=== design 1 ===
### config.mk
export PLATFORM = sky130hd
export DESIGN_NAME = fetch_stage_flat
export DESIGN_NICKNAME = d
export VERILOG_FILES = /design/src/rtl/pipe_pkg.sv /design/src/rtl/fetch_stage_if.sv /design/src/rtl/fetch_stage.sv /design/src/flat_wrapper.sv
export SDC_FILE = /design/constraint.sdc
export NUM_CORES = 1
export LEC_CHECK = 0
export CORE_ASPECT_RATIO = 1.4
export CORE_UTILIZATION = 58
export DETAILED_ROUTE_END_ITERATION = 8
export DONT_BUFFER_PORTS = 1
export PLACE_DENSITY_LB_ADDON = 0.2
export SYNTH_ARGS = -nofsm -noshare
export SYNTH_HDL_FRONTEND = slang
export SYNTH_SLANG_ARGS = --single-unit
export TNS_END_PERCENT = 10
### constraint.sdc
create_clock -name clk -period 3.7 [get_ports clk]
set_input_delay 0.37 -clock clk [delete_from_list [all_inputs] [get_ports clk]]
set_output_delay 0.37 -clock clk [all_outputs]
set_load 0.005 [all_outputs]
### src/rtl/pipe_pkg.sv
// rtl/pipe_pkg.sv - shared encodings and constants for the MIPS fetch pipeline
package pipe_pkg;

   typedef enum logic [1:0] {
      S_ISSUE = 2'd0,
      S_WAIT  = 2'd1,
      S_HOLD  = 2'd2
   } fetch_state_e;

   localparam logic [31:0] P_NOP_INSTR = 32'h0000_0000;
   localparam logic [31:0] P_RESET_PC  = 32'h0000_3000;

   function automatic logic [31:0] word_align(input logic [31:0] addr);
      return {addr[31:2], 2'b00};
   endfunction

endpackage

### src/rtl/fetch_stage_if.sv
// rtl/fetch_stage_if.sv - instruction memory request/response bus
interface fetch_stage_if;

   logic        imem_req;
   logic [31:0] imem_addr;
   logic        imem_rvalid;
   logic [31:0] imem_rdata;

   modport master (
      output imem_req,
      output imem_addr,
      input  imem_rvalid,
      input  imem_rdata
   );

   modport slave (
      input  imem_req,
      input  imem_addr,
      output imem_rvalid,
      output imem_rdata
   );

endinterface

### src/rtl/fetch_stage.sv
// rtl/fetch_stage.sv - IF stage with PC, one-outstanding imem fetch and IF/ID register
module fetch_stage
   import pipe_pkg::*;
#(
   parameter logic [31:0] RESET_PC  = P_RESET_PC,
   parameter logic [31:0] NOP_INSTR = P_NOP_INSTR
) (
   input  logic                 clk,
   input  logic                 rst,
   input  logic                 Stall_IF,
   input  logic                 Stall_ID,
   input  logic                 ID_PCSrc,
   input  logic [31:0]          ID_Target,
   fetch_stage_if.master        imem,
   output logic [31:0]          IF_ID_Instr,
   output logic [31:0]          IF_ID_PC4,
   output logic                 IF_ID_Valid,
   output logic                 IF_Wait
);

   fetch_state_e r_state;
   fetch_state_e w_state_nxt;

   logic [31:0] r_pc;
   logic        r_kill;
   logic [31:0] r_hold;
   logic [31:0] r_ifid_instr;
   logic [31:0] r_ifid_pc4;
   logic        r_ifid_valid;

   logic [31:0] w_pc_nxt;
   logic [31:0] w_pc_inc;
   logic [31:0] w_target;
   logic        w_kill_nxt;
   logic [31:0] w_hold_nxt;
   logic        w_deliver;
   logic [31:0] w_deliver_instr;
   logic        w_stall;
   logic        w_redir;

   // Redirects are only trusted when ID is not stalled; stalled operands may be stale.
   assign w_stall  = Stall_IF | Stall_ID;
   assign w_redir  = ID_PCSrc & ~w_stall;
   assign w_pc_inc = r_pc + 32'd4;
   assign w_target = word_align(ID_Target);

   always_ff @(posedge clk or posedge rst) begin
      if (rst) begin
         r_state <= S_ISSUE;
      end else begin
         r_state <= w_state_nxt;
      end
   end

   always_comb begin
      w_state_nxt     = r_state;
      w_pc_nxt        = r_pc;
      w_kill_nxt      = r_kill;
      w_hold_nxt      = r_hold;
      w_deliver       = 1'b0;
      w_deliver_instr = r_hold;
      case (r_state)
         S_ISSUE: begin
            w_state_nxt = S_WAIT;
            if (w_redir) begin
               w_pc_nxt   = w_target;
               w_kill_nxt = 1'b1;
            end
         end
         S_WAIT: begin
            if (!imem.imem_rvalid) begin
               if (w_redir) begin
                  w_pc_nxt   = w_target;
                  w_kill_nxt = 1'b1;
               end
            end else if (r_kill || w_redir) begin
               w_kill_nxt  = 1'b0;
               w_state_nxt = S_ISSUE;
               if (w_redir) begin
                  w_pc_nxt = w_target;
               end
            end else if (!w_stall) begin
               w_deliver       = 1'b1;
               w_deliver_instr = imem.imem_rdata;
               w_pc_nxt        = w_pc_inc;
               w_state_nxt     = S_ISSUE;
            end else begin
               w_hold_nxt  = imem.imem_rdata;
               w_state_nxt = S_HOLD;
            end
         end
         S_HOLD: begin
            if (!w_stall) begin
               w_state_nxt = S_ISSUE;
               if (w_redir) begin
                  w_pc_nxt = w_target;
               end else begin
                  w_deliver = 1'b1;
                  w_pc_nxt  = w_pc_inc;
               end
            end
         end
         default: begin
            w_state_nxt = S_ISSUE;
         end
      endcase
   end

   always_ff @(posedge clk or posedge rst) begin
      if (rst) begin
         r_pc         <= RESET_PC;
         r_kill       <= 1'b0;
         r_hold       <= 32'd0;
         r_ifid_instr <= NOP_INSTR;
         r_ifid_pc4   <= 32'd0;
         r_ifid_valid <= 1'b0;
      end else begin
         r_pc   <= w_pc_nxt;
         r_kill <= w_kill_nxt;
         r_hold <= w_hold_nxt;
         // Anything other than a delivery while unstalled becomes a bubble, including redirect squash.
         if (!w_stall) begin
            if (w_deliver) begin
               r_ifid_instr <= w_deliver_instr;
               r_ifid_pc4   <= w_pc_inc;
               r_ifid_valid <= 1'b1;
            end else begin
               r_ifid_instr <= NOP_INSTR;
               r_ifid_pc4   <= 32'd0;
               r_ifid_valid <= 1'b0;
            end
         end
      end
   end

   always_comb begin
      imem.imem_req  = (r_state == S_ISSUE) & ~rst;
      imem.imem_addr = word_align(r_pc);
      IF_Wait        = ~((r_state == S_HOLD) ||
                         ((r_state == S_WAIT) && imem.imem_rvalid && !r_kill));
   end

   assign IF_ID_Instr = r_ifid_instr;
   assign IF_ID_PC4   = r_ifid_pc4;
   assign IF_ID_Valid = r_ifid_valid;

endmodule

### src/flat_wrapper.sv
// flat-port wrapper written by rule: the top's interface ports become plain ports
module fetch_stage_flat import pipe_pkg::*;
#(
   parameter logic [31:0] RESET_PC  = P_RESET_PC,
   parameter logic [31:0] NOP_INSTR = P_NOP_INSTR
)
  (clk, rst, Stall_IF, Stall_ID, ID_PCSrc, ID_Target, IF_ID_Instr, IF_ID_PC4, IF_ID_Valid, IF_Wait, imem_imem_req, imem_imem_addr, imem_imem_rvalid, imem_imem_rdata);
  fetch_stage_if imem_i ();
  input  logic clk;
  input  logic rst;
  input  logic Stall_IF;
  input  logic Stall_ID;
  input  logic ID_PCSrc;
  input  logic [31:0] ID_Target;
  output logic [31:0] IF_ID_Instr;
  output logic [31:0] IF_ID_PC4;
  output logic IF_ID_Valid;
  output logic IF_Wait;
  output wire logic [$bits(imem_i.imem_req)-1:0] imem_imem_req;
  output wire logic [$bits(imem_i.imem_addr)-1:0] imem_imem_addr;
  input wire logic [$bits(imem_i.imem_rvalid)-1:0] imem_imem_rvalid;
  input wire logic [$bits(imem_i.imem_rdata)-1:0] imem_imem_rdata;
  assign imem_imem_req = imem_i.imem_req;
  assign imem_imem_addr = imem_i.imem_addr;
  assign imem_i.imem_rvalid = imem_imem_rvalid;
  assign imem_i.imem_rdata = imem_imem_rdata;
  fetch_stage #(.RESET_PC(RESET_PC), .NOP_INSTR(NOP_INSTR)) u_core (.clk(clk), .rst(rst), .Stall_IF(Stall_IF), .Stall_ID(Stall_ID), .ID_PCSrc(ID_PCSrc), .ID_Target(ID_Target), .imem(imem_i), .IF_ID_Instr(IF_ID_Instr), .IF_ID_PC4(IF_ID_PC4), .IF_ID_Valid(IF_ID_Valid), .IF_Wait(IF_Wait));
endmodule
==> results.txt <==
impl run done, here's what came out: via/cell ratio=roughly 6.2, Sink Count=roughly 130, number of non-clock buffers in the layout=12, htree depth=4, total negative slack=0 ns, critical path's top delay family=simple AND/OR/NAND/NOR gates, Critical Path AT=approximately 3.1 ns, placed insts=777, Log Warnings=31, final worst path period need=around 2.7 ns, met1 Use GR=roughly a third, Setup crit end kind=flop, I/O pin total=169, M3 GR Usage=between 8 and 9%, antenna-violating nets left=0, top logic cells by instance count in the layout=130 x dfrtp_1, 93 x nand2_1, 64 x o21ai_1, synthesis area per yosys=approximately 6900 sq um, logic share of the area=between 40% and 50%, met2 wire len=~8.3 mm, Top class by area=registers, hold wc startpoint=imem_imem_rvalid, Mux area share=around a tenth, DP Worst Slack=~0.95 ns, Simple-Gate Area Share=between 10% and 20%, Top non-seq family=AND-OR/OR-AND gates, status=finished, final reports clean, Mapped Cells=between 600 and 700, inverters=14, DRT Pass-1 Iters=4, # setup viols final=0, CTS Buf Count=17
power by group:
part	leakage [nW]	internal, mW	switching (mW)
clock network	0.288	1.10	0.639
registers	1.75	1.83	0.391
logic	1.03	0.702	0.942
total	3.06	3.63	1.97
synthesized netlist by cell type, types with 14 or more instances:
library cell  instances  area, sq um
nand2_1              93          349
nor2_1               24         90.1
dfrtp_1             130         3250
xnor2_1              19          166
o21ai_0              47          235
o21ai_1              64          320
mux2_2               34          383
mux2i_1              32          320
inv_1                14         52.6
buf_4                32          240
clkbuf_1             26         97.6
a21oi_1              21          105
Design 1, placement by cell class:
(3 px per um)
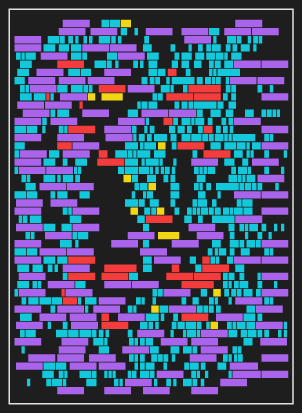
- red: clock drivers and dummy loads (cells 32)
- purple: sequential cells (cells 132)
- cyan: combinational and other logic (cells 490)
- yellow: remaining buffers and delay cells (cells 12)
cell row count: 46
final core utilization: 64.8%
sequential portion of the cell area: 44.6%
core area: 11,500 sq um

Design 1, sizing map:
(3 px per um)
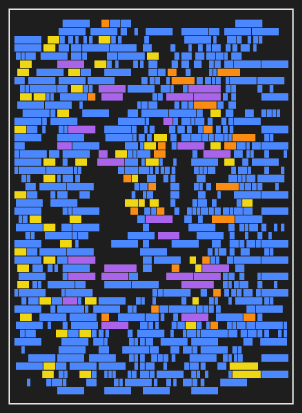
- blue: _0 and _1 cells (cells 565)
- orange: _3 and _4 cells (cells 24)
- yellow: _2 cells (cells 51)
- purple: _6 and larger (cells 26)


=== design 2 ===
Design 2, met1 routing:
(8 px per um)
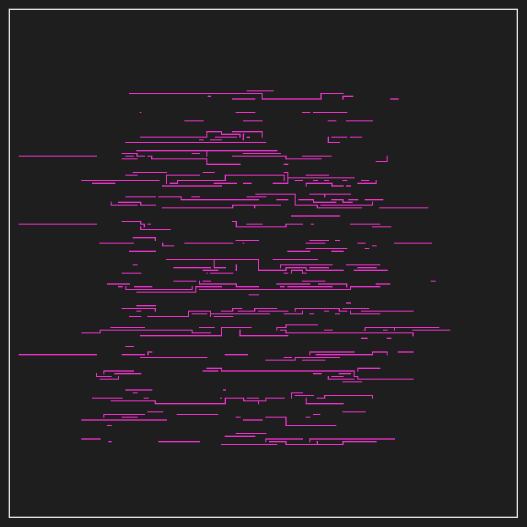
`config.mk`:
```
export PLATFORM = sky130hd
export DESIGN_NAME = piso_serializer_flat
export DESIGN_NICKNAME = d
export VERILOG_FILES = /design/src/rtl/piso_serializer_if.sv /design/src/rtl/piso_serializer.sv /design/src/flat_wrapper.sv
export SDC_FILE = /design/constraint.sdc
export NUM_CORES = 1
export LEC_CHECK = 0
export CAP_MARGIN = 20
export CELL_PAD_IN_SITES_DETAIL_PLACEMENT = 1
export CELL_PAD_IN_SITES_GLOBAL_PLACEMENT = 1
export CORE_MARGIN = 8
export CORE_UTILIZATION = 38
export DETAILED_ROUTE_END_ITERATION = 8
export PLACE_DENSITY_LB_ADDON = 0.1
export SKIP_CTS_REPAIR_TIMING = 1
export SYNTH_ARGS = -nofsm -noshare
export SYNTH_HDL_FRONTEND = slang
export SYNTH_SLANG_ARGS = --single-unit
export TNS_END_PERCENT = 5
```
`constraint.sdc`:
```
create_clock -name clk -period 1.7 [get_ports clk]
set_input_delay 0.51 -clock clk [delete_from_list [all_inputs] [get_ports clk]]
set_output_delay 0.51 -clock clk [all_outputs]
set_load 0.05 [all_outputs]
```
`src/rtl/piso_serializer_if.sv`:
```
// Parallel-word handshake plus serial-line bundle for piso_serializer.
// The master is the word source; the slave is the serializer itself.
interface piso_serializer_if #(
  parameter int WIDTH = 8
);
  logic [WIDTH-1:0] tx_data;
  logic             tx_valid;
  logic             tx_ready;
  logic             shift_en;
  logic             sdo;
  logic             sdo_valid;
  logic             done;

  modport master (
    output tx_data, tx_valid, shift_en,
    input  tx_ready, sdo, sdo_valid, done
  );

  modport slave (
    input  tx_data, tx_valid, shift_en,
    output tx_ready, sdo, sdo_valid, done
  );
endinterface

```
`src/rtl/piso_serializer.sv`:
```
// Parallel-in/serial-out transmitter: one WIDTH-bit word per handshake, one bit per
// shift strobe, with every output registered from the next-state decode.
module piso_serializer #(
  parameter int WIDTH     = 8,
  parameter bit LSB_FIRST = 1'b0
) (
  input  logic               clk,
  input  logic               rst_n,
  piso_serializer_if.slave   bus
);

  localparam int              CW   = $clog2(WIDTH + 1);
  localparam logic [CW-1:0]   LAST = CW'(WIDTH - 1);

  typedef enum logic [1:0] {
    IDLE  = 2'd0,
    SHIFT = 2'd1,
    DONE  = 2'd2
  } state_t;

  state_t           r_state;
  state_t           w_state_next;
  logic [WIDTH-1:0] r_shreg;
  logic [WIDTH-1:0] w_shreg_next;
  logic [CW-1:0]    r_bitcnt;
  logic [CW-1:0]    w_bitcnt_next;
  logic             w_out_bit;

  logic r_tx_ready;
  logic r_sdo;
  logic r_sdo_valid;
  logic r_done;

  always_comb begin
    w_state_next  = r_state;
    w_shreg_next  = r_shreg;
    w_bitcnt_next = r_bitcnt;
    // An out-of-range count can only come from corruption; recover to IDLE.
    if (r_bitcnt > LAST) begin
      w_state_next = IDLE;
    end else begin
      case (r_state)
        IDLE: begin
          if (bus.tx_valid) begin
            w_shreg_next  = bus.tx_data;
            w_bitcnt_next = LAST;
            w_state_next  = SHIFT;
          end
        end
        SHIFT: begin
          if (bus.shift_en) begin
            if (r_bitcnt == '0) begin
              w_state_next = DONE;
            end else begin
              w_shreg_next  = LSB_FIRST ? {1'b0, r_shreg[WIDTH-1:1]}
                                        : {r_shreg[WIDTH-2:0], 1'b0};
              w_bitcnt_next = r_bitcnt - 1'b1;
            end
          end
        end
        DONE:    w_state_next = IDLE;
        default: w_state_next = IDLE;
      endcase
    end
    w_out_bit = LSB_FIRST ? w_shreg_next[0] : w_shreg_next[WIDTH-1];
  end

  // Outputs are decoded from the next state so they line up with the state register.
  always_ff @(posedge clk) begin
    if (!rst_n) begin
      r_state     <= IDLE;
      r_shreg     <= '0;
      r_bitcnt    <= '0;
      r_tx_ready  <= 1'b1;
      r_sdo       <= 1'b0;
      r_sdo_valid <= 1'b0;
      r_done      <= 1'b0;
    end else begin
      r_state     <= w_state_next;
      r_shreg     <= w_shreg_next;
      r_bitcnt    <= w_bitcnt_next;
      r_tx_ready  <= (w_state_next == IDLE);
      r_sdo_valid <= (w_state_next == SHIFT);
      r_sdo       <= (w_state_next == SHIFT) && w_out_bit;
      r_done      <= (w_state_next == DONE);
    end
  end

  assign bus.tx_ready  = r_tx_ready;
  assign bus.sdo       = r_sdo;
  assign bus.sdo_valid = r_sdo_valid;
  assign bus.done      = r_done;

endmodule
```
`src/flat_wrapper.sv`:
```
// flat-port wrapper written by rule: the top's interface ports become plain ports
module piso_serializer_flat 
#(
  parameter int WIDTH     = 8,
  parameter bit LSB_FIRST = 1'b0
)
  (clk, rst_n, bus_tx_data, bus_tx_valid, bus_shift_en, bus_tx_ready, bus_sdo, bus_sdo_valid, bus_done);
  piso_serializer_if #(.WIDTH(WIDTH)) bus_i ();
  input  logic clk;
  input  logic rst_n;
  input wire logic [$bits(bus_i.tx_data)-1:0] bus_tx_data;
  input wire logic [$bits(bus_i.tx_valid)-1:0] bus_tx_valid;
  input wire logic [$bits(bus_i.shift_en)-1:0] bus_shift_en;
  output wire logic [$bits(bus_i.tx_ready)-1:0] bus_tx_ready;
  output wire logic [$bits(bus_i.sdo)-1:0] bus_sdo;
  output wire logic [$bits(bus_i.sdo_valid)-1:0] bus_sdo_valid;
  output wire logic [$bits(bus_i.done)-1:0] bus_done;
  assign bus_i.tx_data = bus_tx_data;
  assign bus_i.tx_valid = bus_tx_valid;
  assign bus_i.shift_en = bus_shift_en;
  assign bus_tx_ready = bus_i.tx_ready;
  assign bus_sdo = bus_i.sdo;
  assign bus_sdo_valid = bus_i.sdo_valid;
  assign bus_done = bus_i.done;
  piso_serializer #(.WIDTH(WIDTH), .LSB_FIRST(LSB_FIRST)) u_core (.clk(clk), .rst_n(rst_n), .bus(bus_i));
endmodule
```
==> results.txt <==
impl run done, here's what came out: dominant power group=registers, DR DRC count=0, P_leak=~0.45 nW, Synth cell types=33, Root Buffer=clkbuf_4, dominant register cell=dfxtp_1, largest area contributor in the synthesized netlist=dfxtp_1, met1 Use GR=about an eighth, comb_multi_in=between 50 and 60, total wire length=2.16 mm, CP Max Fanout=7, clock slew at reported path FFs=roughly 0.11 ns, Final Cycle Share=94.8%, Seq cells post-synth=18, Avg Inst Size Synth=between 9 and 10 sq um, Top reg by flops=u_core.r_shreg, Reg area=360 sq um, critical path's top delay family=buffers and inverters, status=finished, final reports clean, Post-DP Area=~1100 sq um
Notes on 'met1 routing' of design 2 above:
- wire length on this layer: 969 um
- longest straight run: 18.9 um
- nets with wire on the layer: 111
- main direction: horizontal
- share of all routed wire: 45%

path summary, 6_finish.rpt:
kind | to | slack [ns] | cells past startpoint
hold reg to reg | u_core.r_shreg[0] | 0.47 | 2
setup / recovery | u_core.r_shreg[6] | 0.09 | 5
hold / removal | u_core.r_shreg[0] | 0.47 | 2
setup reg to reg | u_core.r_shreg[7] | 0.09 | 7
through the flow:
step	hold WS, ns	cells	util [%]	power [mW]
after global placement	0.455	136	52.2	0.874
after CTS	0.481	140	53.9	1.16
final	0.473	141	54.6	1.16
after floorplan	0.436	87	-	0.742
after detailed placement	0.458	136	52.2	0.884
after global routing	0.509	141	54.6	1.23

=== design 3 ===
--- config.mk ---
export PLATFORM = sky130hd
export DESIGN_NAME = lorenz_plotter
export DESIGN_NICKNAME = d
export VERILOG_FILES = /design/src/rtl/lorenz_plotter.sv
export SDC_FILE = /design/constraint.sdc
export NUM_CORES = 1
export LEC_CHECK = 0
export ABC_AREA = 1
export CAP_MARGIN = 20
export CORE_MARGIN = 2
export CORE_UTILIZATION = 37
export CTS_BUF_LIST = sky130_fd_sc_hd__clkbuf_2 sky130_fd_sc_hd__clkbuf_4 sky130_fd_sc_hd__clkbuf_8
export DETAILED_ROUTE_END_ITERATION = 10
export GPL_TIMING_DRIVEN = 1
export MAX_ROUTING_LAYER = met4
export SLEW_MARGIN = 20
export SYNTH_ARGS = -nofsm -noshare
export SYNTH_HDL_FRONTEND = slang
export SYNTH_SLANG_ARGS = --single-unit
--- constraint.sdc ---
create_clock -name clk -period 4.6 [get_ports clk]
set_input_delay 0.92 -clock clk [delete_from_list [all_inputs] [get_ports clk]]
set_output_delay 0.92 -clock clk [all_outputs]
set_load 0.01 [all_outputs]
--- src/rtl/lorenz_plotter.sv ---
// lorenz_plotter: consumer end of the Lorenz solver's state stream.
// Paces the solver with step_en, keeps 1 of every decim steps, projects the kept
// (x,y,z) sample onto the screen plane, clips it and writes one pixel per sample
// through a req/ack pixel-memory port. Sweeps the whole screen with BG_COLOR after
// reset or on a clear pulse.
//
// Ports:
//   clk, reset          clock, asynchronous active-high reset
//   x, y, z             signed 7.20 solver state, valid every cycle
//   run                 level, lets the solver step while plotting is idle
//   clear               one-cycle pulse, requests a screen clear
//   proj_sel            0:(x,z) 1:(y,z) 2:(x,y) 3:(x,z)
//   decim               keep 1 of every decim steps (0 behaves as 1)
//   step_en             solver clock enable
//   pix_req/pix_ack     pixel write handshake; pix_x/pix_y/pix_color held while req
//   busy                high whenever not in RUN
//   plot_count          pixels written since reset (wraps)
//   drop_count          samples clipped since reset (wraps)
module lorenz_plotter #(
  parameter int unsigned WIDTH       = 27,
  parameter int unsigned FRAC        = 20,
  parameter int unsigned SCALE_SHIFT = 3,
  parameter int unsigned H_RES       = 640,
  parameter int unsigned V_RES       = 480,
  parameter int unsigned X_CENTER    = 320,
  parameter int unsigned Y_CENTER    = 240,
  parameter int unsigned Z_OFFSET    = 25,
  parameter logic [7:0]  FG_COLOR    = 8'hFF,
  parameter logic [7:0]  BG_COLOR    = 8'h00
) (
  input  logic             clk,
  input  logic             reset,
  input  logic [WIDTH-1:0] x,
  input  logic [WIDTH-1:0] y,
  input  logic [WIDTH-1:0] z,
  input  logic             run,
  input  logic             clear,
  input  logic [1:0]       proj_sel,
  input  logic [15:0]      decim,
  output logic             step_en,
  output logic             pix_req,
  output logic [9:0]       pix_x,
  output logic [8:0]       pix_y,
  output logic [7:0]       pix_color,
  input  logic             pix_ack,
  output logic             busy,
  output logic [15:0]      plot_count,
  output logic [15:0]      drop_count
);

  localparam int unsigned SH = FRAC - SCALE_SHIFT;
  localparam logic signed [WIDTH:0] ZOFF = (WIDTH+1)'(Z_OFFSET << FRAC);
  localparam logic signed [WIDTH:0] XC   = (WIDTH+1)'(X_CENTER);
  localparam logic signed [WIDTH:0] YC   = (WIDTH+1)'(Y_CENTER);
  localparam logic signed [WIDTH:0] HR   = (WIDTH+1)'(H_RES);
  localparam logic signed [WIDTH:0] VR   = (WIDTH+1)'(V_RES);
  localparam logic [9:0]            XMAX = 10'(H_RES - 1);
  localparam logic [8:0]            YMAX = 9'(V_RES - 1);

  typedef enum logic [1:0] {StClear, StRun, StProject, StWrite} state_e;

  state_e           state_q, state_d;
  logic [15:0]      dcnt_q, dcnt_d;
  logic [WIDTH-1:0] xs_q, xs_d, ys_q, ys_d, zs_q, zs_d;
  logic [1:0]       psel_q, psel_d;
  logic             pix_req_q, pix_req_d;
  logic [9:0]       pix_x_q, pix_x_d;
  logic [8:0]       pix_y_q, pix_y_d;
  logic [7:0]       pix_color_q, pix_color_d;
  logic [15:0]      plot_q, plot_d, drop_q, drop_d;
  logic             clr_pend_q, clr_pend_d;
  logic             go_clear;

  // Projection datapath, working on the latched sample in WIDTH+1 bits.
  logic signed [WIDTH:0] xe, ye, ze, a, b, u, v, px, py;
  logic                  in_range;
  logic [15:0]           dmax;

  always_comb begin
    xe = {xs_q[WIDTH-1], xs_q};
    ye = {ys_q[WIDTH-1], ys_q};
    ze = {zs_q[WIDTH-1], zs_q} - ZOFF;
    unique case (psel_q)
      2'd1:    begin a = ye; b = ze; end
      2'd2:    begin a = xe; b = ye; end
      default: begin a = xe; b = ze; end
    endcase
    u  = a >>> SH;
    v  = b >>> SH;
    px = XC + u;
    py = YC - v;
    in_range = !px[WIDTH] && (px < HR) && !py[WIDTH] && (py < VR);
  end

  assign dmax = (decim == 16'd0) ? 16'd0 : decim - 16'd1;

  always_comb begin
    state_d     = state_q;
    dcnt_d      = dcnt_q;
    xs_d        = xs_q;
    ys_d        = ys_q;
    zs_d        = zs_q;
    psel_d      = psel_q;
    pix_req_d   = pix_req_q;
    pix_x_d     = pix_x_q;
    pix_y_d     = pix_y_q;
    pix_color_d = pix_color_q;
    plot_d      = plot_q;
    drop_d      = drop_q;
    clr_pend_d  = clr_pend_q;
    go_clear    = 1'b0;
    step_en     = 1'b0;

    unique case (state_q)
      StClear: begin
        if (clear) begin
          go_clear = 1'b1;
        end else if (pix_req_q && pix_ack) begin
          if (pix_x_q == XMAX) begin
            pix_x_d = 10'd0;
            if (pix_y_q == YMAX) begin
              pix_y_d   = 9'd0;
              pix_req_d = 1'b0;
              state_d   = StRun;
            end else begin
              pix_y_d = pix_y_q + 9'd1;
            end
          end else begin
            pix_x_d = pix_x_q + 10'd1;
          end
        end else begin
          // Raises the request on the first cycle after reset.
          pix_req_d = 1'b1;
        end
      end
      StRun: begin
        step_en = run;
        if (clear) begin
          go_clear = 1'b1;
        end else if (run) begin
          if (dcnt_q == dmax) begin
            dcnt_d  = 16'd0;
            xs_d    = x;
            ys_d    = y;
            zs_d    = z;
            psel_d  = proj_sel;
            state_d = StProject;
          end else begin
            dcnt_d = dcnt_q + 16'd1;
          end
        end
      end
      StProject: begin
        clr_pend_d = clr_pend_q | clear;
        if (in_range) begin
          pix_x_d     = px[9:0];
          pix_y_d     = py[8:0];
          pix_color_d = FG_COLOR;
          pix_req_d   = 1'b1;
          state_d     = StWrite;
        end else begin
          drop_d = drop_q + 16'd1;
          if (clr_pend_d) go_clear = 1'b1;
          else            state_d  = StRun;
        end
      end
      StWrite: begin
        clr_pend_d = clr_pend_q | clear;
        if (pix_ack) begin
          plot_d = plot_q + 16'd1;
          if (clr_pend_d) begin
            go_clear = 1'b1;
          end else begin
            pix_req_d = 1'b0;
            state_d   = StRun;
          end
        end
      end
      default: state_d = StClear;
    endcase

    if (go_clear) begin
      state_d     = StClear;
      pix_x_d     = 10'd0;
      pix_y_d     = 9'd0;
      pix_req_d   = 1'b1;
      pix_color_d = BG_COLOR;
      clr_pend_d  = 1'b0;
    end
  end

  always_ff @(posedge clk or posedge reset) begin
    if (reset) begin
      state_q     <= StClear;
      dcnt_q      <= 16'd0;
      xs_q        <= '0;
      ys_q        <= '0;
      zs_q        <= '0;
      psel_q      <= 2'd0;
      pix_req_q   <= 1'b0;
      pix_x_q     <= 10'd0;
      pix_y_q     <= 9'd0;
      pix_color_q <= BG_COLOR;
      plot_q      <= 16'd0;
      drop_q      <= 16'd0;
      clr_pend_q  <= 1'b0;
    end else begin
      state_q     <= state_d;
      dcnt_q      <= dcnt_d;
      xs_q        <= xs_d;
      ys_q        <= ys_d;
      zs_q        <= zs_d;
      psel_q      <= psel_d;
      pix_req_q   <= pix_req_d;
      pix_x_q     <= pix_x_d;
      pix_y_q     <= pix_y_d;
      pix_color_q <= pix_color_d;
      plot_q      <= plot_d;
      drop_q      <= drop_d;
      clr_pend_q  <= clr_pend_d;
    end
  end

  assign pix_req    = pix_req_q;
  assign pix_x      = pix_x_q;
  assign pix_y      = pix_y_q;
  assign pix_color  = pix_color_q;
  assign busy       = (state_q != StRun);
  assign plot_count = plot_q;
  assign drop_count = drop_q;

endmodule

Design 3, layout detail:
Window x 22 to 47, y 90 to 115 um. Cells in grey, sequential cells in the stronger grey; small squares are vias.
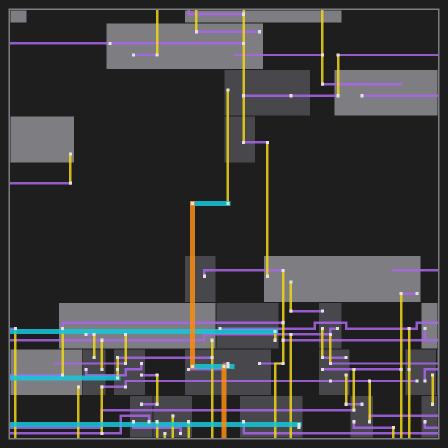
- orange: metal 4
- yellow: metal 2
- purple: metal 1
- cyan: metal 3
- sequential cells in the window: 4
- netlist names of flops here include: pix_x (2), plot_count (2)
- cells with their middle in the window: 19
- most frequent: dfrtp_1 (4), nand2_1 (3), o21ai_1 (3)

==> results.txt <==
impl run done, here's what came out: status=finished, final reports clean, skew final=~0.019 ns, Simple-Gate Area Share=32.1%, flip-flops with a built-in enable=0, dominant register cell=dfrtp_1, Area Overhead vs Synth=23.5%, Worst VDD drop=approximately 0.25 mV, Worst R2R End=pix_y[7], critical setup path kind=input port to flop, slowest cell delay on critical path=0.45 ns, Hold Path Sink=drop_count[15], type of the most critical hold path=flop to flop, critical path depth=17, Rel. slew slack=roughly two fifths, antenna-violating nets left=0, Post-Synth Adder-Cell Area=roughly 1.7%, Top non-seq family=simple AND/OR/NAND/NOR gates, synthesis area per yosys=around 6500 sq um, inverters=roughly 110, Reg area=around 2600 sq um, wire length on met1=roughly 7.5 mm, post-synthesis sequential area ratio=40.0%, share of layout cells above drive strength 1=7.91%, routing usage on met2=between 20% and 30%, largest area contributor in the synthesized netlist=dfrtp_1, Max-area cell share=roughly two fifths, port bufs=about 110, Hold Vio Cnt, Final=0
Design 3, met1 routing:
(3 px per um)
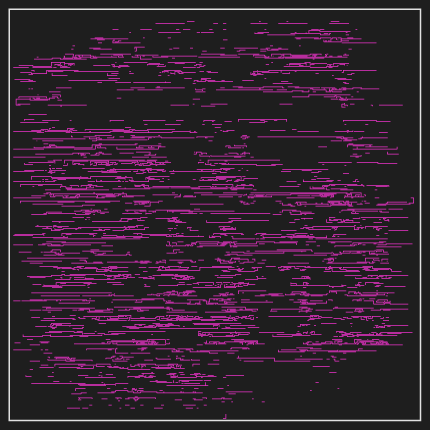
- main direction: horizontal
- longest straight run: 33.1 um

-- per-stage QoR --
| step | std cells | hold WS (ns) | utilization (%) | worst slack, ns | cell area, sq um |
|---|---|---|---|---|---|
| 6_report | 1198 | 0.471 | 46.6 | 0.932 | 8030 |
| 5_1_grt | 1198 | 0.507 | 46.6 | 0.638 | 8030 |
| 4_1_cts | 1198 | 0.479 | 46.6 | 0.925 | 8030 |
| 3_5_place_dp | 1182 | 0.463 | 45.5 | 0.518 | 7840 |
| 3_3_place_gp | 1182 | 0.459 | 45.5 | 0.516 | 7840 |
| 2_1_floorplan | 863 | 0.475 | - | 0.948 | 6510 |

=== design 4 ===
### config.mk
export PLATFORM = sky130hd
export DESIGN_NAME = otp_stream_cipher
export DESIGN_NICKNAME = d
export VERILOG_FILES = /design/src/rtl/otp_pkg.sv /design/src/rtl/otp_lfsr.sv /design/src/rtl/otp_stream_cipher.sv
export SDC_FILE = /design/constraint.sdc
export NUM_CORES = 1
export LEC_CHECK = 0
export CORE_ASPECT_RATIO = 1.25
export CORE_MARGIN = 2
export CORE_UTILIZATION = 45
export DETAILED_ROUTE_END_ITERATION = 10
export PLACE_DENSITY_LB_ADDON = 0.12
export SYNTH_ARGS = -nofsm -noshare
export SYNTH_HDL_FRONTEND = slang
export SYNTH_SLANG_ARGS = --single-unit
export TNS_END_PERCENT = 20
### constraint.sdc
create_clock -name clk -period 6.2 [get_ports clk]
set_input_delay 0.93 -clock clk [delete_from_list [all_inputs] [get_ports clk]]
set_output_delay 0.93 -clock clk [all_outputs]
set_load 0.01 [all_outputs]
### src/rtl/otp_pkg.sv
// Shared constants and helpers for the one-time-pad stream cipher:
// request mode encodings and the Galois LFSR tap table per word width.
package otp_pkg;

    localparam logic MODE_ENC = 1'b0;
    localparam logic MODE_DEC = 1'b1;

    localparam int unsigned MAX_W = 32;

    // Maximal-length Galois feedback masks, right-shifting form.
    function automatic logic [MAX_W-1:0] lfsr_taps(input int unsigned width);
        logic [MAX_W-1:0] taps;
        taps = '0;
        case (width)
            8:       taps = 32'h0000_00B8;
            16:      taps = 32'h0000_B400;
            32:      taps = 32'h8020_0003;
            default: taps = '0;
        endcase
        return taps;
    endfunction

    function automatic bit legal_width(input int unsigned width);
        return (width == 8) || (width == 16) || (width == 32);
    endfunction

endpackage

### src/rtl/otp_lfsr.sv
// Galois LFSR pad generator; steps once per cycle in which advance is high.
// value is the pad that the next accepted encrypt will consume.
module otp_lfsr
    import otp_pkg::*;
#(
    parameter int unsigned      WIDTH = 8,
    parameter logic [WIDTH-1:0] SEED  = 'h1
) (
    input  logic             clk,
    input  logic             rst,
    input  logic             advance,
    output logic [WIDTH-1:0] value
);

    localparam logic [MAX_W-1:0] TAPS_FULL = lfsr_taps(WIDTH);
    localparam logic [WIDTH-1:0] TAPS      = TAPS_FULL[WIDTH-1:0];

    // An all-zero state is a fixed point of the register and would emit a constant pad.
    if (SEED == '0) begin : g_bad_seed
        $error("otp_lfsr: SEED must be nonzero");
    end
    if (!legal_width(WIDTH)) begin : g_bad_width
        $error("otp_lfsr: WIDTH must be 8, 16 or 32");
    end

    logic [WIDTH-1:0] state_q;
    logic [WIDTH-1:0] state_next;

    always_comb begin
        state_next = state_q >> 1;
        if (state_q[0]) begin
            state_next = state_next ^ TAPS;
        end
    end

    always_ff @(posedge clk or posedge rst) begin
        if (rst) begin
            state_q <= SEED;
        end else if (advance) begin
            state_q <= state_next;
        end
    end

    assign value = state_q;

endmodule

### src/rtl/otp_stream_cipher.sv
// One-time-pad cipher engine with valid/ready streaming on input and output.
// Define OTP_BURN_EN to enforce single use of each pad slot (burn on decrypt).
module otp_stream_cipher
    import otp_pkg::*;
#(
    parameter int unsigned       DATA_W    = 8,
    parameter int unsigned       PAD_DEPTH = 8,
    parameter logic [DATA_W-1:0] SEED      = 'h1,
    localparam int unsigned      IDX_W     = $clog2(PAD_DEPTH)
) (
    input  logic              clk,
    input  logic              rst,

    input  logic              in_valid,
    output logic              in_ready,
    input  logic              in_mode,
    input  logic [IDX_W-1:0]  in_index,
    input  logic [DATA_W-1:0] in_data,

    output logic              out_valid,
    input  logic              out_ready,
    output logic [DATA_W-1:0] out_data,
    output logic [IDX_W-1:0]  out_index,
    output logic              out_err,

    output logic [IDX_W:0]    live_count
);

    localparam int unsigned CNT_W = IDX_W + 1;

    if (!legal_width(DATA_W)) begin : g_bad_data_w
        $error("otp_stream_cipher: DATA_W must be 8, 16 or 32");
    end
    if ((PAD_DEPTH < 2) || (PAD_DEPTH > 256) ||
        ((PAD_DEPTH & (PAD_DEPTH - 1)) != 0)) begin : g_bad_depth
        $error("otp_stream_cipher: PAD_DEPTH must be a power of two in 2..256");
    end

    logic [DATA_W-1:0]    pad_mem [PAD_DEPTH];
    logic [PAD_DEPTH-1:0] live;
    logic [IDX_W-1:0]     wr_ptr;
    logic [CNT_W-1:0]     live_cnt_q;
    logic [DATA_W-1:0]    lfsr_value;

    logic accept;
    logic is_enc;
    logic is_dec;
    logic enc_writable;
    logic dec_readable;
    logic enc_ok;
    logic dec_ok;

    logic [DATA_W-1:0] res_data;
    logic [IDX_W-1:0]  res_index;
    logic              res_err;

    // The output stage frees up whenever it is empty or being drained this cycle.
    assign in_ready = ~out_valid | out_ready;
    assign accept   = in_valid & in_ready;
    assign is_enc   = accept & (in_mode == MODE_ENC);
    assign is_dec   = accept & (in_mode == MODE_DEC);

`ifdef OTP_BURN_EN
    assign enc_writable = ~live[wr_ptr];
`else
    assign enc_writable = 1'b1;
`endif
    assign dec_readable = live[in_index];

    assign enc_ok = is_enc & enc_writable;
    assign dec_ok = is_dec & dec_readable;

    otp_lfsr #(
        .WIDTH (DATA_W),
        .SEED  (SEED)
    ) u_lfsr (
        .clk     (clk),
        .rst     (rst),
        .advance (enc_ok),
        .value   (lfsr_value)
    );

    always_comb begin
        res_data  = '0;
        res_index = '0;
        res_err   = 1'b0;
        if (in_mode == MODE_ENC) begin
            res_index = wr_ptr;
            if (enc_writable) begin
                res_data = in_data ^ lfsr_value;
            end else begin
                res_err = 1'b1;
            end
        end else begin
            res_index = in_index;
            if (dec_readable) begin
                res_data = in_data ^ pad_mem[in_index];
            end else begin
                res_err = 1'b1;
            end
        end
    end

    // Pad contents are meaningless until their live flag is set, so no reset here.
    always_ff @(posedge clk) begin
        if (enc_ok) begin
            pad_mem[wr_ptr] <= lfsr_value;
        end
    end

    always_ff @(posedge clk or posedge rst) begin
        if (rst) begin
            wr_ptr <= '0;
            live   <= '0;
        end else begin
            if (enc_ok) begin
                wr_ptr       <= wr_ptr + IDX_W'(1);
                live[wr_ptr] <= 1'b1;
            end
`ifdef OTP_BURN_EN
            if (dec_ok) begin
                live[in_index] <= 1'b0;
            end
`endif
        end
    end

    // Count tracks popcount(live): only a write into a dead slot adds, only a burn removes.
    always_ff @(posedge clk or posedge rst) begin
        if (rst) begin
            live_cnt_q <= '0;
        end else if (enc_ok && !live[wr_ptr]) begin
            live_cnt_q <= live_cnt_q + CNT_W'(1);
`ifdef OTP_BURN_EN
        end else if (dec_ok) begin
            live_cnt_q <= live_cnt_q - CNT_W'(1);
`endif
        end
    end

    assign live_count = live_cnt_q;

    always_ff @(posedge clk or posedge rst) begin
        if (rst) begin
            out_valid <= 1'b0;
            out_data  <= '0;
            out_index <= '0;
            out_err   <= 1'b0;
        end else if (accept) begin
            out_valid <= 1'b1;
            out_data  <= res_data;
            out_index <= res_index;
            out_err   <= res_err;
        end else if (out_ready) begin
            out_valid <= 1'b0;
        end
    end

endmodule

Design 4, placement by cell class:
(3 px per um)
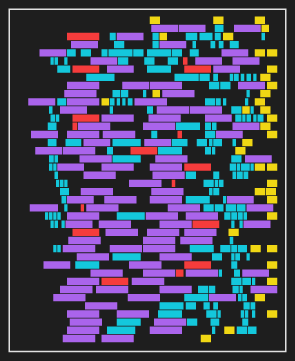
- red: clock drivers and dummy loads (cells 16)
- yellow: remaining buffers and delay cells (cells 38)
- cyan: combinational and other logic (cells 176)
- purple: sequential cells (cells 100)

Design 4, sizing map:
(3 px per um)
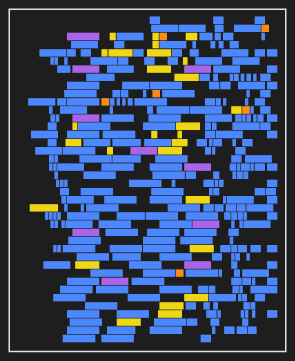
- blue: _0 and _1 cells (cells 287)
- purple: _6 and larger (cells 10)
- yellow: _2 cells (cells 27)
- orange: _3 and _4 cells (cells 6)

==> results.txt <==
impl run done, here's what came out: status=finished, final reports clean, FFs w/ async S/R, synth=between 30% and 40%, Clock Path Buffers=2, Mapped Cells=293, hold wc startpoint=out_err, largest area contributor in the synthesized netlist=edfxtp_1, Top Metal Used=met4, highest-count logic cell in the final layout=edfxtp_1, Post-DP Area=between 4000 and 5000 sq um, Net Sw Frac=28.2%, post-synthesis cell area=around 4300 sq um, final worst path period need=between 3 and 4 ns, DP Worst Slack=about 2.7 ns, Design Area, Final=between 5000 and 6000 sq um, FF-to-FF path depth=3, CP Max Fanout=17, Max-area cell share=roughly 44%, reg2reg setup slack=between 3 and 4 ns, Seq cells post-synth=~100, max cap viols=0, total gr overflow=0, I/O pin total=34, Worst Path Buf+Inv=1, DR DRC count=0, global placement routability congestion=approximately 0.73, cell row count=about 40, CTS Buf Count=9, P_leak=about 1.9 nW, Yosys warning count=0, slowest cell delay on critical path=roughly 0.9 ns, Synth cell types=29, Worst-Skew Late Latency=approximately 0.34 ns, final core utilization=about 54%, Net Sw Power=roughly 540 uW, Synth top cell by count=edfxtp_1, drt first-iter violations=~130, via/cell ratio=around 5.3, Floorplan Nets=between 300 and 400, die y size=around 110 um
Design 4, layout detail:
Window x 10 to 35, y 73 to 98 um. Cells in grey, sequential cells in the stronger grey; small squares are vias.
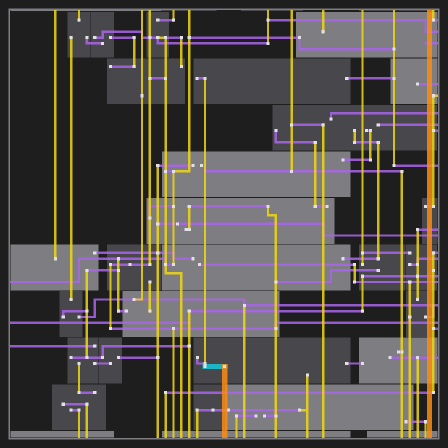
- yellow: metal 2
- cyan: metal 3
- orange: metal 4
- purple: metal 1
- netlist names of flops here include: pad_mem (4)
- cells with their middle in the window: 23
- most frequent: nand2_1 (6), edfxtp_1 (4), dfrtp_1 (3)
- sequential cells in the window: 7

==> kinds of logic (layout without fill, tap and decap cells) <==
group	Yosys count	after routing	synth area share [%]
xor gates and xnor gates	8	8	1.62
DFF	100	100	65.3
AOI/OAI and AO/OA	17	17	2.08
muxes	36	36	14.4
and+or+nand+nor	101	101	13.1
buffers and inverters	29	66	2.92
adders and majority gates	2	2	0.579
==> area by class of cell <==
cell class / instances / area [sq um]
clock buffers: 11 / 233
clock inverters: 5 / 52.6
fillers: 761 / 4390
inverters: 12 / 45.0
multi-input cells: 164 / 1390
flip-flops and latches: 100 / 2820
well taps: 126 / 158
repair buffers: 38 / 368

=== design 5 ===
[src/rtl/button_conditioner_pkg.sv]
// button_conditioner_pkg
//   Shared constants for the arrow-button front end: button bit positions,
//   channel count, default debounce length and the press lockout length.
//   No ports; imported by the interface, the channel and the top level.
package button_conditioner_pkg;

   // Bit position of each button inside btn_raw / press_pulse.
   typedef enum int unsigned {
      BTN_UP    = 0,
      BTN_DOWN  = 1,
      BTN_LEFT  = 2,
      BTN_RIGHT = 3
   } btnIdx_e;

   localparam int unsigned NUM_BUTTONS         = 4;
   localparam int unsigned DEBOUNCE_CYCLES_DEF = 1_000_000;  // 10 ms @ 100 MHz
   localparam int unsigned CNT_BITS_DEF        = 20;
   localparam int unsigned LOCKOUT_CYCLES      = 4096;
   localparam int unsigned LOCK_BITS           = $clog2(LOCKOUT_CYCLES + 1);

endpackage

[src/rtl/button_conditioner_if.sv]
// button_conditioner_if
//   Groups the button-side signals of button_conditioner.
//   btn_raw     [3:0] raw asynchronous buttons {R,L,D,U}
//   enable            game enable (PLAY state)
//   press_pulse [3:0] one-cycle press pulses, same bit order as btn_raw
//   press_any         OR of press_pulse
//   press_multi       more than one press_pulse bit set
//   lockout_active    only when BTN_LOCKOUT_EN is defined
//   master: drives buttons/enable (game side); slave: the conditioner.
interface button_conditioner_if;
   import button_conditioner_pkg::*;

   logic [NUM_BUTTONS-1:0] btn_raw;
   logic                   enable;
   logic [NUM_BUTTONS-1:0] press_pulse;
   logic                   press_any;
   logic                   press_multi;
`ifdef BTN_LOCKOUT_EN
   logic                   lockout_active;

   modport master (output btn_raw, enable,
                   input  press_pulse, press_any, press_multi, lockout_active);
   modport slave  (input  btn_raw, enable,
                   output press_pulse, press_any, press_multi, lockout_active);
`else
   modport master (output btn_raw, enable,
                   input  press_pulse, press_any, press_multi);
   modport slave  (input  btn_raw, enable,
                   output press_pulse, press_any, press_multi);
`endif

endinterface

[src/rtl/button_conditioner_btn_debounce_ch.sv]
// btn_debounce_ch
//   One button channel: 2-flop synchronizer, counter debounce and a
//   rising-edge detect on the debounced level.
//   clk, reset  system clock, synchronous active-high reset
//   btnRaw      asynchronous raw button level
//   stableRise  high for the one cycle after the debounced level goes 0->1
module btn_debounce_ch #(
   parameter int unsigned DEBOUNCE_CYCLES = 1_000_000,
   parameter int unsigned CNT_BITS        = 20
) (
   input  logic clk,
   input  logic reset,
   input  logic btnRaw,
   output logic stableRise
);

   localparam logic [CNT_BITS-1:0] CNT_LAST = CNT_BITS'(DEBOUNCE_CYCLES - 1);

   logic                s1;
   logic                s2;
   logic                stableLevel;
   logic                stablePrev;
   logic [CNT_BITS-1:0] cnt;

   always_ff @(posedge clk) begin
      if (reset) begin
         s1          <= 1'b0;
         s2          <= 1'b0;
         stableLevel <= 1'b0;
         stablePrev  <= 1'b0;
         cnt         <= '0;
      end else begin
         s1         <= btnRaw;
         s2         <= s1;
         stablePrev <= stableLevel;
         // Any return to the stable level restarts the count; the last
         // count value always resolves, so the counter never wraps.
         if (s2 == stableLevel) begin
            cnt <= '0;
         end else if (cnt == CNT_LAST) begin
            stableLevel <= s2;
            cnt         <= '0;
         end else begin
            cnt <= cnt + CNT_BITS'(1);
         end
      end
   end

   assign stableRise = stableLevel & ~stablePrev;

endmodule

[src/rtl/button_conditioner.sv]
// button_conditioner
//   Conditions the four arrow buttons into one-cycle press pulses for the
//   collision logic. Each button runs through btn_debounce_ch; this level
//   gates with enable and derives press_any / press_multi. All outputs are
//   registered.
//   clk    system clock (100 MHz)
//   reset  synchronous, active-high
//   bus    button_conditioner_if.slave (btn_raw, enable in; press_* out)
//   Optional macro BTN_LOCKOUT_EN: after a press, block all new pulses for
//   LOCKOUT_CYCLES cycles and drive bus.lockout_active while blocking.
module button_conditioner
   import button_conditioner_pkg::*;
#(
   parameter int unsigned DEBOUNCE_CYCLES = DEBOUNCE_CYCLES_DEF,
   parameter int unsigned CNT_BITS        = CNT_BITS_DEF
) (
   input  logic                 clk,
   input  logic                 reset,
   button_conditioner_if.slave  bus
);

   logic [NUM_BUTTONS-1:0] rise;
   logic [NUM_BUTTONS-1:0] nextPulse;
   logic [NUM_BUTTONS-1:0] pressPulse;
   logic                   pressAny;
   logic                   pressMulti;
   logic                   pulseAllow;

   for (genvar i = 0; i < NUM_BUTTONS; i++) begin : gCh
      btn_debounce_ch #(
         .DEBOUNCE_CYCLES (DEBOUNCE_CYCLES),
         .CNT_BITS        (CNT_BITS)
      ) uCh (
         .clk        (clk),
         .reset      (reset),
         .btnRaw     (bus.btn_raw[i]),
         .stableRise (rise[i])
      );
   end

`ifdef BTN_LOCKOUT_EN
   logic [LOCK_BITS-1:0] lockCnt;

   // Loaded on the edge that registers a pulse, so the count covers the
   // press_any cycle and the LOCKOUT_CYCLES-1 cycles after it... plus the
   // final one: a rise registered on any of the next LOCKOUT_CYCLES edges
   // still sees a non-zero count.
   always_ff @(posedge clk) begin
      if (reset) begin
         lockCnt <= '0;
      end else if (nextPulse != '0) begin
         lockCnt <= LOCK_BITS'(LOCKOUT_CYCLES);
      end else if (lockCnt != '0) begin
         lockCnt <= lockCnt - LOCK_BITS'(1);
      end
   end

   always_comb pulseAllow = (lockCnt == '0);
   assign bus.lockout_active = (lockCnt != '0);
`else
   always_comb pulseAllow = 1'b1;
`endif

   always_comb begin
      nextPulse = '0;
      if (bus.enable && pulseAllow) begin
         nextPulse = rise;
      end
   end

   always_ff @(posedge clk) begin
      if (reset) begin
         pressPulse <= '0;
         pressAny   <= 1'b0;
         pressMulti <= 1'b0;
      end else begin
         pressPulse <= nextPulse;
         pressAny   <= |nextPulse;
         pressMulti <= ($countones(nextPulse) > 1);
      end
   end

   assign bus.press_pulse = pressPulse;
   assign bus.press_any   = pressAny;
   assign bus.press_multi = pressMulti;

endmodule

[src/flat_wrapper.sv]
// flat-port wrapper written by rule: the top's interface ports become plain ports
module button_conditioner_flat import button_conditioner_pkg::*;
#(
   parameter int unsigned DEBOUNCE_CYCLES = DEBOUNCE_CYCLES_DEF,
   parameter int unsigned CNT_BITS        = CNT_BITS_DEF
)
  (clk, reset, bus_btn_raw, bus_enable, bus_press_pulse, bus_press_any, bus_press_multi);
  button_conditioner_if bus_i ();
  input  logic clk;
  input  logic reset;
  input wire logic [$bits(bus_i.btn_raw)-1:0] bus_btn_raw;
  input wire logic [$bits(bus_i.enable)-1:0] bus_enable;
  output wire logic [$bits(bus_i.press_pulse)-1:0] bus_press_pulse;
  output wire logic [$bits(bus_i.press_any)-1:0] bus_press_any;
  output wire logic [$bits(bus_i.press_multi)-1:0] bus_press_multi;
  assign bus_i.btn_raw = bus_btn_raw;
  assign bus_i.enable = bus_enable;
  assign bus_press_pulse = bus_i.press_pulse;
  assign bus_press_any = bus_i.press_any;
  assign bus_press_multi = bus_i.press_multi;
  button_conditioner #(.DEBOUNCE_CYCLES(DEBOUNCE_CYCLES), .CNT_BITS(CNT_BITS)) u_core (.clk(clk), .reset(reset), .bus(bus_i));
endmodule
[config.mk]
export PLATFORM = sky130hd
export DESIGN_NAME = button_conditioner_flat
export DESIGN_NICKNAME = d
export VERILOG_FILES = /design/src/rtl/button_conditioner_pkg.sv /design/src/rtl/button_conditioner_if.sv /design/src/rtl/button_conditioner_btn_debounce_ch.sv /design/src/rtl/button_conditioner.sv /design/src/flat_wrapper.sv
export SDC_FILE = /design/constraint.sdc
export NUM_CORES = 1
export LEC_CHECK = 0
export ABC_AREA = 1
export CELL_PAD_IN_SITES_DETAIL_PLACEMENT = 1
export CELL_PAD_IN_SITES_GLOBAL_PLACEMENT = 1
export CORE_AREA = 2 2 81 141
export DETAILED_ROUTE_END_ITERATION = 6
export DIE_AREA = 0 0 83 143
export PLACE_DENSITY_LB_ADDON = 0.1
export SYNTH_ARGS = -nofsm -noshare
export SYNTH_HDL_FRONTEND = slang
export SYNTH_SLANG_ARGS = --single-unit
[constraint.sdc]
create_clock -name clk -period 3.25 [get_ports clk]
set_input_delay 0.65 -clock clk [delete_from_list [all_inputs] [get_ports clk]]
set_output_delay 0.65 -clock clk [all_outputs]
set_load 0.03 [all_outputs]
Design 5, sizing map:
(3 px per um)
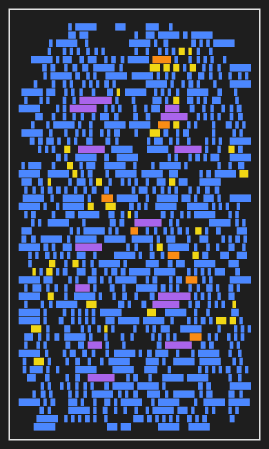
- purple: _6 and larger (cells 14)
- orange: _3 and _4 cells (cells 7)
- blue: _0 and _1 cells (cells 685)
- yellow: _2 cells (cells 37)
Design Area, Final: 5560 sq um
Area Overhead vs Synth: 11.2%

Design 5, placement by cell class:
(3 px per um)
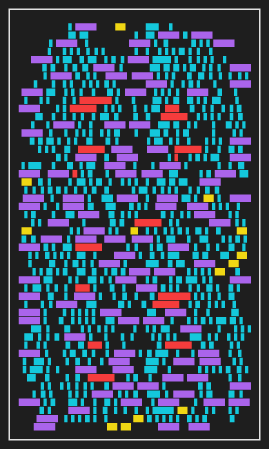
- yellow: remaining buffers and delay cells (cells 13)
- purple: sequential cells (cells 102)
- cyan: combinational and other logic (cells 612)
- red: clock drivers and dummy loads (cells 16)

Design 5, congestion heat map:
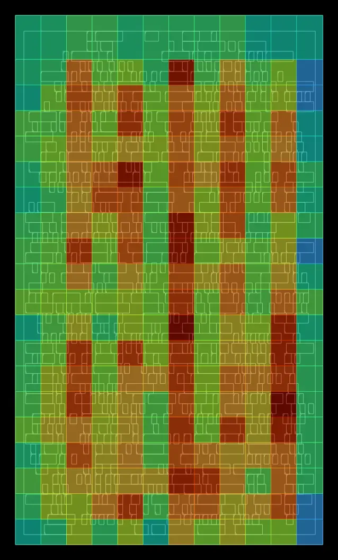
global router's overall resource usage: 22.4%
final core utilization: 52.0%
routing usage on met2: 46.1%

==> results.txt <==
impl run done, here's what came out: Critical Path Source Type=input port, Worst Setup EP=u_core.bus.press_multi, htree depth=3, antenna diode count=0, # setup viols final=0, Mux area share=0%, met3 WL post-DR=roughly 250 um, CP Max Fanout=4, critical setup path kind=input port to flop, FFs w/ async S/R, synth=0%, Hold Vio Cnt, Final=0, Pint=roughly 2 mW, Logic power comb=around 34 uW, status=finished, final reports clean, largest net degree at the start of global routing=21, Clock Path Buffers=2, DRT Pass-1 Iters=4
worst min path at each step:
stage	start	to	slack, ns	cells past startpoint
after floorplan	u_core.gCh[0].uCh.s1	u_core.gCh[0].uCh.s2	0.39	2
after global placement	u_core.gCh[0].uCh.s1	u_core.gCh[0].uCh.s2	0.40	2
after detailed placement	u_core.gCh[0].uCh.s1	u_core.gCh[0].uCh.s2	0.40	2
after CTS	u_core.gCh[0].uCh.s1	u_core.gCh[0].uCh.s2	0.41	2
after global routing	u_core.gCh[2].uCh.s1	u_core.gCh[2].uCh.s2	0.43	2
final	u_core.gCh[0].uCh.s1	u_core.gCh[0].uCh.s2	0.41	2

=== design 6 ===
Design 6, layout detail:
Window x 2 to 27, y 59 to 84 um. Cells in grey, sequential cells in the stronger grey; small squares are vias.
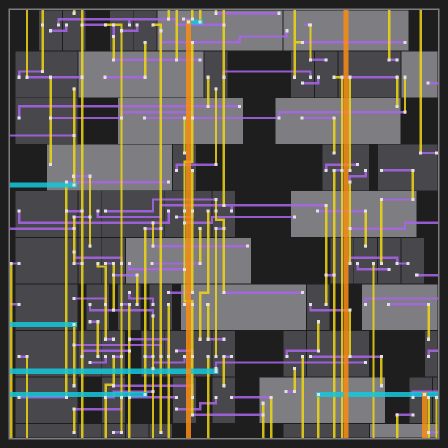
Design 6, met1 routing:
(6 px per um)
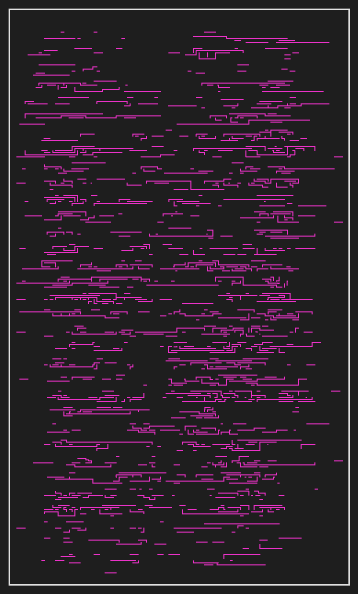
Design 6, congestion heat map:
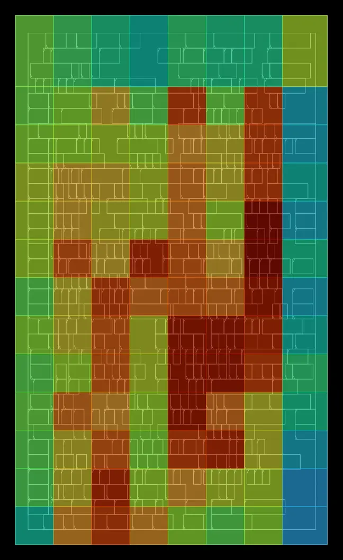
### src/rtl/vga_layer_mixer.sv
`default_nettype none
// ============================================================================
// Module      : vga_layer_mixer
// Description : VGA timing generator combined with a strict-priority layer
//               compositor. Pixel coordinates advance once per pixel_tick.
//               On every tick the layer inputs for the current coordinate are
//               composited, and the result is registered into rgb together
//               with the matching hsync/vsync. Output is therefore exactly
//               one pixel behind the coordinates.
// Revision    : 1.0 - initial release
// ----------------------------------------------------------------------------
// Optional feature macro: VGA_LAYER_BLINK_EN
//   Adds input layer_blink and parameter BLINK_FRAMES. A blink phase toggles
//   every BLINK_FRAMES frames. While the phase is 1, any layer whose
//   layer_blink bit is set is treated as transparent.
// ----------------------------------------------------------------------------
// Ports
//   clk          in   system clock
//   reset        in   synchronous, active-high reset
//   layer_rgb    in   NUM_LAYERS*RGB_W, layer k colour at [k*RGB_W +: RGB_W]
//   layer_ok     in   NUM_LAYERS, layer k opaque at the current pixel
//   layer_mask   in   NUM_LAYERS, layer k globally enabled
//   layer_blink  in   NUM_LAYERS, layer k blinks (VGA_LAYER_BLINK_EN only)
//   pixel_x/_y   out  10 bits each, current pixel coordinates
//   video_on     out  current coordinates lie in the active area
//   pixel_tick   out  one-clk pulse per pixel
//   frame_start  out  pixel_tick at x=0, y=0
//   hsync/vsync  out  active-low sync, aligned with rgb
//   rgb          out  RGB_W, registered composited colour
// ============================================================================
module vga_layer_mixer #(
    parameter int H_ACTIVE   = 640,
    parameter int H_FP       = 16,
    parameter int H_SYNC     = 96,
    parameter int H_BP       = 48,
    parameter int V_ACTIVE   = 480,
    parameter int V_FP       = 10,
    parameter int V_SYNC     = 2,
    parameter int V_BP       = 33,
    parameter int PIX_DIV    = 4,
    parameter int NUM_LAYERS = 4,
    parameter int RGB_W      = 12,
    parameter logic [RGB_W-1:0] BG_COLOR = '0
`ifdef VGA_LAYER_BLINK_EN
    ,
    parameter int BLINK_FRAMES = 30
`endif
) (
    input  logic                        clk,
    input  logic                        reset,
    input  logic [NUM_LAYERS*RGB_W-1:0] layer_rgb,
    input  logic [NUM_LAYERS-1:0]       layer_ok,
    input  logic [NUM_LAYERS-1:0]       layer_mask,
`ifdef VGA_LAYER_BLINK_EN
    input  logic [NUM_LAYERS-1:0]       layer_blink,
`endif
    output logic [9:0]                  pixel_x,
    output logic [9:0]                  pixel_y,
    output logic                        video_on,
    output logic                        pixel_tick,
    output logic                        frame_start,
    output logic                        hsync,
    output logic                        vsync,
    output logic [RGB_W-1:0]            rgb
);

    // ------------------------------------------------------------------
    // Timing constants
    // ------------------------------------------------------------------
    localparam int c_H_TOTAL = H_ACTIVE + H_FP + H_SYNC + H_BP;
    localparam int c_V_TOTAL = V_ACTIVE + V_FP + V_SYNC + V_BP;

    localparam logic [9:0] c_H_ACT      = 10'(H_ACTIVE);
    localparam logic [9:0] c_V_ACT      = 10'(V_ACTIVE);
    localparam logic [9:0] c_H_LAST     = 10'(c_H_TOTAL - 1);
    localparam logic [9:0] c_V_LAST     = 10'(c_V_TOTAL - 1);
    localparam logic [9:0] c_HS_FIRST   = 10'(H_ACTIVE + H_FP);
    localparam logic [9:0] c_HS_LAST    = 10'(H_ACTIVE + H_FP + H_SYNC - 1);
    localparam logic [9:0] c_VS_FIRST   = 10'(V_ACTIVE + V_FP);
    localparam logic [9:0] c_VS_LAST    = 10'(V_ACTIVE + V_FP + V_SYNC - 1);

    // A one-bit divider is kept even for PIX_DIV=1; it then stays at zero,
    // which makes pixel_tick permanently high outside reset.
    localparam int c_DIV_W = (PIX_DIV > 1) ? $clog2(PIX_DIV) : 1;
    localparam logic [c_DIV_W-1:0] c_DIV_LAST = c_DIV_W'(PIX_DIV - 1);

    // ------------------------------------------------------------------
    // Pixel clock divider
    // ------------------------------------------------------------------
    logic [c_DIV_W-1:0] r_div;

    always_ff @(posedge clk) begin
        if (reset) begin
            r_div <= '0;
        end else if (r_div == c_DIV_LAST) begin
            r_div <= '0;
        end else begin
            r_div <= r_div + 1'b1;
        end
    end

    // Gated by reset so that the tick is low while reset is held.
    logic w_tick;
    assign w_tick     = ~reset & (r_div == c_DIV_LAST);
    assign pixel_tick = w_tick;

    // ------------------------------------------------------------------
    // Pixel coordinate counters
    // ------------------------------------------------------------------
    logic [9:0] r_x;
    logic [9:0] r_y;

    always_ff @(posedge clk) begin
        if (reset) begin
            r_x <= '0;
            r_y <= '0;
        end else if (w_tick) begin
            if (r_x == c_H_LAST) begin
                r_x <= '0;
                r_y <= (r_y == c_V_LAST) ? 10'd0 : r_y + 10'd1;
            end else begin
                r_x <= r_x + 10'd1;
            end
        end
    end

    assign pixel_x     = r_x;
    assign pixel_y     = r_y;
    assign frame_start = w_tick & (r_x == 10'd0) & (r_y == 10'd0);

    logic w_video_on;
    assign w_video_on = (r_x < c_H_ACT) && (r_y < c_V_ACT);
    assign video_on   = w_video_on;

    // Raw (unregistered) sync for the current coordinate, active low.
    logic w_hsync_raw;
    logic w_vsync_raw;
    assign w_hsync_raw = ~((r_x >= c_HS_FIRST) && (r_x <= c_HS_LAST));
    assign w_vsync_raw = ~((r_y >= c_VS_FIRST) && (r_y <= c_VS_LAST));

    // ------------------------------------------------------------------
    // Layer selection
    // ------------------------------------------------------------------
    logic [NUM_LAYERS-1:0] w_select;

`ifdef VGA_LAYER_BLINK_EN
    localparam int c_BLK_W = $clog2(BLINK_FRAMES + 1);
    localparam logic [c_BLK_W-1:0] c_BLK_LAST = c_BLK_W'(BLINK_FRAMES - 1);

    logic [c_BLK_W-1:0] r_blink_cnt;   // frame_starts seen, modulo BLINK_FRAMES
    logic               r_blink_seen;  // at least one frame_start since reset
    logic               r_blink_phase;
    logic               w_blink_toggle;
    logic               w_blink_phase;

    // The toggle is applied combinationally on the frame_start tick so the
    // very first pixel of a new blink period already uses the new phase.
    // The first frame after reset never toggles, giving BLINK_FRAMES frames
    // of phase 0 before the first switch.
    assign w_blink_toggle = frame_start & r_blink_seen & (r_blink_cnt == '0);
    assign w_blink_phase  = r_blink_phase ^ w_blink_toggle;

    always_ff @(posedge clk) begin
        if (reset) begin
            r_blink_cnt   <= '0;
            r_blink_seen  <= 1'b0;
            r_blink_phase <= 1'b0;
        end else if (frame_start) begin
            r_blink_seen  <= 1'b1;
            r_blink_phase <= w_blink_phase;
            r_blink_cnt   <= (r_blink_cnt == c_BLK_LAST) ? '0 : r_blink_cnt + 1'b1;
        end
    end

    assign w_select = layer_ok & layer_mask & ~(layer_blink & {NUM_LAYERS{w_blink_phase}});
`else
    assign w_select = layer_ok & layer_mask;
`endif

    // Strict priority: walk from the highest index down so the lowest
    // selected index is the last assignment and wins.
    logic [RGB_W-1:0] w_mix;

    always_comb begin
        w_mix = BG_COLOR;
        for (int k = NUM_LAYERS - 1; k >= 0; k--) begin
            if (w_select[k]) begin
                w_mix = layer_rgb[k*RGB_W +: RGB_W];
            end
        end
    end

    // ------------------------------------------------------------------
    // Output registers: colour and sync captured on the same tick so they
    // stay aligned one pixel behind the coordinates.
    // ------------------------------------------------------------------
    logic [RGB_W-1:0] r_rgb;
    logic             r_hsync;
    logic             r_vsync;

    always_ff @(posedge clk) begin
        if (reset) begin
            r_rgb   <= '0;
            r_hsync <= 1'b1;
            r_vsync <= 1'b1;
        end else if (w_tick) begin
            r_rgb   <= w_video_on ? w_mix : '0;
            r_hsync <= w_hsync_raw;
            r_vsync <= w_vsync_raw;
        end
    end

    assign rgb   = r_rgb;
    assign hsync = r_hsync;
    assign vsync = r_vsync;

endmodule
`default_nettype wire

### config.mk
export PLATFORM = sky130hd
export DESIGN_NAME = vga_layer_mixer
export DESIGN_NICKNAME = d
export VERILOG_FILES = /design/src/rtl/vga_layer_mixer.sv
export SDC_FILE = /design/constraint.sdc
export NUM_CORES = 1
export LEC_CHECK = 0
export ABC_AREA = 1
export ABC_CLOCK_PERIOD_IN_PS = 2600
export CORE_ASPECT_RATIO = 1.75
export CORE_MARGIN = 2
export CORE_UTILIZATION = 46
export CTS_CLUSTER_DIAMETER = 150
export CTS_CLUSTER_SIZE = 16
export DETAILED_ROUTE_END_ITERATION = 6
export GPL_TIMING_DRIVEN = 0
export PLACE_DENSITY_LB_ADDON = 0.2
export SYNTH_ARGS = -nofsm -noshare
export SYNTH_HDL_FRONTEND = slang
export SYNTH_SLANG_ARGS = --single-unit
### constraint.sdc
create_clock -name clk -period 2.6 [get_ports clk]
set_input_delay 0.26 -clock clk [delete_from_list [all_inputs] [get_ports clk]]
set_output_delay 0.26 -clock clk [all_outputs]
set_load 0.01 [all_outputs]
==> results.txt <==
impl run done, here's what came out: comb_multi_in=approximately 270, Logic power comb=218 uW, Reg area=721 sq um, Flop+latch power=569 uW, skew final=0.00670 ns, tap cells=around 52, Comb area=1290 sq um, placed insts=~500, # hold bufs at CTS=0, Non-Filler Instances=503, Post-Synth Adder-Cell Area=between 2 and 3%, Seq cells post-synth=36, final worst path period need=about 2.2 ns, die y size=95.7 um, status=finished, final reports clean, fin nets=between 500 and 600, WHS Path Cells=2, power density over cell area=391 nW/um^2, worst slew pin tran=approximately 0.41 ns, drt first-iter violations=about 87, clock-cell share of area=approximately 3.5%, Commonest cells post-synth=102 x nand2_1, 59 x nor2_1, 42 x nand3_1, Design Area, Final=between 3000 and 4000 sq um, critical setup path kind=flop to output pin, wire length on met1=between 2 and 2.5 mm, initial antenna violation count=0, Setup crit end kind=output pin, Simple-Gate Area Share=between 40% and 50%, post-synthesis sequential area ratio=about a third, met2 wire len=3.69 mm, Final Max Tran Viols=0, critical path depth=6
## Picture notes: 'layout detail' of design 6
- cyan: metal 3
- purple: metal 1
- yellow: metal 2
- orange: metal 4
- most frequent: nand2_1 (24), clkdlybuf4s50_1 (11), dfxtp_1 (11)
- netlist names of flops here include: rgb (10), r_div (1)
- cells with their middle in the window: 58
- sequential cells in the window: 11

## Picture notes: 'met1 routing' of design 6
- wire length on this layer: 2,200 um
- nets with wire on the layer: 447
- main direction: horizontal
vias: 2,638
total wire length: 6.70 mm
met1 Use GR: 22.7%

## Picture notes: 'congestion heat map' of design 6
final core utilization: 71.2%
M3 GR Usage: 5.43%
gr busiest metal: met2

cell usage in the layout, fill, tap and decap left out, types with 2 or more instances in the layout:
cell type / n
nand2_1: 102
clkdlybuf4s50_1: 93
nor2_1: 59
nand3_1: 42
dfxtp_1: 36
inv_1: 33
o21ai_0: 18
nor3_1: 8
nand4_1: 6
a21oi_1: 6
clkbuf_1: 5
ha_1: 5
clkbuf_8: 5
nand2_4: 4
buf_2: 3
nor2_4: 3
xor2_1: 3
nand4_2: 2
nor2_2: 2
o21ai_2: 2

=== design 7 ===
`src/rtl/key_schedule_seq.sv`:
```
`default_nettype none
// ============================================================================
// Module      : p_key2 / key_schedule_seq
// Description : Sequential DES key-schedule engine. Loads a 56-bit post-PC-1
//               key and emits ROUNDS 48-bit subkeys through a valid/ready
//               handshake, in encrypt (K1..Kn) or decrypt (Kn..K1) order.
//               p_key2 is the PC-2 compression (56 -> 48) used on {C,D}.
// Revision    : 1.0 - initial sequential engine
// ============================================================================

module p_key2 (
    input  logic [55:0] i_cd,
    output logic [47:0] o_subkey
);

    // PC-2 taps, 1-based from the MSB of {C,D}; entry i drives output bit i
    // counted 1-based from the MSB of the subkey.
    localparam int c_pc2 [48] = '{
        14, 17, 11, 24,  1,  5,
         3, 28, 15,  6, 21, 10,
        23, 19, 12,  4, 26,  8,
        16,  7, 27, 20, 13,  2,
        41, 52, 31, 37, 47, 55,
        30, 40, 51, 45, 33, 48,
        44, 49, 39, 56, 34, 53,
        46, 42, 50, 36, 29, 32
    };

    // Pure wiring: each subkey bit is a fixed tap into the key state.
    for (genvar i = 0; i < 48; i++) begin : g_pc2_bit
        assign o_subkey[47-i] = i_cd[56-c_pc2[i]];
    end

endmodule

module key_schedule_seq #(
    parameter int          ROUNDS    = 16,
    parameter logic [15:0] SHIFT_MAP = 16'h8103,
    parameter int          RND_W     = 5
) (
    input  logic             clk,
    input  logic             rst_n,
    input  logic             start,
    input  logic             mode,
    input  logic [55:0]      key_in,
    input  logic             abort,
    output logic [47:0]      subkey,
    output logic             subkey_valid,
    input  logic             subkey_ready,
    output logic [RND_W-1:0] round_idx,
    output logic [55:0]      key_state,
    output logic             busy,
    output logic             done
);

    localparam logic [RND_W-1:0] c_last_round  = RND_W'(ROUNDS);
    localparam logic [RND_W-1:0] c_first_round = RND_W'(1);

    typedef enum logic [0:0] {
        ST_IDLE = 1'b0,
        ST_EMIT = 1'b1
    } state_t;

    // True when round r (1-based) rotates by one position, otherwise by two.
    function automatic logic shift_is_one(input int r);
        logic res;
        res = 1'b0;
        for (int i = 0; i < 16; i++) begin
            if (i + 1 == r) res = SHIFT_MAP[i];
        end
        return res;
    endfunction

    // Circular left rotate of one 28-bit half by 1 or 2.
    function automatic logic [27:0] rotl28(input logic [27:0] x, input logic by_one);
        return by_one ? {x[26:0], x[27]} : {x[25:0], x[27:26]};
    endfunction

    // Circular right rotate of one 28-bit half by 1 or 2.
    function automatic logic [27:0] rotr28(input logic [27:0] x, input logic by_one);
        return by_one ? {x[0], x[27:1]} : {x[1:0], x[27:2]};
    endfunction

    state_t           r_state;
    logic [27:0]      r_c;
    logic [27:0]      r_d;
    logic             r_mode;
    logic [RND_W-1:0] r_round;
    logic             r_valid;
    logic             r_busy;
    logic             r_done;

    logic             w_step_one;
    logic [27:0]      w_c_next;
    logic [27:0]      w_d_next;
    logic [27:0]      w_c_load;
    logic [27:0]      w_d_load;

    // Next {C,D} for the following round and for a fresh load from key_in.
    // Decrypt walks the encrypt schedule backwards, so it undoes the shift of
    // the round it is leaving, starting from the unrotated key (= last key).
    always_comb begin
        w_step_one = 1'b0;
        w_c_next   = r_c;
        w_d_next   = r_d;
        w_c_load   = key_in[55:28];
        w_d_load   = key_in[27:0];
        if (r_mode) begin
            w_step_one = shift_is_one(ROUNDS + 1 - int'(r_round));
            w_c_next   = rotr28(r_c, w_step_one);
            w_d_next   = rotr28(r_d, w_step_one);
        end else begin
            w_step_one = shift_is_one(int'(r_round) + 1);
            w_c_next   = rotl28(r_c, w_step_one);
            w_d_next   = rotl28(r_d, w_step_one);
        end
        if (!mode) begin
            w_c_load = rotl28(key_in[55:28], SHIFT_MAP[0]);
            w_d_load = rotl28(key_in[27:0], SHIFT_MAP[0]);
        end
    end

    // Run control: load on start, advance on each handshake, stop on the
    // last accepted subkey or on abort. Abort outranks a same-edge handshake.
    always_ff @(posedge clk) begin
        if (!rst_n) begin
            r_state <= ST_IDLE;
            r_c     <= '0;
            r_d     <= '0;
            r_mode  <= 1'b0;
            r_round <= '0;
            r_valid <= 1'b0;
            r_busy  <= 1'b0;
            r_done  <= 1'b0;
        end else begin
            r_done <= 1'b0;
            case (r_state)
                ST_IDLE: begin
                    if (start && !abort) begin
                        r_mode  <= mode;
                        r_c     <= w_c_load;
                        r_d     <= w_d_load;
                        r_round <= c_first_round;
                        r_valid <= 1'b1;
                        r_busy  <= 1'b1;
                        r_state <= ST_EMIT;
                    end
                end
                ST_EMIT: begin
                    if (abort) begin
                        r_valid <= 1'b0;
                        r_busy  <= 1'b0;
                        r_state <= ST_IDLE;
                    end else if (subkey_ready) begin
                        if (r_round == c_last_round) begin
                            r_valid <= 1'b0;
                            r_busy  <= 1'b0;
                            r_done  <= 1'b1;
                            r_state <= ST_IDLE;
                        end else begin
                            r_round <= r_round + c_first_round;
                            r_c     <= w_c_next;
                            r_d     <= w_d_next;
                        end
                    end
                end
                default: begin
                    r_valid <= 1'b0;
                    r_busy  <= 1'b0;
                    r_state <= ST_IDLE;
                end
            endcase
        end
    end

    // Subkey is compressed straight from the C/D register, no extra stage.
    p_key2 u_p_key2 (
        .i_cd     ({r_c, r_d}),
        .o_subkey (subkey)
    );

    assign key_state    = {r_c, r_d};
    assign round_idx    = r_round;
    assign subkey_valid = r_valid;
    assign busy         = r_busy;
    assign done         = r_done;

endmodule

`default_nettype wire

```
`config.mk`:
```
export PLATFORM = sky130hd
export DESIGN_NAME = key_schedule_seq
export DESIGN_NICKNAME = d
export VERILOG_FILES = /design/src/rtl/key_schedule_seq.sv
export SDC_FILE = /design/constraint.sdc
export NUM_CORES = 1
export LEC_CHECK = 0
export CAP_MARGIN = 20
export CORE_MARGIN = 4
export CORE_UTILIZATION = 53
export CTS_CLUSTER_DIAMETER = 100
export DETAILED_ROUTE_END_ITERATION = 7
export PLACE_DENSITY_LB_ADDON = 0.3
export SLEW_MARGIN = 20
export SYNTH_ARGS = -nofsm -noshare
export SYNTH_HDL_FRONTEND = slang
export SYNTH_SLANG_ARGS = --single-unit
```
`constraint.sdc`:
```
create_clock -name clk -period 7.7 [get_ports clk]
set_clock_uncertainty 0.2 [all_clocks]
set_input_delay 1.925 -clock clk [delete_from_list [all_inputs] [get_ports clk]]
set_output_delay 1.925 -clock clk [all_outputs]
set_load 0.03 [all_outputs]
```
Design 7, placement by cell class:
(3 px per um)
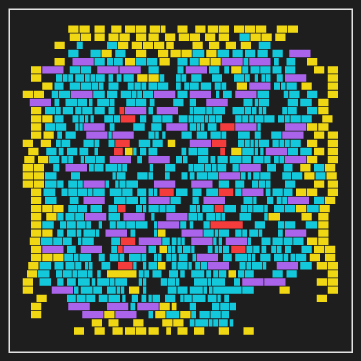
- purple: sequential cells (cells 65)
- cyan: combinational and other logic (cells 535)
- red: clock drivers and dummy loads (cells 16)
- yellow: remaining buffers and delay cells (cells 182)
cell row count: 38
sequential portion of the cell area: 17.5%
core area: 10,900 sq um

Design 7, layout detail:
Window x 16 to 41, y 73 to 98 um. Cells in grey, sequential cells in the stronger grey; small squares are vias.
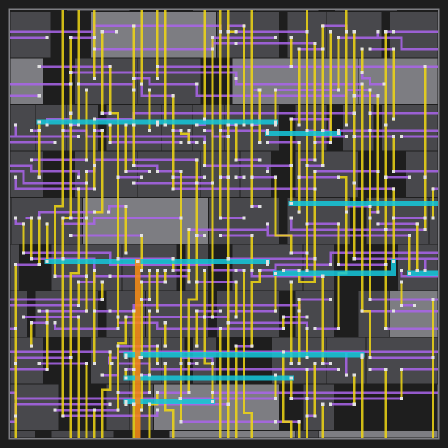
- orange: metal 4
- purple: metal 1
- cyan: metal 3
- yellow: metal 2
- most frequent: mux2i_1 (13), o221ai_1 (6)
- cells with their middle in the window: 58
- sequential cells in the window: 5
- netlist names of flops here include: r_c (5)

[state kept, by name, summed over array words and instances (netlist names)]
register   flops
r_c           28
r_d           28
r_state        1
done           1
round_idx      5
r_mode         1
busy           1
[area by class of cell]
cell class	count	share of cell area (%)
sequential	65	17.5
clock inverter	7	0.941
multi-input combinational	528	52.9
inverter	7	0.353
clock buffer	9	1.66
tap	140	2.35
timing repair buffer	182	24.3
[cell families after synthesis]
family	share of synthesized area (%)
xor+xnor	0.443
mux	24.8
compound gates	21.1
simple gates	18.3
flops	21.9
fa+ha+maj	1.48
buf+inv	12.0
==> results.txt <==
impl run done, here's what came out: status=finished, final reports clean, Avg Inst Size Synth=~8.2 sq um, flip-flops with a built-in enable=0, met1 Use GR=36.1%, initial antenna violation count=0, Post-DP Area=7230 sq um, Hold Path Sink=busy, power density over cell area=147 nW/um^2, final worst path period need=4.69 ns, Pint=around 700 uW, share of layout cells above drive strength 1=12.2%, type of the most critical hold path=flop to flop, met2 wire len=9.18 mm, Synth top cell by count=mux2i_1, Seq cells post-synth=65, reg2reg setup slack=approximately 3.6 ns, antenna diode count=0, Setup crit end kind=flop, dominant register cell=dfxtp_1, Tot Pwr=~1.1 mW, clock slew at reported path FFs=around 0.080 ns, critical path's top delay family=buffers and inverters, number of global-route vias before repair=slightly above 6k, final core utilization=68.4%, global router's overall resource usage=about 28%, vias=around 6.2k, yosys cell count=722, total wire length=roughly 19 mm, Worst Setup EP=r_d[3], Top Metal Used=met4, P_leak=~2.6 nW, Logic power comb=between 300 and 400 uW, global placement routability congestion=between 0.8 and 0.9, hold wc startpoint=busy, Rel. slew slack=between 20% and 30%, fin nets=roughly 860, # setup viols final=0, Sink Count=approximately 65, dominant power group=registers, DRT Pass-1 Iters=5

=== design 8 ===
[src/rtl/fpga_cmd_tx_if.sv]
// Request and bus signal bundle for the FPGA command transmitter.
// slave is the transmitter's view; master is the requester/bus-observer view.
interface fpga_cmd_tx_if;
    logic       req_valid;
    logic       req_ready;
    logic [6:0] req_command;
    logic [7:0] req_data;
    logic       enable;
    logic [6:0] command;
    logic [7:0] data;
    logic       busy;

    modport master (
        output req_valid, req_command, req_data,
        input  req_ready, enable, command, data, busy
    );

    modport slave (
        input  req_valid, req_command, req_data,
        output req_ready, enable, command, data, busy
    );
endinterface

[src/rtl/fpga_cmd_tx.sv]
// Command-bus transmitter: FIFO-buffered requests are driven onto the enable/command/data
// bus with fixed setup, strobe and hold phases around each rising edge of enable.
module fpga_cmd_tx #(
    parameter int unsigned DEPTH         = 4,
    parameter int unsigned SETUP_CYCLES  = 2,
    parameter int unsigned STROBE_CYCLES = 2,
    parameter int unsigned HOLD_CYCLES   = 1
) (
    input logic          clk,
    input logic          rst_n,
    fpga_cmd_tx_if.slave bus
);
    localparam int unsigned EntryW   = 15;
    localparam int unsigned PtrW     = $clog2(DEPTH);
    localparam int unsigned CntW     = PtrW + 1;
    localparam int unsigned MaxSt    = (SETUP_CYCLES > STROBE_CYCLES) ? SETUP_CYCLES
                                                                      : STROBE_CYCLES;
    localparam int unsigned MaxPhase = (MaxSt > HOLD_CYCLES) ? MaxSt : HOLD_CYCLES;
    localparam int unsigned TmrW     = (MaxPhase > 1) ? $clog2(MaxPhase) : 1;

    localparam logic [TmrW-1:0] SetupLoad  = TmrW'(SETUP_CYCLES - 1);
    localparam logic [TmrW-1:0] StrobeLoad = TmrW'(STROBE_CYCLES - 1);
    localparam logic [TmrW-1:0] HoldLoad   = TmrW'(HOLD_CYCLES - 1);
    localparam logic [CntW-1:0] FullCount  = CntW'(DEPTH);

    typedef enum logic [1:0] {StIdle, StSetup, StStrobe, StHold} state_e;

    logic [EntryW-1:0] mem [DEPTH];
    logic [PtrW-1:0]   wr_ptr_q, rd_ptr_q;
    logic [CntW-1:0]   count_q;
    state_e            state_q;
    logic [TmrW-1:0]   tmr_q;
    logic              enable_q;
    logic [6:0]        command_q;
    logic [7:0]        data_q;

    logic full, empty, push, pop;

    always_comb begin
        full  = (count_q == FullCount);
        empty = (count_q == '0);
        push  = bus.req_valid && !full;
        // A pop is the only way into SETUP, either from IDLE or at the end of HOLD.
        pop   = !empty && ((state_q == StIdle) || ((state_q == StHold) && (tmr_q == '0)));
    end

    always_ff @(posedge clk) begin
        if (push) begin
            mem[wr_ptr_q] <= {bus.req_command, bus.req_data};
        end
    end

    always_ff @(posedge clk or negedge rst_n) begin
        if (!rst_n) begin
            wr_ptr_q <= '0;
            rd_ptr_q <= '0;
            count_q  <= '0;
        end else begin
            if (push) begin
                wr_ptr_q <= wr_ptr_q + 1'b1;
            end
            if (pop) begin
                rd_ptr_q <= rd_ptr_q + 1'b1;
            end
            case ({push, pop})
                2'b10:   count_q <= count_q + 1'b1;
                2'b01:   count_q <= count_q - 1'b1;
                default: count_q <= count_q;
            endcase
        end
    end

    always_ff @(posedge clk or negedge rst_n) begin
        if (!rst_n) begin
            state_q   <= StIdle;
            tmr_q     <= '0;
            enable_q  <= 1'b0;
            command_q <= '0;
            data_q    <= '0;
        end else begin
            if (pop) begin
                command_q <= mem[rd_ptr_q][14:8];
                data_q    <= mem[rd_ptr_q][7:0];
            end
            unique case (state_q)
                StIdle: begin
                    if (pop) begin
                        state_q <= StSetup;
                        tmr_q   <= SetupLoad;
                    end
                end
                StSetup: begin
                    if (tmr_q == '0) begin
                        state_q  <= StStrobe;
                        enable_q <= 1'b1;
                        tmr_q    <= StrobeLoad;
                    end else begin
                        tmr_q <= tmr_q - 1'b1;
                    end
                end
                StStrobe: begin
                    if (tmr_q == '0) begin
                        state_q  <= StHold;
                        enable_q <= 1'b0;
                        tmr_q    <= HoldLoad;
                    end else begin
                        tmr_q <= tmr_q - 1'b1;
                    end
                end
                StHold: begin
                    if (tmr_q == '0) begin
                        if (pop) begin
                            state_q <= StSetup;
                            tmr_q   <= SetupLoad;
                        end else begin
                            state_q <= StIdle;
                        end
                    end else begin
                        tmr_q <= tmr_q - 1'b1;
                    end
                end
                default: state_q <= StIdle;
            endcase
        end
    end

    assign bus.req_ready = !full;
    assign bus.busy      = (state_q != StIdle) || !empty;
    assign bus.enable    = enable_q;
    assign bus.command   = command_q;
    assign bus.data      = data_q;
endmodule

[src/flat_wrapper.sv]
// flat-port wrapper written by rule: the top's interface ports become plain ports
module fpga_cmd_tx_flat 
#(
    parameter int unsigned DEPTH         = 4,
    parameter int unsigned SETUP_CYCLES  = 2,
    parameter int unsigned STROBE_CYCLES = 2,
    parameter int unsigned HOLD_CYCLES   = 1
)
  (clk, rst_n, bus_req_valid, bus_req_command, bus_req_data, bus_req_ready, bus_enable, bus_command, bus_data, bus_busy);
  fpga_cmd_tx_if bus_i ();
  input logic clk;
  input logic rst_n;
  input wire logic [$bits(bus_i.req_valid)-1:0] bus_req_valid;
  input wire logic [$bits(bus_i.req_command)-1:0] bus_req_command;
  input wire logic [$bits(bus_i.req_data)-1:0] bus_req_data;
  output wire logic [$bits(bus_i.req_ready)-1:0] bus_req_ready;
  output wire logic [$bits(bus_i.enable)-1:0] bus_enable;
  output wire logic [$bits(bus_i.command)-1:0] bus_command;
  output wire logic [$bits(bus_i.data)-1:0] bus_data;
  output wire logic [$bits(bus_i.busy)-1:0] bus_busy;
  assign bus_i.req_valid = bus_req_valid;
  assign bus_i.req_command = bus_req_command;
  assign bus_i.req_data = bus_req_data;
  assign bus_req_ready = bus_i.req_ready;
  assign bus_enable = bus_i.enable;
  assign bus_command = bus_i.command;
  assign bus_data = bus_i.data;
  assign bus_busy = bus_i.busy;
  fpga_cmd_tx #(.DEPTH(DEPTH), .SETUP_CYCLES(SETUP_CYCLES), .STROBE_CYCLES(STROBE_CYCLES), .HOLD_CYCLES(HOLD_CYCLES)) u_core (.clk(clk), .rst_n(rst_n), .bus(bus_i));
endmodule
[config.mk]
export PLATFORM = sky130hd
export DESIGN_NAME = fpga_cmd_tx_flat
export DESIGN_NICKNAME = d
export VERILOG_FILES = /design/src/rtl/fpga_cmd_tx_if.sv /design/src/rtl/fpga_cmd_tx.sv /design/src/flat_wrapper.sv
export SDC_FILE = /design/constraint.sdc
export NUM_CORES = 1
export LEC_CHECK = 0
export CAP_MARGIN = 20
export CORE_ASPECT_RATIO = 1.1
export CORE_MARGIN = 2
export CORE_UTILIZATION = 40
export DETAILED_ROUTE_END_ITERATION = 8
export SLEW_MARGIN = 25
export SYNTH_ARGS = -nofsm -noshare
export SYNTH_HDL_FRONTEND = slang
export SYNTH_SLANG_ARGS = --single-unit
export TNS_END_PERCENT = 50
[constraint.sdc]
create_clock -name clk -period 2.8 [get_ports clk]
set_input_delay 0.7 -clock clk [delete_from_list [all_inputs] [get_ports clk]]
set_output_delay 0.7 -clock clk [all_outputs]
set_load 0.03 [all_outputs]
Design 8, sizing map:
(4 px per um)
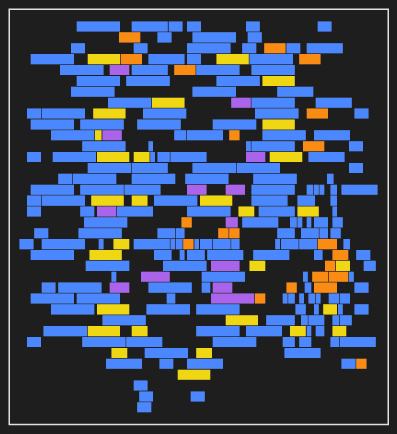
- yellow: _2 cells (cells 29)
- purple: _6 and larger (cells 13)
- blue: _0 and _1 cells (cells 185)
- orange: _3 and _4 cells (cells 21)

Design 8, congestion heat map:
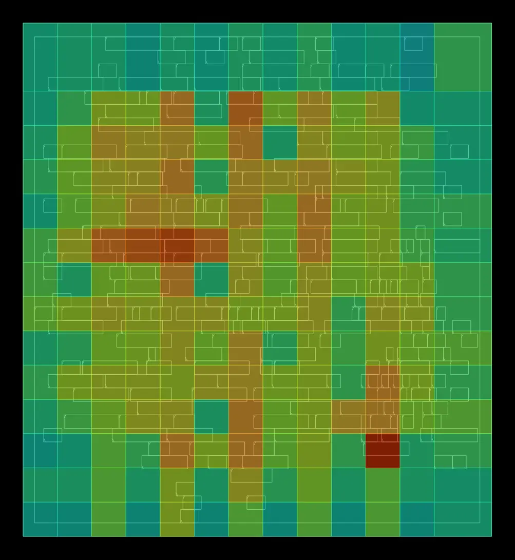
M3 GR Usage: 3.84%
global router's overall resource usage: 13.8%

Design 8, met1 routing:
(4 px per um)
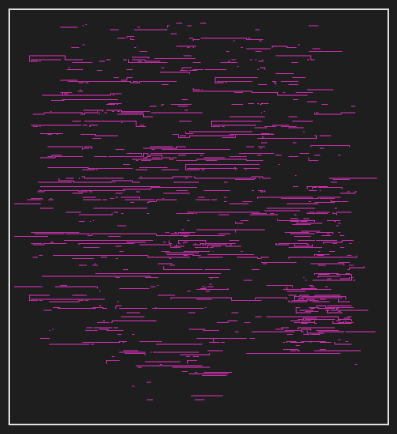
- nets with wire on the layer: 241
- wire length on this layer: 2,730 um
- main direction: horizontal
total wire length: 6.00 mm
vias: 1,783
met1 Use GR: 18.0%

==> results.txt <==
impl run done, here's what came out: tap cells=approximately 110, Setup crit end kind=output pin, power density over cell area=around 1100 nW/um^2, slowest cell delay on critical path=about 0.50 ns, Hold Slack=between 0.5 and 0.6 ns, Synth top cell by count=edfxtp_1, PostCTS Resize Cnt=1, # hold bufs at CTS=0, Worst VDD drop=0.411 mV, Critical Path AT=between 1.5 and 2 ns, fp util=40.9%, inverters=7, status=finished, final reports clean, Worst R2R End=u_core.count_q[1], Root Buffer=clkbuf_8, highest-count logic cell in the final layout=edfxtp_1, drt first-iter violations=44, fmax=374 MHz, # setup viols final=0, registers=between 80 and 90, Seq cells post-synth=roughly 86, NonClk Buf Share=10.6%, Worst Setup EP=bus_busy, DR DRC count=0, I/O pin total=36, dpl hpwl=roughly 3.9 mm, CTS tree=yes
-- routing by layer --
layer / part of all wire, % / GRT usage, % / vias up
met5: 0 / 0 / -
met4: 1.2 / 5.69 / 0
met3: 3.3 / 3.84 / 6
met2: 50 / 22.0 / 28
met1: 46 / 18.0 / 900
li1: - / - / 849
-- where the power goes --
| group | switching [mW] | total [mW] | internal (mW) |
|---|---|---|---|
| logic | 1.00 | 2.10 | 1.10 |
| clock network | 0.400 | 0.808 | 0.407 |
| registers | 0.269 | 2.02 | 1.76 |
| total | 1.67 | 4.93 | 3.26 |

=== design 9 ===
Design 9, congestion heat map:
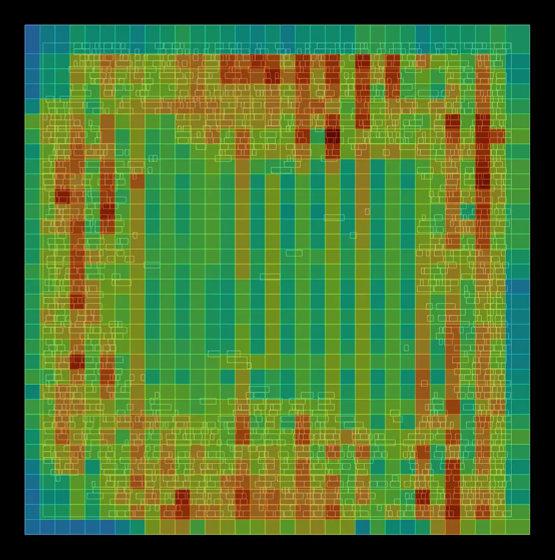
Design 9, layout detail:
Window x 46 to 71, y 163 to 188 um. Cells in grey, sequential cells in the stronger grey; small squares are vias.
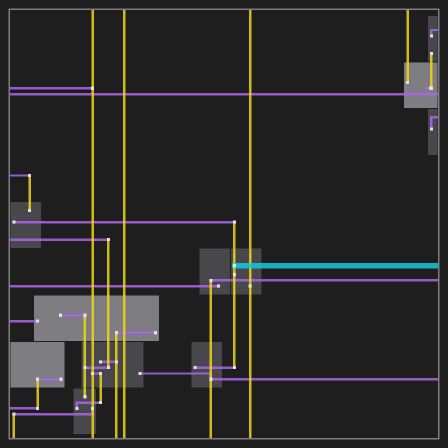
Design 9, placement by cell class:
(1.5 px per um)
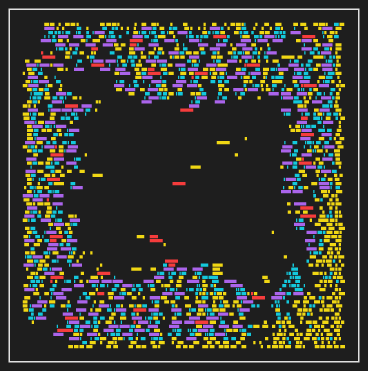
$ cat config.mk
export PLATFORM = sky130hd
export DESIGN_NAME = execute_ctrl_flat
export DESIGN_NICKNAME = d
export VERILOG_FILES = /design/src/rtl/execute_ctrl_if.sv /design/src/rtl/execute_ctrl.sv /design/src/flat_wrapper.sv
export SDC_FILE = /design/constraint.sdc
export NUM_CORES = 1
export LEC_CHECK = 0
export CAP_MARGIN = 20
export CORE_AREA = 8 8 224 226
export CTS_BUF_LIST = sky130_fd_sc_hd__clkbuf_8 sky130_fd_sc_hd__clkbuf_16
export CTS_CLUSTER_SIZE = 14
export DETAILED_ROUTE_END_ITERATION = 7
export DIE_AREA = 0 0 232 234
export GPL_ROUTABILITY_DRIVEN = 0
export GPL_TIMING_DRIVEN = 0
export SKIP_CTS_REPAIR_TIMING = 1
export SLEW_MARGIN = 30
export SYNTH_ARGS = -nofsm -noshare
export SYNTH_HDL_FRONTEND = slang
export SYNTH_SLANG_ARGS = --single-unit
$ cat constraint.sdc
create_clock -name clk -period 1.85 [get_ports clk]
set_input_delay 0.555 -clock clk [delete_from_list [all_inputs] [get_ports clk]]
set_output_delay 0.555 -clock clk [all_outputs]
set_load 0.01 [all_outputs]
$ cat src/rtl/execute_ctrl_if.sv
// Signal bundle between the decode/memory/writeback stages, the shared ALU and
// the execute-stage controller; the slave side is the execute controller.
interface execute_ctrl_if;
    logic        E_stall;
    logic        E_bubble;
    logic [3:0]  d_stat;
    logic [3:0]  d_icode;
    logic [3:0]  d_ifun;
    logic [63:0] d_valC;
    logic [63:0] d_valA;
    logic [63:0] d_valB;
    logic [3:0]  d_dstE;
    logic [3:0]  d_dstM;
    logic [3:0]  d_srcA;
    logic [3:0]  d_srcB;
    logic [3:0]  m_stat;
    logic [3:0]  W_stat;
    logic [63:0] alu_out;
    logic        alu_of;
    logic [63:0] alu_a;
    logic [63:0] alu_b;
    logic [1:0]  alu_fun;
    logic [3:0]  E_stat;
    logic [3:0]  E_icode;
    logic [3:0]  E_ifun;
    logic [3:0]  E_dstM;
    logic [3:0]  E_srcA;
    logic [3:0]  E_srcB;
    logic [63:0] E_valA;
    logic [63:0] e_valE;
    logic        e_cnd;
    logic [3:0]  e_dstE;
    logic [2:0]  cc;

    modport slave (
        input  E_stall, E_bubble, d_stat, d_icode, d_ifun, d_valC, d_valA, d_valB,
               d_dstE, d_dstM, d_srcA, d_srcB, m_stat, W_stat, alu_out, alu_of,
        output alu_a, alu_b, alu_fun, E_stat, E_icode, E_ifun, E_dstM, E_srcA,
               E_srcB, E_valA, e_valE, e_cnd, e_dstE, cc
    );

    modport master (
        output E_stall, E_bubble, d_stat, d_icode, d_ifun, d_valC, d_valA, d_valB,
               d_dstE, d_dstM, d_srcA, d_srcB, m_stat, W_stat, alu_out, alu_of,
        input  alu_a, alu_b, alu_fun, E_stat, E_icode, E_ifun, E_dstM, E_srcA,
               E_srcB, E_valA, e_valE, e_cnd, e_dstE, cc
    );
endinterface

$ cat src/rtl/execute_ctrl.sv
// Execute stage of a Y86-64 style pipeline: E pipeline register, ALU operand
// selection, condition-code register and branch/cmov condition evaluation.
module execute_ctrl #(
    parameter logic [3:0] RNONE = 4'hF
) (
    input logic          clk,
    input logic          rst,
    execute_ctrl_if.slave bus
);
    localparam logic [3:0] I_NOP   = 4'h1;
    localparam logic [3:0] I_CMOV  = 4'h2;
    localparam logic [3:0] I_IRMOV = 4'h3;
    localparam logic [3:0] I_RMMOV = 4'h4;
    localparam logic [3:0] I_MRMOV = 4'h5;
    localparam logic [3:0] I_OPQ   = 4'h6;
    localparam logic [3:0] I_CALL  = 4'h8;
    localparam logic [3:0] I_RET   = 4'h9;
    localparam logic [3:0] I_PUSH  = 4'hA;
    localparam logic [3:0] I_POP   = 4'hB;
    localparam logic [3:0] S_AOK   = 4'h1;

    logic [3:0]  r_stat, r_icode, r_ifun;
    logic [63:0] r_valC, r_valA, r_valB;
    logic [3:0]  r_dstE, r_dstM, r_srcA, r_srcB;
    logic [2:0]  r_cc;

    logic        w_set_cc;
    logic        w_m_exc, w_w_exc;
    logic        w_zf, w_sf, w_of;
    logic        w_cnd;
    logic [63:0] w_alu_a, w_alu_b;
    logic [1:0]  w_alu_fun;

    // Stall outranks bubble so a held instruction is never silently squashed.
    always_ff @(posedge clk) begin
        if (rst || (!bus.E_stall && bus.E_bubble)) begin
            r_stat  <= S_AOK;
            r_icode <= I_NOP;
            r_ifun  <= 4'h0;
            r_valC  <= 64'd0;
            r_valA  <= 64'd0;
            r_valB  <= 64'd0;
            r_dstE  <= RNONE;
            r_dstM  <= RNONE;
            r_srcA  <= RNONE;
            r_srcB  <= RNONE;
        end else if (!bus.E_stall) begin
            r_stat  <= bus.d_stat;
            r_icode <= bus.d_icode;
            r_ifun  <= bus.d_ifun;
            r_valC  <= bus.d_valC;
            r_valA  <= bus.d_valA;
            r_valB  <= bus.d_valB;
            r_dstE  <= bus.d_dstE;
            r_dstM  <= bus.d_dstM;
            r_srcA  <= bus.d_srcA;
            r_srcB  <= bus.d_srcB;
        end
    end

    assign w_m_exc  = (bus.m_stat == 4'h2) || (bus.m_stat == 4'h3) || (bus.m_stat == 4'h4);
    assign w_w_exc  = (bus.W_stat == 4'h2) || (bus.W_stat == 4'h3) || (bus.W_stat == 4'h4);
    assign w_set_cc = (r_icode == I_OPQ) && !w_m_exc && !w_w_exc;

    // Flags follow the instruction in E even while E is stalled.
    always_ff @(posedge clk) begin
        if (rst) begin
            r_cc <= 3'b001;
        end else if (w_set_cc) begin
            r_cc <= {bus.alu_of, bus.alu_out[63], (bus.alu_out == 64'd0)};
        end
    end

    always_comb begin
        w_alu_a = 64'd0;
        case (r_icode)
            I_CMOV, I_OPQ:                 w_alu_a = r_valA;
            I_IRMOV, I_RMMOV, I_MRMOV:     w_alu_a = r_valC;
            I_CALL, I_RET, I_PUSH, I_POP:  w_alu_a = 64'd8;
            default:                       w_alu_a = 64'd0;
        endcase
    end

    always_comb begin
        w_alu_b = 64'd0;
        case (r_icode)
            I_RMMOV, I_MRMOV, I_OPQ, I_CALL, I_RET, I_PUSH, I_POP: w_alu_b = r_valB;
            default:                                               w_alu_b = 64'd0;
        endcase
    end

    always_comb begin
        w_alu_fun = 2'd0;
        case (r_icode)
            I_OPQ:          w_alu_fun = r_ifun[1:0];
            I_CALL, I_PUSH: w_alu_fun = 2'd1;
            default:        w_alu_fun = 2'd0;
        endcase
    end

    assign w_zf = r_cc[0];
    assign w_sf = r_cc[1];
    assign w_of = r_cc[2];

    always_comb begin
        w_cnd = 1'b0;
        case (r_ifun)
            4'h0:    w_cnd = 1'b1;
            4'h1:    w_cnd = (w_sf ^ w_of) | w_zf;
            4'h2:    w_cnd = w_sf ^ w_of;
            4'h3:    w_cnd = w_zf;
            4'h4:    w_cnd = ~w_zf;
            4'h5:    w_cnd = ~(w_sf ^ w_of);
            4'h6:    w_cnd = ~(w_sf ^ w_of) & ~w_zf;
            default: w_cnd = 1'b0;
        endcase
    end

    assign bus.alu_a   = w_alu_a;
    assign bus.alu_b   = w_alu_b;
    assign bus.alu_fun = w_alu_fun;
    assign bus.e_valE  = bus.alu_out;
    assign bus.e_cnd   = w_cnd;
    assign bus.e_dstE  = ((r_icode == I_CMOV) && !w_cnd) ? RNONE : r_dstE;
    assign bus.cc      = r_cc;
    assign bus.E_stat  = r_stat;
    assign bus.E_icode = r_icode;
    assign bus.E_ifun  = r_ifun;
    assign bus.E_dstM  = r_dstM;
    assign bus.E_srcA  = r_srcA;
    assign bus.E_srcB  = r_srcB;
    assign bus.E_valA  = r_valA;
endmodule

$ cat src/flat_wrapper.sv
// flat-port wrapper written by rule: the top's interface ports become plain ports
module execute_ctrl_flat 
#(
    parameter logic [3:0] RNONE = 4'hF
)
  (clk, rst, bus_E_stall, bus_E_bubble, bus_d_stat, bus_d_icode, bus_d_ifun, bus_d_valC, bus_d_valA, bus_d_valB, bus_d_dstE, bus_d_dstM, bus_d_srcA, bus_d_srcB, bus_m_stat, bus_W_stat, bus_alu_out, bus_alu_of, bus_alu_a, bus_alu_b, bus_alu_fun, bus_E_stat, bus_E_icode, bus_E_ifun, bus_E_dstM, bus_E_srcA, bus_E_srcB, bus_E_valA, bus_e_valE, bus_e_cnd, bus_e_dstE, bus_cc);
  execute_ctrl_if bus_i ();
  input logic clk;
  input logic rst;
  input wire logic [$bits(bus_i.E_stall)-1:0] bus_E_stall;
  input wire logic [$bits(bus_i.E_bubble)-1:0] bus_E_bubble;
  input wire logic [$bits(bus_i.d_stat)-1:0] bus_d_stat;
  input wire logic [$bits(bus_i.d_icode)-1:0] bus_d_icode;
  input wire logic [$bits(bus_i.d_ifun)-1:0] bus_d_ifun;
  input wire logic [$bits(bus_i.d_valC)-1:0] bus_d_valC;
  input wire logic [$bits(bus_i.d_valA)-1:0] bus_d_valA;
  input wire logic [$bits(bus_i.d_valB)-1:0] bus_d_valB;
  input wire logic [$bits(bus_i.d_dstE)-1:0] bus_d_dstE;
  input wire logic [$bits(bus_i.d_dstM)-1:0] bus_d_dstM;
  input wire logic [$bits(bus_i.d_srcA)-1:0] bus_d_srcA;
  input wire logic [$bits(bus_i.d_srcB)-1:0] bus_d_srcB;
  input wire logic [$bits(bus_i.m_stat)-1:0] bus_m_stat;
  input wire logic [$bits(bus_i.W_stat)-1:0] bus_W_stat;
  input wire logic [$bits(bus_i.alu_out)-1:0] bus_alu_out;
  input wire logic [$bits(bus_i.alu_of)-1:0] bus_alu_of;
  output wire logic [$bits(bus_i.alu_a)-1:0] bus_alu_a;
  output wire logic [$bits(bus_i.alu_b)-1:0] bus_alu_b;
  output wire logic [$bits(bus_i.alu_fun)-1:0] bus_alu_fun;
  output wire logic [$bits(bus_i.E_stat)-1:0] bus_E_stat;
  output wire logic [$bits(bus_i.E_icode)-1:0] bus_E_icode;
  output wire logic [$bits(bus_i.E_ifun)-1:0] bus_E_ifun;
  output wire logic [$bits(bus_i.E_dstM)-1:0] bus_E_dstM;
  output wire logic [$bits(bus_i.E_srcA)-1:0] bus_E_srcA;
  output wire logic [$bits(bus_i.E_srcB)-1:0] bus_E_srcB;
  output wire logic [$bits(bus_i.E_valA)-1:0] bus_E_valA;
  output wire logic [$bits(bus_i.e_valE)-1:0] bus_e_valE;
  output wire logic [$bits(bus_i.e_cnd)-1:0] bus_e_cnd;
  output wire logic [$bits(bus_i.e_dstE)-1:0] bus_e_dstE;
  output wire logic [$bits(bus_i.cc)-1:0] bus_cc;
  assign bus_i.E_stall = bus_E_stall;
  assign bus_i.E_bubble = bus_E_bubble;
  assign bus_i.d_stat = bus_d_stat;
  assign bus_i.d_icode = bus_d_icode;
  assign bus_i.d_ifun = bus_d_ifun;
  assign bus_i.d_valC = bus_d_valC;
  assign bus_i.d_valA = bus_d_valA;
  assign bus_i.d_valB = bus_d_valB;
  assign bus_i.d_dstE = bus_d_dstE;
  assign bus_i.d_dstM = bus_d_dstM;
  assign bus_i.d_srcA = bus_d_srcA;
  assign bus_i.d_srcB = bus_d_srcB;
  assign bus_i.m_stat = bus_m_stat;
  assign bus_i.W_stat = bus_W_stat;
  assign bus_i.alu_out = bus_alu_out;
  assign bus_i.alu_of = bus_alu_of;
  assign bus_alu_a = bus_i.alu_a;
  assign bus_alu_b = bus_i.alu_b;
  assign bus_alu_fun = bus_i.alu_fun;
  assign bus_E_stat = bus_i.E_stat;
  assign bus_E_icode = bus_i.E_icode;
  assign bus_E_ifun = bus_i.E_ifun;
  assign bus_E_dstM = bus_i.E_dstM;
  assign bus_E_srcA = bus_i.E_srcA;
  assign bus_E_srcB = bus_i.E_srcB;
  assign bus_E_valA = bus_i.E_valA;
  assign bus_e_valE = bus_i.e_valE;
  assign bus_e_cnd = bus_i.e_cnd;
  assign bus_e_dstE = bus_i.e_dstE;
  assign bus_cc = bus_i.cc;
  execute_ctrl #(.RNONE(RNONE)) u_core (.clk(clk), .rst(rst), .bus(bus_i));
endmodule
==> results.txt <==
impl run done, here's what came out: status=complete, but fails checks, failing checks=negative setup slack, Hold Path Sink=u_core.bus.cc[1], DR DRC count=0, inverters=4, final worst path period need=around 2.6 ns, Worst Slack Setup Final=-0.769 ns, clock network power share=around two fifths, WHS Path Cells=3, # setup viols final=about 140, drt first-iter violations=294, synthesis area per yosys=9720 sq um, Hold Vio Cnt, Final=0, Final Cycle Share=142%, Top non-seq family=multiplexers, Final Max Tran Viols=0, Crit. Startpoint=u_core.bus.E_icode[2], Worst R2R End=u_core.bus.cc[0], dpl hpwl=about 38 mm, routing usage on met2=29.8%, htree depth=1, yosys xor share=0.0901%, Crit path top cell by count=buf_12, Fill cells=4,778, CTS tree=yes, critical path depth=7
## Picture notes: 'congestion heat map' of design 9
met1 Use GR: 18.1%
wire length per cell: 21.4 um
M3 GR Usage: 5.09%
final core utilization: 37.4%

## Picture notes: 'layout detail' of design 9
- cyan: metal 3
- yellow: metal 2
- purple: metal 1
- most frequent: buf_2 (3)
- sequential cells in the window: 1
- cells with their middle in the window: 7
- netlist names of flops here include: u_core.r_valC (1)

## Picture notes: 'placement by cell class' of design 9
- cyan: combinational and other logic (cells 647)
- red: clock drivers and dummy loads (cells 46)
- purple: sequential cells (cells 223)
- yellow: remaining buffers and delay cells (cells 740)

power groups by stage:
| stage | logic (mW) | registers [mW] | clock network [mW] |
|---|---|---|---|
| global route | 2.61 | 5.23 | 5.57 |
| detailed placement | 2.42 | 5.31 | 0 |
| global placement | 2.39 | 5.30 | 0 |
| finish | 2.43 | 5.20 | 5.18 |
| CTS | 2.43 | 5.21 | 5.36 |
| floorplan | 0.924 | 5.31 | 0 |
Yosys cell counts (all sizes together) (5+ instances only):
library cell / instances
nor2: 210
a22o: 63
nor4: 17
mux2i: 221
nand4: 5
nor2b: 67
clkbuf: 32
nand2: 26
dfxtp: 223
buf: 100

=== design 10 ===
**src/rtl/crp16_fetch_unit.sv**
```systemverilog
// rtl/crp16_fetch_unit.sv - CRP16 instruction fetch unit with in-order instruction queue
//
// Fetches sequential instruction words from an asynchronous-read memory into
// a DEPTH-entry queue and presents the head entry to decode.
// Optional feature macro: CRP16_FETCH_BYPASS_EN (empty-queue combinational bypass).
//
// Ports:
//   clock, reset          - rising-edge clock, asynchronous active-high reset
//   mem_addr, mem_rden    - fetch address (current fetch pc) and fetch strobe
//   mem_q, mem_ready      - same-cycle read data, memory port available
//   instr, instr_pc       - head instruction and its address (zero when not valid)
//   instr_valid           - head entry present
//   instr_ready           - decode accepts the head entry
//   redirect, redirect_addr - flush queue and restart fetch at redirect_addr
//   halt                  - stop fetching; queued entries still drain
//   count                 - occupied queue entries
module crp16_fetch_unit #(
    parameter int unsigned          ADDR_W   = 16,
    parameter int unsigned          DATA_W   = 16,
    parameter int unsigned          DEPTH    = 4,
    parameter logic [ADDR_W-1:0]    RESET_PC = '0
) (
    input  logic                     clock,
    input  logic                     reset,
    output logic [ADDR_W-1:0]        mem_addr,
    output logic                     mem_rden,
    input  logic [DATA_W-1:0]        mem_q,
    input  logic                     mem_ready,
    output logic [DATA_W-1:0]        instr,
    output logic [ADDR_W-1:0]        instr_pc,
    output logic                     instr_valid,
    input  logic                     instr_ready,
    input  logic                     redirect,
    input  logic [ADDR_W-1:0]        redirect_addr,
    input  logic                     halt,
    output logic [$clog2(DEPTH):0]   count
);

    localparam int unsigned PTR_W = $clog2(DEPTH);
    localparam int unsigned CNT_W = PTR_W + 1;

    logic [ADDR_W-1:0] fetch_pc_q, fetch_pc_d;
    logic [PTR_W-1:0]  head_q, head_d;
    logic [PTR_W-1:0]  tail_q, tail_d;
    logic [CNT_W-1:0]  count_q, count_d;

    // Queue storage is deliberately unreset; count gates every read of it.
    logic [DATA_W-1:0] data_q [DEPTH];
    logic [ADDR_W-1:0] pc_q   [DEPTH];

    logic queue_empty;
    logic push;
    logic pop;
    logic q_pop;

    assign queue_empty = (count_q == '0);
    assign mem_addr    = fetch_pc_q;
    // Full blocks the fetch even if a pop happens this cycle.
    assign mem_rden    = mem_ready & ~redirect & ~halt & (count_q < CNT_W'(DEPTH));
    assign count       = count_q;

`ifdef CRP16_FETCH_BYPASS_EN
    logic bypass_hit;
    assign bypass_hit  = queue_empty & mem_rden;
    assign instr_valid = ~queue_empty | bypass_hit;
    assign instr       = ~queue_empty ? data_q[head_q] : (bypass_hit ? mem_q : '0);
    assign instr_pc    = ~queue_empty ? pc_q[head_q] : (bypass_hit ? fetch_pc_q : '0);
    // A word consumed straight off the bus never enters the queue.
    assign push        = mem_rden & ~(bypass_hit & instr_ready);
`else
    assign instr_valid = ~queue_empty;
    assign instr       = instr_valid ? data_q[head_q] : '0;
    assign instr_pc    = instr_valid ? pc_q[head_q] : '0;
    assign push        = mem_rden;
`endif

    assign pop   = instr_valid & instr_ready & ~redirect;
    // Only pops of real queue entries move the head (a bypass pop does not).
    assign q_pop = pop & ~queue_empty;

    always_comb begin
        fetch_pc_d = fetch_pc_q;
        head_d     = head_q;
        tail_d     = tail_q;
        count_d    = count_q;
        if (redirect) begin
            fetch_pc_d = redirect_addr;
            head_d     = '0;
            tail_d     = '0;
            count_d    = '0;
        end else begin
            if (push) begin
                tail_d     = tail_q + PTR_W'(1);
                fetch_pc_d = fetch_pc_q + ADDR_W'(1);
            end
            if (q_pop) begin
                head_d = head_q + PTR_W'(1);
            end
            case ({push, q_pop})
                2'b10:   count_d = count_q + CNT_W'(1);
                2'b01:   count_d = count_q - CNT_W'(1);
                default: count_d = count_q;
            endcase
        end
    end

    always_ff @(posedge clock or posedge reset) begin
        if (reset) begin
            fetch_pc_q <= RESET_PC;
            head_q     <= '0;
            tail_q     <= '0;
            count_q    <= '0;
        end else begin
            fetch_pc_q <= fetch_pc_d;
            head_q     <= head_d;
            tail_q     <= tail_d;
            count_q    <= count_d;
        end
    end

    always_ff @(posedge clock) begin
        if (push) begin
            data_q[tail_q] <= mem_q;
            pc_q[tail_q]   <= fetch_pc_q;
        end
    end

endmodule

```
**config.mk**
```make
export PLATFORM = sky130hd
export DESIGN_NAME = crp16_fetch_unit
export DESIGN_NICKNAME = d
export VERILOG_FILES = /design/src/rtl/crp16_fetch_unit.sv
export SDC_FILE = /design/constraint.sdc
export NUM_CORES = 1
export LEC_CHECK = 0
export ABC_AREA = 1
export CAP_MARGIN = 20
export CELL_PAD_IN_SITES_DETAIL_PLACEMENT = 1
export CELL_PAD_IN_SITES_GLOBAL_PLACEMENT = 2
export CORE_UTILIZATION = 32
export DETAILED_ROUTE_END_ITERATION = 16
export PLACE_DENSITY_LB_ADDON = 0.1
export SLEW_MARGIN = 20
export SYNTH_ARGS = -nofsm -noshare
export SYNTH_HDL_FRONTEND = slang
export SYNTH_SLANG_ARGS = --single-unit
```
**constraint.sdc**
```tcl
create_clock -name clock -period 2.8 [get_ports clock]
set_input_delay 0.28 -clock clock [delete_from_list [all_inputs] [get_ports clock]]
set_output_delay 0.28 -clock clock [all_outputs]
set_load 0.02 [all_outputs]
```
Design 10, placement by cell class:
(2 px per um)
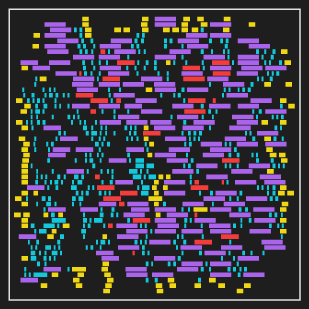
- purple: sequential cells (cells 151)
- yellow: remaining buffers and delay cells (cells 111)
- red: clock drivers and dummy loads (cells 31)
- cyan: combinational and other logic (cells 428)
final core utilization: 42.6%
cell row count: 51
core area: 19,700 sq um

Design 10, congestion heat map:
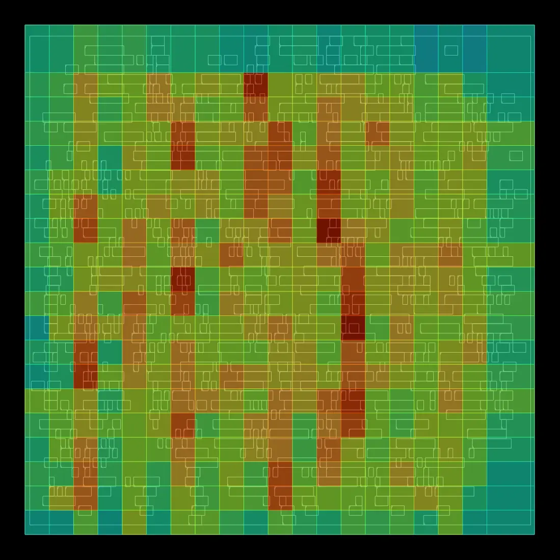
M3 GR Usage: 3.15%
met1 Use GR: 22.4%
gr busiest metal: met2
routing usage on met2: 30.6%
wire length per cell: 17.7 um

Design 10, sizing map:
(2 px per um)
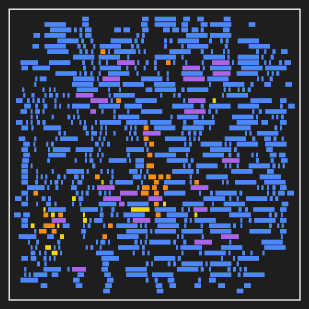
- blue: _0 and _1 cells (cells 652)
- yellow: _2 cells (cells 15)
- purple: _6 and larger (cells 25)
- orange: _3 and _4 cells (cells 29)

==> results.txt <==
impl run done, here's what came out: status=finished, final reports clean, worst slew pin tran=about 0.67 ns, global placement routability congestion=0.750, wire length on met1=just over 8 mm, antenna-violating nets left=0, number of global-route vias before repair=about 5.0k, antenna diode count=0, largest area contributor in the synthesized netlist=edfxtp_1, htree depth=4, total negative slack=0 ns, first-pass GRT wire length=around 27 mm, slowest cell delay on critical path=~0.66 ns, Synth top cell by count=nor2_1, Logic power comb=between 500 and 600 uW, Post-Synth Adder-Cell Area=approximately 1.3%, Worst Setup EP=instr[4], Critical Path Source Type=flop, Area Overhead vs Synth=29.0%, clkbuf count=20, Root Buffer=clkbuf_16, Critical Path AT=2.34 ns, RSZ-0062 raised after global routing=no, Crit. Startpoint=head_q[0], global router's overall resource usage=approximately 18%, DP Worst Slack=0.557 ns, CP Max Fanout=33, P_leak=about 3.1 nW, Die W=between 100 and 150 um, flip-flops with a built-in enable=128, reg2reg start=count[0], Avg Inst Size Synth=10.7 sq um, FF-to-FF path depth=10
## per-stage QoR
| step | hold WS, ns | instance area [sq um] | instances | power (mW) |
|---|---|---|---|---|
| floorplan | 0.282 | 6510 | 606 | 2.91 |
| global placement | 0.545 | 7830 | 955 | 3.21 |
| detailed placement | 0.558 | 7830 | 955 | 3.22 |
| CTS | 0.286 | 8390 | 986 | 5.44 |
| global route | 0.317 | 8400 | 986 | 5.57 |
| finish | 0.254 | 8400 | 986 | 5.38 |
## critical path: cells and delay by family (launching register included)
kind	cells	cell delay, ns
buf+inv	2	1.02
flops	1	0.38
simple gates	2	0.18
compound gates	2	0.32

=== design 11 ===
Design 11, met1 routing:
(2 px per um)
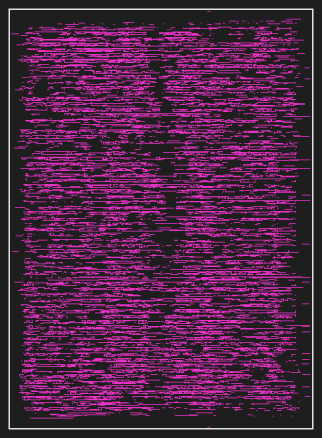
Design 11, congestion heat map:
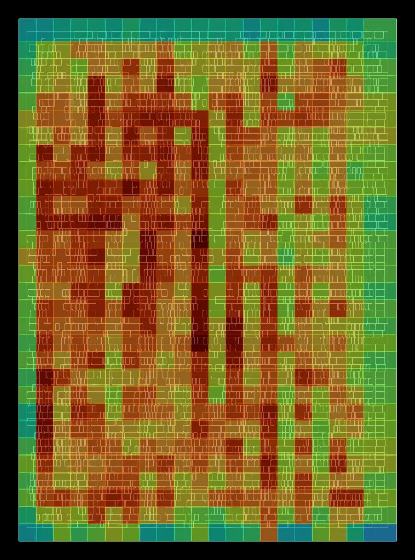
<file path="config.mk">
export PLATFORM = sky130hd
export DESIGN_NAME = muldiv_unit_flat
export DESIGN_NICKNAME = d
export VERILOG_FILES = /design/src/rtl/muldiv_pkg.sv /design/src/rtl/muldiv_if.sv /design/src/rtl/muldiv_iter_core.sv /design/src/rtl/muldiv_unit.sv /design/src/flat_wrapper.sv
export SDC_FILE = /design/constraint.sdc
export NUM_CORES = 1
export LEC_CHECK = 0
export ABC_AREA = 1
export CAP_MARGIN = 30
export CORE_ASPECT_RATIO = 1.4
export CORE_MARGIN = 3
export CORE_UTILIZATION = 58
export DETAILED_ROUTE_END_ITERATION = 10
export PLACE_DENSITY = 0.81
export SLEW_MARGIN = 20
export SYNTH_ARGS = -nofsm -noshare
export SYNTH_HDL_FRONTEND = slang
export SYNTH_HIERARCHICAL = 1
export SYNTH_SLANG_ARGS = --single-unit
</file>
<file path="constraint.sdc">
create_clock -name clk -period 3.3 [get_ports clk]
set_input_delay 0.66 -clock clk [delete_from_list [all_inputs] [get_ports clk]]
set_output_delay 0.66 -clock clk [all_outputs]
set_load 0.02 [all_outputs]
</file>
<file path="src/rtl/muldiv_pkg.sv">
// rtl/muldiv_pkg.sv - shared widths, op/state encodings and constants for the mul/div unit
package muldiv_pkg;

    localparam int XLEN  = 32;
    localparam int CNT_W = 5;

    localparam logic [CNT_W-1:0] ITER_LAST  = 5'd31;
    localparam logic [XLEN-1:0]  DIVZERO_LO = 32'hFFFF_FFFF;

    typedef enum logic [2:0] {
        OP_MULTU = 3'b000,
        OP_MULT  = 3'b001,
        OP_DIVU  = 3'b010,
        OP_DIV   = 3'b011,
        OP_MFHI  = 3'b100,
        OP_MFLO  = 3'b101,
        OP_MTHI  = 3'b110,
        OP_MTLO  = 3'b111
    } op_e;

    typedef enum logic [1:0] {
        ST_IDLE = 2'd0,
        ST_RUN  = 2'd1,
        ST_FIX  = 2'd2
    } state_e;

endpackage

</file>
<file path="src/rtl/muldiv_if.sv">
// rtl/muldiv_if.sv - request/result bundle between issue/write-back logic and the mul/div unit
interface muldiv_if;
    import muldiv_pkg::*;

    logic            start;
    logic [2:0]      op;
    logic [XLEN-1:0] rs_data;
    logic [XLEN-1:0] rt_data;
    logic [4:0]      rd_addr;
    logic            busy;
    logic            done;
    logic            div_zero;
    logic            wb_valid;
    logic [4:0]      wb_addr;
    logic [XLEN-1:0] wb_data;
    logic [XLEN-1:0] hi;
    logic [XLEN-1:0] lo;

    modport master (
        output start, op, rs_data, rt_data, rd_addr,
        input  busy, done, div_zero, wb_valid, wb_addr, wb_data, hi, lo
    );

    modport slave (
        input  start, op, rs_data, rt_data, rd_addr,
        output busy, done, div_zero, wb_valid, wb_addr, wb_data, hi, lo
    );

endinterface

</file>
<file path="src/rtl/muldiv_iter_core.sv">
// rtl/muldiv_iter_core.sv - 64-bit accumulator doing one shift-add multiply or restoring divide step per enable
module muldiv_iter_core
    import muldiv_pkg::*;
(
    input  logic              clk,
    input  logic              reset,
    input  logic              load,
    input  logic              step,
    input  logic              is_div,
    input  logic [XLEN-1:0]   a,
    input  logic [XLEN-1:0]   b,
    output logic [2*XLEN-1:0] acc
);

    logic [2*XLEN-1:0] acc_q, acc_d;
    logic [XLEN-1:0]   b_q, b_d;
    logic [XLEN:0]     sum;
    logic [XLEN:0]     rem_sh;
    logic [XLEN+1:0]   diff;

    always_comb begin
        acc_d  = acc_q;
        b_d    = b_q;
        sum    = {1'b0, acc_q[2*XLEN-1:XLEN]} + (acc_q[0] ? {1'b0, b_q} : '0);
        rem_sh = {acc_q[2*XLEN-1:XLEN], acc_q[XLEN-1]};
        diff   = {1'b0, rem_sh} - {2'b00, b_q};
        if (load) begin
            acc_d = {{XLEN{1'b0}}, a};
            b_d   = b;
        end else if (step) begin
            if (!is_div) begin
                // Upper half accumulates, multiplier bits retire out of the bottom.
                acc_d = {sum, acc_q[XLEN-1:1]};
            end else if (!diff[XLEN+1]) begin
                acc_d = {diff[XLEN-1:0], acc_q[XLEN-2:0], 1'b1};
            end else begin
                acc_d = {rem_sh[XLEN-1:0], acc_q[XLEN-2:0], 1'b0};
            end
        end
    end

    always_ff @(posedge clk) begin
        if (reset) begin
            acc_q <= '0;
            b_q   <= '0;
        end else begin
            acc_q <= acc_d;
            b_q   <= b_d;
        end
    end

    assign acc = acc_q;

endmodule

</file>
<file path="src/rtl/muldiv_unit.sv">
// rtl/muldiv_unit.sv - iterative mul/div with HI/LO and MFHI/MFLO write-back; MULDIV_SIGNED_EN enables MULT/DIV sign handling
module muldiv_unit
    import muldiv_pkg::*;
(
    input  logic     clk,
    input  logic     reset,
    muldiv_if.slave  bus
);

    state_e            state_q, state_d;
    logic [CNT_W-1:0]  cnt_q, cnt_d;
    logic              busy_q, busy_d;
    logic              done_q, done_d;
    logic              div_zero_q, div_zero_d;
    logic              wb_valid_q, wb_valid_d;
    logic [4:0]        wb_addr_q, wb_addr_d;
    logic [XLEN-1:0]   wb_data_q, wb_data_d;
    logic [XLEN-1:0]   hi_q, hi_d;
    logic [XLEN-1:0]   lo_q, lo_d;
    logic              is_div_q, is_div_d;
    logic              b_zero_q, b_zero_d;
    logic [XLEN-1:0]   raw_a_q, raw_a_d;
`ifdef MULDIV_SIGNED_EN
    logic              neg_q, neg_d;
    logic              rem_neg_q, rem_neg_d;
    logic              a_neg, b_neg;
`endif

    op_e               op_in;
    logic              core_load;
    logic [XLEN-1:0]   a_mag, b_mag;
    logic [2*XLEN-1:0] core_acc;
    logic [2*XLEN-1:0] res;

    muldiv_iter_core u_core (
        .clk    (clk),
        .reset  (reset),
        .load   (core_load),
        .step   (state_q == ST_RUN),
        .is_div (is_div_q),
        .a      (a_mag),
        .b      (b_mag),
        .acc    (core_acc)
    );

    always_comb begin
        op_in      = op_e'(bus.op);
        state_d    = state_q;
        cnt_d      = cnt_q;
        done_d     = 1'b0;
        div_zero_d = 1'b0;
        wb_valid_d = 1'b0;
        wb_addr_d  = wb_addr_q;
        wb_data_d  = wb_data_q;
        hi_d       = hi_q;
        lo_d       = lo_q;
        is_div_d   = is_div_q;
        b_zero_d   = b_zero_q;
        raw_a_d    = raw_a_q;
        core_load  = 1'b0;
        a_mag      = bus.rs_data;
        b_mag      = bus.rt_data;
        res        = core_acc;
`ifdef MULDIV_SIGNED_EN
        neg_d      = neg_q;
        rem_neg_d  = rem_neg_q;
        a_neg      = op_in[0] & bus.rs_data[XLEN-1];
        b_neg      = op_in[0] & bus.rt_data[XLEN-1];
        if (a_neg) a_mag = -bus.rs_data;
        if (b_neg) b_mag = -bus.rt_data;
`endif
        case (state_q)
            ST_IDLE: begin
                if (bus.start) begin
                    case (op_in)
                        OP_MFHI, OP_MFLO: begin
                            wb_valid_d = |bus.rd_addr;
                            wb_addr_d  = bus.rd_addr;
                            wb_data_d  = (op_in == OP_MFHI) ? hi_q : lo_q;
                        end
                        OP_MTHI: hi_d = bus.rs_data;
                        OP_MTLO: lo_d = bus.rs_data;
                        default: begin
                            core_load = 1'b1;
                            state_d   = ST_RUN;
                            cnt_d     = '0;
                            is_div_d  = op_in[1];
                            raw_a_d   = bus.rs_data;
                            b_zero_d  = (bus.rt_data == '0);
`ifdef MULDIV_SIGNED_EN
                            neg_d     = a_neg ^ b_neg;
                            rem_neg_d = a_neg;
`endif
                        end
                    endcase
                end
            end
            ST_RUN: begin
                cnt_d = cnt_q + 1'b1;
                if (cnt_q == ITER_LAST) state_d = ST_FIX;
            end
            ST_FIX: begin
                state_d = ST_IDLE;
                done_d  = 1'b1;
`ifdef MULDIV_SIGNED_EN
                if (is_div_q) begin
                    res[XLEN-1:0]      = neg_q ? -core_acc[XLEN-1:0] : core_acc[XLEN-1:0];
                    res[2*XLEN-1:XLEN] = rem_neg_q ? -core_acc[2*XLEN-1:XLEN] : core_acc[2*XLEN-1:XLEN];
                end else if (neg_q) begin
                    res = -core_acc;
                end
`endif
                {hi_d, lo_d} = res;
                // Divide by zero reports the dividend exactly as issued, not its magnitude.
                if (is_div_q && b_zero_q) begin
                    lo_d       = DIVZERO_LO;
                    hi_d       = raw_a_q;
                    div_zero_d = 1'b1;
                end
            end
            default: state_d = ST_IDLE;
        endcase
        busy_d = (state_d != ST_IDLE);
    end

    always_ff @(posedge clk) begin
        if (reset) begin
            state_q    <= ST_IDLE;
            cnt_q      <= '0;
            busy_q     <= 1'b0;
            done_q     <= 1'b0;
            div_zero_q <= 1'b0;
            wb_valid_q <= 1'b0;
            wb_addr_q  <= '0;
            wb_data_q  <= '0;
            hi_q       <= '0;
            lo_q       <= '0;
            is_div_q   <= 1'b0;
            b_zero_q   <= 1'b0;
            raw_a_q    <= '0;
`ifdef MULDIV_SIGNED_EN
            neg_q      <= 1'b0;
            rem_neg_q  <= 1'b0;
`endif
        end else begin
            state_q    <= state_d;
            cnt_q      <= cnt_d;
            busy_q     <= busy_d;
            done_q     <= done_d;
            div_zero_q <= div_zero_d;
            wb_valid_q <= wb_valid_d;
            wb_addr_q  <= wb_addr_d;
            wb_data_q  <= wb_data_d;
            hi_q       <= hi_d;
            lo_q       <= lo_d;
            is_div_q   <= is_div_d;
            b_zero_q   <= b_zero_d;
            raw_a_q    <= raw_a_d;
`ifdef MULDIV_SIGNED_EN
            neg_q      <= neg_d;
            rem_neg_q  <= rem_neg_d;
`endif
        end
    end

    assign bus.busy     = busy_q;
    assign bus.done     = done_q;
    assign bus.div_zero = div_zero_q;
    assign bus.wb_valid = wb_valid_q;
    assign bus.wb_addr  = wb_addr_q;
    assign bus.wb_data  = wb_data_q;
    assign bus.hi       = hi_q;
    assign bus.lo       = lo_q;

endmodule
</file>
<file path="src/flat_wrapper.sv">
// flat-port wrapper written by rule: the top's interface ports become plain ports
module muldiv_unit_flat import muldiv_pkg::*;
  (clk, reset, bus_start, bus_op, bus_rs_data, bus_rt_data, bus_rd_addr, bus_busy, bus_done, bus_div_zero, bus_wb_valid, bus_wb_addr, bus_wb_data, bus_hi, bus_lo);
  muldiv_if bus_i ();
  input  logic clk;
  input  logic reset;
  input wire logic [$bits(bus_i.start)-1:0] bus_start;
  input wire logic [$bits(bus_i.op)-1:0] bus_op;
  input wire logic [$bits(bus_i.rs_data)-1:0] bus_rs_data;
  input wire logic [$bits(bus_i.rt_data)-1:0] bus_rt_data;
  input wire logic [$bits(bus_i.rd_addr)-1:0] bus_rd_addr;
  output wire logic [$bits(bus_i.busy)-1:0] bus_busy;
  output wire logic [$bits(bus_i.done)-1:0] bus_done;
  output wire logic [$bits(bus_i.div_zero)-1:0] bus_div_zero;
  output wire logic [$bits(bus_i.wb_valid)-1:0] bus_wb_valid;
  output wire logic [$bits(bus_i.wb_addr)-1:0] bus_wb_addr;
  output wire logic [$bits(bus_i.wb_data)-1:0] bus_wb_data;
  output wire logic [$bits(bus_i.hi)-1:0] bus_hi;
  output wire logic [$bits(bus_i.lo)-1:0] bus_lo;
  assign bus_i.start = bus_start;
  assign bus_i.op = bus_op;
  assign bus_i.rs_data = bus_rs_data;
  assign bus_i.rt_data = bus_rt_data;
  assign bus_i.rd_addr = bus_rd_addr;
  assign bus_busy = bus_i.busy;
  assign bus_done = bus_i.done;
  assign bus_div_zero = bus_i.div_zero;
  assign bus_wb_valid = bus_i.wb_valid;
  assign bus_wb_addr = bus_i.wb_addr;
  assign bus_wb_data = bus_i.wb_data;
  assign bus_hi = bus_i.hi;
  assign bus_lo = bus_i.lo;
  muldiv_unit u_core (.clk(clk), .reset(reset), .bus(bus_i));
endmodule
</file>
==> results.txt <==
impl run done, here's what came out: # setup viols final=0, status=finished, final reports clean, Synth top cell by count=nand2_1, Critical Path AT=between 3 and 4 ns, type of the most critical hold path=flop to flop, Flop+latch power=3.21 mW, Avg Inst Size Synth=between 5 and 6 sq um, dominant power group=the clock network, reg2reg start=u_core/u_core/acc[0], global placement routability congestion=0.996, yosys xor share=~1.1%, final worst path period need=2.89 ns, Floorplan Nets=3,065, Max stage delay cell, worst path=fa_1, I/O pin total=approximately 180, Worst-Skew Late Latency=about 0.53 ns, # hold bufs at CTS=0, Worst Path Buf+Inv=2, max cap viols=0, initial antenna violation count=0, fp util=around three fifths, Crit path top cell by count=nand2_1, Area Overhead vs Synth=17.0%, clk pwr=between 3 and 4 mW, total gr overflow=0, Simple-Gate Area Share=a little under two fifths, fin nets=3,167, slowest cell delay on critical path=approximately 0.46 ns, Root Buffer=clkbuf_16, Non-Filler Instances=~3.4k, antenna diode count=0, die y size=roughly 210 um, CP Max Fanout=9, Net Sw Frac=about a third, clock slew at reported path FFs=roughly 0.07 ns, total negative slack=0 ns, sequential power share=36.9%, Mapped Cells=2,922, first-pass GRT wire length=between 90 and 100 mm
## Picture notes: 'met1 routing' of design 11
- wire length on this layer: 21.4 mm
- longest straight run: 58.0 um
- main direction: horizontal
- nets with wire on the layer: 2,979
- share of all routed wire: 37%
vias: 19.1k
total wire length: 57.4 mm

## Picture notes: 'congestion heat map' of design 11
routing usage on met2: 61.7%
wire length per cell: 16.8 um
gr busiest metal: met2
M3 GR Usage: 4.01%

-- area by class of cell --
class	instances	area share, %
flip-flops and latches	242	24.3
multi-input cells	2073	49.3
repair buffers	209	10.5
clock buffers	28	3.29
inverters	473	8.89
well taps	375	2.35
clock inverters	17	1.50
-- per-layer routing --
layer  global-route usage (%)  vias up  share of wire (%)
li1                         -     9300                  -
met1                     41.4     8590                 37
met2                     61.7      945                 49
met3                     4.01      217                7.6
met4                     19.2        0                6.3
met5                        0        -                  0

=== design 12 ===
File: src/rtl/nbr_pkg.sv
// Shared definitions for the neighbor-list builder and reader.
//   ADDR_WIDTH / MAX_NEIGHBOR_COUNT : neighbor RAM geometry (one list per vertex)
//   COUNT_WIDTH                     : width of the stored neighbor count
//   nbr_layout_e                    : word offsets inside one vertex's list
//   nbr_base_addr()                 : first word of a 1-indexed vertex's list
//   nbr_rd_state_e                  : reader FSM states
package nbr_pkg;

  localparam int unsigned ADDR_WIDTH         = 9;
  localparam int unsigned MAX_NEIGHBOR_COUNT = 10;
  localparam int unsigned COUNT_WIDTH        = 4;

  typedef enum logic [ADDR_WIDTH-1:0] {
    COUNT_OFFSET     = ADDR_WIDTH'(0),
    FIRST_NBR_OFFSET = ADDR_WIDTH'(1)
  } nbr_layout_e;

  // Vertices are 1-indexed; the product wraps to the RAM address width.
  function automatic logic [ADDR_WIDTH-1:0] nbr_base_addr(input logic [ADDR_WIDTH-1:0] vertex);
    logic [ADDR_WIDTH-1:0] vm1;
    vm1 = vertex - ADDR_WIDTH'(1);
    return vm1 * ADDR_WIDTH'(MAX_NEIGHBOR_COUNT);
  endfunction

  typedef enum logic [2:0] {
    ST_IDLE,
    ST_CNT_RD,
    ST_CNT_CAP,
    ST_NBR_RD,
    ST_NBR_CAP,
    ST_SEND,
    ST_DONE
  } nbr_rd_state_e;

endpackage

File: src/rtl/neighbor_reader.sv
// Streams the one-ring of a requested vertex out of the neighbor RAM.
//   req_valid/req_ready/req_vertex : request handshake (1-indexed vertex)
//   vertex_count                   : number of valid vertices, stable while busy
//   RAM_NBR_*                      : read-only use of the neighbor RAM port
//   nbr_valid/nbr_ready/nbr_data/nbr_idx/nbr_last : neighbor beat stream
//   done/rsp_count/err_range/sat   : one-cycle completion status
//   busy                           : request in progress
module neighbor_reader
  import nbr_pkg::*;
(
  input  logic                   clk,
  input  logic                   rst_n,
  input  logic                   req_valid,
  output logic                   req_ready,
  input  logic [31:0]            req_vertex,
  input  logic [31:0]            vertex_count,
  output logic                   RAM_NBR_EN,
  output logic [ADDR_WIDTH-1:0]  RAM_NBR_A,
  output logic [3:0]             RAM_NBR_WE,
  output logic [31:0]            RAM_NBR_Di,
  input  logic [31:0]            RAM_NBR_Do,
  output logic                   nbr_valid,
  input  logic                   nbr_ready,
  output logic [31:0]            nbr_data,
  output logic [COUNT_WIDTH-1:0] nbr_idx,
  output logic                   nbr_last,
  output logic                   done,
  output logic [COUNT_WIDTH-1:0] rsp_count,
  output logic                   err_range,
  output logic                   sat,
  output logic                   busy
);

  localparam logic [COUNT_WIDTH-1:0] MAX_NBRS = COUNT_WIDTH'(MAX_NEIGHBOR_COUNT - 1);

  nbr_rd_state_e          state_q, state_d;
  logic                   req_ready_q, req_ready_d;
  logic                   busy_q, busy_d;
  logic                   en_q, en_d;
  logic [ADDR_WIDTH-1:0]  addr_q, addr_d;
  logic [ADDR_WIDTH-1:0]  base_q, base_d;
  logic [COUNT_WIDTH-1:0] count_q, count_d;
  logic                   nbr_valid_q, nbr_valid_d;
  logic [31:0]            nbr_data_q, nbr_data_d;
  logic [COUNT_WIDTH-1:0] nbr_idx_q, nbr_idx_d;
  logic                   nbr_last_q, nbr_last_d;
  logic                   done_q, done_d;
  logic [COUNT_WIDTH-1:0] rsp_count_q, rsp_count_d;
  logic                   err_q, err_d;
  logic                   sat_q, sat_d;

  logic [ADDR_WIDTH-1:0]  req_base;
  logic                   req_oor;
  logic [COUNT_WIDTH-1:0] ram_count;

  assign req_base  = nbr_base_addr(req_vertex[ADDR_WIDTH-1:0]);
  assign req_oor   = (req_vertex == '0) || (req_vertex > vertex_count);
  assign ram_count = RAM_NBR_Do[COUNT_WIDTH-1:0];

  always_ff @(posedge clk or negedge rst_n) begin
    if (!rst_n) begin
      state_q     <= ST_IDLE;
      req_ready_q <= 1'b1;
      busy_q      <= 1'b0;
      en_q        <= 1'b0;
      addr_q      <= '0;
      base_q      <= '0;
      count_q     <= '0;
      nbr_valid_q <= 1'b0;
      nbr_data_q  <= '0;
      nbr_idx_q   <= '0;
      nbr_last_q  <= 1'b0;
      done_q      <= 1'b0;
      rsp_count_q <= '0;
      err_q       <= 1'b0;
      sat_q       <= 1'b0;
    end else begin
      state_q     <= state_d;
      req_ready_q <= req_ready_d;
      busy_q      <= busy_d;
      en_q        <= en_d;
      addr_q      <= addr_d;
      base_q      <= base_d;
      count_q     <= count_d;
      nbr_valid_q <= nbr_valid_d;
      nbr_data_q  <= nbr_data_d;
      nbr_idx_q   <= nbr_idx_d;
      nbr_last_q  <= nbr_last_d;
      done_q      <= done_d;
      rsp_count_q <= rsp_count_d;
      err_q       <= err_d;
      sat_q       <= sat_d;
    end
  end

  always_comb begin
    state_d     = state_q;
    req_ready_d = req_ready_q;
    busy_d      = busy_q;
    en_d        = en_q;
    addr_d      = addr_q;
    base_d      = base_q;
    count_d     = count_q;
    nbr_valid_d = nbr_valid_q;
    nbr_data_d  = nbr_data_q;
    nbr_idx_d   = nbr_idx_q;
    nbr_last_d  = nbr_last_q;
    done_d      = 1'b0;
    rsp_count_d = rsp_count_q;
    err_d       = err_q;
    sat_d       = sat_q;

    unique case (state_q)
      ST_IDLE: begin
        // err/sat stay visible through the done cycle, then clear here.
        req_ready_d = 1'b1;
        err_d       = 1'b0;
        sat_d       = 1'b0;
        if (req_valid && req_ready_q) begin
          req_ready_d = 1'b0;
          busy_d      = 1'b1;
          base_d      = req_base;
          if (req_oor) begin
            err_d       = 1'b1;
            rsp_count_d = '0;
            state_d     = ST_DONE;
          end else begin
            en_d    = 1'b1;
            addr_d  = req_base + COUNT_OFFSET;
            state_d = ST_CNT_RD;
          end
        end
      end

      ST_CNT_RD: state_d = ST_CNT_CAP;

      ST_CNT_CAP: begin
        if (ram_count > MAX_NBRS) begin
          count_d = MAX_NBRS;
          sat_d   = 1'b1;
        end else begin
          count_d = ram_count;
        end
        if (ram_count == '0) begin
          rsp_count_d = '0;
          state_d     = ST_DONE;
        end else begin
          addr_d    = base_q + FIRST_NBR_OFFSET;
          nbr_idx_d = '0;
          state_d   = ST_NBR_RD;
        end
      end

      ST_NBR_RD: state_d = ST_NBR_CAP;

      ST_NBR_CAP: begin
        nbr_data_d  = RAM_NBR_Do;
        nbr_valid_d = 1'b1;
        nbr_last_d  = (nbr_idx_q == count_q - COUNT_WIDTH'(1));
        state_d     = ST_SEND;
      end

      ST_SEND: begin
        if (nbr_ready) begin
          nbr_valid_d = 1'b0;
          if (nbr_last_q) begin
            nbr_last_d  = 1'b0;
            rsp_count_d = count_q;
            state_d     = ST_DONE;
          end else begin
            nbr_idx_d = nbr_idx_q + COUNT_WIDTH'(1);
            addr_d    = base_q + ADDR_WIDTH'(nbr_idx_q) + ADDR_WIDTH'(2);
            state_d   = ST_NBR_RD;
          end
        end
      end

      ST_DONE: begin
        done_d      = 1'b1;
        en_d        = 1'b0;
        busy_d      = 1'b0;
        req_ready_d = 1'b1;
        state_d     = ST_IDLE;
      end

      default: state_d = ST_IDLE;
    endcase
  end

  assign req_ready  = req_ready_q;
  assign busy       = busy_q;
  assign RAM_NBR_EN = en_q;
  assign RAM_NBR_A  = addr_q;
  assign RAM_NBR_WE = 4'b0000;
  assign RAM_NBR_Di = '0;
  assign nbr_valid  = nbr_valid_q;
  assign nbr_data   = nbr_data_q;
  assign nbr_idx    = nbr_idx_q;
  assign nbr_last   = nbr_last_q;
  assign done       = done_q;
  assign rsp_count  = rsp_count_q;
  assign err_range  = err_q;
  assign sat        = sat_q;

endmodule

File: config.mk
export PLATFORM = sky130hd
export DESIGN_NAME = neighbor_reader
export DESIGN_NICKNAME = d
export VERILOG_FILES = /design/src/rtl/nbr_pkg.sv /design/src/rtl/neighbor_reader.sv
export SDC_FILE = /design/constraint.sdc
export NUM_CORES = 1
export LEC_CHECK = 0
export CAP_MARGIN = 15
export CORE_MARGIN = 3
export CORE_UTILIZATION = 40
export CTS_BUF_LIST = sky130_fd_sc_hd__clkbuf_8
export DETAILED_ROUTE_END_ITERATION = 6
export DONT_BUFFER_PORTS = 1
export MAX_ROUTING_LAYER = met4
export PLACE_DENSITY_LB_ADDON = 0.3
export SKIP_CTS_REPAIR_TIMING = 1
export SLEW_MARGIN = 10
export SYNTH_ARGS = -nofsm -noshare
export SYNTH_HDL_FRONTEND = slang
export SYNTH_SLANG_ARGS = --single-unit
File: constraint.sdc
create_clock -name clk -period 2.4 [get_ports clk]
set_clock_uncertainty 0.1 [all_clocks]
set_input_delay 0.48 -clock clk [delete_from_list [all_inputs] [get_ports clk]]
set_output_delay 0.48 -clock clk [all_outputs]
set_load 0.03 [all_outputs]
Design 12, sizing map:
(3 px per um)
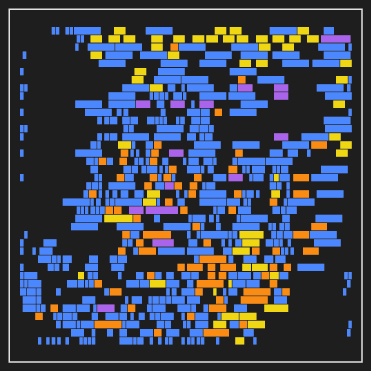
- yellow: _2 cells (cells 55)
- blue: _0 and _1 cells (cells 413)
- purple: _6 and larger (cells 15)
- orange: _3 and _4 cells (cells 73)

Design 12, layout detail:
Window x 17 to 42, y 75 to 100 um. Cells in grey, sequential cells in the stronger grey; small squares are vias.
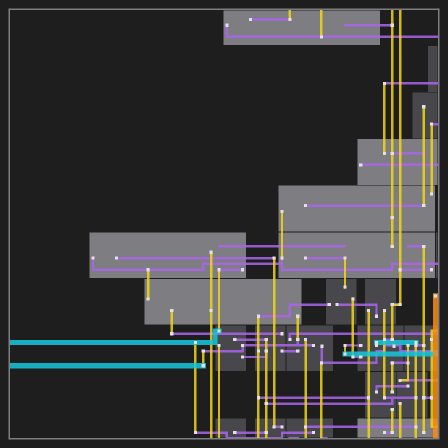
- yellow: metal 2
- orange: metal 4
- cyan: metal 3
- purple: metal 1
- cells with their middle in the window: 15
- most frequent: dfrtp_1 (6)
- netlist names of flops here include: nbr_data (3), rsp_count (3)
- sequential cells in the window: 6

## power by group through the flow
| stage | clock network [mW] | logic (mW) | registers (mW) |
|---|---|---|---|
| after floorplan | 0 | 1.85 | 3.01 |
| after global placement | 0 | 2.41 | 3.13 |
| after detailed placement | 0 | 2.51 | 3.15 |
| after CTS | 1.01 | 2.52 | 3.13 |
| after global routing | 1.08 | 2.84 | 3.20 |
| final | 0.982 | 2.56 | 3.11 |
==> results.txt <==
impl run done, here's what came out: yosys cell count=498, Rel. slew slack=between 60 and 70%, highest-count logic cell in the final layout=dfrtp_1, failing checks=negative setup slack, placed insts=between 600 and 700, wire length on met1=4.84 mm, Non-Filler Instances=~720, P_leak=around 2.8 nW, Worst Slack Setup Final=-0.246 ns, Net Sw Frac=45.8%, CP Max Fanout=5, power density over cell area=around 1200 nW/um^2, status=complete, but fails checks, CP required=roughly 2.5 ns, post-synthesis sequential area ratio=between 30% and 40%, clkbuf count=10, # setup viols final=3, registers=72, post-synthesis cell area=between 4000 and 5000 sq um

=== design 13 ===
Design 13, congestion heat map:
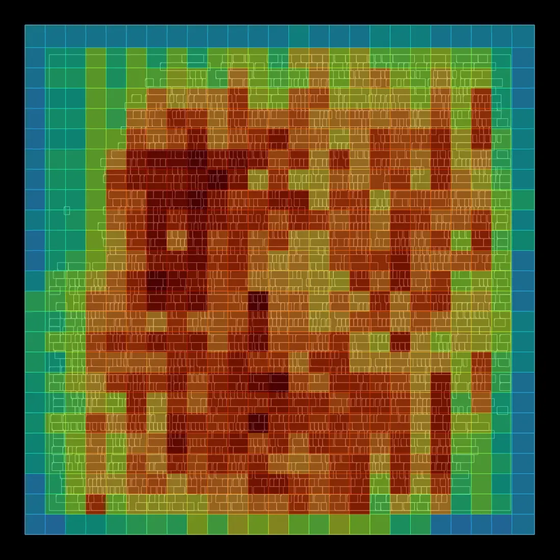
Design 13, placement by cell class:
(2 px per um)
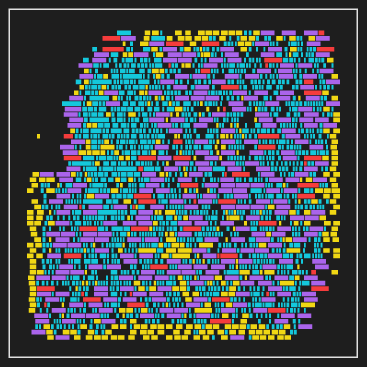
==> src/rtl/enet_rx_addr_filter.sv <==
// Destination-address filter for the ENET receive path.
// Captures the 6-byte DA of each frame, hashes it with the Ethernet CRC-32,
// and issues one accept/reject verdict per frame to the RX FIFO writer.
//
// Handshake: rx_valid qualifies rx_data, rx_sof and rx_eof in the same cycle.
// There is no ready; the filter always accepts a valid byte. filt_done is a
// one-cycle strobe with no backpressure. The other filt_* outputs hold their
// value until the next strobe.
module enet_rx_addr_filter #(
  parameter bit HASH_EN = 1'b1
) (
  input  logic        rx_clk,
  input  logic        rst_n,
  input  logic        prom,
  input  logic        bc_rej,
  input  logic [31:0] palr,
  input  logic [15:0] paur,
  input  logic [31:0] ialr,
  input  logic [31:0] iaur,
  input  logic [31:0] galr,
  input  logic [31:0] gaur,
  input  logic        rx_valid,
  input  logic [7:0]  rx_data,
  input  logic        rx_sof,
  input  logic        rx_eof,
  output logic        filt_done,
  output logic        filt_accept,
  output logic [1:0]  filt_class,
  output logic        filt_runt,
  output logic [5:0]  filt_hash,
  output logic [1:0]  dbg_state
);

  typedef enum logic [1:0] {
    S_IDLE     = 2'd0,
    S_DA       = 2'd1,
    S_DECIDE   = 2'd2,
    S_WAIT_EOF = 2'd3
  } state_t;

  localparam logic [31:0] CRC_POLY = 32'hEDB88320;
  localparam logic [31:0] CRC_INIT = 32'hFFFFFFFF;

  localparam logic [1:0] CLASS_UNI   = 2'd0;
  localparam logic [1:0] CLASS_MULTI = 2'd1;
  localparam logic [1:0] CLASS_BCAST = 2'd2;

  // Reflected CRC-32 update for one byte, LSB first, no final inversion.
  function automatic logic [31:0] crc_byte(input logic [31:0] crc_in,
                                           input logic [7:0]  data);
    logic [31:0] c;
    c = crc_in;
    for (int i = 0; i < 8; i++) begin
      if (c[0] ^ data[i]) c = (c >> 1) ^ CRC_POLY;
      else                c = c >> 1;
    end
    return c;
  endfunction

  state_t      state_q, state_d;
  logic [2:0]  cnt_q;
  logic [47:0] da_q;
  logic [31:0] crc_q;
  logic        runt_q;
  logic        ended_q;

  // Per-frame snapshot of the register-block configuration.
  logic        snap_prom;
  logic        snap_bc_rej;
  logic [47:0] snap_pa;
  logic [31:0] snap_ialr, snap_iaur, snap_galr, snap_gaur;

  // Decide-stage results, one cycle ahead of the output registers.
  logic        vld_q;
  logic        v_accept_q;
  logic [1:0]  v_class_q;
  logic        v_runt_q;
  logic [5:0]  v_hash_q;

  logic        v_accept_d;
  logic [1:0]  v_class_d;
  logic [5:0]  v_hash_d;

  logic        sof_acc;
  logic        da_byte;
  logic        last_da;
  state_t      sof_next;

  assign sof_acc  = rx_valid & rx_sof;
  assign da_byte  = rx_valid & ~rx_sof & (state_q == S_DA);
  assign last_da  = (cnt_q == 3'd5);
  // A start byte that is also the end byte is a 1-byte runt: go straight to decide.
  assign sof_next = rx_eof ? S_DECIDE : S_DA;

  assign dbg_state = state_q;

  // State register.
  always_ff @(posedge rx_clk) begin
    if (!rst_n) state_q <= S_IDLE;
    else        state_q <= state_d;
  end

  // Next-state logic; a new rx_sof always wins and restarts capture.
  always_comb begin
    state_d = state_q;
    unique case (state_q)
      S_IDLE: begin
        if (sof_acc) state_d = sof_next;
      end
      S_DA: begin
        if (sof_acc)                            state_d = sof_next;
        else if (rx_valid && (last_da || rx_eof)) state_d = S_DECIDE;
      end
      S_DECIDE: begin
        if (sof_acc)                              state_d = sof_next;
        else if (ended_q || (rx_valid && rx_eof)) state_d = S_IDLE;
        else                                      state_d = S_WAIT_EOF;
      end
      S_WAIT_EOF: begin
        if (sof_acc)                 state_d = sof_next;
        else if (rx_valid && rx_eof) state_d = S_IDLE;
      end
      default: state_d = S_IDLE;
    endcase
  end

  // DA/CRC capture and configuration snapshot.
  always_ff @(posedge rx_clk) begin
    if (!rst_n) begin
      cnt_q       <= 3'd0;
      da_q        <= 48'd0;
      crc_q       <= CRC_INIT;
      runt_q      <= 1'b0;
      ended_q     <= 1'b0;
      snap_prom   <= 1'b0;
      snap_bc_rej <= 1'b0;
      snap_pa     <= 48'd0;
      snap_ialr   <= 32'd0;
      snap_iaur   <= 32'd0;
      snap_galr   <= 32'd0;
      snap_gaur   <= 32'd0;
    end else if (sof_acc) begin
      cnt_q       <= 3'd1;
      da_q        <= {40'd0, rx_data};
      crc_q       <= crc_byte(CRC_INIT, rx_data);
      runt_q      <= rx_eof;
      ended_q     <= rx_eof;
      snap_prom   <= prom;
      snap_bc_rej <= bc_rej;
      snap_pa     <= {palr, paur};
      snap_ialr   <= ialr;
      snap_iaur   <= iaur;
      snap_galr   <= galr;
      snap_gaur   <= gaur;
    end else if (da_byte) begin
      cnt_q   <= cnt_q + 3'd1;
      da_q    <= {da_q[39:0], rx_data};
      crc_q   <= crc_byte(crc_q, rx_data);
      // An end marker on byte 6 is a complete DA, anything earlier is a runt.
      runt_q  <= rx_eof & ~last_da;
      ended_q <= rx_eof;
    end
  end

  // Verdict logic, evaluated from latched DA/CRC/snapshot while in DECIDE.
  always_comb begin
    logic       is_bcast;
    logic       is_mcast;
    logic [5:0] hash;
    logic       ind_hit;
    logic       grp_hit;

    is_bcast = &da_q;
    is_mcast = da_q[40] & ~is_bcast;
    hash     = HASH_EN ? crc_q[31:26] : 6'd0;
    ind_hit  = HASH_EN & (hash[5] ? snap_iaur[hash[4:0]] : snap_ialr[hash[4:0]]);
    grp_hit  = HASH_EN & (hash[5] ? snap_gaur[hash[4:0]] : snap_galr[hash[4:0]]);

    v_accept_d = 1'b0;
    v_class_d  = CLASS_UNI;
    v_hash_d   = 6'd0;

    if (!runt_q) begin
      v_hash_d = hash;
      if (is_bcast)      v_class_d = CLASS_BCAST;
      else if (is_mcast) v_class_d = CLASS_MULTI;
      else               v_class_d = CLASS_UNI;

      if (snap_prom)     v_accept_d = 1'b1;
      else if (is_bcast) v_accept_d = ~snap_bc_rej;
      else if (is_mcast) v_accept_d = grp_hit;
      else               v_accept_d = (da_q == snap_pa) | ind_hit;
    end
  end

  // Decide stage: capture the verdict in the single DECIDE cycle.
  always_ff @(posedge rx_clk) begin
    if (!rst_n) begin
      vld_q      <= 1'b0;
      v_accept_q <= 1'b0;
      v_class_q  <= 2'd0;
      v_runt_q   <= 1'b0;
      v_hash_q   <= 6'd0;
    end else begin
      vld_q <= (state_q == S_DECIDE);
      if (state_q == S_DECIDE) begin
        v_accept_q <= v_accept_d;
        v_class_q  <= v_class_d;
        v_runt_q   <= runt_q;
        v_hash_q   <= v_hash_d;
      end
    end
  end

  // Output registers: strobe for one cycle, hold fields until the next verdict.
  always_ff @(posedge rx_clk) begin
    if (!rst_n) begin
      filt_done   <= 1'b0;
      filt_accept <= 1'b0;
      filt_class  <= 2'd0;
      filt_runt   <= 1'b0;
      filt_hash   <= 6'd0;
    end else begin
      filt_done <= vld_q;
      if (vld_q) begin
        filt_accept <= v_accept_q;
        filt_class  <= v_class_q;
        filt_runt   <= v_runt_q;
        filt_hash   <= v_hash_q;
      end
    end
  end

endmodule

==> config.mk <==
export PLATFORM = sky130hd
export DESIGN_NAME = enet_rx_addr_filter
export DESIGN_NICKNAME = d
export VERILOG_FILES = /design/src/rtl/enet_rx_addr_filter.sv
export SDC_FILE = /design/constraint.sdc
export NUM_CORES = 1
export LEC_CHECK = 0
export ABC_AREA = 1
export CORE_MARGIN = 8
export CORE_UTILIZATION = 55
export DETAILED_ROUTE_END_ITERATION = 10
export GPL_ROUTABILITY_DRIVEN = 0
export GPL_TIMING_DRIVEN = 0
export PLACE_DENSITY = 0.83
export SLEW_MARGIN = 25
export SYNTH_ARGS = -nofsm -noshare
export SYNTH_HDL_FRONTEND = slang
export SYNTH_SLANG_ARGS = --single-unit
==> constraint.sdc <==
create_clock -name rx_clk -period 1.8 [get_ports rx_clk]
set_input_delay 0.18 -clock rx_clk [delete_from_list [all_inputs] [get_ports rx_clk]]
set_output_delay 0.18 -clock rx_clk [all_outputs]
set_load 0.02 [all_outputs]
==> results.txt <==
impl run done, here's what came out: status=complete, but fails checks, failing checks=negative setup slack, # setup viols final=14, reg2reg start=crc_q[6], Pint=~13 mW, Worst Setup EP=crc_q[20], die area=~30,000 sq um, drt first-iter violations=between 1.5k and 2k, Post-DP Area=16,000 sq um, clock network power share=approximately a third, antenna-violating nets left=0, Cell area leaders=dfxtp_1 42%, nand2_1 11%, o21ai_0 10%, nor2_1 10%, nand3_1 4.9%, slowest cell delay on critical path=between 0.3 and 0.4 ns, wire length on met1=18.9 mm, Crit path top cell by count=nand2_1, Worst Path Buf+Inv=2, Commonest cells post-synth=393 x nand2_1, 366 x nor2_1, 287 x dfxtp_1, Final Max Tran Viols=0, Gate power share=between 20 and 30%, DP Worst Slack=-1.01 ns, aoi share=around 16%, met3 WL post-DR=5.85 mm, Seq cells post-synth=287, Worst-Skew Late Latency=approximately 0.56 ns, largest net degree at the start of global routing=15, number of global-route vias before repair=roughly 14k, via/cell ratio=between 5 and 6, clk pwr=between 6 and 7 mW, Clock Path Buffers=3, DR DRC count=0, Setup crit end kind=flop, placed insts=between 2k and 3k, skew final=between 0.008 and 0.009 ns, Synth cell types=36, worst slew pin tran=around 0.74 ns, Largest regs=da_q (48), snap_pa (48), CTS Buf Count=30, Flop+latch power=7.24 mW, clock-cell share of area=about 5.6%, Worst Slack Setup Final=-0.213 ns
Notes on 'congestion heat map' of design 13 above:
gr busiest metal: met2
global router's overall resource usage: 29.8%
wire length per cell: 19.6 um
M3 GR Usage: 6.01%

Notes on 'placement by cell class' of design 13 above:
- purple: sequential cells (cells 287)
- red: clock drivers and dummy loads (cells 55)
- cyan: combinational and other logic (cells 1,568)
- yellow: remaining buffers and delay cells (cells 374)
core area: 24,300 sq um
sequential portion of the cell area: 31.4%
final core utilization: 75.4%
cell row count: 57

-- what timing repair did --
item,in CTS,in global routing
hold buffers,1,0
endpoints found under the hold margin,1,0
pin swaps,6,84
gates resized,76,188
cloned,0,5
setup buffers,8,39
setup endpoints to repair,262,107
-- layer usage --
metal / up-vias / GRT usage [%]
li1: 6931 / -
met1: 7126 / 36.7
met2: 1096 / 49.2
met3: 275 / 6.01
met4: 0 / 14.0
met5: - / 0

=== design 14 ===
<file path="src/rtl/seq_tx_arbiter_if.sv">
// Bundle between the requesters, the round-robin arbiter and the shared serial transmitter.
// The slave modport is the arbiter's view; the master modport drives requests and the transmitter's done flag.
interface seq_tx_arbiter_if #(
  parameter int NUM_REQ = 4,
  parameter int WORD_W  = 10
);
  localparam int OWN_W = $clog2(NUM_REQ);

  logic [NUM_REQ-1:0]        i_req;
  logic [NUM_REQ*WORD_W-1:0] i_data;
  logic [NUM_REQ-1:0]        o_grant;
  logic [NUM_REQ-1:0]        o_done;
  logic                      o_err;
  logic [OWN_W-1:0]          o_owner;
  logic                      o_busy;
  logic                      o_tx_load;
  logic [WORD_W-1:0]         o_tx_word;
  logic                      i_tx_done;

  modport slave (
    input  i_req, i_data, i_tx_done,
    output o_grant, o_done, o_err, o_owner, o_busy, o_tx_load, o_tx_word
  );

  modport master (
    output i_req, i_data, i_tx_done,
    input  o_grant, o_done, o_err, o_owner, o_busy, o_tx_load, o_tx_word
  );
endinterface

</file>
<file path="src/rtl/seq_tx_arbiter.sv">
// Round-robin scheduler sharing one serial transmitter between NUM_REQ word sources,
// with a watchdog on each transfer and an optional idle gap between words.
module seq_tx_arbiter #(
  parameter int NUM_REQ    = 4,
  parameter int WORD_W     = 10,
  parameter int GAP_CYCLES = 2,
  parameter int TIMEOUT    = 15
) (
  input logic             i_clk,
  input logic             i_reset,
  seq_tx_arbiter_if.slave bus
);
  localparam int PTR_W = $clog2(NUM_REQ);
  localparam int WD_W  = $clog2(TIMEOUT + 1);
  localparam int GAP_W = $clog2(GAP_CYCLES + 2);

  typedef enum logic [1:0] {IDLE, LOAD, WAIT_DONE, GAP} state_t;

  state_t             state, state_n;
  logic [PTR_W-1:0]   ptr, ptr_n;
  logic [PTR_W-1:0]   owner, owner_n;
  logic [WORD_W-1:0]  word, word_n;
  logic [WD_W-1:0]    wdog, wdog_n, wdog_inc;
  logic [GAP_W-1:0]   gap_cnt, gap_n;
  logic [NUM_REQ-1:0] grant, grant_n;
  logic [NUM_REQ-1:0] done, done_n;
  logic               err, err_n;
  logic               busy, busy_n;
  logic               load, load_n;
  logic               found;
  logic [PTR_W-1:0]   win;
  logic [PTR_W:0]     sum;
  logic               xfer_end;

  // Every output is computed one cycle ahead and registered, so nothing reaches an output combinationally.
  always_comb begin
    state_n  = state;
    ptr_n    = ptr;
    owner_n  = owner;
    word_n   = word;
    wdog_n   = wdog;
    gap_n    = gap_cnt;
    grant_n  = '0;
    done_n   = '0;
    err_n    = 1'b0;
    load_n   = 1'b0;
    found    = 1'b0;
    win      = '0;
    sum      = '0;
    xfer_end = 1'b0;
    wdog_inc = (wdog == WD_W'(TIMEOUT)) ? wdog : wdog + 1'b1;

    case (state)
      IDLE: begin
        for (int i = 0; i < NUM_REQ; i++) begin
          sum = {1'b0, ptr} + (PTR_W+1)'(i);
          if (sum >= (PTR_W+1)'(NUM_REQ))
            sum = sum - (PTR_W+1)'(NUM_REQ);
          if (!found && bus.i_req[sum[PTR_W-1:0]]) begin
            found = 1'b1;
            win   = sum[PTR_W-1:0];
          end
        end
        if (found) begin
          word_n  = bus.i_data[win*WORD_W +: WORD_W];
          owner_n = win;
          ptr_n   = (win == PTR_W'(NUM_REQ - 1)) ? '0 : win + 1'b1;
          grant_n = NUM_REQ'(1) << win;
          load_n  = 1'b1;
          state_n = LOAD;
        end
      end
      LOAD: begin
        wdog_n  = '0;
        state_n = WAIT_DONE;
      end
      WAIT_DONE: begin
        wdog_n = wdog_inc;
        // A done arriving on the timeout cycle still counts as a clean completion.
        if (bus.i_tx_done) begin
          done_n   = NUM_REQ'(1) << owner;
          xfer_end = 1'b1;
        end else if (wdog_inc == WD_W'(TIMEOUT)) begin
          err_n    = 1'b1;
          xfer_end = 1'b1;
        end
        if (xfer_end) begin
          gap_n   = '0;
          state_n = (GAP_CYCLES == 0) ? IDLE : GAP;
        end
      end
      GAP: begin
        if (gap_cnt == GAP_W'(GAP_CYCLES - 1))
          state_n = IDLE;
        else
          gap_n = gap_cnt + 1'b1;
      end
      default: state_n = IDLE;
    endcase

    busy_n = (state_n != IDLE);
  end

  always_ff @(posedge i_clk) begin
    if (i_reset) begin
      state   <= IDLE;
      ptr     <= '0;
      owner   <= '0;
      word    <= '0;
      wdog    <= '0;
      gap_cnt <= '0;
      grant   <= '0;
      done    <= '0;
      err     <= 1'b0;
      busy    <= 1'b0;
      load    <= 1'b0;
    end else begin
      state   <= state_n;
      ptr     <= ptr_n;
      owner   <= owner_n;
      word    <= word_n;
      wdog    <= wdog_n;
      gap_cnt <= gap_n;
      grant   <= grant_n;
      done    <= done_n;
      err     <= err_n;
      busy    <= busy_n;
      load    <= load_n;
    end
  end

  assign bus.o_grant   = grant;
  assign bus.o_done    = done;
  assign bus.o_err     = err;
  assign bus.o_owner   = owner;
  assign bus.o_busy    = busy;
  assign bus.o_tx_load = load;
  assign bus.o_tx_word = word;
endmodule

</file>
<file path="src/flat_wrapper.sv">
// flat-port wrapper written by rule: the top's interface ports become plain ports
module seq_tx_arbiter_flat 
#(
  parameter int NUM_REQ    = 4,
  parameter int WORD_W     = 10,
  parameter int GAP_CYCLES = 2,
  parameter int TIMEOUT    = 15
)
  (i_clk, i_reset, bus_i_req, bus_i_data, bus_i_tx_done, bus_o_grant, bus_o_done, bus_o_err, bus_o_owner, bus_o_busy, bus_o_tx_load, bus_o_tx_word);
  seq_tx_arbiter_if #(.NUM_REQ(NUM_REQ), .WORD_W(WORD_W)) bus_i ();
  input logic i_clk;
  input logic i_reset;
  input wire logic [$bits(bus_i.i_req)-1:0] bus_i_req;
  input wire logic [$bits(bus_i.i_data)-1:0] bus_i_data;
  input wire logic [$bits(bus_i.i_tx_done)-1:0] bus_i_tx_done;
  output wire logic [$bits(bus_i.o_grant)-1:0] bus_o_grant;
  output wire logic [$bits(bus_i.o_done)-1:0] bus_o_done;
  output wire logic [$bits(bus_i.o_err)-1:0] bus_o_err;
  output wire logic [$bits(bus_i.o_owner)-1:0] bus_o_owner;
  output wire logic [$bits(bus_i.o_busy)-1:0] bus_o_busy;
  output wire logic [$bits(bus_i.o_tx_load)-1:0] bus_o_tx_load;
  output wire logic [$bits(bus_i.o_tx_word)-1:0] bus_o_tx_word;
  assign bus_i.i_req = bus_i_req;
  assign bus_i.i_data = bus_i_data;
  assign bus_i.i_tx_done = bus_i_tx_done;
  assign bus_o_grant = bus_i.o_grant;
  assign bus_o_done = bus_i.o_done;
  assign bus_o_err = bus_i.o_err;
  assign bus_o_owner = bus_i.o_owner;
  assign bus_o_busy = bus_i.o_busy;
  assign bus_o_tx_load = bus_i.o_tx_load;
  assign bus_o_tx_word = bus_i.o_tx_word;
  seq_tx_arbiter #(.NUM_REQ(NUM_REQ), .WORD_W(WORD_W), .GAP_CYCLES(GAP_CYCLES), .TIMEOUT(TIMEOUT)) u_core (.i_clk(i_clk), .i_reset(i_reset), .bus(bus_i));
endmodule
</file>
<file path="config.mk">
export PLATFORM = sky130hd
export DESIGN_NAME = seq_tx_arbiter_flat
export DESIGN_NICKNAME = d
export VERILOG_FILES = /design/src/rtl/seq_tx_arbiter_if.sv /design/src/rtl/seq_tx_arbiter.sv /design/src/flat_wrapper.sv
export SDC_FILE = /design/constraint.sdc
export NUM_CORES = 1
export LEC_CHECK = 0
export CAP_MARGIN = 20
export CORE_MARGIN = 1.5
export CORE_UTILIZATION = 38
export CTS_BUF_LIST = sky130_fd_sc_hd__clkbuf_16
export CTS_CLUSTER_DIAMETER = 80
export DETAILED_ROUTE_END_ITERATION = 6
export PLACE_DENSITY = 0.72
export SYNTH_ARGS = -nofsm -noshare
export SYNTH_HDL_FRONTEND = slang
export SYNTH_SLANG_ARGS = --single-unit
</file>
<file path="constraint.sdc">
create_clock -name i_clk -period 1.7 [get_ports i_clk]
set_input_delay 0.255 -clock i_clk [delete_from_list [all_inputs] [get_ports i_clk]]
set_output_delay 0.255 -clock i_clk [all_outputs]
set_load 0.03 [all_outputs]
</file>
Design 14, met1 routing:
(6 px per um)
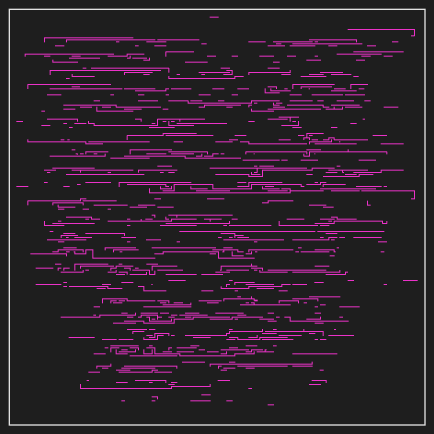
- nets with wire on the layer: 287
- wire length on this layer: 2,000 um
- main direction: horizontal
- longest straight run: 23.5 um
- share of all routed wire: 44%
vias: 1,634
met1 Use GR: 22.8%
total wire length: 4.53 mm

==> results.txt <==
impl run done, here's what came out: Synth top cell by count=dfxtp_1, fp util=between 40% and 50%, Log Warnings=30, # setup viols final=0, Setup crit end kind=flop, type of the most critical hold path=flop to flop, total gr overflow=0, FFs w/ async S/R, synth=0%, final worst path period need=between 1.5 and 2 ns, wire length per cell=between 10 and 15 um, Mux area share=a little over an eighth, DP Worst Slack=-0.238 ns, Worst R2R End=u_core.gap_cnt[0], share of layout cells above drive strength 1=~14%, post-synthesis sequential area ratio=approximately two fifths, yosys cell count=around 180, Die W=around 70 um, Net Sw Frac=between 30% and 40%, Fill cells=~370, clk pwr=roughly 860 uW, status=finished, final reports clean, routing usage on met2=approximately 32%, Commonest cells post-synth=33 x dfxtp_1, 22 x mux2i_1, 22 x nand2_1, met3 WL post-DR=between 150 and 200 um, hold wc startpoint=u_core.bus.o_tx_word[8], Yosys warning count=0, FF-to-FF path depth=6, met2 wire len=2.26 mm, Worst Slack Setup Final=about 0.086 ns, Worst VDD drop=roughly 0.58 mV, # hold bufs at CTS=0
Design 14, congestion heat map:
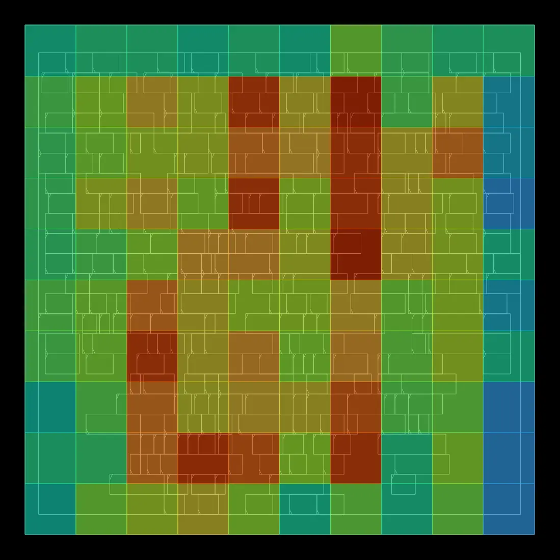
gr busiest metal: met2
M3 GR Usage: 2.92%

## area by class of cell
type | instances | share of cell area [%]
tap | 50 | 2.28
sequential | 33 | 24.1
inverter | 9 | 1.28
clock inverter | 3 | 0.456
timing repair buffer | 88 | 32.3
multi-input combinational | 132 | 35.0
clock buffer | 5 | 4.56
## worst max-delay path, cell delays in order (launching register included)
cell	delay (ns)
dfxtp_1	0.34
ha_4	0.28
clkinv_2	0.06
o32ai_4	0.28
o21ai_2	0.10
or3b_1	0.37
a21oi_1	0.12

=== design 15 ===
`src/rtl/display_scheduler.sv`:
```
// Page sequencer for the two-field clock display: rotates MS <-> HM on a tick dwell,
// with debounced next/hold buttons. Optional blank gap via DISPLAY_SCHED_BLANK_GAP_EN.
module display_scheduler #(
  parameter int DWELL_S      = 15,
  parameter int DEBOUNCE_CYC = 4
) (
  input  logic       clk,
  input  logic       reset,
  input  logic       tick_1hz,
  input  logic       btn_next,
  input  logic       btn_hold,
  input  logic [5:0] segundo,
  input  logic [5:0] minuto,
  input  logic [5:0] horas,
  output logic [5:0] out1,
  output logic [5:0] out2,
  output logic [1:0] page,
  output logic       hold,
  output logic [4:0] dwell_left
);

  typedef enum logic [1:0] {
    ST_MS    = 2'd0,
    ST_HM    = 2'd1,
    ST_BLANK = 2'd2
  } state_t;

  localparam logic [4:0] RELOAD  = 5'(DWELL_S);
  localparam logic [3:0] DB_LAST = 4'(DEBOUNCE_CYC - 1);

  // Index 0 is the next button, index 1 is the hold button.
  logic [1:0] raw;
  logic [1:0] sync1_q, sync2_q;
  logic [1:0] acc_q, acc_d;
  logic [3:0] cnt_q [2];
  logic [3:0] cnt_d [2];
  logic [1:0] pulse_q;

  assign raw = {btn_hold, btn_next};

  always_comb begin
    for (int i = 0; i < 2; i++) begin
      acc_d[i] = acc_q[i];
      cnt_d[i] = 4'd0;
      if (sync2_q[i] != acc_q[i]) begin
        if (cnt_q[i] == DB_LAST) acc_d[i] = sync2_q[i];
        else                     cnt_d[i] = cnt_q[i] + 4'd1;
      end
    end
  end

  always_ff @(posedge clk or negedge reset) begin
    if (!reset) begin
      sync1_q <= 2'b00;
      sync2_q <= 2'b00;
      acc_q   <= 2'b00;
      pulse_q <= 2'b00;
      for (int i = 0; i < 2; i++) cnt_q[i] <= 4'd0;
    end else begin
      sync1_q <= raw;
      sync2_q <= sync1_q;
      acc_q   <= acc_d;
      pulse_q <= acc_d & ~acc_q;
      for (int i = 0; i < 2; i++) cnt_q[i] <= cnt_d[i];
    end
  end

  logic next_p, hold_p, tick_cnt;
  state_t state_q, other_page;
  logic       hold_q;
  logic [4:0] dwell_q;
  logic [5:0] out1_q, out2_q;
`ifdef DISPLAY_SCHED_BLANK_GAP_EN
  state_t target_q;
`endif

  assign next_p     = pulse_q[0];
  assign hold_p     = pulse_q[1];
  assign tick_cnt   = tick_1hz & ~hold_q;
  assign other_page = (state_q == ST_MS) ? ST_HM : ST_MS;

  always_ff @(posedge clk or negedge reset) begin
    if (!reset) begin
      state_q <= ST_MS;
      hold_q  <= 1'b0;
      dwell_q <= RELOAD;
      out1_q  <= 6'd0;
      out2_q  <= 6'd0;
`ifdef DISPLAY_SCHED_BLANK_GAP_EN
      target_q <= ST_MS;
`endif
    end else begin
      if (hold_p) hold_q <= ~hold_q;

      case (state_q)
        ST_MS:   begin out1_q <= minuto; out2_q <= segundo; end
        ST_HM:   begin out1_q <= horas;  out2_q <= minuto;  end
        default: begin out1_q <= 6'h3F;  out2_q <= 6'h3F;   end
      endcase

      case (state_q)
        ST_MS, ST_HM: begin
          // A button pulse and an expiring tick in the same cycle merge into one advance.
          if (next_p || (tick_cnt && dwell_q == 5'd1)) begin
            dwell_q <= RELOAD;
`ifdef DISPLAY_SCHED_BLANK_GAP_EN
            state_q  <= ST_BLANK;
            target_q <= other_page;
`else
            state_q  <= other_page;
`endif
          end else if (tick_cnt) begin
            dwell_q <= dwell_q - 5'd1;
          end
        end
`ifdef DISPLAY_SCHED_BLANK_GAP_EN
        // Hold is ignored here so a frozen display never sticks on blank.
        ST_BLANK: if (next_p || tick_1hz) state_q <= target_q;
`endif
        default: state_q <= ST_MS;
      endcase
    end
  end

  assign out1       = out1_q;
  assign out2       = out2_q;
  assign page       = state_q;
  assign hold       = hold_q;
  assign dwell_left = dwell_q;

endmodule

```
`config.mk`:
```
export PLATFORM = sky130hd
export DESIGN_NAME = display_scheduler
export DESIGN_NICKNAME = d
export VERILOG_FILES = /design/src/rtl/display_scheduler.sv
export SDC_FILE = /design/constraint.sdc
export NUM_CORES = 1
export LEC_CHECK = 0
export CAP_MARGIN = 40
export CORE_ASPECT_RATIO = 0.9
export CORE_MARGIN = 5
export CORE_UTILIZATION = 46
export CTS_CLUSTER_DIAMETER = 120
export DETAILED_ROUTE_END_ITERATION = 6
export GPL_TIMING_DRIVEN = 0
export PLACE_DENSITY = 0.9
export SLEW_MARGIN = 10
export SYNTH_ARGS = -nofsm -noshare
export SYNTH_HDL_FRONTEND = slang
export SYNTH_SLANG_ARGS = --single-unit
```
`constraint.sdc`:
```
create_clock -name clk -period 1.7 [get_ports clk]
set_input_delay 0.255 -clock clk [delete_from_list [all_inputs] [get_ports clk]]
set_output_delay 0.255 -clock clk [all_outputs]
set_load 0.01 [all_outputs]
```
Design 15, congestion heat map:
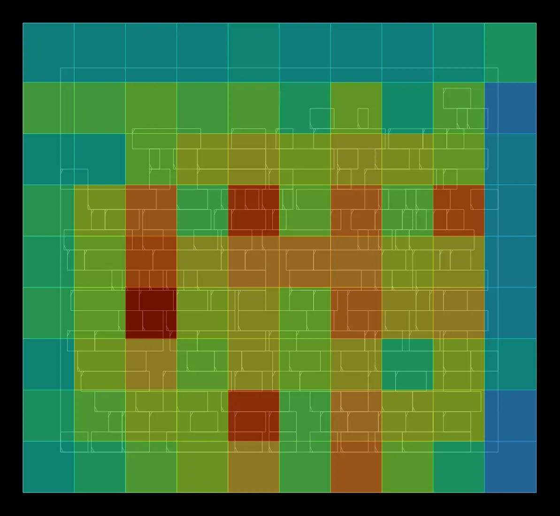
M3 GR Usage: 4.45%
routing usage on met2: 23.6%
gr busiest metal: met2

==> results.txt <==
impl run done, here's what came out: Hold Slack=-0.0182 ns, antenna diode count=0, total negative slack=0 ns, final core utilization=64.2%, port bufs=around 41, Top class by area=registers, yosys xor share=under 10%, Synth cell types=28, wire length on met1=between 1 and 1.5 mm, Hold Vio Cnt, Final=31, status=complete, but fails checks, reg2reg start=dwell_left[1], Net Sw Power=890 uW, critical path's top delay family=buffers and inverters, P_leak=0.860 nW, Non-Filler Instances=196, failing checks=negative hold slack
Design 15, layout detail:
Window x 5 to 30, y 35 to 60 um. Cells in grey, sequential cells in the stronger grey; small squares are vias.
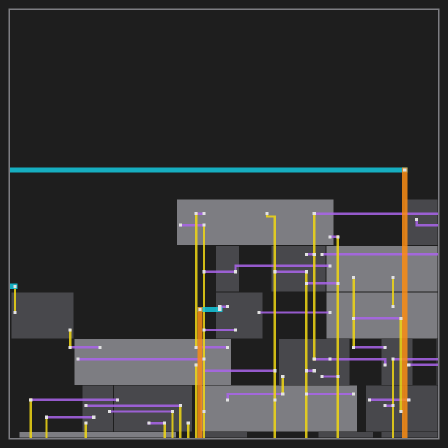
- orange: metal 4
- purple: metal 1
- yellow: metal 2
- cyan: metal 3
- most frequent: dfrtp_1 (5), nor3_1 (2)
- netlist names of flops here include: cnt_q (2)
- cells with their middle in the window: 14
- sequential cells in the window: 5

[path summary, 6_finish.rpt]
kind	depth (start not counted)	end	slack [ns]
setup reg to reg	5	dwell_left[1]	0.19
hold / removal	1	out2[0]	-0.02
max in group asynchronous	1	hold	1.20
setup / recovery	1	hold	0.09
min in group clk	1	sync1_q[1]	0.35
hold reg to reg	0	sync2_q[1]	0.36
[repair_timing]
action	CTS	global route
pin swaps	0	0
hold buffers	0	0
endpoints found under the setup margin	3	2
gates resized	3	2

=== design 16 ===
Design 16, congestion heat map:
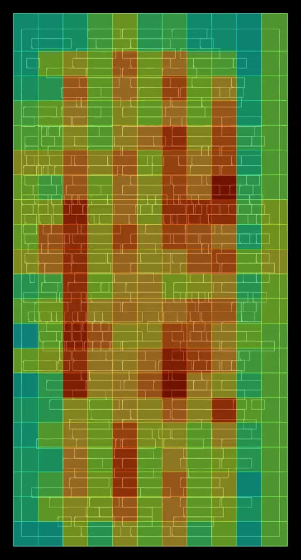
Design 16, layout detail:
Window x 7 to 32, y 99 to 124 um. Cells in grey, sequential cells in the stronger grey; small squares are vias.
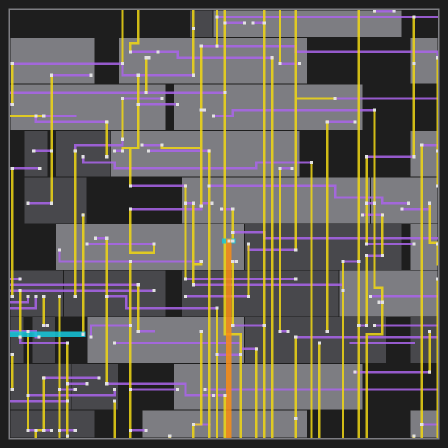
**src/rtl/uart_tx_fifo.sv**
```systemverilog
// rtl/uart_tx_fifo.sv - first-word-fall-through byte FIFO between packet_parser and uart_tx
module uart_tx_fifo #(
    parameter int DATA_WIDTH_P = 8,
    parameter int DEPTH_P      = 16
) (
    input  logic                       clk_i,
    input  logic                       rst_ni,
    input  logic                       valid_i,
    input  logic [DATA_WIDTH_P-1:0]    data_i,
    output logic                       ready_o,
    output logic                       valid_o,
    output logic [DATA_WIDTH_P-1:0]    data_o,
    input  logic                       ready_i,
    output logic [$clog2(DEPTH_P):0]   count_o,
    output logic                       overflow_o,
    input  logic                       clear_overflow_i
);

    localparam int IDX_W = $clog2(DEPTH_P);
    localparam int PTR_W = IDX_W + 1;

    logic [PTR_W-1:0]        wr_ptr;
    logic [PTR_W-1:0]        rd_ptr;
    logic [DATA_WIDTH_P-1:0] mem [DEPTH_P];
    logic                    full;
    logic                    empty;
    logic                    pop;
    logic                    push;
    logic                    drop;

    // The extra wrap bit distinguishes full from empty when the index bits match.
    assign empty = (wr_ptr == rd_ptr);
    assign full  = (wr_ptr[IDX_W-1:0] == rd_ptr[IDX_W-1:0]) && (wr_ptr[IDX_W] != rd_ptr[IDX_W]);

    assign pop  = !empty && ready_i;
    assign push = valid_i && (!full || pop);
    assign drop = valid_i && full && !pop;

    assign valid_o = !empty;
    assign ready_o = !full;
    assign count_o = wr_ptr - rd_ptr;
    assign data_o  = mem[rd_ptr[IDX_W-1:0]];

    always_ff @(posedge clk_i or negedge rst_ni) begin
        if (!rst_ni) begin
            wr_ptr     <= '0;
            rd_ptr     <= '0;
            overflow_o <= 1'b0;
        end else begin
            if (push) begin
                wr_ptr <= wr_ptr + PTR_W'(1);
            end
            if (pop) begin
                rd_ptr <= rd_ptr + PTR_W'(1);
            end
            // A drop wins over a same-cycle clear so no lost byte goes unreported.
            if (drop) begin
                overflow_o <= 1'b1;
            end else if (clear_overflow_i) begin
                overflow_o <= 1'b0;
            end
        end
    end

    // Storage is deliberately left unreset.
    always_ff @(posedge clk_i) begin
        if (push) begin
            mem[wr_ptr[IDX_W-1:0]] <= data_i;
        end
    end

endmodule

```
**config.mk**
```make
export PLATFORM = sky130hd
export DESIGN_NAME = uart_tx_fifo
export DESIGN_NICKNAME = d
export VERILOG_FILES = /design/src/rtl/uart_tx_fifo.sv
export SDC_FILE = /design/constraint.sdc
export NUM_CORES = 1
export LEC_CHECK = 0
export CAP_MARGIN = 30
export CORE_ASPECT_RATIO = 2
export CORE_MARGIN = 2
export CORE_UTILIZATION = 55
export CTS_CLUSTER_SIZE = 20
export DETAILED_ROUTE_END_ITERATION = 7
export HOLD_SLACK_MARGIN = 0.06
export PLACE_DENSITY = 0.77
export SLEW_MARGIN = 20
export SYNTH_ARGS = -nofsm -noshare
export SYNTH_HDL_FRONTEND = slang
export SYNTH_SLANG_ARGS = --single-unit
```
**constraint.sdc**
```tcl
create_clock -name clk_i -period 3.69 [get_ports clk_i]
set_input_delay 0.738 -clock clk_i [delete_from_list [all_inputs] [get_ports clk_i]]
set_output_delay 0.738 -clock clk_i [all_outputs]
set_load 0.02 [all_outputs]
```
==> results.txt <==
impl run done, here's what came out: status=finished, final reports clean, placed insts=between 400 and 500, NonClk Buf Share=4.73%, Synth top cell by count=edfxtp_1, top logic cells by instance count in the layout=128 x edfxtp_1, 28 x clkdlybuf4s50_1, 24 x mux2i_1, FFs w/ async S/R, synth=~7.9%, drt first-iter violations=around 320, CTS tree=yes, Worst R2R End=mem[9][2], Pint=around 4.1 mW, Comb area=about 1500 sq um, sequential portion of the cell area=between 60% and 70%, aoi share=4.29%, yosys cell count=~300, type of the most critical hold path=flop to flop, fmax=between 200 and 300 MHz, gr busiest metal=met2, Reg area=approximately 4100 sq um, total gr overflow=0, highest-count logic cell in the final layout=edfxtp_1, Critical Path AT=approximately 2.8 ns, Post-DP Area=roughly 6100 sq um, slowest cell delay on critical path=0.63 ns, Hold Vio Cnt, Final=0, first-pass GRT wire length=between 15 and 20 mm, registers=139, wire length per cell=roughly 25 um, Area Overhead vs Synth=17.8%, Worst-Skew Late Latency=just over 0.4 ns, dominant power group=combinational logic, post-CTS setup buffer count=0, Hold Slack=between 0.5 and 0.6 ns, Setup crit end kind=output pin, total wire length=between 10 and 15 mm, die area=between 10,000 and 15,000 sq um, Hold Path Sink=wr_ptr[4], worst-path cell chain=inv_1, fa_1, a21o_1, a21oi_1, xnor2_1, clkdlybuf4s50_1, Top non-seq family=multiplexers, Max-area cell share=about two thirds
About 'congestion heat map' of design 16:
final core utilization: 66.7%
M3 GR Usage: 5.40%
met1 Use GR: 25.4%

About 'layout detail' of design 16:
- cyan: metal 3
- orange: metal 4
- yellow: metal 2
- purple: metal 1
- most frequent: edfxtp_1 (8), dfrtp_1 (3)
- cells with their middle in the window: 26
- sequential cells in the window: 12
- netlist names of flops here include: mem (8), rd_ptr (2)

[how the worst max path moves through the flow]
stage	slack [ns]	to	from	cells after the start
5_1_grt	0.005	count_o[4]	rd_ptr[1]	6
3_3_place_gp	0.65	count_o[4]	rd_ptr[1]	6
2_1_floorplan	1.02	count_o[4]	rd_ptr[1]	7
6_report	0.11	count_o[4]	rd_ptr[1]	6
3_5_place_dp	0.53	count_o[4]	rd_ptr[1]	6
4_1_cts	0.08	count_o[4]	rd_ptr[1]	6

=== design 17 ===
`config.mk`:
```
export PLATFORM = sky130hd
export DESIGN_NAME = uart_tx_fsm
export DESIGN_NICKNAME = d
export VERILOG_FILES = /design/src/rtl/uart_pkg.sv /design/src/rtl/uart_baud_gen.sv /design/src/rtl/uart_tx_fsm.sv
export SDC_FILE = /design/constraint.sdc
export NUM_CORES = 1
export LEC_CHECK = 0
export ABC_AREA = 1
export CELL_PAD_IN_SITES_DETAIL_PLACEMENT = 0
export CELL_PAD_IN_SITES_GLOBAL_PLACEMENT = 1
export CORE_ASPECT_RATIO = 0.6
export CORE_MARGIN = 3
export CORE_UTILIZATION = 43
export CTS_BUF_LIST = sky130_fd_sc_hd__clkbuf_4
export CTS_CLUSTER_SIZE = 28
export DETAILED_ROUTE_END_ITERATION = 10
export DONT_BUFFER_PORTS = 1
export PLACE_DENSITY = 0.83
export SETUP_SLACK_MARGIN = 0.05
export SLEW_MARGIN = 15
export SYNTH_ARGS = -nofsm -noshare
export SYNTH_HDL_FRONTEND = slang
export SYNTH_HIERARCHICAL = 1
export SYNTH_SLANG_ARGS = --single-unit
```
`constraint.sdc`:
```
create_clock -name clk -period 1.75 [get_ports clk]
set_input_delay 0.35 -clock clk [delete_from_list [all_inputs] [get_ports clk]]
set_output_delay 0.35 -clock clk [all_outputs]
set_load 0.02 [all_outputs]
```
`src/rtl/uart_pkg.sv`:
```
// uart_pkg: shared definitions for the UART transmitter.
//   DATA_BITS       - payload bits per frame
//   IDLE_LEVEL      - line level when no frame is being sent (mark)
//   uart_tx_state_t - transmitter FSM state encoding
// Optional feature macro: UART_TX_PARITY_EN adds the PARITY state.
package uart_pkg;

    localparam int unsigned DATA_BITS  = 8;
    localparam logic        IDLE_LEVEL = 1'b1;

    typedef enum logic [2:0] {
        IDLE,
        START,
        DATA,
`ifdef UART_TX_PARITY_EN
        PARITY,
`endif
        STOP
    } uart_tx_state_t;

endpackage

```
`src/rtl/uart_baud_gen.sv`:
```
// uart_baud_gen: bit-period timer for the UART transmitter.
//   clk      - system clock
//   rst_n    - asynchronous active-low reset
//   enable   - count while high; counter is held at zero while low
//   bit_tick - high on the last cycle of each CLKS_PER_BIT-cycle bit period
module uart_baud_gen #(
    parameter int unsigned CLKS_PER_BIT = 868
) (
    input  logic clk,
    input  logic rst_n,
    input  logic enable,
    output logic bit_tick
);

    localparam int unsigned      CNT_W   = $clog2(CLKS_PER_BIT);
    localparam logic [CNT_W-1:0] CNT_MAX = CNT_W'(CLKS_PER_BIT - 1);

    logic [CNT_W-1:0] cnt_q, cnt_d;

    always_comb begin
        cnt_d = cnt_q;
        if (!enable || cnt_q == CNT_MAX) begin
            cnt_d = '0;
        end else begin
            cnt_d = cnt_q + 1'b1;
        end
    end

    always_ff @(posedge clk or negedge rst_n) begin
        if (!rst_n) begin
            cnt_q <= '0;
        end else begin
            cnt_q <= cnt_d;
        end
    end

    assign bit_tick = enable && (cnt_q == CNT_MAX);

endmodule

```
`src/rtl/uart_tx_fsm.sv`:
```
// uart_tx_fsm: 8-bit UART transmitter, LSB first, 1 or 2 stop bits.
//   clk      - system clock
//   rst_n    - asynchronous active-low reset
//   tx_data  - byte to send, captured on acceptance (tx_valid && tx_ready)
//   tx_valid - upstream offers a byte
//   tx_ready - high in IDLE; block can accept a byte
//   tx_out   - registered serial line, idles high
//   tx_busy  - high while a frame is on the line
//   tx_done  - one-cycle pulse on return to IDLE
// Macro UART_TX_PARITY_EN: when defined, a parity bit (even, or odd when
// PARITY_ODD = 1) is sent between the last data bit and the stop bit(s).
module uart_tx_fsm
    import uart_pkg::*;
#(
    parameter int unsigned CLKS_PER_BIT = 868,
    parameter int unsigned STOP_BITS    = 1,
    parameter int unsigned PARITY_ODD   = 0
) (
    input  logic       clk,
    input  logic       rst_n,
    input  logic [7:0] tx_data,
    input  logic       tx_valid,
    output logic       tx_ready,
    output logic       tx_out,
    output logic       tx_busy,
    output logic       tx_done
);

    if (CLKS_PER_BIT < 2 || STOP_BITS < 1 || STOP_BITS > 2 || PARITY_ODD > 1) begin : g_param_check
        $error("uart_tx_fsm: illegal parameter value");
    end

    localparam int unsigned      IDX_W    = $clog2(DATA_BITS);
    localparam logic [IDX_W-1:0] IDX_LAST = IDX_W'(DATA_BITS - 1);
    localparam logic             STOP_LAST = 1'(STOP_BITS - 1);

    uart_tx_state_t         state_q, state_d;
    logic [DATA_BITS-1:0]   shift_q, shift_d;
    logic [IDX_W-1:0]       bit_idx_q, bit_idx_d;
    logic                   stop_idx_q, stop_idx_d;
    logic                   tx_out_q, tx_out_d;
    logic                   busy_q, busy_d;
    logic                   done_q, done_d;
    logic                   bit_tick;
`ifdef UART_TX_PARITY_EN
    // Parity is computed at acceptance because the shift register is
    // consumed while the data bits go out.
    logic                   parity_q, parity_d;
`endif

    uart_baud_gen #(
        .CLKS_PER_BIT(CLKS_PER_BIT)
    ) u_baud (
        .clk     (clk),
        .rst_n   (rst_n),
        .enable  (state_q != IDLE),
        .bit_tick(bit_tick)
    );

    always_comb begin
        state_d    = state_q;
        shift_d    = shift_q;
        bit_idx_d  = bit_idx_q;
        stop_idx_d = stop_idx_q;
        tx_out_d   = tx_out_q;
        busy_d     = busy_q;
        done_d     = 1'b0;
`ifdef UART_TX_PARITY_EN
        parity_d   = parity_q;
`endif
        case (state_q)
            IDLE: begin
                if (tx_valid) begin
                    state_d  = START;
                    shift_d  = tx_data;
                    tx_out_d = 1'b0;
                    busy_d   = 1'b1;
`ifdef UART_TX_PARITY_EN
                    parity_d = (^tx_data) ^ 1'(PARITY_ODD);
`endif
                end
            end
            START: begin
                if (bit_tick) begin
                    state_d   = DATA;
                    bit_idx_d = '0;
                    tx_out_d  = shift_q[0];
                    shift_d   = {1'b0, shift_q[DATA_BITS-1:1]};
                end
            end
            DATA: begin
                if (bit_tick) begin
                    if (bit_idx_q == IDX_LAST) begin
`ifdef UART_TX_PARITY_EN
                        state_d    = PARITY;
                        tx_out_d   = parity_q;
`else
                        state_d    = STOP;
                        tx_out_d   = IDLE_LEVEL;
                        stop_idx_d = 1'b0;
`endif
                    end else begin
                        bit_idx_d = bit_idx_q + 1'b1;
                        tx_out_d  = shift_q[0];
                        shift_d   = {1'b0, shift_q[DATA_BITS-1:1]};
                    end
                end
            end
`ifdef UART_TX_PARITY_EN
            PARITY: begin
                if (bit_tick) begin
                    state_d    = STOP;
                    tx_out_d   = IDLE_LEVEL;
                    stop_idx_d = 1'b0;
                end
            end
`endif
            STOP: begin
                if (bit_tick) begin
                    if (stop_idx_q == STOP_LAST) begin
                        state_d = IDLE;
                        busy_d  = 1'b0;
                        done_d  = 1'b1;
                    end else begin
                        stop_idx_d = stop_idx_q + 1'b1;
                    end
                end
            end
            default: begin
                state_d  = IDLE;
                tx_out_d = IDLE_LEVEL;
                busy_d   = 1'b0;
            end
        endcase
    end

    always_ff @(posedge clk or negedge rst_n) begin
        if (!rst_n) begin
            state_q    <= IDLE;
            shift_q    <= '0;
            bit_idx_q  <= '0;
            stop_idx_q <= 1'b0;
            tx_out_q   <= IDLE_LEVEL;
            busy_q     <= 1'b0;
            done_q     <= 1'b0;
`ifdef UART_TX_PARITY_EN
            parity_q   <= 1'b0;
`endif
        end else begin
            state_q    <= state_d;
            shift_q    <= shift_d;
            bit_idx_q  <= bit_idx_d;
            stop_idx_q <= stop_idx_d;
            tx_out_q   <= tx_out_d;
            busy_q     <= busy_d;
            done_q     <= done_d;
`ifdef UART_TX_PARITY_EN
            parity_q   <= parity_d;
`endif
        end
    end

    assign tx_ready = (state_q == IDLE);
    assign tx_out   = tx_out_q;
    assign tx_busy  = busy_q;
    assign tx_done  = done_q;

endmodule

```
Design 17, met1 routing:
(6 px per um)
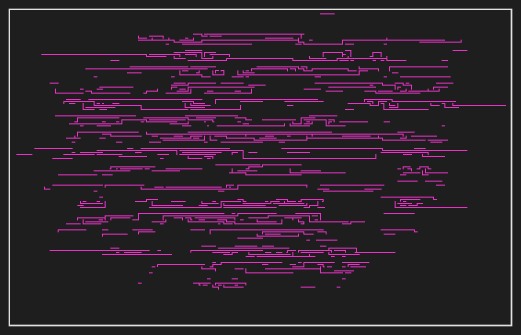
- longest straight run: 42.8 um
- share of all routed wire: 55%
- main direction: horizontal
vias: 1,288
met1 Use GR: 25.7%
total wire length: 3.41 mm

==> results.txt <==
impl run done, here's what came out: status=finished, final reports clean, Top non-seq family=simple AND/OR/NAND/NOR gates, CTS tree=yes, Log Warnings=32, Worst VDD drop=0.431 mV, Post-DP Area=about 1700 sq um, CP Max Fanout=5, Clock Path Buffers=2, Largest register FFs=10, DP Worst Slack=-0.0533 ns, largest net degree at the start of global routing=27, dominant power group=registers, synthesis area per yosys=between 1500 and 2000 sq um, Worst R2R End=shift_q[6], Net Sw Frac=around 20%, number of global-route vias before repair=~1.2k, CP required=a little over 2 ns, skew final=around 0.012 ns, Comb area=823 sq um, Flop+latch power=~600 uW, Mux area share=0%, Root Buffer=clkbuf_4, Cell area leaders=dfrtp_1 40%, nand2_1 19%, ha_1 7.3%, inv_1 5.8%, nand3_1 4.2%, Final Max Tran Viols=0, via/cell ratio=4.86, RSZ-0062 raised after global routing=yes, initial antenna violation count=0, core area=between 3000 and 4000 sq um, antenna-violating nets left=0, post-CTS setup buffer count=2, dpl hpwl=roughly 2.6 mm, Worst Slack Setup Final=between 0.1 and 0.15 ns, M3 GR Usage=under 10%, final worst path period need=1.61 ns, reg2reg setup slack=0.14 ns, Die W=between 80 and 90 um
Design 17, layout detail:
Window x 8 to 33, y 27 to 52 um. Cells in grey, sequential cells in the stronger grey; small squares are vias.
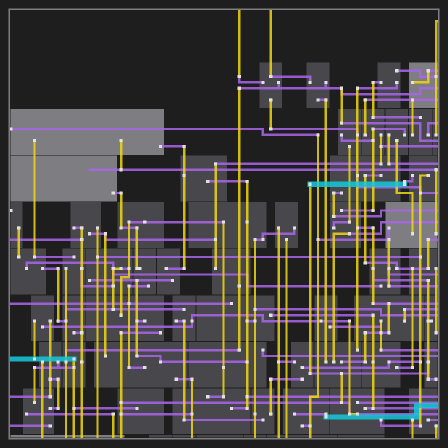
- cyan: metal 3
- purple: metal 1
- yellow: metal 2
- cells with their middle in the window: 48
- sequential cells in the window: 2
- most frequent: nand2_1 (16), ha_1 (5), inv_1 (4)
- netlist names of flops here include: state_q (2)

[critical path: stages, from the launching register on]
cell and delay (ns):
dfrtp_1 0.38, ha_2 0.19, nand2_1 0.07, nor2_2 0.11, nand3_2 0.10, nor2_4 0.11, inv_2 0.07, nand2_2 0.11
nand2_4 0.10, nor2_4 0.16, nand3_1 0.10, nand2_1 0.07
[layout make-up]
cell class                 count  share of cell area (%)
multi-input combinational    149                    45.4
sequential                    26                    36.0
timing repair buffer          15                    7.04
inverter                      26                    5.52
tap                           45                    3.11
clock inverter                 1                    1.66
clock buffer                   3                    1.24

=== design 18 ===
[src/rtl/frame_dma.sv]
// ---------------------------------------------------------------------------
// frame_dma
//
// Pixel-stream-to-memory DMA. Each word accepted from a valid/ready pixel
// stream becomes one registered memory write at base + offset. The write side
// supports backpressure. The offset can optionally wrap inside a ring of
// ring_size words. A transfer can be cancelled with abort. Busy and
// error/status pulses are reported alongside.
//
// Parameters
//   DATA_W  pixel / memory word width
//   ADDR_W  word-address width (address arithmetic wraps modulo 2^ADDR_W)
//   LEN_W   transfer-length and word-counter width
//
// Ports
//   clk, rst_n       rising-edge clock, asynchronous active-low reset
//   start            1-cycle launch; samples base/len/wrap_en/ring_size
//   abort            cancels the active transfer (no effect when idle)
//   base, len        first write address, number of words to move
//   wrap_en          ring mode: offset wraps back to 0 at ring_size
//   ring_size        ring length in words (0 means no wrap)
//   pix_valid/ready  stream handshake, pix_data is the stream word
//   wr_valid/ready   memory write handshake, wr_addr / wr_data payload
//   words_written    words accepted in the current / most recent transfer
//   busy             a transfer is in progress
//   done             1-cycle pulse: transfer completed normally
//   aborted          1-cycle pulse: transfer cancelled
//   start_err        1-cycle pulse: start seen while busy (start ignored)
// ---------------------------------------------------------------------------
module frame_dma #(
    parameter int DATA_W = 8,
    parameter int ADDR_W = 16,
    parameter int LEN_W  = 16
) (
    input  logic              clk,
    input  logic              rst_n,
    input  logic              start,
    input  logic              abort,
    input  logic [ADDR_W-1:0] base,
    input  logic [LEN_W-1:0]  len,
    input  logic              wrap_en,
    input  logic [ADDR_W-1:0] ring_size,
    input  logic              pix_valid,
    output logic              pix_ready,
    input  logic [DATA_W-1:0] pix_data,
    output logic              wr_valid,
    input  logic              wr_ready,
    output logic [ADDR_W-1:0] wr_addr,
    output logic [DATA_W-1:0] wr_data,
    output logic [LEN_W-1:0]  words_written,
    output logic              busy,
    output logic              done,
    output logic              aborted,
    output logic              start_err
);

    typedef enum logic [1:0] {
        IDLE  = 2'd0,
        RUN   = 2'd1,
        FLUSH = 2'd2
    } state_t;

    state_t state;

    // Transfer parameters captured at start, so the inputs may change freely
    // while a transfer is in flight.
    logic [ADDR_W-1:0] base_l;
    logic [ADDR_W-1:0] ring_size_l;
    logic [LEN_W-1:0]  len_l;
    logic              wrap_en_l;

    // Offset of the next word to be written, relative to base_l.
    logic [ADDR_W-1:0] offset;
    logic [ADDR_W-1:0] offset_inc;
    logic [ADDR_W-1:0] offset_next;

    logic [LEN_W-1:0]  words_next;
    logic              accept;
    logic              wr_fire;
    logic              last_word;

    // There is a single output register. A new word can be taken whenever
    // that register is empty or is being drained in this same cycle.
    assign busy      = (state != IDLE);
    assign pix_ready = (state == RUN) && (!wr_valid || wr_ready);
    assign accept    = pix_valid && pix_ready;
    assign wr_fire   = wr_valid && wr_ready;

    assign words_next = words_written + 1'b1;
    assign last_word  = (words_next == len_l);
    assign offset_inc = offset + 1'b1;

    // Ring wrap. A ring size of zero is treated as "no ring", so the offset
    // simply keeps counting (and wraps naturally at 2^ADDR_W).
    always_comb begin
        offset_next = offset_inc;
        if (wrap_en_l && (ring_size_l != '0) && (offset_inc == ring_size_l)) begin
            offset_next = '0;
        end
    end

    // Main control: state machine, write register, counters and status
    // pulses. Abort from any active state outranks every other event. A start
    // that arrives while busy only raises start_err and never disturbs the
    // running transfer.
    always_ff @(posedge clk or negedge rst_n) begin
        if (!rst_n) begin
            state         <= IDLE;
            base_l        <= '0;
            ring_size_l   <= '0;
            len_l         <= '0;
            wrap_en_l     <= 1'b0;
            offset        <= '0;
            wr_valid      <= 1'b0;
            wr_addr       <= '0;
            wr_data       <= '0;
            words_written <= '0;
            done          <= 1'b0;
            aborted       <= 1'b0;
            start_err     <= 1'b0;
        end else begin
            done      <= 1'b0;
            aborted   <= 1'b0;
            start_err <= 1'b0;

            if (abort && (state != IDLE)) begin
                state    <= IDLE;
                wr_valid <= 1'b0;
                aborted  <= 1'b1;
            end else begin
                case (state)
                    IDLE: begin
                        if (start) begin
                            if (len != '0) begin
                                base_l        <= base;
                                len_l         <= len;
                                wrap_en_l     <= wrap_en;
                                ring_size_l   <= ring_size;
                                offset        <= '0;
                                words_written <= '0;
                                state         <= RUN;
                            end else begin
                                done <= 1'b1;
                            end
                        end
                    end

                    RUN: begin
                        if (start) begin
                            start_err <= 1'b1;
                        end
                        // Drain first; a same-cycle accept below refills the
                        // register so wr_valid stays high back-to-back.
                        if (wr_fire) begin
                            wr_valid <= 1'b0;
                        end
                        if (accept) begin
                            wr_valid      <= 1'b1;
                            wr_addr       <= base_l + offset;
                            wr_data       <= pix_data;
                            words_written <= words_next;
                            offset        <= offset_next;
                            if (last_word) begin
                                state <= FLUSH;
                            end
                        end
                    end

                    FLUSH: begin
                        if (start) begin
                            start_err <= 1'b1;
                        end
                        if (wr_fire) begin
                            wr_valid <= 1'b0;
                            done     <= 1'b1;
                            state    <= IDLE;
                        end
                    end

                    default: begin
                        state    <= IDLE;
                        wr_valid <= 1'b0;
                    end
                endcase
            end
        end
    end

endmodule

[config.mk]
export PLATFORM = sky130hd
export DESIGN_NAME = frame_dma
export DESIGN_NICKNAME = d
export VERILOG_FILES = /design/src/rtl/frame_dma.sv
export SDC_FILE = /design/constraint.sdc
export NUM_CORES = 1
export LEC_CHECK = 0
export ABC_CLOCK_PERIOD_IN_PS = 3100
export CAP_MARGIN = 20
export CORE_MARGIN = 2
export CORE_UTILIZATION = 54
export CTS_CLUSTER_SIZE = 28
export DETAILED_ROUTE_END_ITERATION = 10
export PLACE_DENSITY = 0.79
export SLEW_MARGIN = 20
export SYNTH_ARGS = -nofsm -noshare
export SYNTH_HDL_FRONTEND = slang
export SYNTH_SLANG_ARGS = --single-unit
[constraint.sdc]
create_clock -name clk -period 3.1 [get_ports clk]
set_input_delay 0.62 -clock clk [delete_from_list [all_inputs] [get_ports clk]]
set_output_delay 0.62 -clock clk [all_outputs]
set_load 0.1 [all_outputs]
Design 18, sizing map:
(3 px per um)
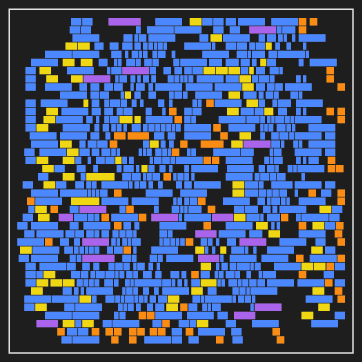
- purple: _6 and larger (cells 17)
- yellow: _2 cells (cells 75)
- blue: _0 and _1 cells (cells 618)
- orange: _3 and _4 cells (cells 73)

Design 18, met1 routing:
(4 px per um)
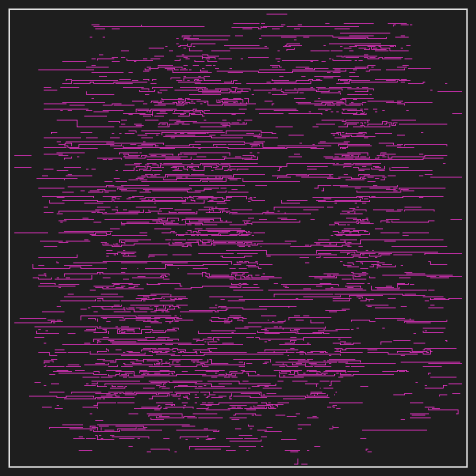
- wire length on this layer: 7,010 um
- longest straight run: 32.2 um
- share of all routed wire: 45%
vias: 5,531
met1 Use GR: 33.3%

==> results.txt <==
impl run done, here's what came out: Top class by area=combinational gates, Area Overhead vs Synth=24.3%, post-synthesis sequential area ratio=42.5%, Synth cell types=61, Worst R2R End=state[0], Die W=approximately 110 um, # hold bufs at CTS=0, Gate power share=51.7%, met2 wire len=a little over 7 mm, Max stage delay cell, worst path=or4_1, total wire length=around 16 mm, Worst VDD drop=around 0.58 mV, number of non-clock buffers in the layout=136, M3 GR Usage=a little under 4%, first-pass GRT wire length=~25 mm, post-CTS setup buffer count=0, largest net degree at the start of global routing=79, sequential portion of the cell area=34.2%, Reg area=~2800 sq um, gr busiest metal=met2, worst slew pin tran=0.684 ns, post-synthesis cell area=6540 sq um, global router's overall resource usage=24.3%, die y size=about 110 um, antenna-violating nets left=0, dpl hpwl=11.5 mm, routing usage on met2=about two fifths, Net Sw Frac=between 40% and 50%, type of the most critical hold path=input port to async pin, status=finished, final reports clean, inverters=13
==> power groups by stage <==
stage	logic, mW	registers, mW	clock network, mW
final	3.89	2.39	1.25
after global routing	4.15	2.47	1.32
after CTS	3.90	2.39	1.27
after detailed placement	3.88	2.42	0
after global placement	3.81	2.37	0
after floorplan	1.74	3.58	0
==> layout by cell type (no fill, tap or decap), types with 23 or more instances in the layout <==
cell and instances:
clkdlybuf4s50_1 61, mux2_2 58, nand3_1 35, dfrtp_1 109, nand2_1 60, o21ai_0 61, xnor2_1 36, xor2_1 23
nor2_1 36, buf_4 70

=== design 19 ===
Design 19, layout detail:
Window x 13 to 38, y 93 to 118 um. Cells in grey, sequential cells in the stronger grey; small squares are vias.
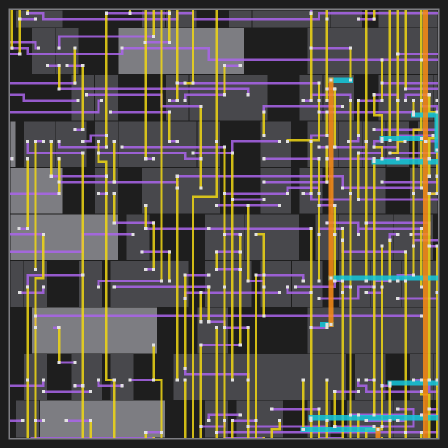
Design 19, congestion heat map:
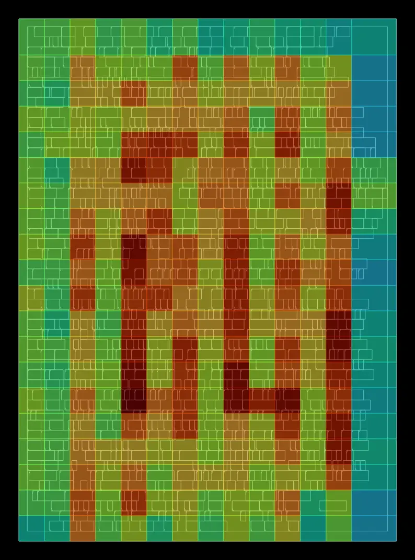
Design 19, placement by cell class:
(3 px per um)
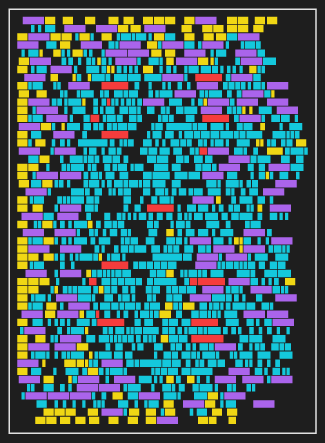
==> src/rtl/cb_search_ctrl.sv <==
// cb_search_ctrl: nearest-neighbour codebook search controller.
//
// Purpose: on an accepted start, walks a combinational codebook ROM from
// address 0 to DEPTH-1, one entry per cycle. It keeps the entry with the
// smallest absolute distance to the latched target, then pulses done for
// one cycle. Words are signed Q15.16 fixed point.
//
// Ports:
//   clk        in   single clock, rising edge
//   rst        in   synchronous active-high reset
//   start      in   search request, sampled only while idle
//   target     in   N   value to quantise, captured with start
//   rom_addr   out  AW  codebook ROM address (ROM answers in the same cycle)
//   rom_data   in   N   codebook entry at rom_addr
//   busy       out  high during SEARCH and DONE
//   done       out  one-cycle pulse when best_index/best_value are valid
//   best_index out  AW  index of the nearest entry
//   best_value out  N   codebook entry at best_index
module cb_search_ctrl #(
  parameter int N     = 32,
  parameter int AW    = 4,
  parameter int DEPTH = 16
) (
  input  logic          clk,
  input  logic          rst,
  input  logic          start,
  input  logic [N-1:0]  target,
  output logic [AW-1:0] rom_addr,
  input  logic [N-1:0]  rom_data,
  output logic          busy,
  output logic          done,
  output logic [AW-1:0] best_index,
  output logic [N-1:0]  best_value
);

  typedef enum logic [1:0] {
    IDLE,
    SEARCH,
    DONE
  } state_t;

  localparam logic [AW-1:0] last_addr = AW'(DEPTH - 1);
  localparam logic [N:0]    one_w     = {{N{1'b0}}, 1'b1};

  state_t        state_reg;
  logic [N-1:0]  target_reg;
  logic [N:0]    best_err_reg;
  logic [AW-1:0] rom_addr_reg;
  logic          busy_reg;
  logic          done_reg;
  logic [AW-1:0] best_index_reg;
  logic [N-1:0]  best_value_reg;

  // The distance is formed one bit wider than the operands. A difference
  // of two N-bit signed values always fits in N+1 signed bits. Its magnitude
  // is at most 2^N, and that fits in N+1 unsigned bits, so nothing can
  // overflow.
  logic [N:0] diff;
  logic [N:0] err;

  assign diff = {target_reg[N-1], target_reg} - {rom_data[N-1], rom_data};
  assign err  = diff[N] ? (~diff + one_w) : diff;

  always_ff @(posedge clk) begin
    if (rst) begin
      state_reg      <= IDLE;
      target_reg     <= '0;
      best_err_reg   <= '1;
      rom_addr_reg   <= '0;
      busy_reg       <= 1'b0;
      done_reg       <= 1'b0;
      best_index_reg <= '0;
      best_value_reg <= '0;
    end else begin
      case (state_reg)
        IDLE: begin
          done_reg <= 1'b0;
          if (start) begin
            target_reg   <= target;
            rom_addr_reg <= '0;
            // All-ones guarantees that the first entry read wins.
            best_err_reg <= '1;
            busy_reg     <= 1'b1;
            state_reg    <= SEARCH;
          end
        end
        SEARCH: begin
          // A strict compare means a tie keeps the earlier (lower) index.
          if (err < best_err_reg) begin
            best_err_reg   <= err;
            best_index_reg <= rom_addr_reg;
            best_value_reg <= rom_data;
          end
          if (rom_addr_reg == last_addr) begin
            rom_addr_reg <= '0;
            done_reg     <= 1'b1;
            state_reg    <= DONE;
          end else begin
            rom_addr_reg <= rom_addr_reg + 1'b1;
          end
        end
        DONE: begin
          done_reg  <= 1'b0;
          busy_reg  <= 1'b0;
          state_reg <= IDLE;
        end
        default: begin
          state_reg <= IDLE;
        end
      endcase
    end
  end

  assign rom_addr   = rom_addr_reg;
  assign busy       = busy_reg;
  assign done       = done_reg;
  assign best_index = best_index_reg;
  assign best_value = best_value_reg;

endmodule

==> config.mk <==
export PLATFORM = sky130hd
export DESIGN_NAME = cb_search_ctrl
export DESIGN_NICKNAME = d
export VERILOG_FILES = /design/src/rtl/cb_search_ctrl.sv
export SDC_FILE = /design/constraint.sdc
export NUM_CORES = 1
export LEC_CHECK = 0
export CAP_MARGIN = 15
export CORE_ASPECT_RATIO = 1.4
export CORE_MARGIN = 2
export CORE_UTILIZATION = 56
export CTS_BUF_LIST = sky130_fd_sc_hd__clkbuf_16
export DETAILED_ROUTE_END_ITERATION = 12
export GPL_TIMING_DRIVEN = 0
export PLACE_DENSITY_LB_ADDON = 0.15
export SYNTH_ARGS = -nofsm -noshare
export SYNTH_HDL_FRONTEND = slang
export SYNTH_SLANG_ARGS = --single-unit
==> constraint.sdc <==
create_clock -name clk -period 7.3 [get_ports clk]
set_clock_uncertainty 0.05 [all_clocks]
set_input_delay 1.095 -clock clk [delete_from_list [all_inputs] [get_ports clk]]
set_output_delay 1.095 -clock clk [all_outputs]
set_load 0.05 [all_outputs]
==> results.txt <==
impl run done, here's what came out: FF-to-FF path depth=26, clock network power share=a little over a quarter, total gr overflow=0, Top Metal Used=met4, wire length per cell=about 15 um, first-pass GRT wire length=slightly above 30 mm, status=finished, final reports clean, Top class by area=combinational gates, die area=14,300 sq um, largest net degree at the start of global routing=18, PostCTS Resize Cnt=6, Yosys warning count=0, fp util=a little under three fifths, clock slew at reported path FFs=0.07 ns, htree depth=3, hold wc startpoint=target_reg[19], port bufs=around 110, RSZ-0062 raised after global routing=yes
## Picture notes: 'layout detail' of design 19
- purple: metal 1
- orange: metal 4
- cyan: metal 3
- yellow: metal 2
- most frequent: nand2_1 (12), a21oi_1 (8), inv_1 (7)
- sequential cells in the window: 4
- cells with their middle in the window: 60
- netlist names of flops here include: target_reg (4)

## Picture notes: 'congestion heat map' of design 19
routing usage on met2: 44.5%
met1 Use GR: 32.3%
gr busiest metal: met2

## Picture notes: 'placement by cell class' of design 19
- yellow: remaining buffers and delay cells (cells 159)
- red: clock drivers and dummy loads (cells 16)
- cyan: combinational and other logic (cells 802)
- purple: sequential cells (cells 109)
final core utilization: 69.9%
sequential portion of the cell area: 23.6%
cell row count: 50
Design Area, Final: 9230 sq um
core area: 13,200 sq um

[critical path: stages]
cell and delay (ns):
clkdlybuf4s50_1 0.43, ha_1 0.24, fa_1 0.40, nand2b_1 0.21, a211oi_4 0.37, nor2_1 0.11, a221oi_2 0.34, nand4_1 0.24
nor4_4 0.40, nand3b_1 0.20, nor2_4 0.17, a31oi_1 0.11, xnor2_1 0.30, ha_1 0.31, a21o_1 0.18, a21oi_1 0.14
nor2b_1 0.05, o21ai_0 0.15, nand2_1 0.08, a2111oi_2 0.38, o21ai_0 0.17, a21oi_2 0.23, nor2_1 0.22, buf_2 0.32
nor3_1 0.19, o21bai_1 0.08

=== design 20 ===
--- config.mk ---
export PLATFORM = sky130hd
export DESIGN_NAME = pc_sequencer
export DESIGN_NICKNAME = d
export VERILOG_FILES = /design/src/rtl/pc_pkg.sv /design/src/rtl/ras_stack.sv /design/src/rtl/pc_sequencer.sv
export SDC_FILE = /design/constraint.sdc
export NUM_CORES = 1
export LEC_CHECK = 0
export CORE_MARGIN = 5
export CORE_UTILIZATION = 50
export DETAILED_ROUTE_END_ITERATION = 7
export PLACE_DENSITY = 0.8
export SLEW_MARGIN = 10
export SYNTH_ARGS = -nofsm -noshare
export SYNTH_HDL_FRONTEND = slang
export SYNTH_HIERARCHICAL = 1
export SYNTH_SLANG_ARGS = --single-unit
--- constraint.sdc ---
create_clock -name clk -period 5 [get_ports clk]
set_clock_uncertainty 0.05 [all_clocks]
set_input_delay 0.5 -clock clk [delete_from_list [all_inputs] [get_ports clk]]
set_output_delay 0.5 -clock clk [all_outputs]
set_load 0.02 [all_outputs]
--- src/rtl/pc_pkg.sv ---
`default_nettype none
// ============================================================================
// Module   : pc_pkg
// Purpose  : Shared jumpControl opcode encodings for the next-PC sequencer.
// Revision : 1.0
// ============================================================================
package pc_pkg;

    typedef logic [3:0] jump_op_t;

    localparam jump_op_t OP_IDLE  = 4'd0;
    localparam jump_op_t OP_EQZ   = 4'd1;
    localparam jump_op_t OP_NEZ   = 4'd2;
    localparam jump_op_t OP_TEQZ  = 4'd3;
    localparam jump_op_t OP_TNEZ  = 4'd4;
    localparam jump_op_t OP_JUMP  = 4'd5;
    localparam jump_op_t OP_DB    = 4'd6;
    localparam jump_op_t OP_CALL  = 4'd7;
    localparam jump_op_t OP_CALLR = 4'd8;
    localparam jump_op_t OP_RET   = 4'd9;

endpackage
`default_nettype wire

--- src/rtl/ras_stack.sv ---
`default_nettype none
// ============================================================================
// Module   : ras_stack
// Purpose  : Circular return-address stack with saturating count, sticky
//            overflow flag and one-cycle underflow pulse.
// Revision : 1.0
// ============================================================================
module ras_stack
    import pc_pkg::*;
#(
    parameter int ADDR_W    = 16,
    parameter int RAS_DEPTH = 4
) (
    input  logic              clk,
    input  logic              rst,
    input  logic              en,
    input  logic              push,
    input  logic              pop,
    input  logic [ADDR_W-1:0] wdata,
    output logic [ADDR_W-1:0] top,
    output logic              empty,
    output logic              full,
    output logic              overflow,
    output logic              underflow
);

    localparam int PTR_W = $clog2(RAS_DEPTH);
    localparam int CNT_W = $clog2(RAS_DEPTH + 1);
    localparam logic [CNT_W-1:0] DEPTH_C = CNT_W'(RAS_DEPTH);

    logic [ADDR_W-1:0] mem_q [RAS_DEPTH];
    logic [PTR_W-1:0]  ptr_q, ptr_d;
    logic [CNT_W-1:0]  cnt_q, cnt_d;
    logic              ovf_q, ovf_d;
    logic              unf_q, unf_d;
    logic              w_wr;

    // ptr_q names the next free slot; when full it is also the oldest entry,
    // so a push into a full stack overwrites exactly that one.
    assign empty     = (cnt_q == '0);
    assign full      = (cnt_q == DEPTH_C);
    assign top       = mem_q[ptr_q - PTR_W'(1)];
    assign overflow  = ovf_q;
    assign underflow = unf_q;
    assign w_wr      = en & push;

    always_comb begin
        ptr_d = ptr_q;
        cnt_d = cnt_q;
        ovf_d = ovf_q;
        unf_d = unf_q;
        if (en) begin
            unf_d = pop & empty;
            if (push) begin
                ptr_d = ptr_q + PTR_W'(1);
                if (full) begin
                    ovf_d = 1'b1;
                end else begin
                    cnt_d = cnt_q + CNT_W'(1);
                end
            end else if (pop && !empty) begin
                ptr_d = ptr_q - PTR_W'(1);
                cnt_d = cnt_q - CNT_W'(1);
            end
        end
    end

    always_ff @(posedge clk or negedge rst) begin
        if (!rst) begin
            ptr_q <= '0;
            cnt_q <= '0;
            ovf_q <= 1'b0;
            unf_q <= 1'b0;
        end else begin
            ptr_q <= ptr_d;
            cnt_q <= cnt_d;
            ovf_q <= ovf_d;
            unf_q <= unf_d;
        end
    end

    always_ff @(posedge clk) begin
        if (w_wr) begin
            mem_q[ptr_q] <= wdata;
        end
    end

endmodule
`default_nettype wire

--- src/rtl/pc_sequencer.sv ---
`default_nettype none
// ============================================================================
// Module   : pc_sequencer
// Purpose  : Fetch PC register with single-cycle resolution of conditional,
//            indirect, relative and call/return control flow.
// Revision : 1.0
// ============================================================================
module pc_sequencer
    import pc_pkg::*;
#(
    parameter int                ADDR_W    = 16,
    parameter int                IMM_W     = 8,
    parameter int                STEP      = 2,
    parameter int                RAS_DEPTH = 4,
    parameter logic [ADDR_W-1:0] RESET_PC  = '0
) (
    input  logic              clk,
    input  logic              rst,
    input  logic              stall,
    input  logic [3:0]        jumpControl,
    input  logic [ADDR_W-1:0] basePC,
    input  logic [IMM_W-1:0]  imm,
    input  logic [ADDR_W-1:0] rs,
    input  logic              t,
    output logic [ADDR_W-1:0] pc,
    output logic [ADDR_W-1:0] nextPC,
    output logic              taken,
    output logic              rasEmpty,
    output logic              rasOverflow,
    output logic              rasUnderflow
);

    localparam logic [ADDR_W-1:0] STEP_C = ADDR_W'(STEP);

    jump_op_t          w_op;
    logic [ADDR_W-1:0] w_sext;
    logic [ADDR_W-1:0] w_rel;
    logic [ADDR_W-1:0] w_fall;
    logic [ADDR_W-1:0] w_target;
    logic              w_taken;
    logic              w_push;
    logic              w_pop;
    logic [ADDR_W-1:0] w_ras_top;
    logic              w_ras_empty;
    logic              w_ras_full;
    logic              w_unused;
    logic [ADDR_W-1:0] pc_q, pc_d;

    // Holding the opcode at IDLE during reset keeps nextPC at RESET_PC+STEP
    // and blocks any push/pop from reaching the stack.
    assign w_op     = rst ? jump_op_t'(jumpControl) : OP_IDLE;
    assign w_sext   = ADDR_W'($signed(imm));
    assign w_rel    = basePC + w_sext;
    assign w_fall   = pc_q + STEP_C;
    assign w_unused = w_ras_full;

    always_comb begin
        w_taken  = 1'b0;
        w_target = w_rel;
        w_push   = 1'b0;
        w_pop    = 1'b0;
        case (w_op)
            OP_EQZ:   w_taken = (rs == '0);
            OP_NEZ:   w_taken = (rs != '0);
            OP_TEQZ:  w_taken = ~t;
            OP_TNEZ:  w_taken = t;
            OP_JUMP: begin
                w_taken  = 1'b1;
                w_target = rs;
            end
            OP_DB:    w_taken = 1'b1;
            OP_CALL: begin
                w_taken = 1'b1;
                w_push  = 1'b1;
            end
            OP_CALLR: begin
                w_taken  = 1'b1;
                w_target = rs;
                w_push   = 1'b1;
            end
            OP_RET: begin
                w_taken  = ~w_ras_empty;
                w_target = w_ras_top;
                w_pop    = 1'b1;
            end
            default: ;
        endcase
    end

    assign nextPC = w_taken ? w_target : w_fall;
    assign taken  = w_taken;
    assign pc_d   = stall ? pc_q : nextPC;
    assign pc     = pc_q;

    always_ff @(posedge clk or negedge rst) begin
        if (!rst) begin
            pc_q <= RESET_PC;
        end else begin
            pc_q <= pc_d;
        end
    end

    ras_stack #(
        .ADDR_W    (ADDR_W),
        .RAS_DEPTH (RAS_DEPTH)
    ) u_ras (
        .clk       (clk),
        .rst       (rst),
        .en        (~stall),
        .push      (w_push),
        .pop       (w_pop),
        .wdata     (basePC + STEP_C),
        .top       (w_ras_top),
        .empty     (w_ras_empty),
        .full      (w_ras_full),
        .overflow  (rasOverflow),
        .underflow (rasUnderflow)
    );

    assign rasEmpty = w_ras_empty;

endmodule
`default_nettype wire

Design 20, layout detail:
Window x 16 to 41, y 73 to 98 um. Cells in grey, sequential cells in the stronger grey; small squares are vias.
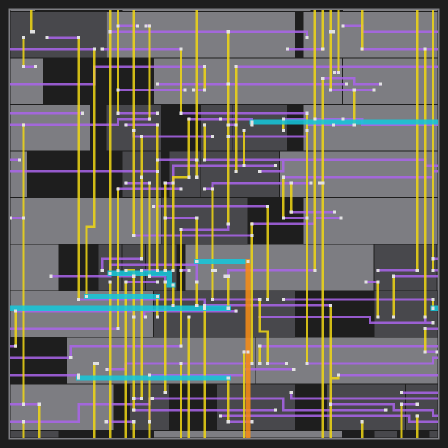
- orange: metal 4
- yellow: metal 2
- cyan: metal 3
- purple: metal 1
- netlist names of flops here include: u_ras/mem_q (13)
- sequential cells in the window: 13
- cells with their middle in the window: 29
- most frequent: edfxtp_1 (13), nand3_1 (3), ha_1 (3)

Design 20, met1 routing:
(4 px per um)
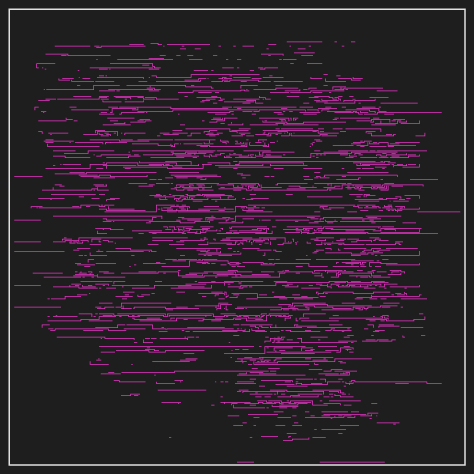
- longest straight run: 38.6 um
- wire length on this layer: 5,740 um

==> results.txt <==
impl run done, here's what came out: inverters=15, Commonest cells post-synth=64 x edfxtp_1, 37 x a21oi_1, 31 x nor2_1, Hold Slack=0.457 ns, Sink Count=approximately 87, FFs w/ async S/R, synth=26.4%, Largest register FFs=roughly 64, Worst-Skew Late Latency=approximately 0.37 ns, antenna diode count=0, RSZ-0062 raised after global routing=no, wire length per cell=roughly 20 um, Top non-seq family=AND-OR/OR-AND gates, Reg area=2500 sq um, number of non-clock buffers in the layout=about 90, fmax=223 MHz, status=finished, final reports clean, cell row count=37, Floorplan Nets=between 500 and 600, Net Sw Power=982 uW, final worst path period need=between 4 and 5 ns, synthesis area per yosys=between 5000 and 6000 sq um, comb_multi_in=339, clk pwr=roughly 500 uW, dominant power group=combinational logic, sequential portion of the cell area=38.5%, Crit path top cell by count=clkdlybuf4s50_1, Mux area share=under 10%, port bufs=slightly above 80
[layer usage]
layer,vias up,global-route usage (%)
met4,0,7.85
met3,22,3.13
met1,2080,29.3
met5,-,0
met2,185,35.5
li1,1957,-
[worst min path at each step]
stage	from	to	depth (start not counted)
detailed placement	u_ras/overflow	u_ras/overflow	1
global route	u_ras/overflow	u_ras/overflow	1
global placement	u_ras/overflow	u_ras/overflow	1
finish	u_ras/overflow	u_ras/overflow	1
floorplan	rst	pc[0]	0
CTS	u_ras/overflow	u_ras/overflow	1

=== design 21 ===
Design 21, layout detail:
Window x 7 to 32, y 45 to 70 um. Cells in grey, sequential cells in the stronger grey; small squares are vias.
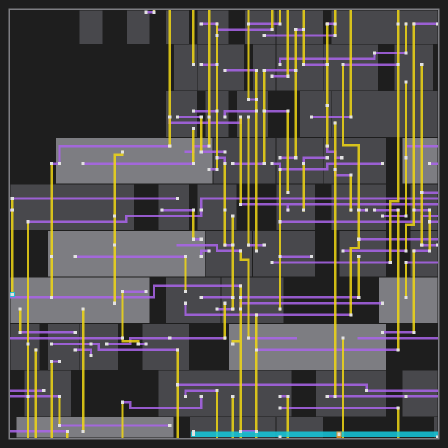
Design 21, met1 routing:
(6 px per um)
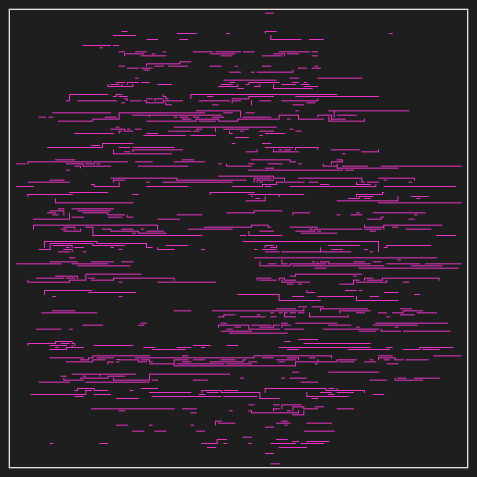
File: config.mk
export PLATFORM = sky130hd
export DESIGN_NAME = lfsr_gen
export DESIGN_NICKNAME = d
export VERILOG_FILES = /design/src/rtl/lfsr_gen_pkg.sv /design/src/rtl/lfsr_step.sv /design/src/rtl/lfsr_gen.sv
export SDC_FILE = /design/constraint.sdc
export NUM_CORES = 1
export LEC_CHECK = 0
export CORE_UTILIZATION = 35
export DETAILED_ROUTE_END_ITERATION = 6
export PLACE_DENSITY = 0.76
export SLEW_MARGIN = 30
export SYNTH_ARGS = -nofsm -noshare
export SYNTH_HDL_FRONTEND = slang
export SYNTH_SLANG_ARGS = --single-unit
File: constraint.sdc
create_clock -name clk -period 1.27 [get_ports clk]
set_clock_uncertainty 0.05 [all_clocks]
set_input_delay 0.381 -clock clk [delete_from_list [all_inputs] [get_ports clk]]
set_output_delay 0.381 -clock clk [all_outputs]
set_load 0.01 [all_outputs]
File: src/rtl/lfsr_gen_pkg.sv
// Shared constants and types for the parametrised Galois LFSR generator.
// Tap masks are right-shift Galois masks (x^WIDTH term implied).
package lfsr_gen_pkg;

  localparam logic [7:0]  LFSR_TAPS_8  = 8'hB8;
  localparam logic [15:0] LFSR_TAPS_16 = 16'hB400;
  localparam logic [31:0] LFSR_TAPS_32 = 32'h8020_0003;
  localparam logic [63:0] LFSR_TAPS_64 = 64'hD800_0000_0000_0000;

  typedef enum logic {
    IDLE = 1'b0,
    RUN  = 1'b1
  } lfsr_gen_state_e;

endpackage

File: src/rtl/lfsr_step.sv
// Combinational single Galois LFSR step: d = (q >> 1) ^ (q[0] ? TAPS : 0).
module lfsr_step #(
  parameter int unsigned      WIDTH = 32,
  parameter logic [WIDTH-1:0] TAPS  = WIDTH'(32'h8020_0003)
) (
  input  logic [WIDTH-1:0] q,
  output logic [WIDTH-1:0] d
);

  assign d = (q >> 1) ^ (q[0] ? TAPS : '0);

endmodule

File: src/rtl/lfsr_gen.sv
// Parametrised Galois LFSR with seed load, valid/ready output and zero-seed guard.
// Optional period detection (wrap/period) is built when LFSR_GEN_PERIOD_CHK_EN is defined.
module lfsr_gen
  import lfsr_gen_pkg::*;
#(
  parameter int unsigned      WIDTH = 32,
  parameter logic [WIDTH-1:0] TAPS  = WIDTH'(LFSR_TAPS_32),
  parameter logic [WIDTH-1:0] SEED  = WIDTH'(1),
  parameter int unsigned      STEPS = 1
) (
  input  logic             clk,
  input  logic             reset,
  input  logic             load,
  input  logic [WIDTH-1:0] load_val,
  output logic             out_valid,
  input  logic             out_ready,
  output logic [WIDTH-1:0] out_data,
  output logic             zero_seed,
  output logic             wrap,
  output logic [WIDTH-1:0] period
);

  lfsr_gen_state_e  fsm;
  logic [WIDTH-1:0] state_q;
  logic [WIDTH-1:0] load_eff;
  logic             load_zero;
  logic             advance;
  logic             zero_seed_q;

  // chain[0] is the current state; chain[STEPS] is the state after one advance.
  logic [WIDTH-1:0] chain [STEPS+1];

  assign chain[0] = state_q;

  for (genvar g = 0; g < STEPS; g++) begin : g_step
    lfsr_step #(
      .WIDTH (WIDTH),
      .TAPS  (TAPS)
    ) u_step (
      .q (chain[g]),
      .d (chain[g+1])
    );
  end

  assign load_zero = (load_val == '0);
  assign load_eff  = load_zero ? SEED : load_val;
  // A load wins over a simultaneous handshake, so the advance is suppressed.
  assign advance   = (fsm == RUN) && out_ready && !load;

  // NOTE: sequential state uses non-blocking assignments so every flop samples
  // pre-edge values regardless of statement order.
  always_ff @(posedge clk or posedge reset) begin
    if (reset) begin
      fsm         <= IDLE;
      state_q     <= SEED;
      zero_seed_q <= 1'b0;
    end else begin
      zero_seed_q <= load && load_zero;
      if (load) begin
        fsm     <= RUN;
        state_q <= load_eff;
      end else if (advance) begin
        state_q <= chain[STEPS];
      end
    end
  end

  assign out_valid = (fsm == RUN);
  assign out_data  = state_q;
  assign zero_seed = zero_seed_q;

`ifdef LFSR_GEN_PERIOD_CHK_EN
  logic [WIDTH-1:0] seed_q;
  logic [WIDTH-1:0] adv_cnt;
  logic [WIDTH-1:0] cnt_inc;
  logic             wrap_q;
  logic [WIDTH-1:0] period_q;

  // Saturating increment: an all-ones counter stays all-ones.
  assign cnt_inc = (&adv_cnt) ? adv_cnt : adv_cnt + WIDTH'(1);

  always_ff @(posedge clk or posedge reset) begin
    if (reset) begin
      seed_q   <= SEED;
      adv_cnt  <= '0;
      wrap_q   <= 1'b0;
      period_q <= '0;
    end else begin
      wrap_q <= 1'b0;
      if (load) begin
        seed_q  <= load_eff;
        adv_cnt <= '0;
      end else if (advance) begin
        if (chain[STEPS] == seed_q) begin
          wrap_q   <= 1'b1;
          period_q <= cnt_inc;
          adv_cnt  <= '0;
        end else begin
          adv_cnt <= cnt_inc;
        end
      end
    end
  end

  assign wrap   = wrap_q;
  assign period = period_q;
`else
  assign wrap   = 1'b0;
  assign period = '0;
`endif

endmodule

==> results.txt <==
impl run done, here's what came out: Net Sw Frac=between 20 and 30%, Worst Path Buf+Inv=1, critical path's top delay family=flip-flops, dpl hpwl=3.49 mm, share of layout cells above drive strength 1=between 40% and 50%, Max stage delay cell, worst path=dfstp_2, post-synthesis cell area=1920 sq um, htree depth=2, Critical Path Source Type=flop, reg2reg start=out_data[0], WHS Path Cells=3, FF-to-FF path depth=5, Comb area=just over 1000 sq um, yosys xor share=1.37%, failing checks=negative setup slack, CTS tree=yes, # setup viols final=6, clock slew at reported path FFs=0.08 ns, Clock Path Buffers=2, total negative slack=-0.219 ns, Worst Slack Setup Final=-0.115 ns, dominant power group=registers, top logic cells by instance count in the layout=47 x buf_4, 33 x conb_1, 33 x buf_2, 33 x dfrtp_1, 30 x mux2i_1, status=complete, but fails checks, DRT Pass-1 Iters=5, Root Buffer=clkbuf_8, Final Max Tran Viols=0, post-CTS setup buffer count=10, Seq cells post-synth=34, worst-path cell chain=buf_6, sequential power share=between 30% and 40%, wire length per cell=13.6 um, Critical Path AT=~0.95 ns, max cap viols=0, # hold bufs at CTS=0, aoi share=9.56%, global placement routability congestion=0.738, Worst R2R End=out_data[0], Cell area leaders=dfrtp_1 43%, mux2i_1 16%, buf_4 13%, o21ai_0 8.1%, nand2_1 6.0%, fin nets=between 300 and 400, total gr overflow=0
## Picture notes: 'layout detail' of design 21
- yellow: metal 2
- orange: metal 4
- cyan: metal 3
- purple: metal 1
- cells with their middle in the window: 44
- most frequent: buf_4 (9), nand2_2 (5), conb_1 (5)
- sequential cells in the window: 4
- netlist names of flops here include: out_data (4)

## Picture notes: 'met1 routing' of design 21
- wire length on this layer: 2,290 um
- share of all routed wire: 43%
- main direction: horizontal
- nets with wire on the layer: 292

[layer usage]
metal	vias to the layer above	track usage, %	wire, um
met5	-	0	0
met4	0	4.62	67
met3	8	3.59	240
met2	61	30.5	2730
met1	855	22.1	2290
li1	849	-	-
[registers in the layout, summed over array words and instances (netlist names)]
register and count:
zero_seed 1, out_valid 1, out_data 32
[area by class of cell]
class,count,share of cell area [%]
Clock buffer,5,2.16
Timing Repair Buffer,131,34.4
Tap cell,70,2.74
Sequential cell,34,26.7
Clock inverter,3,2.16
Multi-Input combinational cell,147,31.6
Inverter,2,0.235

=== design 22 ===
Design 22, placement by cell class:
(4 px per um)
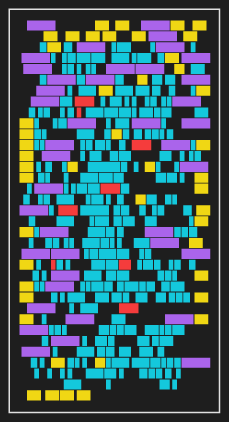
Design 22, sizing map:
(4 px per um)
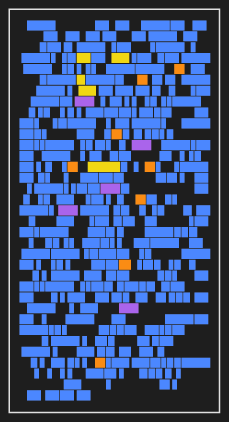
### config.mk
export PLATFORM = sky130hd
export DESIGN_NAME = alu_sequencer
export DESIGN_NICKNAME = d
export VERILOG_FILES = /design/src/rtl/alu_sequencer.sv
export SDC_FILE = /design/constraint.sdc
export NUM_CORES = 1
export LEC_CHECK = 0
export CAP_MARGIN = 20
export CORE_ASPECT_RATIO = 2
export CORE_MARGIN = 2
export CORE_UTILIZATION = 54
export CTS_CLUSTER_SIZE = 12
export DETAILED_ROUTE_END_ITERATION = 10
export PLACE_DENSITY = 0.78
export SLEW_MARGIN = 15
export SYNTH_ARGS = -nofsm -noshare
export SYNTH_HDL_FRONTEND = slang
export SYNTH_SLANG_ARGS = --single-unit
### constraint.sdc
create_clock -name clk -period 2.8 [get_ports clk]
set_input_delay 0.56 -clock clk [delete_from_list [all_inputs] [get_ports clk]]
set_output_delay 0.56 -clock clk [all_outputs]
set_load 0.02 [all_outputs]
### src/rtl/alu_sequencer.sv
// ALU instruction sequencer: fetches B/C operands, computes one of eight functions,
// and strobes the result into destination register A or D while latching S/C/Z flags.
module alu_sequencer #(
    parameter int unsigned N = 8
) (
    input  logic         clk,
    input  logic         reset,
    input  logic         start,
    input  logic [2:0]   func,
    input  logic         dest,
    input  logic [N-1:0] b_in,
    input  logic [N-1:0] c_in,
    output logic         sel_b,
    output logic         sel_c,
    output logic [N-1:0] alu_result,
    output logic         ld_a,
    output logic         ld_d,
    output logic         busy,
    output logic         done,
    output logic         flag_s,
    output logic         flag_c,
    output logic         flag_z
);

    localparam logic [2:0] F_ADD = 3'd0;
    localparam logic [2:0] F_INC = 3'd1;
    localparam logic [2:0] F_AND = 3'd2;
    localparam logic [2:0] F_OR  = 3'd3;
    localparam logic [2:0] F_XOR = 3'd4;
    localparam logic [2:0] F_NOT = 3'd5;
    localparam logic [2:0] F_SHL = 3'd6;

    typedef enum logic [2:0] {
        IDLE    = 3'd0,
        SEL     = 3'd1,
        COMPUTE = 3'd2,
        LOAD    = 3'd3,
        DONE    = 3'd4
    } state_t;

    state_t       state;
    logic [2:0]   func_q;
    logic         dest_q;
    logic [N-1:0] op_b;
    logic [N-1:0] op_c;
    logic         carry_q;

    logic [N:0]   sum;
    logic [N-1:0] res_nxt;
    logic         carry_nxt;

    // Function unit operating on the latched operands.
    always_comb begin
        sum       = '0;
        res_nxt   = '0;
        carry_nxt = 1'b0;
        case (func_q)
            F_ADD: begin
                sum       = {1'b0, op_b} + {1'b0, op_c};
                res_nxt   = sum[N-1:0];
                carry_nxt = sum[N];
            end
            F_INC: begin
                sum       = {1'b0, op_b} + (N+1)'(1);
                res_nxt   = sum[N-1:0];
                carry_nxt = sum[N];
            end
            F_AND: res_nxt = op_b & op_c;
            F_OR:  res_nxt = op_b | op_c;
            F_XOR: res_nxt = op_b ^ op_c;
            F_NOT: res_nxt = ~op_b;
            F_SHL: begin
                res_nxt   = {op_b[N-2:0], op_b[N-1]};
                carry_nxt = op_b[N-1];
            end
            default: begin
                res_nxt   = '0;
                carry_nxt = 1'b0;
            end
        endcase
    end

    // Sequencer; strobes default low and are raised one state ahead so they are registered.
    always_ff @(posedge clk) begin
        if (reset) begin
            state      <= IDLE;
            func_q     <= '0;
            dest_q     <= 1'b0;
            op_b       <= '0;
            op_c       <= '0;
            carry_q    <= 1'b0;
            alu_result <= '0;
            sel_b      <= 1'b0;
            sel_c      <= 1'b0;
            ld_a       <= 1'b0;
            ld_d       <= 1'b0;
            busy       <= 1'b0;
            done       <= 1'b0;
            flag_s     <= 1'b0;
            flag_c     <= 1'b0;
            flag_z     <= 1'b0;
        end else begin
            sel_b <= 1'b0;
            sel_c <= 1'b0;
            ld_a  <= 1'b0;
            ld_d  <= 1'b0;
            done  <= 1'b0;
            case (state)
                IDLE: begin
                    if (start) begin
                        func_q <= func;
                        dest_q <= dest;
                        sel_b  <= 1'b1;
                        sel_c  <= 1'b1;
                        busy   <= 1'b1;
                        state  <= SEL;
                    end
                end
                SEL: begin
                    op_b  <= b_in;
                    op_c  <= c_in;
                    state <= COMPUTE;
                end
                COMPUTE: begin
                    alu_result <= res_nxt;
                    carry_q    <= carry_nxt;
                    ld_a       <= ~dest_q;
                    ld_d       <= dest_q;
                    state      <= LOAD;
                end
                LOAD: begin
                    flag_s <= alu_result[N-1];
                    flag_c <= carry_q;
                    flag_z <= (alu_result == '0);
                    done   <= 1'b1;
                    state  <= DONE;
                end
                DONE: begin
                    busy  <= 1'b0;
                    state <= IDLE;
                end
                default: begin
                    busy  <= 1'b0;
                    state <= IDLE;
                end
            endcase
        end
    end

    // Destination strobes are exclusive and never overlap the operand bus enables.
    a_ld_onehot: assert property (@(posedge clk) disable iff (reset) !(ld_a && ld_d));
    a_no_contention: assert property (@(posedge clk) disable iff (reset)
                                      !((ld_a || ld_d) && (sel_b || sel_c)));

endmodule

==> results.txt <==
impl run done, here's what came out: M3 GR Usage=around 4.0%, CP required=2.97 ns, global router's overall resource usage=27.7%, largest net degree at the start of global routing=33, logic share of the area=50.6%, Area Overhead vs Synth=19.7%, Log Warnings=34, Mux area share=8.08%, total negative slack=0 ns, power density over cell area=between 400 and 500 nW/um^2, status=finished, final reports clean, Top Metal Used=met4, Worst VDD drop=~0.35 mV, antenna-violating nets left=0, dpl hpwl=5.23 mm, FFs w/ async S/R, synth=0%, worst slew pin tran=slightly above 0.7 ns
## Picture notes: 'placement by cell class' of design 22
- cyan: combinational and other logic (cells 259)
- red: clock drivers and dummy loads (cells 8)
- yellow: remaining buffers and delay cells (cells 46)
- purple: sequential cells (cells 40)

## Picture notes: 'sizing map' of design 22
- orange: _3 and _4 cells (cells 8)
- purple: _6 and larger (cells 5)
- blue: _0 and _1 cells (cells 335)
- yellow: _2 cells (cells 5)
Design Area, Final: 3010 sq um
Worst Slack Setup Final: 0.583 ns

flip-flops by register name, indices dropped and copies added, names as in the netlist, 3 cells and up:
signal	cells
alu_result	8
op_b	8
op_c	8
func_q	3
state	3
through the flow:
| step | util (%) | setup slack (ns) | hold slack (ns) |
|---|---|---|---|
| floorplan | - | 0.830 | 0.416 |
| global route | 66.0 | 0.408 | 0.500 |
| CTS | 66.0 | 0.584 | 0.473 |
| detailed placement | 64.1 | 0.602 | 0.460 |
| global placement | 64.1 | 0.651 | 0.432 |
| finish | 66.0 | 0.583 | 0.471 |

=== design 23 ===
`src/rtl/uart_rx.sv`:
```
`default_nettype none
// +--------------------------------------------------------------------------+
// | Module   : uart_rx                                                       |
// | Purpose  : 8N1 serial receiver for the jacaranda-8 memory-mapped UART.   |
// |            A 2-flop synchronizer feeds an IDLE/START/DATA/STOP FSM that  |
// |            samples mid-bit. It raises receive_flag/int_req on a good     |
// |            frame and a sticky frame_err on a low stop bit.               |
// | Options  : UART_RX_OVERRUN_EN adds the overrun output and status bit 2.  |
// | Revision : 1.0 - initial release                                         |
// +--------------------------------------------------------------------------+
module uart_rx #(
   parameter int CLKS_PER_BIT = 1042
) (
   input  logic       wb_clk_i,
   input  logic       wb_rst_n_i,
   input  logic       rx,
   input  logic       rx_en,
   input  logic [7:0] access_addr,
   input  logic       reg_w_en,
   output logic [7:0] rx_data,
   output logic       receive_flag,
   output logic       int_req,
   output logic       frame_err,
`ifdef UART_RX_OVERRUN_EN
   output logic       overrun,
`endif
   output logic [7:0] status
);

   localparam int             c_CW       = $clog2(CLKS_PER_BIT);
   localparam logic [c_CW-1:0] c_HALF_M1 = c_CW'((CLKS_PER_BIT >> 1) - 1);
   localparam logic [c_CW-1:0] c_BIT_M1  = c_CW'(CLKS_PER_BIT - 1);
   localparam logic [7:0]      c_RD_ADDR = 8'd252;

   typedef enum logic [1:0] {
      S_IDLE  = 2'd0,
      S_START = 2'd1,
      S_DATA  = 2'd2,
      S_STOP  = 2'd3
   } state_t;

   state_t          r_state, w_state_nxt;
   logic [c_CW-1:0] r_cnt, w_cnt_nxt;
   logic [2:0]      r_idx, w_idx_nxt;
   logic [7:0]      r_shift, w_shift_nxt;
   logic            r_rx_meta, r_rx_s;
   logic            w_good, w_bad, w_clr;

   // The CPU reading the data register acknowledges the pending byte
   assign w_clr = reg_w_en && (access_addr == c_RD_ADDR);

   // Two-flop synchronizer; idles high so reset never looks like a start bit
   always_ff @(posedge wb_clk_i or negedge wb_rst_n_i) begin
      if (!wb_rst_n_i) begin
         r_rx_meta <= 1'b1;
         r_rx_s    <= 1'b1;
      end else begin
         r_rx_meta <= rx;
         r_rx_s    <= r_rx_meta;
      end
   end

   // FSM state, bit timer, bit index and shift register
   always_ff @(posedge wb_clk_i or negedge wb_rst_n_i) begin
      if (!wb_rst_n_i) begin
         r_state <= S_IDLE;
         r_cnt   <= '0;
         r_idx   <= '0;
         r_shift <= '0;
      end else begin
         r_state <= w_state_nxt;
         r_cnt   <= w_cnt_nxt;
         r_idx   <= w_idx_nxt;
         r_shift <= w_shift_nxt;
      end
   end

   // Next-state logic: start bit checked mid-bit, data/stop one bit later each
   always_comb begin
      w_state_nxt = r_state;
      w_cnt_nxt   = r_cnt + c_CW'(1);
      w_idx_nxt   = r_idx;
      w_shift_nxt = r_shift;
      w_good      = 1'b0;
      w_bad       = 1'b0;
      case (r_state)
         S_IDLE: begin
            w_cnt_nxt = '0;
            w_idx_nxt = '0;
            if (rx_en && !r_rx_s) w_state_nxt = S_START;
         end
         S_START: begin
            if (r_cnt == c_HALF_M1) begin
               w_cnt_nxt   = '0;
               w_idx_nxt   = '0;
               // A line that is high again at mid-start was only a glitch
               w_state_nxt = r_rx_s ? S_IDLE : S_DATA;
            end
         end
         S_DATA: begin
            if (r_cnt == c_BIT_M1) begin
               w_cnt_nxt          = '0;
               w_shift_nxt[r_idx] = r_rx_s;
               if (r_idx == 3'd7) w_state_nxt = S_STOP;
               else               w_idx_nxt   = r_idx + 3'd1;
            end
         end
         S_STOP: begin
            if (r_cnt == c_BIT_M1) begin
               w_cnt_nxt   = '0;
               w_state_nxt = S_IDLE;
               w_good      = r_rx_s;
               w_bad       = !r_rx_s;
            end
         end
         default: begin
            w_state_nxt = S_IDLE;
            w_cnt_nxt   = '0;
         end
      endcase
      // Disabling the receiver abandons any partial frame
      if (!rx_en && (r_state != S_IDLE)) begin
         w_state_nxt = S_IDLE;
         w_cnt_nxt   = '0;
         w_idx_nxt   = '0;
         w_good      = 1'b0;
         w_bad       = 1'b0;
      end
   end

   // CPU-visible registers; a completing frame takes priority over the clear
   always_ff @(posedge wb_clk_i or negedge wb_rst_n_i) begin
      if (!wb_rst_n_i) begin
         rx_data      <= 8'h00;
         receive_flag <= 1'b0;
         int_req      <= 1'b0;
         frame_err    <= 1'b0;
      end else begin
         if (w_good) begin
            rx_data      <= r_shift;
            receive_flag <= 1'b1;
            frame_err    <= 1'b0;
         end else if (w_clr) begin
            receive_flag <= 1'b0;
         end
         if (w_bad) frame_err <= 1'b1;
         int_req <= receive_flag & rx_en;
      end
   end

`ifdef UART_RX_OVERRUN_EN
   // Overrun: a good byte landed on top of an unread one with no read in flight
   always_ff @(posedge wb_clk_i or negedge wb_rst_n_i) begin
      if (!wb_rst_n_i)                      overrun <= 1'b0;
      else if (w_clr)                       overrun <= 1'b0;
      else if (w_good && receive_flag)      overrun <= 1'b1;
   end

   assign status = {5'b0, overrun, receive_flag, 1'b0};
`else
   assign status = {5'b0, 1'b0, receive_flag, 1'b0};
`endif

endmodule
`default_nettype wire

```
`config.mk`:
```
export PLATFORM = sky130hd
export DESIGN_NAME = uart_rx
export DESIGN_NICKNAME = d
export VERILOG_FILES = /design/src/rtl/uart_rx.sv
export SDC_FILE = /design/constraint.sdc
export NUM_CORES = 1
export LEC_CHECK = 0
export ABC_AREA = 1
export CAP_MARGIN = 20
export CORE_UTILIZATION = 57
export CTS_CLUSTER_DIAMETER = 30
export CTS_CLUSTER_SIZE = 14
export DETAILED_ROUTE_END_ITERATION = 6
export GPL_TIMING_DRIVEN = 0
export PLACE_DENSITY = 0.82
export RECOVER_POWER = 50
export SYNTH_ARGS = -nofsm -noshare
export SYNTH_HDL_FRONTEND = slang
export SYNTH_SLANG_ARGS = --single-unit
```
`constraint.sdc`:
```
create_clock -name wb_clk_i -period 5.2 [get_ports wb_clk_i]
set_clock_uncertainty 0.15 [all_clocks]
set_input_delay 1.04 -clock wb_clk_i [delete_from_list [all_inputs] [get_ports wb_clk_i]]
set_output_delay 1.04 -clock wb_clk_i [all_outputs]
set_load 0.005 [all_outputs]
```
Design 23, congestion heat map:
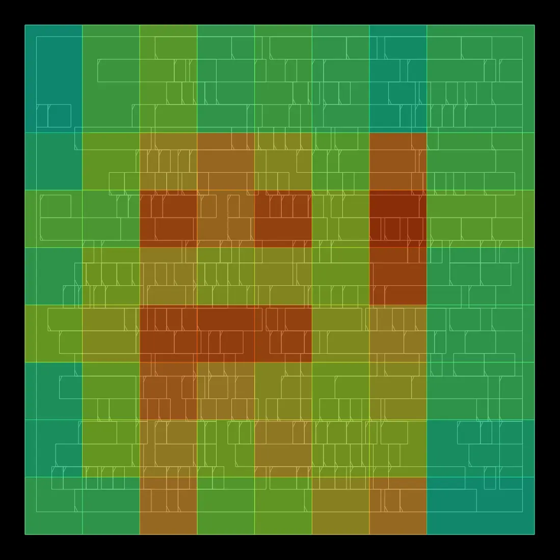
met1 Use GR: 28.0%
routing usage on met2: 36.6%
final core utilization: 71.3%

==> results.txt <==
impl run done, here's what came out: reg2reg setup slack=around 2.9 ns, FF-to-FF path depth=11, vias=~1.6k, Critical Path Source Type=flop, global router's overall resource usage=roughly 22%, Synth cell types=30, number of global-route vias before repair=1,412, logic share of the area=a little over a third, clock slew at reported path FFs=0.11 ns, critical path depth=2, PostCTS Resize Cnt=0, Comb area=about 850 sq um, Cell area leaders=dfrtp_1 44%, nand2_1 9.2%, inv_1 6.9%, ha_1 5.6%, nor2_1 5.1%, total wire length=3.44 mm, met3 WL post-DR=approximately 170 um, fmax=a little under 400 MHz, dpl hpwl=roughly 2.6 mm, number of non-clock buffers in the layout=33, synthesis area per yosys=around 2000 sq um, Yosys warning count=0, type of the most critical hold path=flop to flop, yosys cell count=approximately 240, placed insts=around 320, Final Max Tran Viols=38, critical path's top delay family=buffers and inverters, clock-cell share of area=about 3.7%, # hold bufs at CTS=0, Worst R2R End=r_shift[2], top logic cells by instance count in the layout=49 x nand2_1, 37 x inv_1, 35 x dfrtp_1, initial antenna violation count=0, Commonest cells post-synth=49 x nand2_1, 37 x inv_1, 35 x dfrtp_1, Mapped Cells=between 200 and 250, max cap viols=1, status=complete, but fails checks, inverters=39, failing checks=max-capacitance violations, max-slew violations, registers=37, yosys xor share=approximately 1.8%
==> report_power, final <==
part / internal (mW) / switching, mW / leakage, nW
sequential: 0.300 / 0.0177 / 0.466
combinational: 0.0500 / 0.0911 / 0.617
clock: 0.114 / 0.0949 / 0.0445
total: 0.464 / 0.204 / 1.13
==> sequential cells by signal, summed over array words and instances (netlist names) <==
signal	flops
r_cnt	11
r_shift	8
rx_data	8
r_idx	3
r_state	2
frame_err	1
int_req	1
r_rx_meta	1
r_rx_s	1
receive_flag	1

=== design 24 ===
Design 24, congestion heat map:
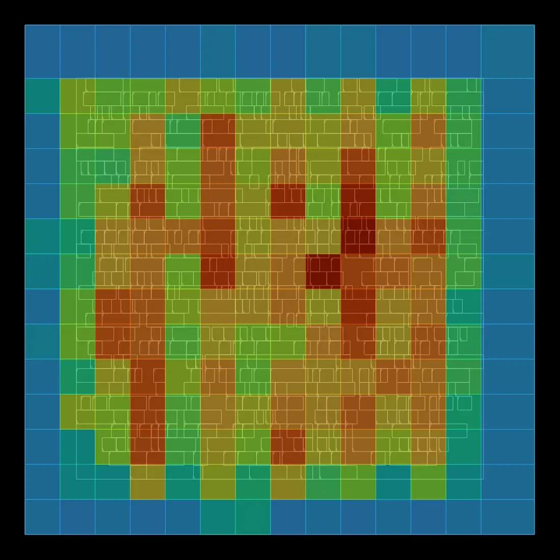
**config.mk**
```make
export PLATFORM = sky130hd
export DESIGN_NAME = framebuffer_loader
export DESIGN_NICKNAME = d
export VERILOG_FILES = /design/src/rtl/framebuffer_loader.sv
export SDC_FILE = /design/constraint.sdc
export NUM_CORES = 1
export LEC_CHECK = 0
export ABC_AREA = 0
export CAP_MARGIN = 25
export CORE_MARGIN = 10
export CORE_UTILIZATION = 57
export DETAILED_ROUTE_END_ITERATION = 8
export HOLD_SLACK_MARGIN = 0.05
export MAX_ROUTING_LAYER = met4
export PLACE_DENSITY_LB_ADDON = 0.05
export SYNTH_ARGS = -nofsm -noshare
export SYNTH_HDL_FRONTEND = slang
export SYNTH_SLANG_ARGS = --single-unit
```
**constraint.sdc**
```tcl
create_clock -name clk -period 2.3 [get_ports clk]
set_input_delay 0.46 -clock clk [delete_from_list [all_inputs] [get_ports clk]]
set_output_delay 0.46 -clock clk [all_outputs]
set_load 0.1 [all_outputs]
```
**src/rtl/framebuffer_loader.sv**
```systemverilog
// UART byte-stream loader: parses CMD/ADDR/LEN/DATA packets into framebuffer writes.
// Define LOADER_CHECKSUM_EN to require a trailing XOR checksum byte (CHECK state).
module framebuffer_loader #(
  parameter logic [7:0] CMD_LOAD       = 8'h4C,
  parameter int         TIMEOUT_CYCLES = 1000000
) (
  input  logic        clk,
  input  logic        reset,
  input  logic [7:0]  rx_data,
  input  logic        rx_valid,
  output logic [7:0]  ram_data,
  output logic [11:0] ram_addr,
  output logic        ram_wr,
  output logic        busy,
  output logic        done,
  output logic        error
);

  localparam logic [23:0] TMO_LAST = 24'(TIMEOUT_CYCLES - 1);

`ifdef LOADER_CHECKSUM_EN
  typedef enum logic [2:0] {
    S_IDLE, S_ADDR_HI, S_ADDR_LO, S_LEN_HI, S_LEN_LO, S_DATA, S_CHECK
  } state_t;
  logic [7:0]  r_xor;
`else
  typedef enum logic [2:0] {
    S_IDLE, S_ADDR_HI, S_ADDR_LO, S_LEN_HI, S_LEN_LO, S_DATA
  } state_t;
`endif

  state_t      r_state;
  state_t      w_next;
  logic [23:0] r_tmo;
  logic [11:0] r_ptr;
  logic [11:0] r_cnt;
  logic        w_expire;
  logic        w_last;
  logic        w_wr;
  logic        w_done;
  logic        w_err;

  // An arriving byte always beats an expiring counter.
  assign w_expire = (r_state != S_IDLE) && !rx_valid && (r_tmo == TMO_LAST);
  assign w_last   = (r_cnt == 12'd0);
  assign busy     = (r_state != S_IDLE);

  // State register plus packet-field registers
  always_ff @(posedge clk) begin
    if (reset) begin
      r_state <= S_IDLE;
      r_tmo   <= 24'd0;
      r_ptr   <= 12'd0;
      r_cnt   <= 12'd0;
`ifdef LOADER_CHECKSUM_EN
      r_xor   <= 8'd0;
`endif
    end else begin
      r_state <= w_next;
      if ((r_state == S_IDLE) || rx_valid || w_expire)
        r_tmo <= 24'd0;
      else
        r_tmo <= r_tmo + 24'd1;
      if (rx_valid) begin
        case (r_state)
          S_ADDR_HI: r_ptr[11:8] <= rx_data[3:0];
          S_ADDR_LO: r_ptr[7:0]  <= rx_data;
          S_LEN_HI:  r_cnt[11:8] <= rx_data[3:0];
          S_LEN_LO: begin
            r_cnt[7:0] <= rx_data;
`ifdef LOADER_CHECKSUM_EN
            r_xor      <= 8'd0;
`endif
          end
          S_DATA: begin
            r_ptr <= r_ptr + 12'd1;
            r_cnt <= r_cnt - 12'd1;
`ifdef LOADER_CHECKSUM_EN
            r_xor <= r_xor ^ rx_data;
`endif
          end
          default: ;
        endcase
      end
    end
  end

  // Next-state logic
  always_comb begin
    w_next = r_state;
    if (w_expire) begin
      w_next = S_IDLE;
    end else if (rx_valid) begin
      case (r_state)
        S_IDLE:    if (rx_data == CMD_LOAD) w_next = S_ADDR_HI;
        S_ADDR_HI: w_next = S_ADDR_LO;
        S_ADDR_LO: w_next = S_LEN_HI;
        S_LEN_HI:  w_next = (rx_data[7:4] != 4'h0) ? S_IDLE : S_LEN_LO;
        S_LEN_LO:  w_next = S_DATA;
`ifdef LOADER_CHECKSUM_EN
        S_DATA:    if (w_last) w_next = S_CHECK;
        S_CHECK:   w_next = S_IDLE;
`else
        S_DATA:    if (w_last) w_next = S_IDLE;
`endif
        default:   w_next = S_IDLE;
      endcase
    end
  end

  // Output decode, registered below for single-cycle write latency
  always_comb begin
    w_wr   = 1'b0;
    w_done = 1'b0;
    w_err  = w_expire;
    if (rx_valid) begin
      case (r_state)
        S_LEN_HI: w_err = (rx_data[7:4] != 4'h0);
        S_DATA: begin
          w_wr = 1'b1;
`ifndef LOADER_CHECKSUM_EN
          w_done = w_last;
`endif
        end
`ifdef LOADER_CHECKSUM_EN
        S_CHECK: begin
          w_done = (rx_data == r_xor);
          w_err  = (rx_data != r_xor);
        end
`endif
        default: ;
      endcase
    end
  end

  always_ff @(posedge clk) begin
    if (reset) begin
      ram_wr   <= 1'b0;
      done     <= 1'b0;
      error    <= 1'b0;
      ram_data <= 8'd0;
      ram_addr <= 12'd0;
    end else begin
      ram_wr <= w_wr;
      done   <= w_done;
      error  <= w_err;
      if (w_wr) begin
        ram_data <= rx_data;
        ram_addr <= r_ptr;
      end
    end
  end

endmodule

```
==> results.txt <==
impl run done, here's what came out: DRT Pass-1 Iters=5, share of layout cells above drive strength 1=13.8%, comb_multi_in=between 300 and 400, clkbuf count=9, status=finished, final reports clean, Final Max Tran Viols=0, flip-flops with a built-in enable=0, post-synthesis sequential area ratio=40.4%, skew final=~0.0066 ns, Gate power share=9.8%, wire length per cell=15.5 um, type of the most critical hold path=flop to flop, Synth cell types=~54, Area Overhead vs Synth=16.3%, worst slew pin tran=between 0.6 and 0.7 ns, DP Worst Slack=around 0.16 ns, Reg area=1480 sq um, max cap viols=0, FF-to-FF path depth=4
Notes on 'congestion heat map' of design 24 above:
gr busiest metal: met2
global router's overall resource usage: 18.6%

==> flip-flops by register name (all words and copies together) (netlist names) <==
name	count
error	1
r_ptr	12
ram_data	8
done	1
ram_addr	12
r_tmo	24
ram_wr	1
r_cnt	12
r_state	3
==> logic make-up after synthesis <==
kind of cell             count (synthesis)  synth area share, %
adder cells (fa/ha/maj)                  3                 1.02
AND/OR/NAND/NOR                        210                 30.1
AND-OR/OR-AND                          123                 19.5
buffers and inverters                   44                 4.78
multiplexers                             3                0.853
XOR/XNOR                                14                 3.34
flip-flops                              74                 40.4

=== design 25 ===
Design 25, layout detail:
Window x 16 to 41, y 65 to 90 um. Cells in grey, sequential cells in the stronger grey; small squares are vias.
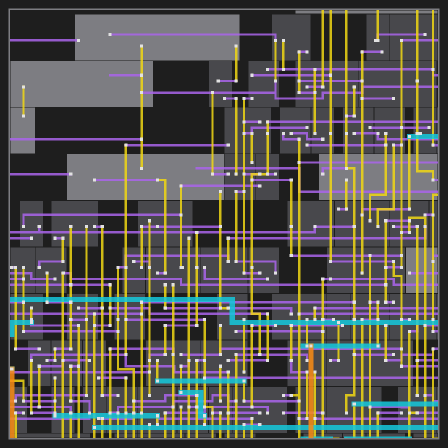
Design 25, congestion heat map:
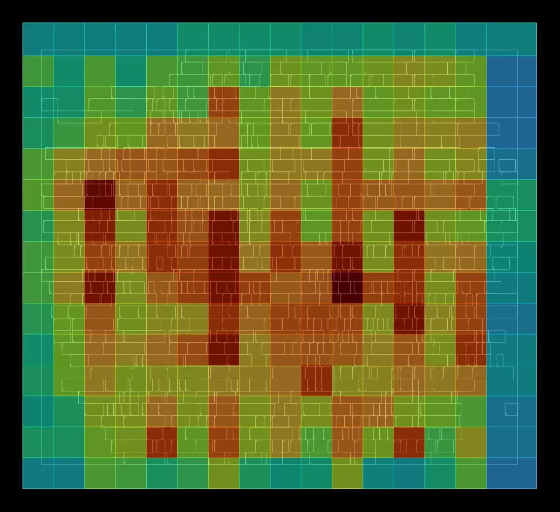
**config.mk**
```make
export PLATFORM = sky130hd
export DESIGN_NAME = io_uart
export DESIGN_NICKNAME = d
export VERILOG_FILES = /design/src/rtl/io_pkg.sv /design/src/rtl/io_uart_rx.sv /design/src/rtl/io_uart.sv
export SDC_FILE = /design/constraint.sdc
export NUM_CORES = 1
export LEC_CHECK = 0
export CAP_MARGIN = 20
export CORE_ASPECT_RATIO = 0.9
export CORE_MARGIN = 4
export CORE_UTILIZATION = 60
export CTS_BUF_LIST = sky130_fd_sc_hd__clkbuf_4 sky130_fd_sc_hd__clkbuf_8
export DETAILED_ROUTE_END_ITERATION = 16
export PLACE_DENSITY = 0.8
export SYNTH_ARGS = -nofsm -noshare
export SYNTH_HDL_FRONTEND = slang
export SYNTH_SLANG_ARGS = --single-unit
```
**constraint.sdc**
```tcl
create_clock -name clk -period 3.4 [get_ports clk]
set_input_delay 1.02 -clock clk [delete_from_list [all_inputs] [get_ports clk]]
set_output_delay 1.02 -clock clk [all_outputs]
set_load 0.02 [all_outputs]
```
**src/rtl/io_pkg.sv**
```systemverilog
// io_pkg: shared constants for the memory-mapped UART.
// Register map, STATUS layout, I/O window and FSM encodings.
package io_pkg;

  localparam logic [2:0] IO_WIN = 3'b011;

  localparam logic [1:0] REG_DATA   = 2'd0;
  localparam logic [1:0] REG_STATUS = 2'd1;
  localparam logic [1:0] REG_DIV_LO = 2'd2;
  localparam logic [1:0] REG_DIV_HI = 2'd3;

  localparam int ST_TXRDY = 0;
  localparam int ST_RXVAL = 1;
  localparam int ST_OVR   = 2;
  localparam int ST_FERR  = 3;
  localparam int ST_BUSY  = 4;
  localparam int ST_RXIE  = 7;

  typedef enum logic [1:0] {
    TX_IDLE, TX_START, TX_DATA, TX_STOP
  } tx_state_t;

  typedef enum logic [1:0] {
    RX_IDLE, RX_START, RX_DATA, RX_STOP
  } rx_state_t;

  // Divisors below 2 are clamped so the RX half-period stays non-zero.
  function automatic logic [15:0] eff_div(input logic [15:0] d);
    return (d < 16'd2) ? 16'd2 : d;
  endfunction

endpackage

```
**src/rtl/io_uart_rx.sv**
```systemverilog
// io_uart_rx: 8N1 receiver with 2-FF synchronizer.
// Emits a one-cycle strobe with the byte, or a frame_err pulse.
module io_uart_rx
  import io_pkg::*;
(
  input  logic        clk,
  input  logic        RST,
  input  logic        rxd,
  input  logic [15:0] div_eff,
  output logic        rx_strobe,
  output logic        frame_err,
  output logic [7:0]  rx_data
);

  logic [1:0]  sync;
  logic        prev;
  logic        s;
  logic        tick;
  rx_state_t   state;
  logic [15:0] cnt;
  logic [2:0]  nbit;
  logic [7:0]  sr;

  assign s    = sync[1];
  assign tick = cnt == 16'd0;

  // Synchronize rxd, detect start, sample mid-bit and deliver.
  always_ff @(posedge clk or negedge RST) begin
    if (!RST) begin
      sync      <= 2'b11;
      prev      <= 1'b1;
      state     <= RX_IDLE;
      cnt       <= '0;
      nbit      <= '0;
      sr        <= '0;
      rx_strobe <= 1'b0;
      frame_err <= 1'b0;
      rx_data   <= '0;
    end else begin
      sync      <= {sync[0], rxd};
      prev      <= s;
      rx_strobe <= 1'b0;
      frame_err <= 1'b0;
      unique case (state)
        RX_IDLE: begin
          if (prev && !s) begin
            state <= RX_START;
            cnt   <= div_eff >> 1;
          end
        end
        RX_START: begin
          if (!tick) begin
            cnt <= cnt - 16'd1;
          end else if (s) begin
            state <= RX_IDLE;
          end else begin
            state <= RX_DATA;
            cnt   <= div_eff;
            nbit  <= '0;
          end
        end
        RX_DATA: begin
          if (!tick) begin
            cnt <= cnt - 16'd1;
          end else begin
            sr   <= {s, sr[7:1]};
            nbit <= nbit + 3'd1;
            cnt  <= div_eff;
            if (nbit == 3'd7) state <= RX_STOP;
          end
        end
        RX_STOP: begin
          if (!tick) begin
            cnt <= cnt - 16'd1;
          end else begin
            state <= RX_IDLE;
            if (s) begin
              rx_strobe <= 1'b1;
              rx_data   <= sr;
            end else begin
              frame_err <= 1'b1;
            end
          end
        end
      endcase
    end
  end

endmodule

```
**src/rtl/io_uart.sv**
```systemverilog
// io_uart: CPU-bus UART in the $6000-$7FFF window.
// Bus decode, register file and 8N1 transmitter.
module io_uart
  import io_pkg::*;
#(
  parameter logic [15:0] DEFAULT_DIV = 16'd433
) (
  input  logic        clk,
  input  logic        RST,
  input  logic [15:0] AD,
  input  logic        WE,
  input  logic [7:0]  DO,
  output logic [7:0]  io_dout,
  output logic        txd,
  input  logic        rxd,
  output logic        irq
);

  logic        sel, rd, wr, pop;
  logic [1:0]  idx;
  logic [15:0] div, div_eff;
  logic [7:0]  thr, tsr, rbr, status;
  logic        thr_full, rx_valid, overrun, ferr, rxie;
  logic        tx_load, tx_tick;
  logic [15:0] tx_cnt;
  logic [2:0]  tx_bit;
  tx_state_t   tx_state;
  logic        rx_strobe, rx_ferr;
  logic [7:0]  rx_data;
  logic        unused_ad;

  assign sel       = AD[15:13] == IO_WIN;
  assign idx       = AD[1:0];
  assign rd        = sel & ~WE;
  assign wr        = sel & WE;
  assign pop       = rd & (idx == REG_DATA);
  assign unused_ad = ^AD[12:2];
  assign div_eff   = eff_div(div);
  assign tx_tick   = tx_cnt == 16'd0;
  assign tx_load   = thr_full & ((tx_state == TX_IDLE) |
                     ((tx_state == TX_STOP) & tx_tick));
  assign irq       = rx_valid & rxie;

  // Assemble the STATUS view.
  always_comb begin
    status           = '0;
    status[ST_TXRDY] = ~thr_full;
    status[ST_RXVAL] = rx_valid;
    status[ST_OVR]   = overrun;
    status[ST_FERR]  = ferr;
    status[ST_BUSY]  = tx_state != TX_IDLE;
    status[ST_RXIE]  = rxie;
  end

  io_uart_rx u_rx (
    .clk       (clk),
    .RST       (RST),
    .rxd       (rxd),
    .div_eff   (div_eff),
    .rx_strobe (rx_strobe),
    .frame_err (rx_ferr),
    .rx_data   (rx_data)
  );

  // Registered read data, one cycle after the access.
  always_ff @(posedge clk or negedge RST) begin
    if (!RST) begin
      io_dout <= '0;
    end else if (rd) begin
      unique case (idx)
        REG_DATA:   io_dout <= rbr;
        REG_STATUS: io_dout <= status;
        REG_DIV_LO: io_dout <= div[7:0];
        REG_DIV_HI: io_dout <= div[15:8];
      endcase
    end
  end

  // Divisor, interrupt enable and receive-side flags.
  always_ff @(posedge clk or negedge RST) begin
    if (!RST) begin
      div      <= DEFAULT_DIV;
      rxie     <= 1'b0;
      overrun  <= 1'b0;
      ferr     <= 1'b0;
      rx_valid <= 1'b0;
      rbr      <= '0;
    end else begin
      if (wr && idx == REG_DIV_LO) div[7:0]  <= DO;
      if (wr && idx == REG_DIV_HI) div[15:8] <= DO;
      if (wr && idx == REG_STATUS) begin
        rxie    <= DO[7];
        overrun <= 1'b0;
        ferr    <= 1'b0;
      end
      if (rx_ferr) ferr <= 1'b1;
      if (rx_strobe) begin
        if (rx_valid && !pop) begin
          overrun <= 1'b1;
        end else begin
          rbr      <= rx_data;
          rx_valid <= 1'b1;
        end
      end else if (pop) begin
        rx_valid <= 1'b0;
      end
    end
  end

  // Holding register and transmit frame FSM.
  always_ff @(posedge clk or negedge RST) begin
    if (!RST) begin
      tx_state <= TX_IDLE;
      thr      <= '0;
      thr_full <= 1'b0;
      tsr      <= '0;
      tx_cnt   <= '0;
      tx_bit   <= '0;
      txd      <= 1'b1;
    end else begin
      if (wr && idx == REG_DATA && (!thr_full || tx_load)) begin
        thr      <= DO;
        thr_full <= 1'b1;
      end else if (tx_load) begin
        thr_full <= 1'b0;
      end
      if (tx_load) begin
        tx_state <= TX_START;
        tsr      <= thr;
        txd      <= 1'b0;
        tx_cnt   <= div_eff;
      end else if (tx_state != TX_IDLE) begin
        if (!tx_tick) begin
          tx_cnt <= tx_cnt - 16'd1;
        end else begin
          tx_cnt <= div_eff;
          unique case (tx_state)
            TX_START: begin
              tx_state <= TX_DATA;
              txd      <= tsr[0];
              tx_bit   <= '0;
            end
            TX_DATA: begin
              if (tx_bit == 3'd7) begin
                tx_state <= TX_STOP;
                txd      <= 1'b1;
              end else begin
                tsr    <= tsr >> 1;
                txd    <= tsr[1];
                tx_bit <= tx_bit + 3'd1;
              end
            end
            default: tx_state <= TX_IDLE;
          endcase
        end
      end
    end
  end

endmodule

```
==> results.txt <==
impl run done, here's what came out: largest area contributor in the synthesized netlist=dfrtp_1, sequential power share=between 30% and 40%, Worst R2R End=u_rx.cnt[10], clock-cell share of area=under 10%, Worst-Skew Late Latency=about 0.44 ns, Seq cells post-synth=roughly 120, synthesis area per yosys=about 6000 sq um, Crit. Startpoint=u_rx.cnt[0], Root Buffer=clkbuf_8, wire length on met1=slightly above 6 mm, M3 GR Usage=5.99%, Net Sw Power=2.07 mW, status=finished, final reports clean, Worst VDD drop=between 0.5 and 0.6 mV, hold wc startpoint=u_rx.sync[0], placed insts=a little over 700, aoi share=between 10% and 20%, power density over cell area=~770 nW/um^2, comb_multi_in=around 400, Post-Synth Adder-Cell Area=under 10%, dominant power group=registers, Net Sw Frac=between 30% and 40%, worst slew pin tran=between 0.8 and 0.9 ns, post-synthesis cell area=~6100 sq um, number of non-clock buffers in the layout=38, post-synthesis sequential area ratio=about 48%, RSZ-0062 raised after global routing=no, Fill cells=a little under 700, final worst path period need=approximately 2.7 ns, Logic power comb=1.93 mW, inverters=35, core area=approximately 10000 sq um, flip-flops with a built-in enable=0, FFs w/ async S/R, synth=100%, htree depth=4, Yosys warning count=0, total wire length=between 10 and 15 mm, Commonest cells post-synth=108 x dfrtp_1, 60 x mux2_2, 48 x nand2_1, Area Overhead vs Synth=13.9%, fin nets=651
About 'layout detail' of design 25:
- yellow: metal 2
- purple: metal 1
- cyan: metal 3
- orange: metal 4
- cells with their middle in the window: 56
- most frequent: inv_1 (6), nor2_1 (5), o21ai_0 (5)
- sequential cells in the window: 4

About 'congestion heat map' of design 25:
global router's overall resource usage: 25.2%
routing usage on met2: 38.3%
final core utilization: 71.2%
met1 Use GR: 35.1%

[sequential cells by signal (all words and copies together) (netlist names), 2 cells and up, named ones only]
| signal | flops |
|---|---|
| tx_cnt | 16 |
| u_rx.sync | 2 |
| div | 16 |
| u_rx.sr | 8 |
| u_rx.nbit | 3 |
| tsr | 8 |
| tx_bit | 3 |
| tx_state | 2 |
| u_rx.cnt | 16 |
| rbr | 8 |
| thr | 8 |
| u_rx.rx_data | 8 |
| io_dout | 8 |


## Gallery

Met1 routing.
shot_01.png
(4 px per um)
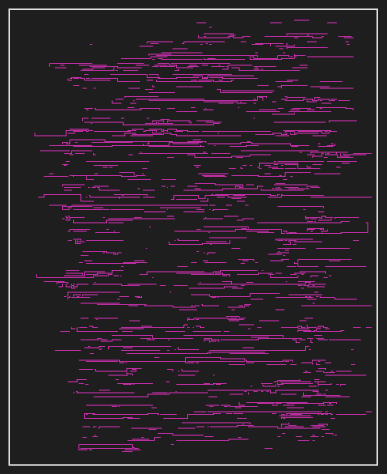
shot_02.png
(8 px per um)
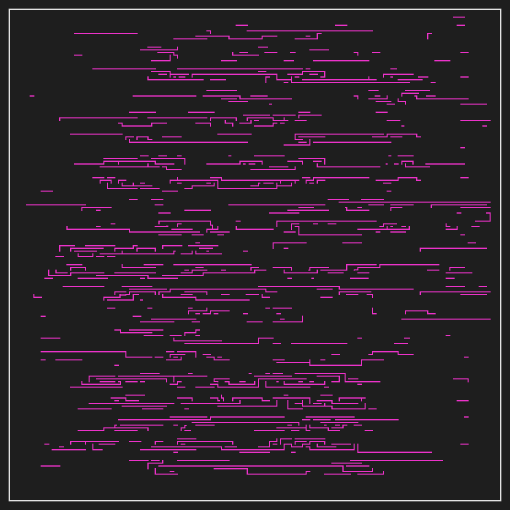
shot_03.png
(2 px per um)
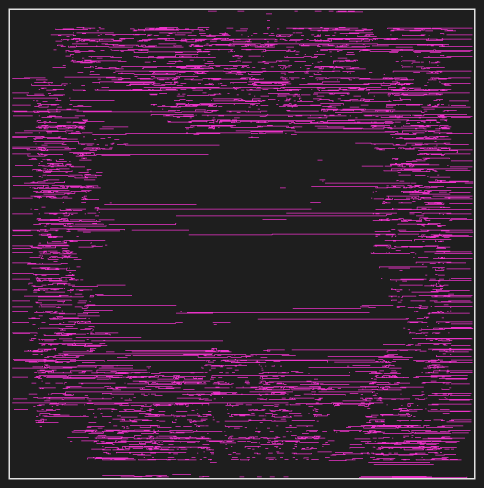
shot_04.png
(3 px per um)
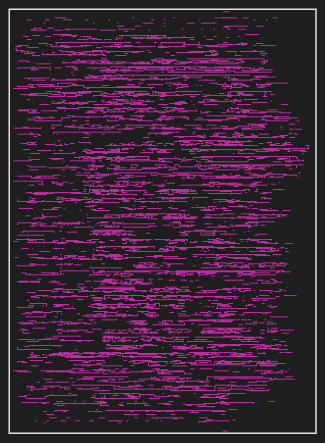
shot_05.png
(4 px per um)
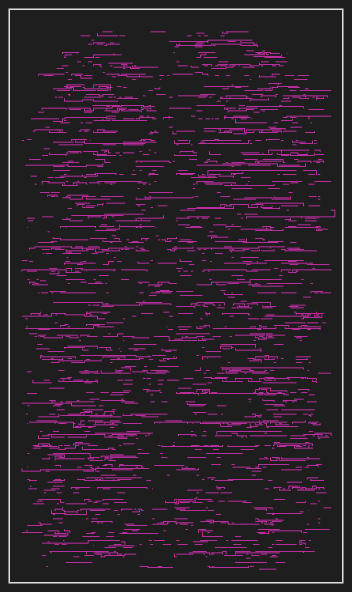
shot_06.png
(3 px per um)
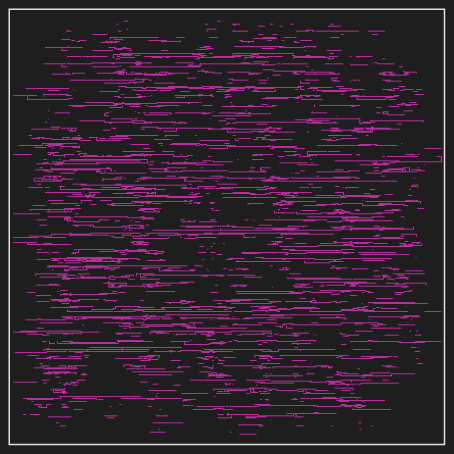
| from | picture |
|---|---|
| design 9 | shot_03.png |
| design 23 | shot_02.png |
| design 10 | shot_06.png |
| design 4 | shot_01.png |
| design 19 | shot_04.png |
| design 5 | shot_05.png |
- largest die: shot_03.png
- smallest die: shot_02.png

Key to shot_06.png:
- longest straight run: 44.6 um
- nets with wire on the layer: 667
- share of all routed wire: 47%
- wire length on this layer: 8,160 um


==> notes/layouts.md <==
Pictures saved along the way, in no particular order.

Sizing map.
Plate I
(2 px per um)
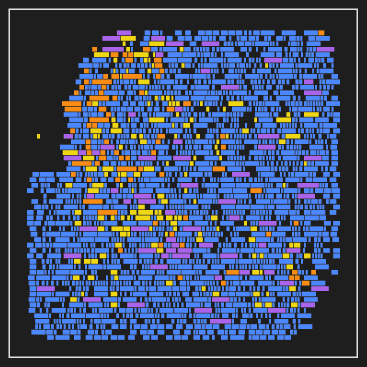
Plate II
(4 px per um)
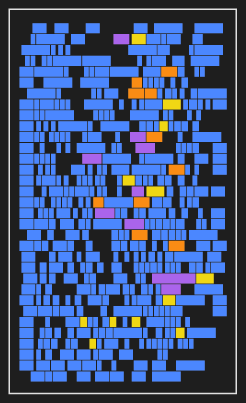
Plate III
(1.5 px per um)
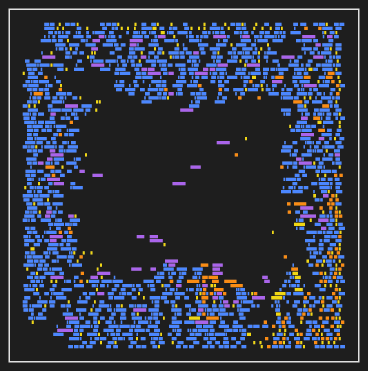
Plate IV
(4 px per um)
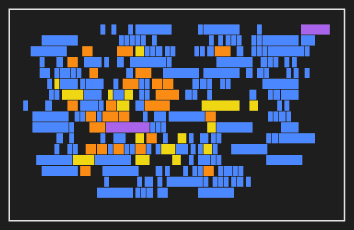
Plate V
(6 px per um)
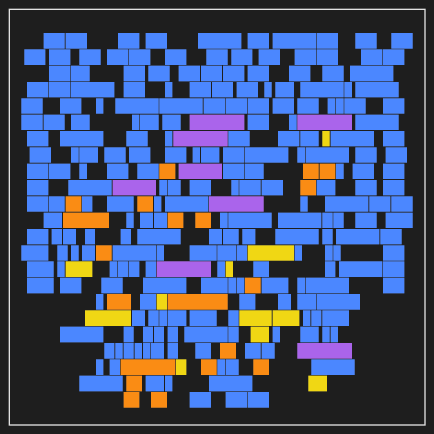
Plate VI
(3 px per um)
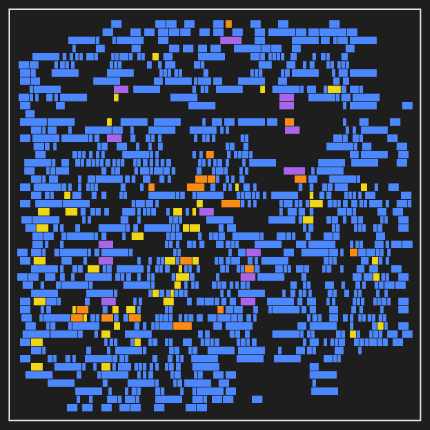
Plate I: design 13
Plate IV: design 17
Plate VI: design 3
Plate II: design 6
Plate III: design 9
Plate V: design 14
The one with the fewest cells is Plate IV.
The one with the largest die is Plate III.

Key to Plate I:
- purple: _6 and larger (cells 68)
- blue: _0 and _1 cells (cells 1,985)
- yellow: _2 cells (cells 153)
- orange: _3 and _4 cells (cells 78)

No activity file was given, so power comes from the tool's default toggle rates.
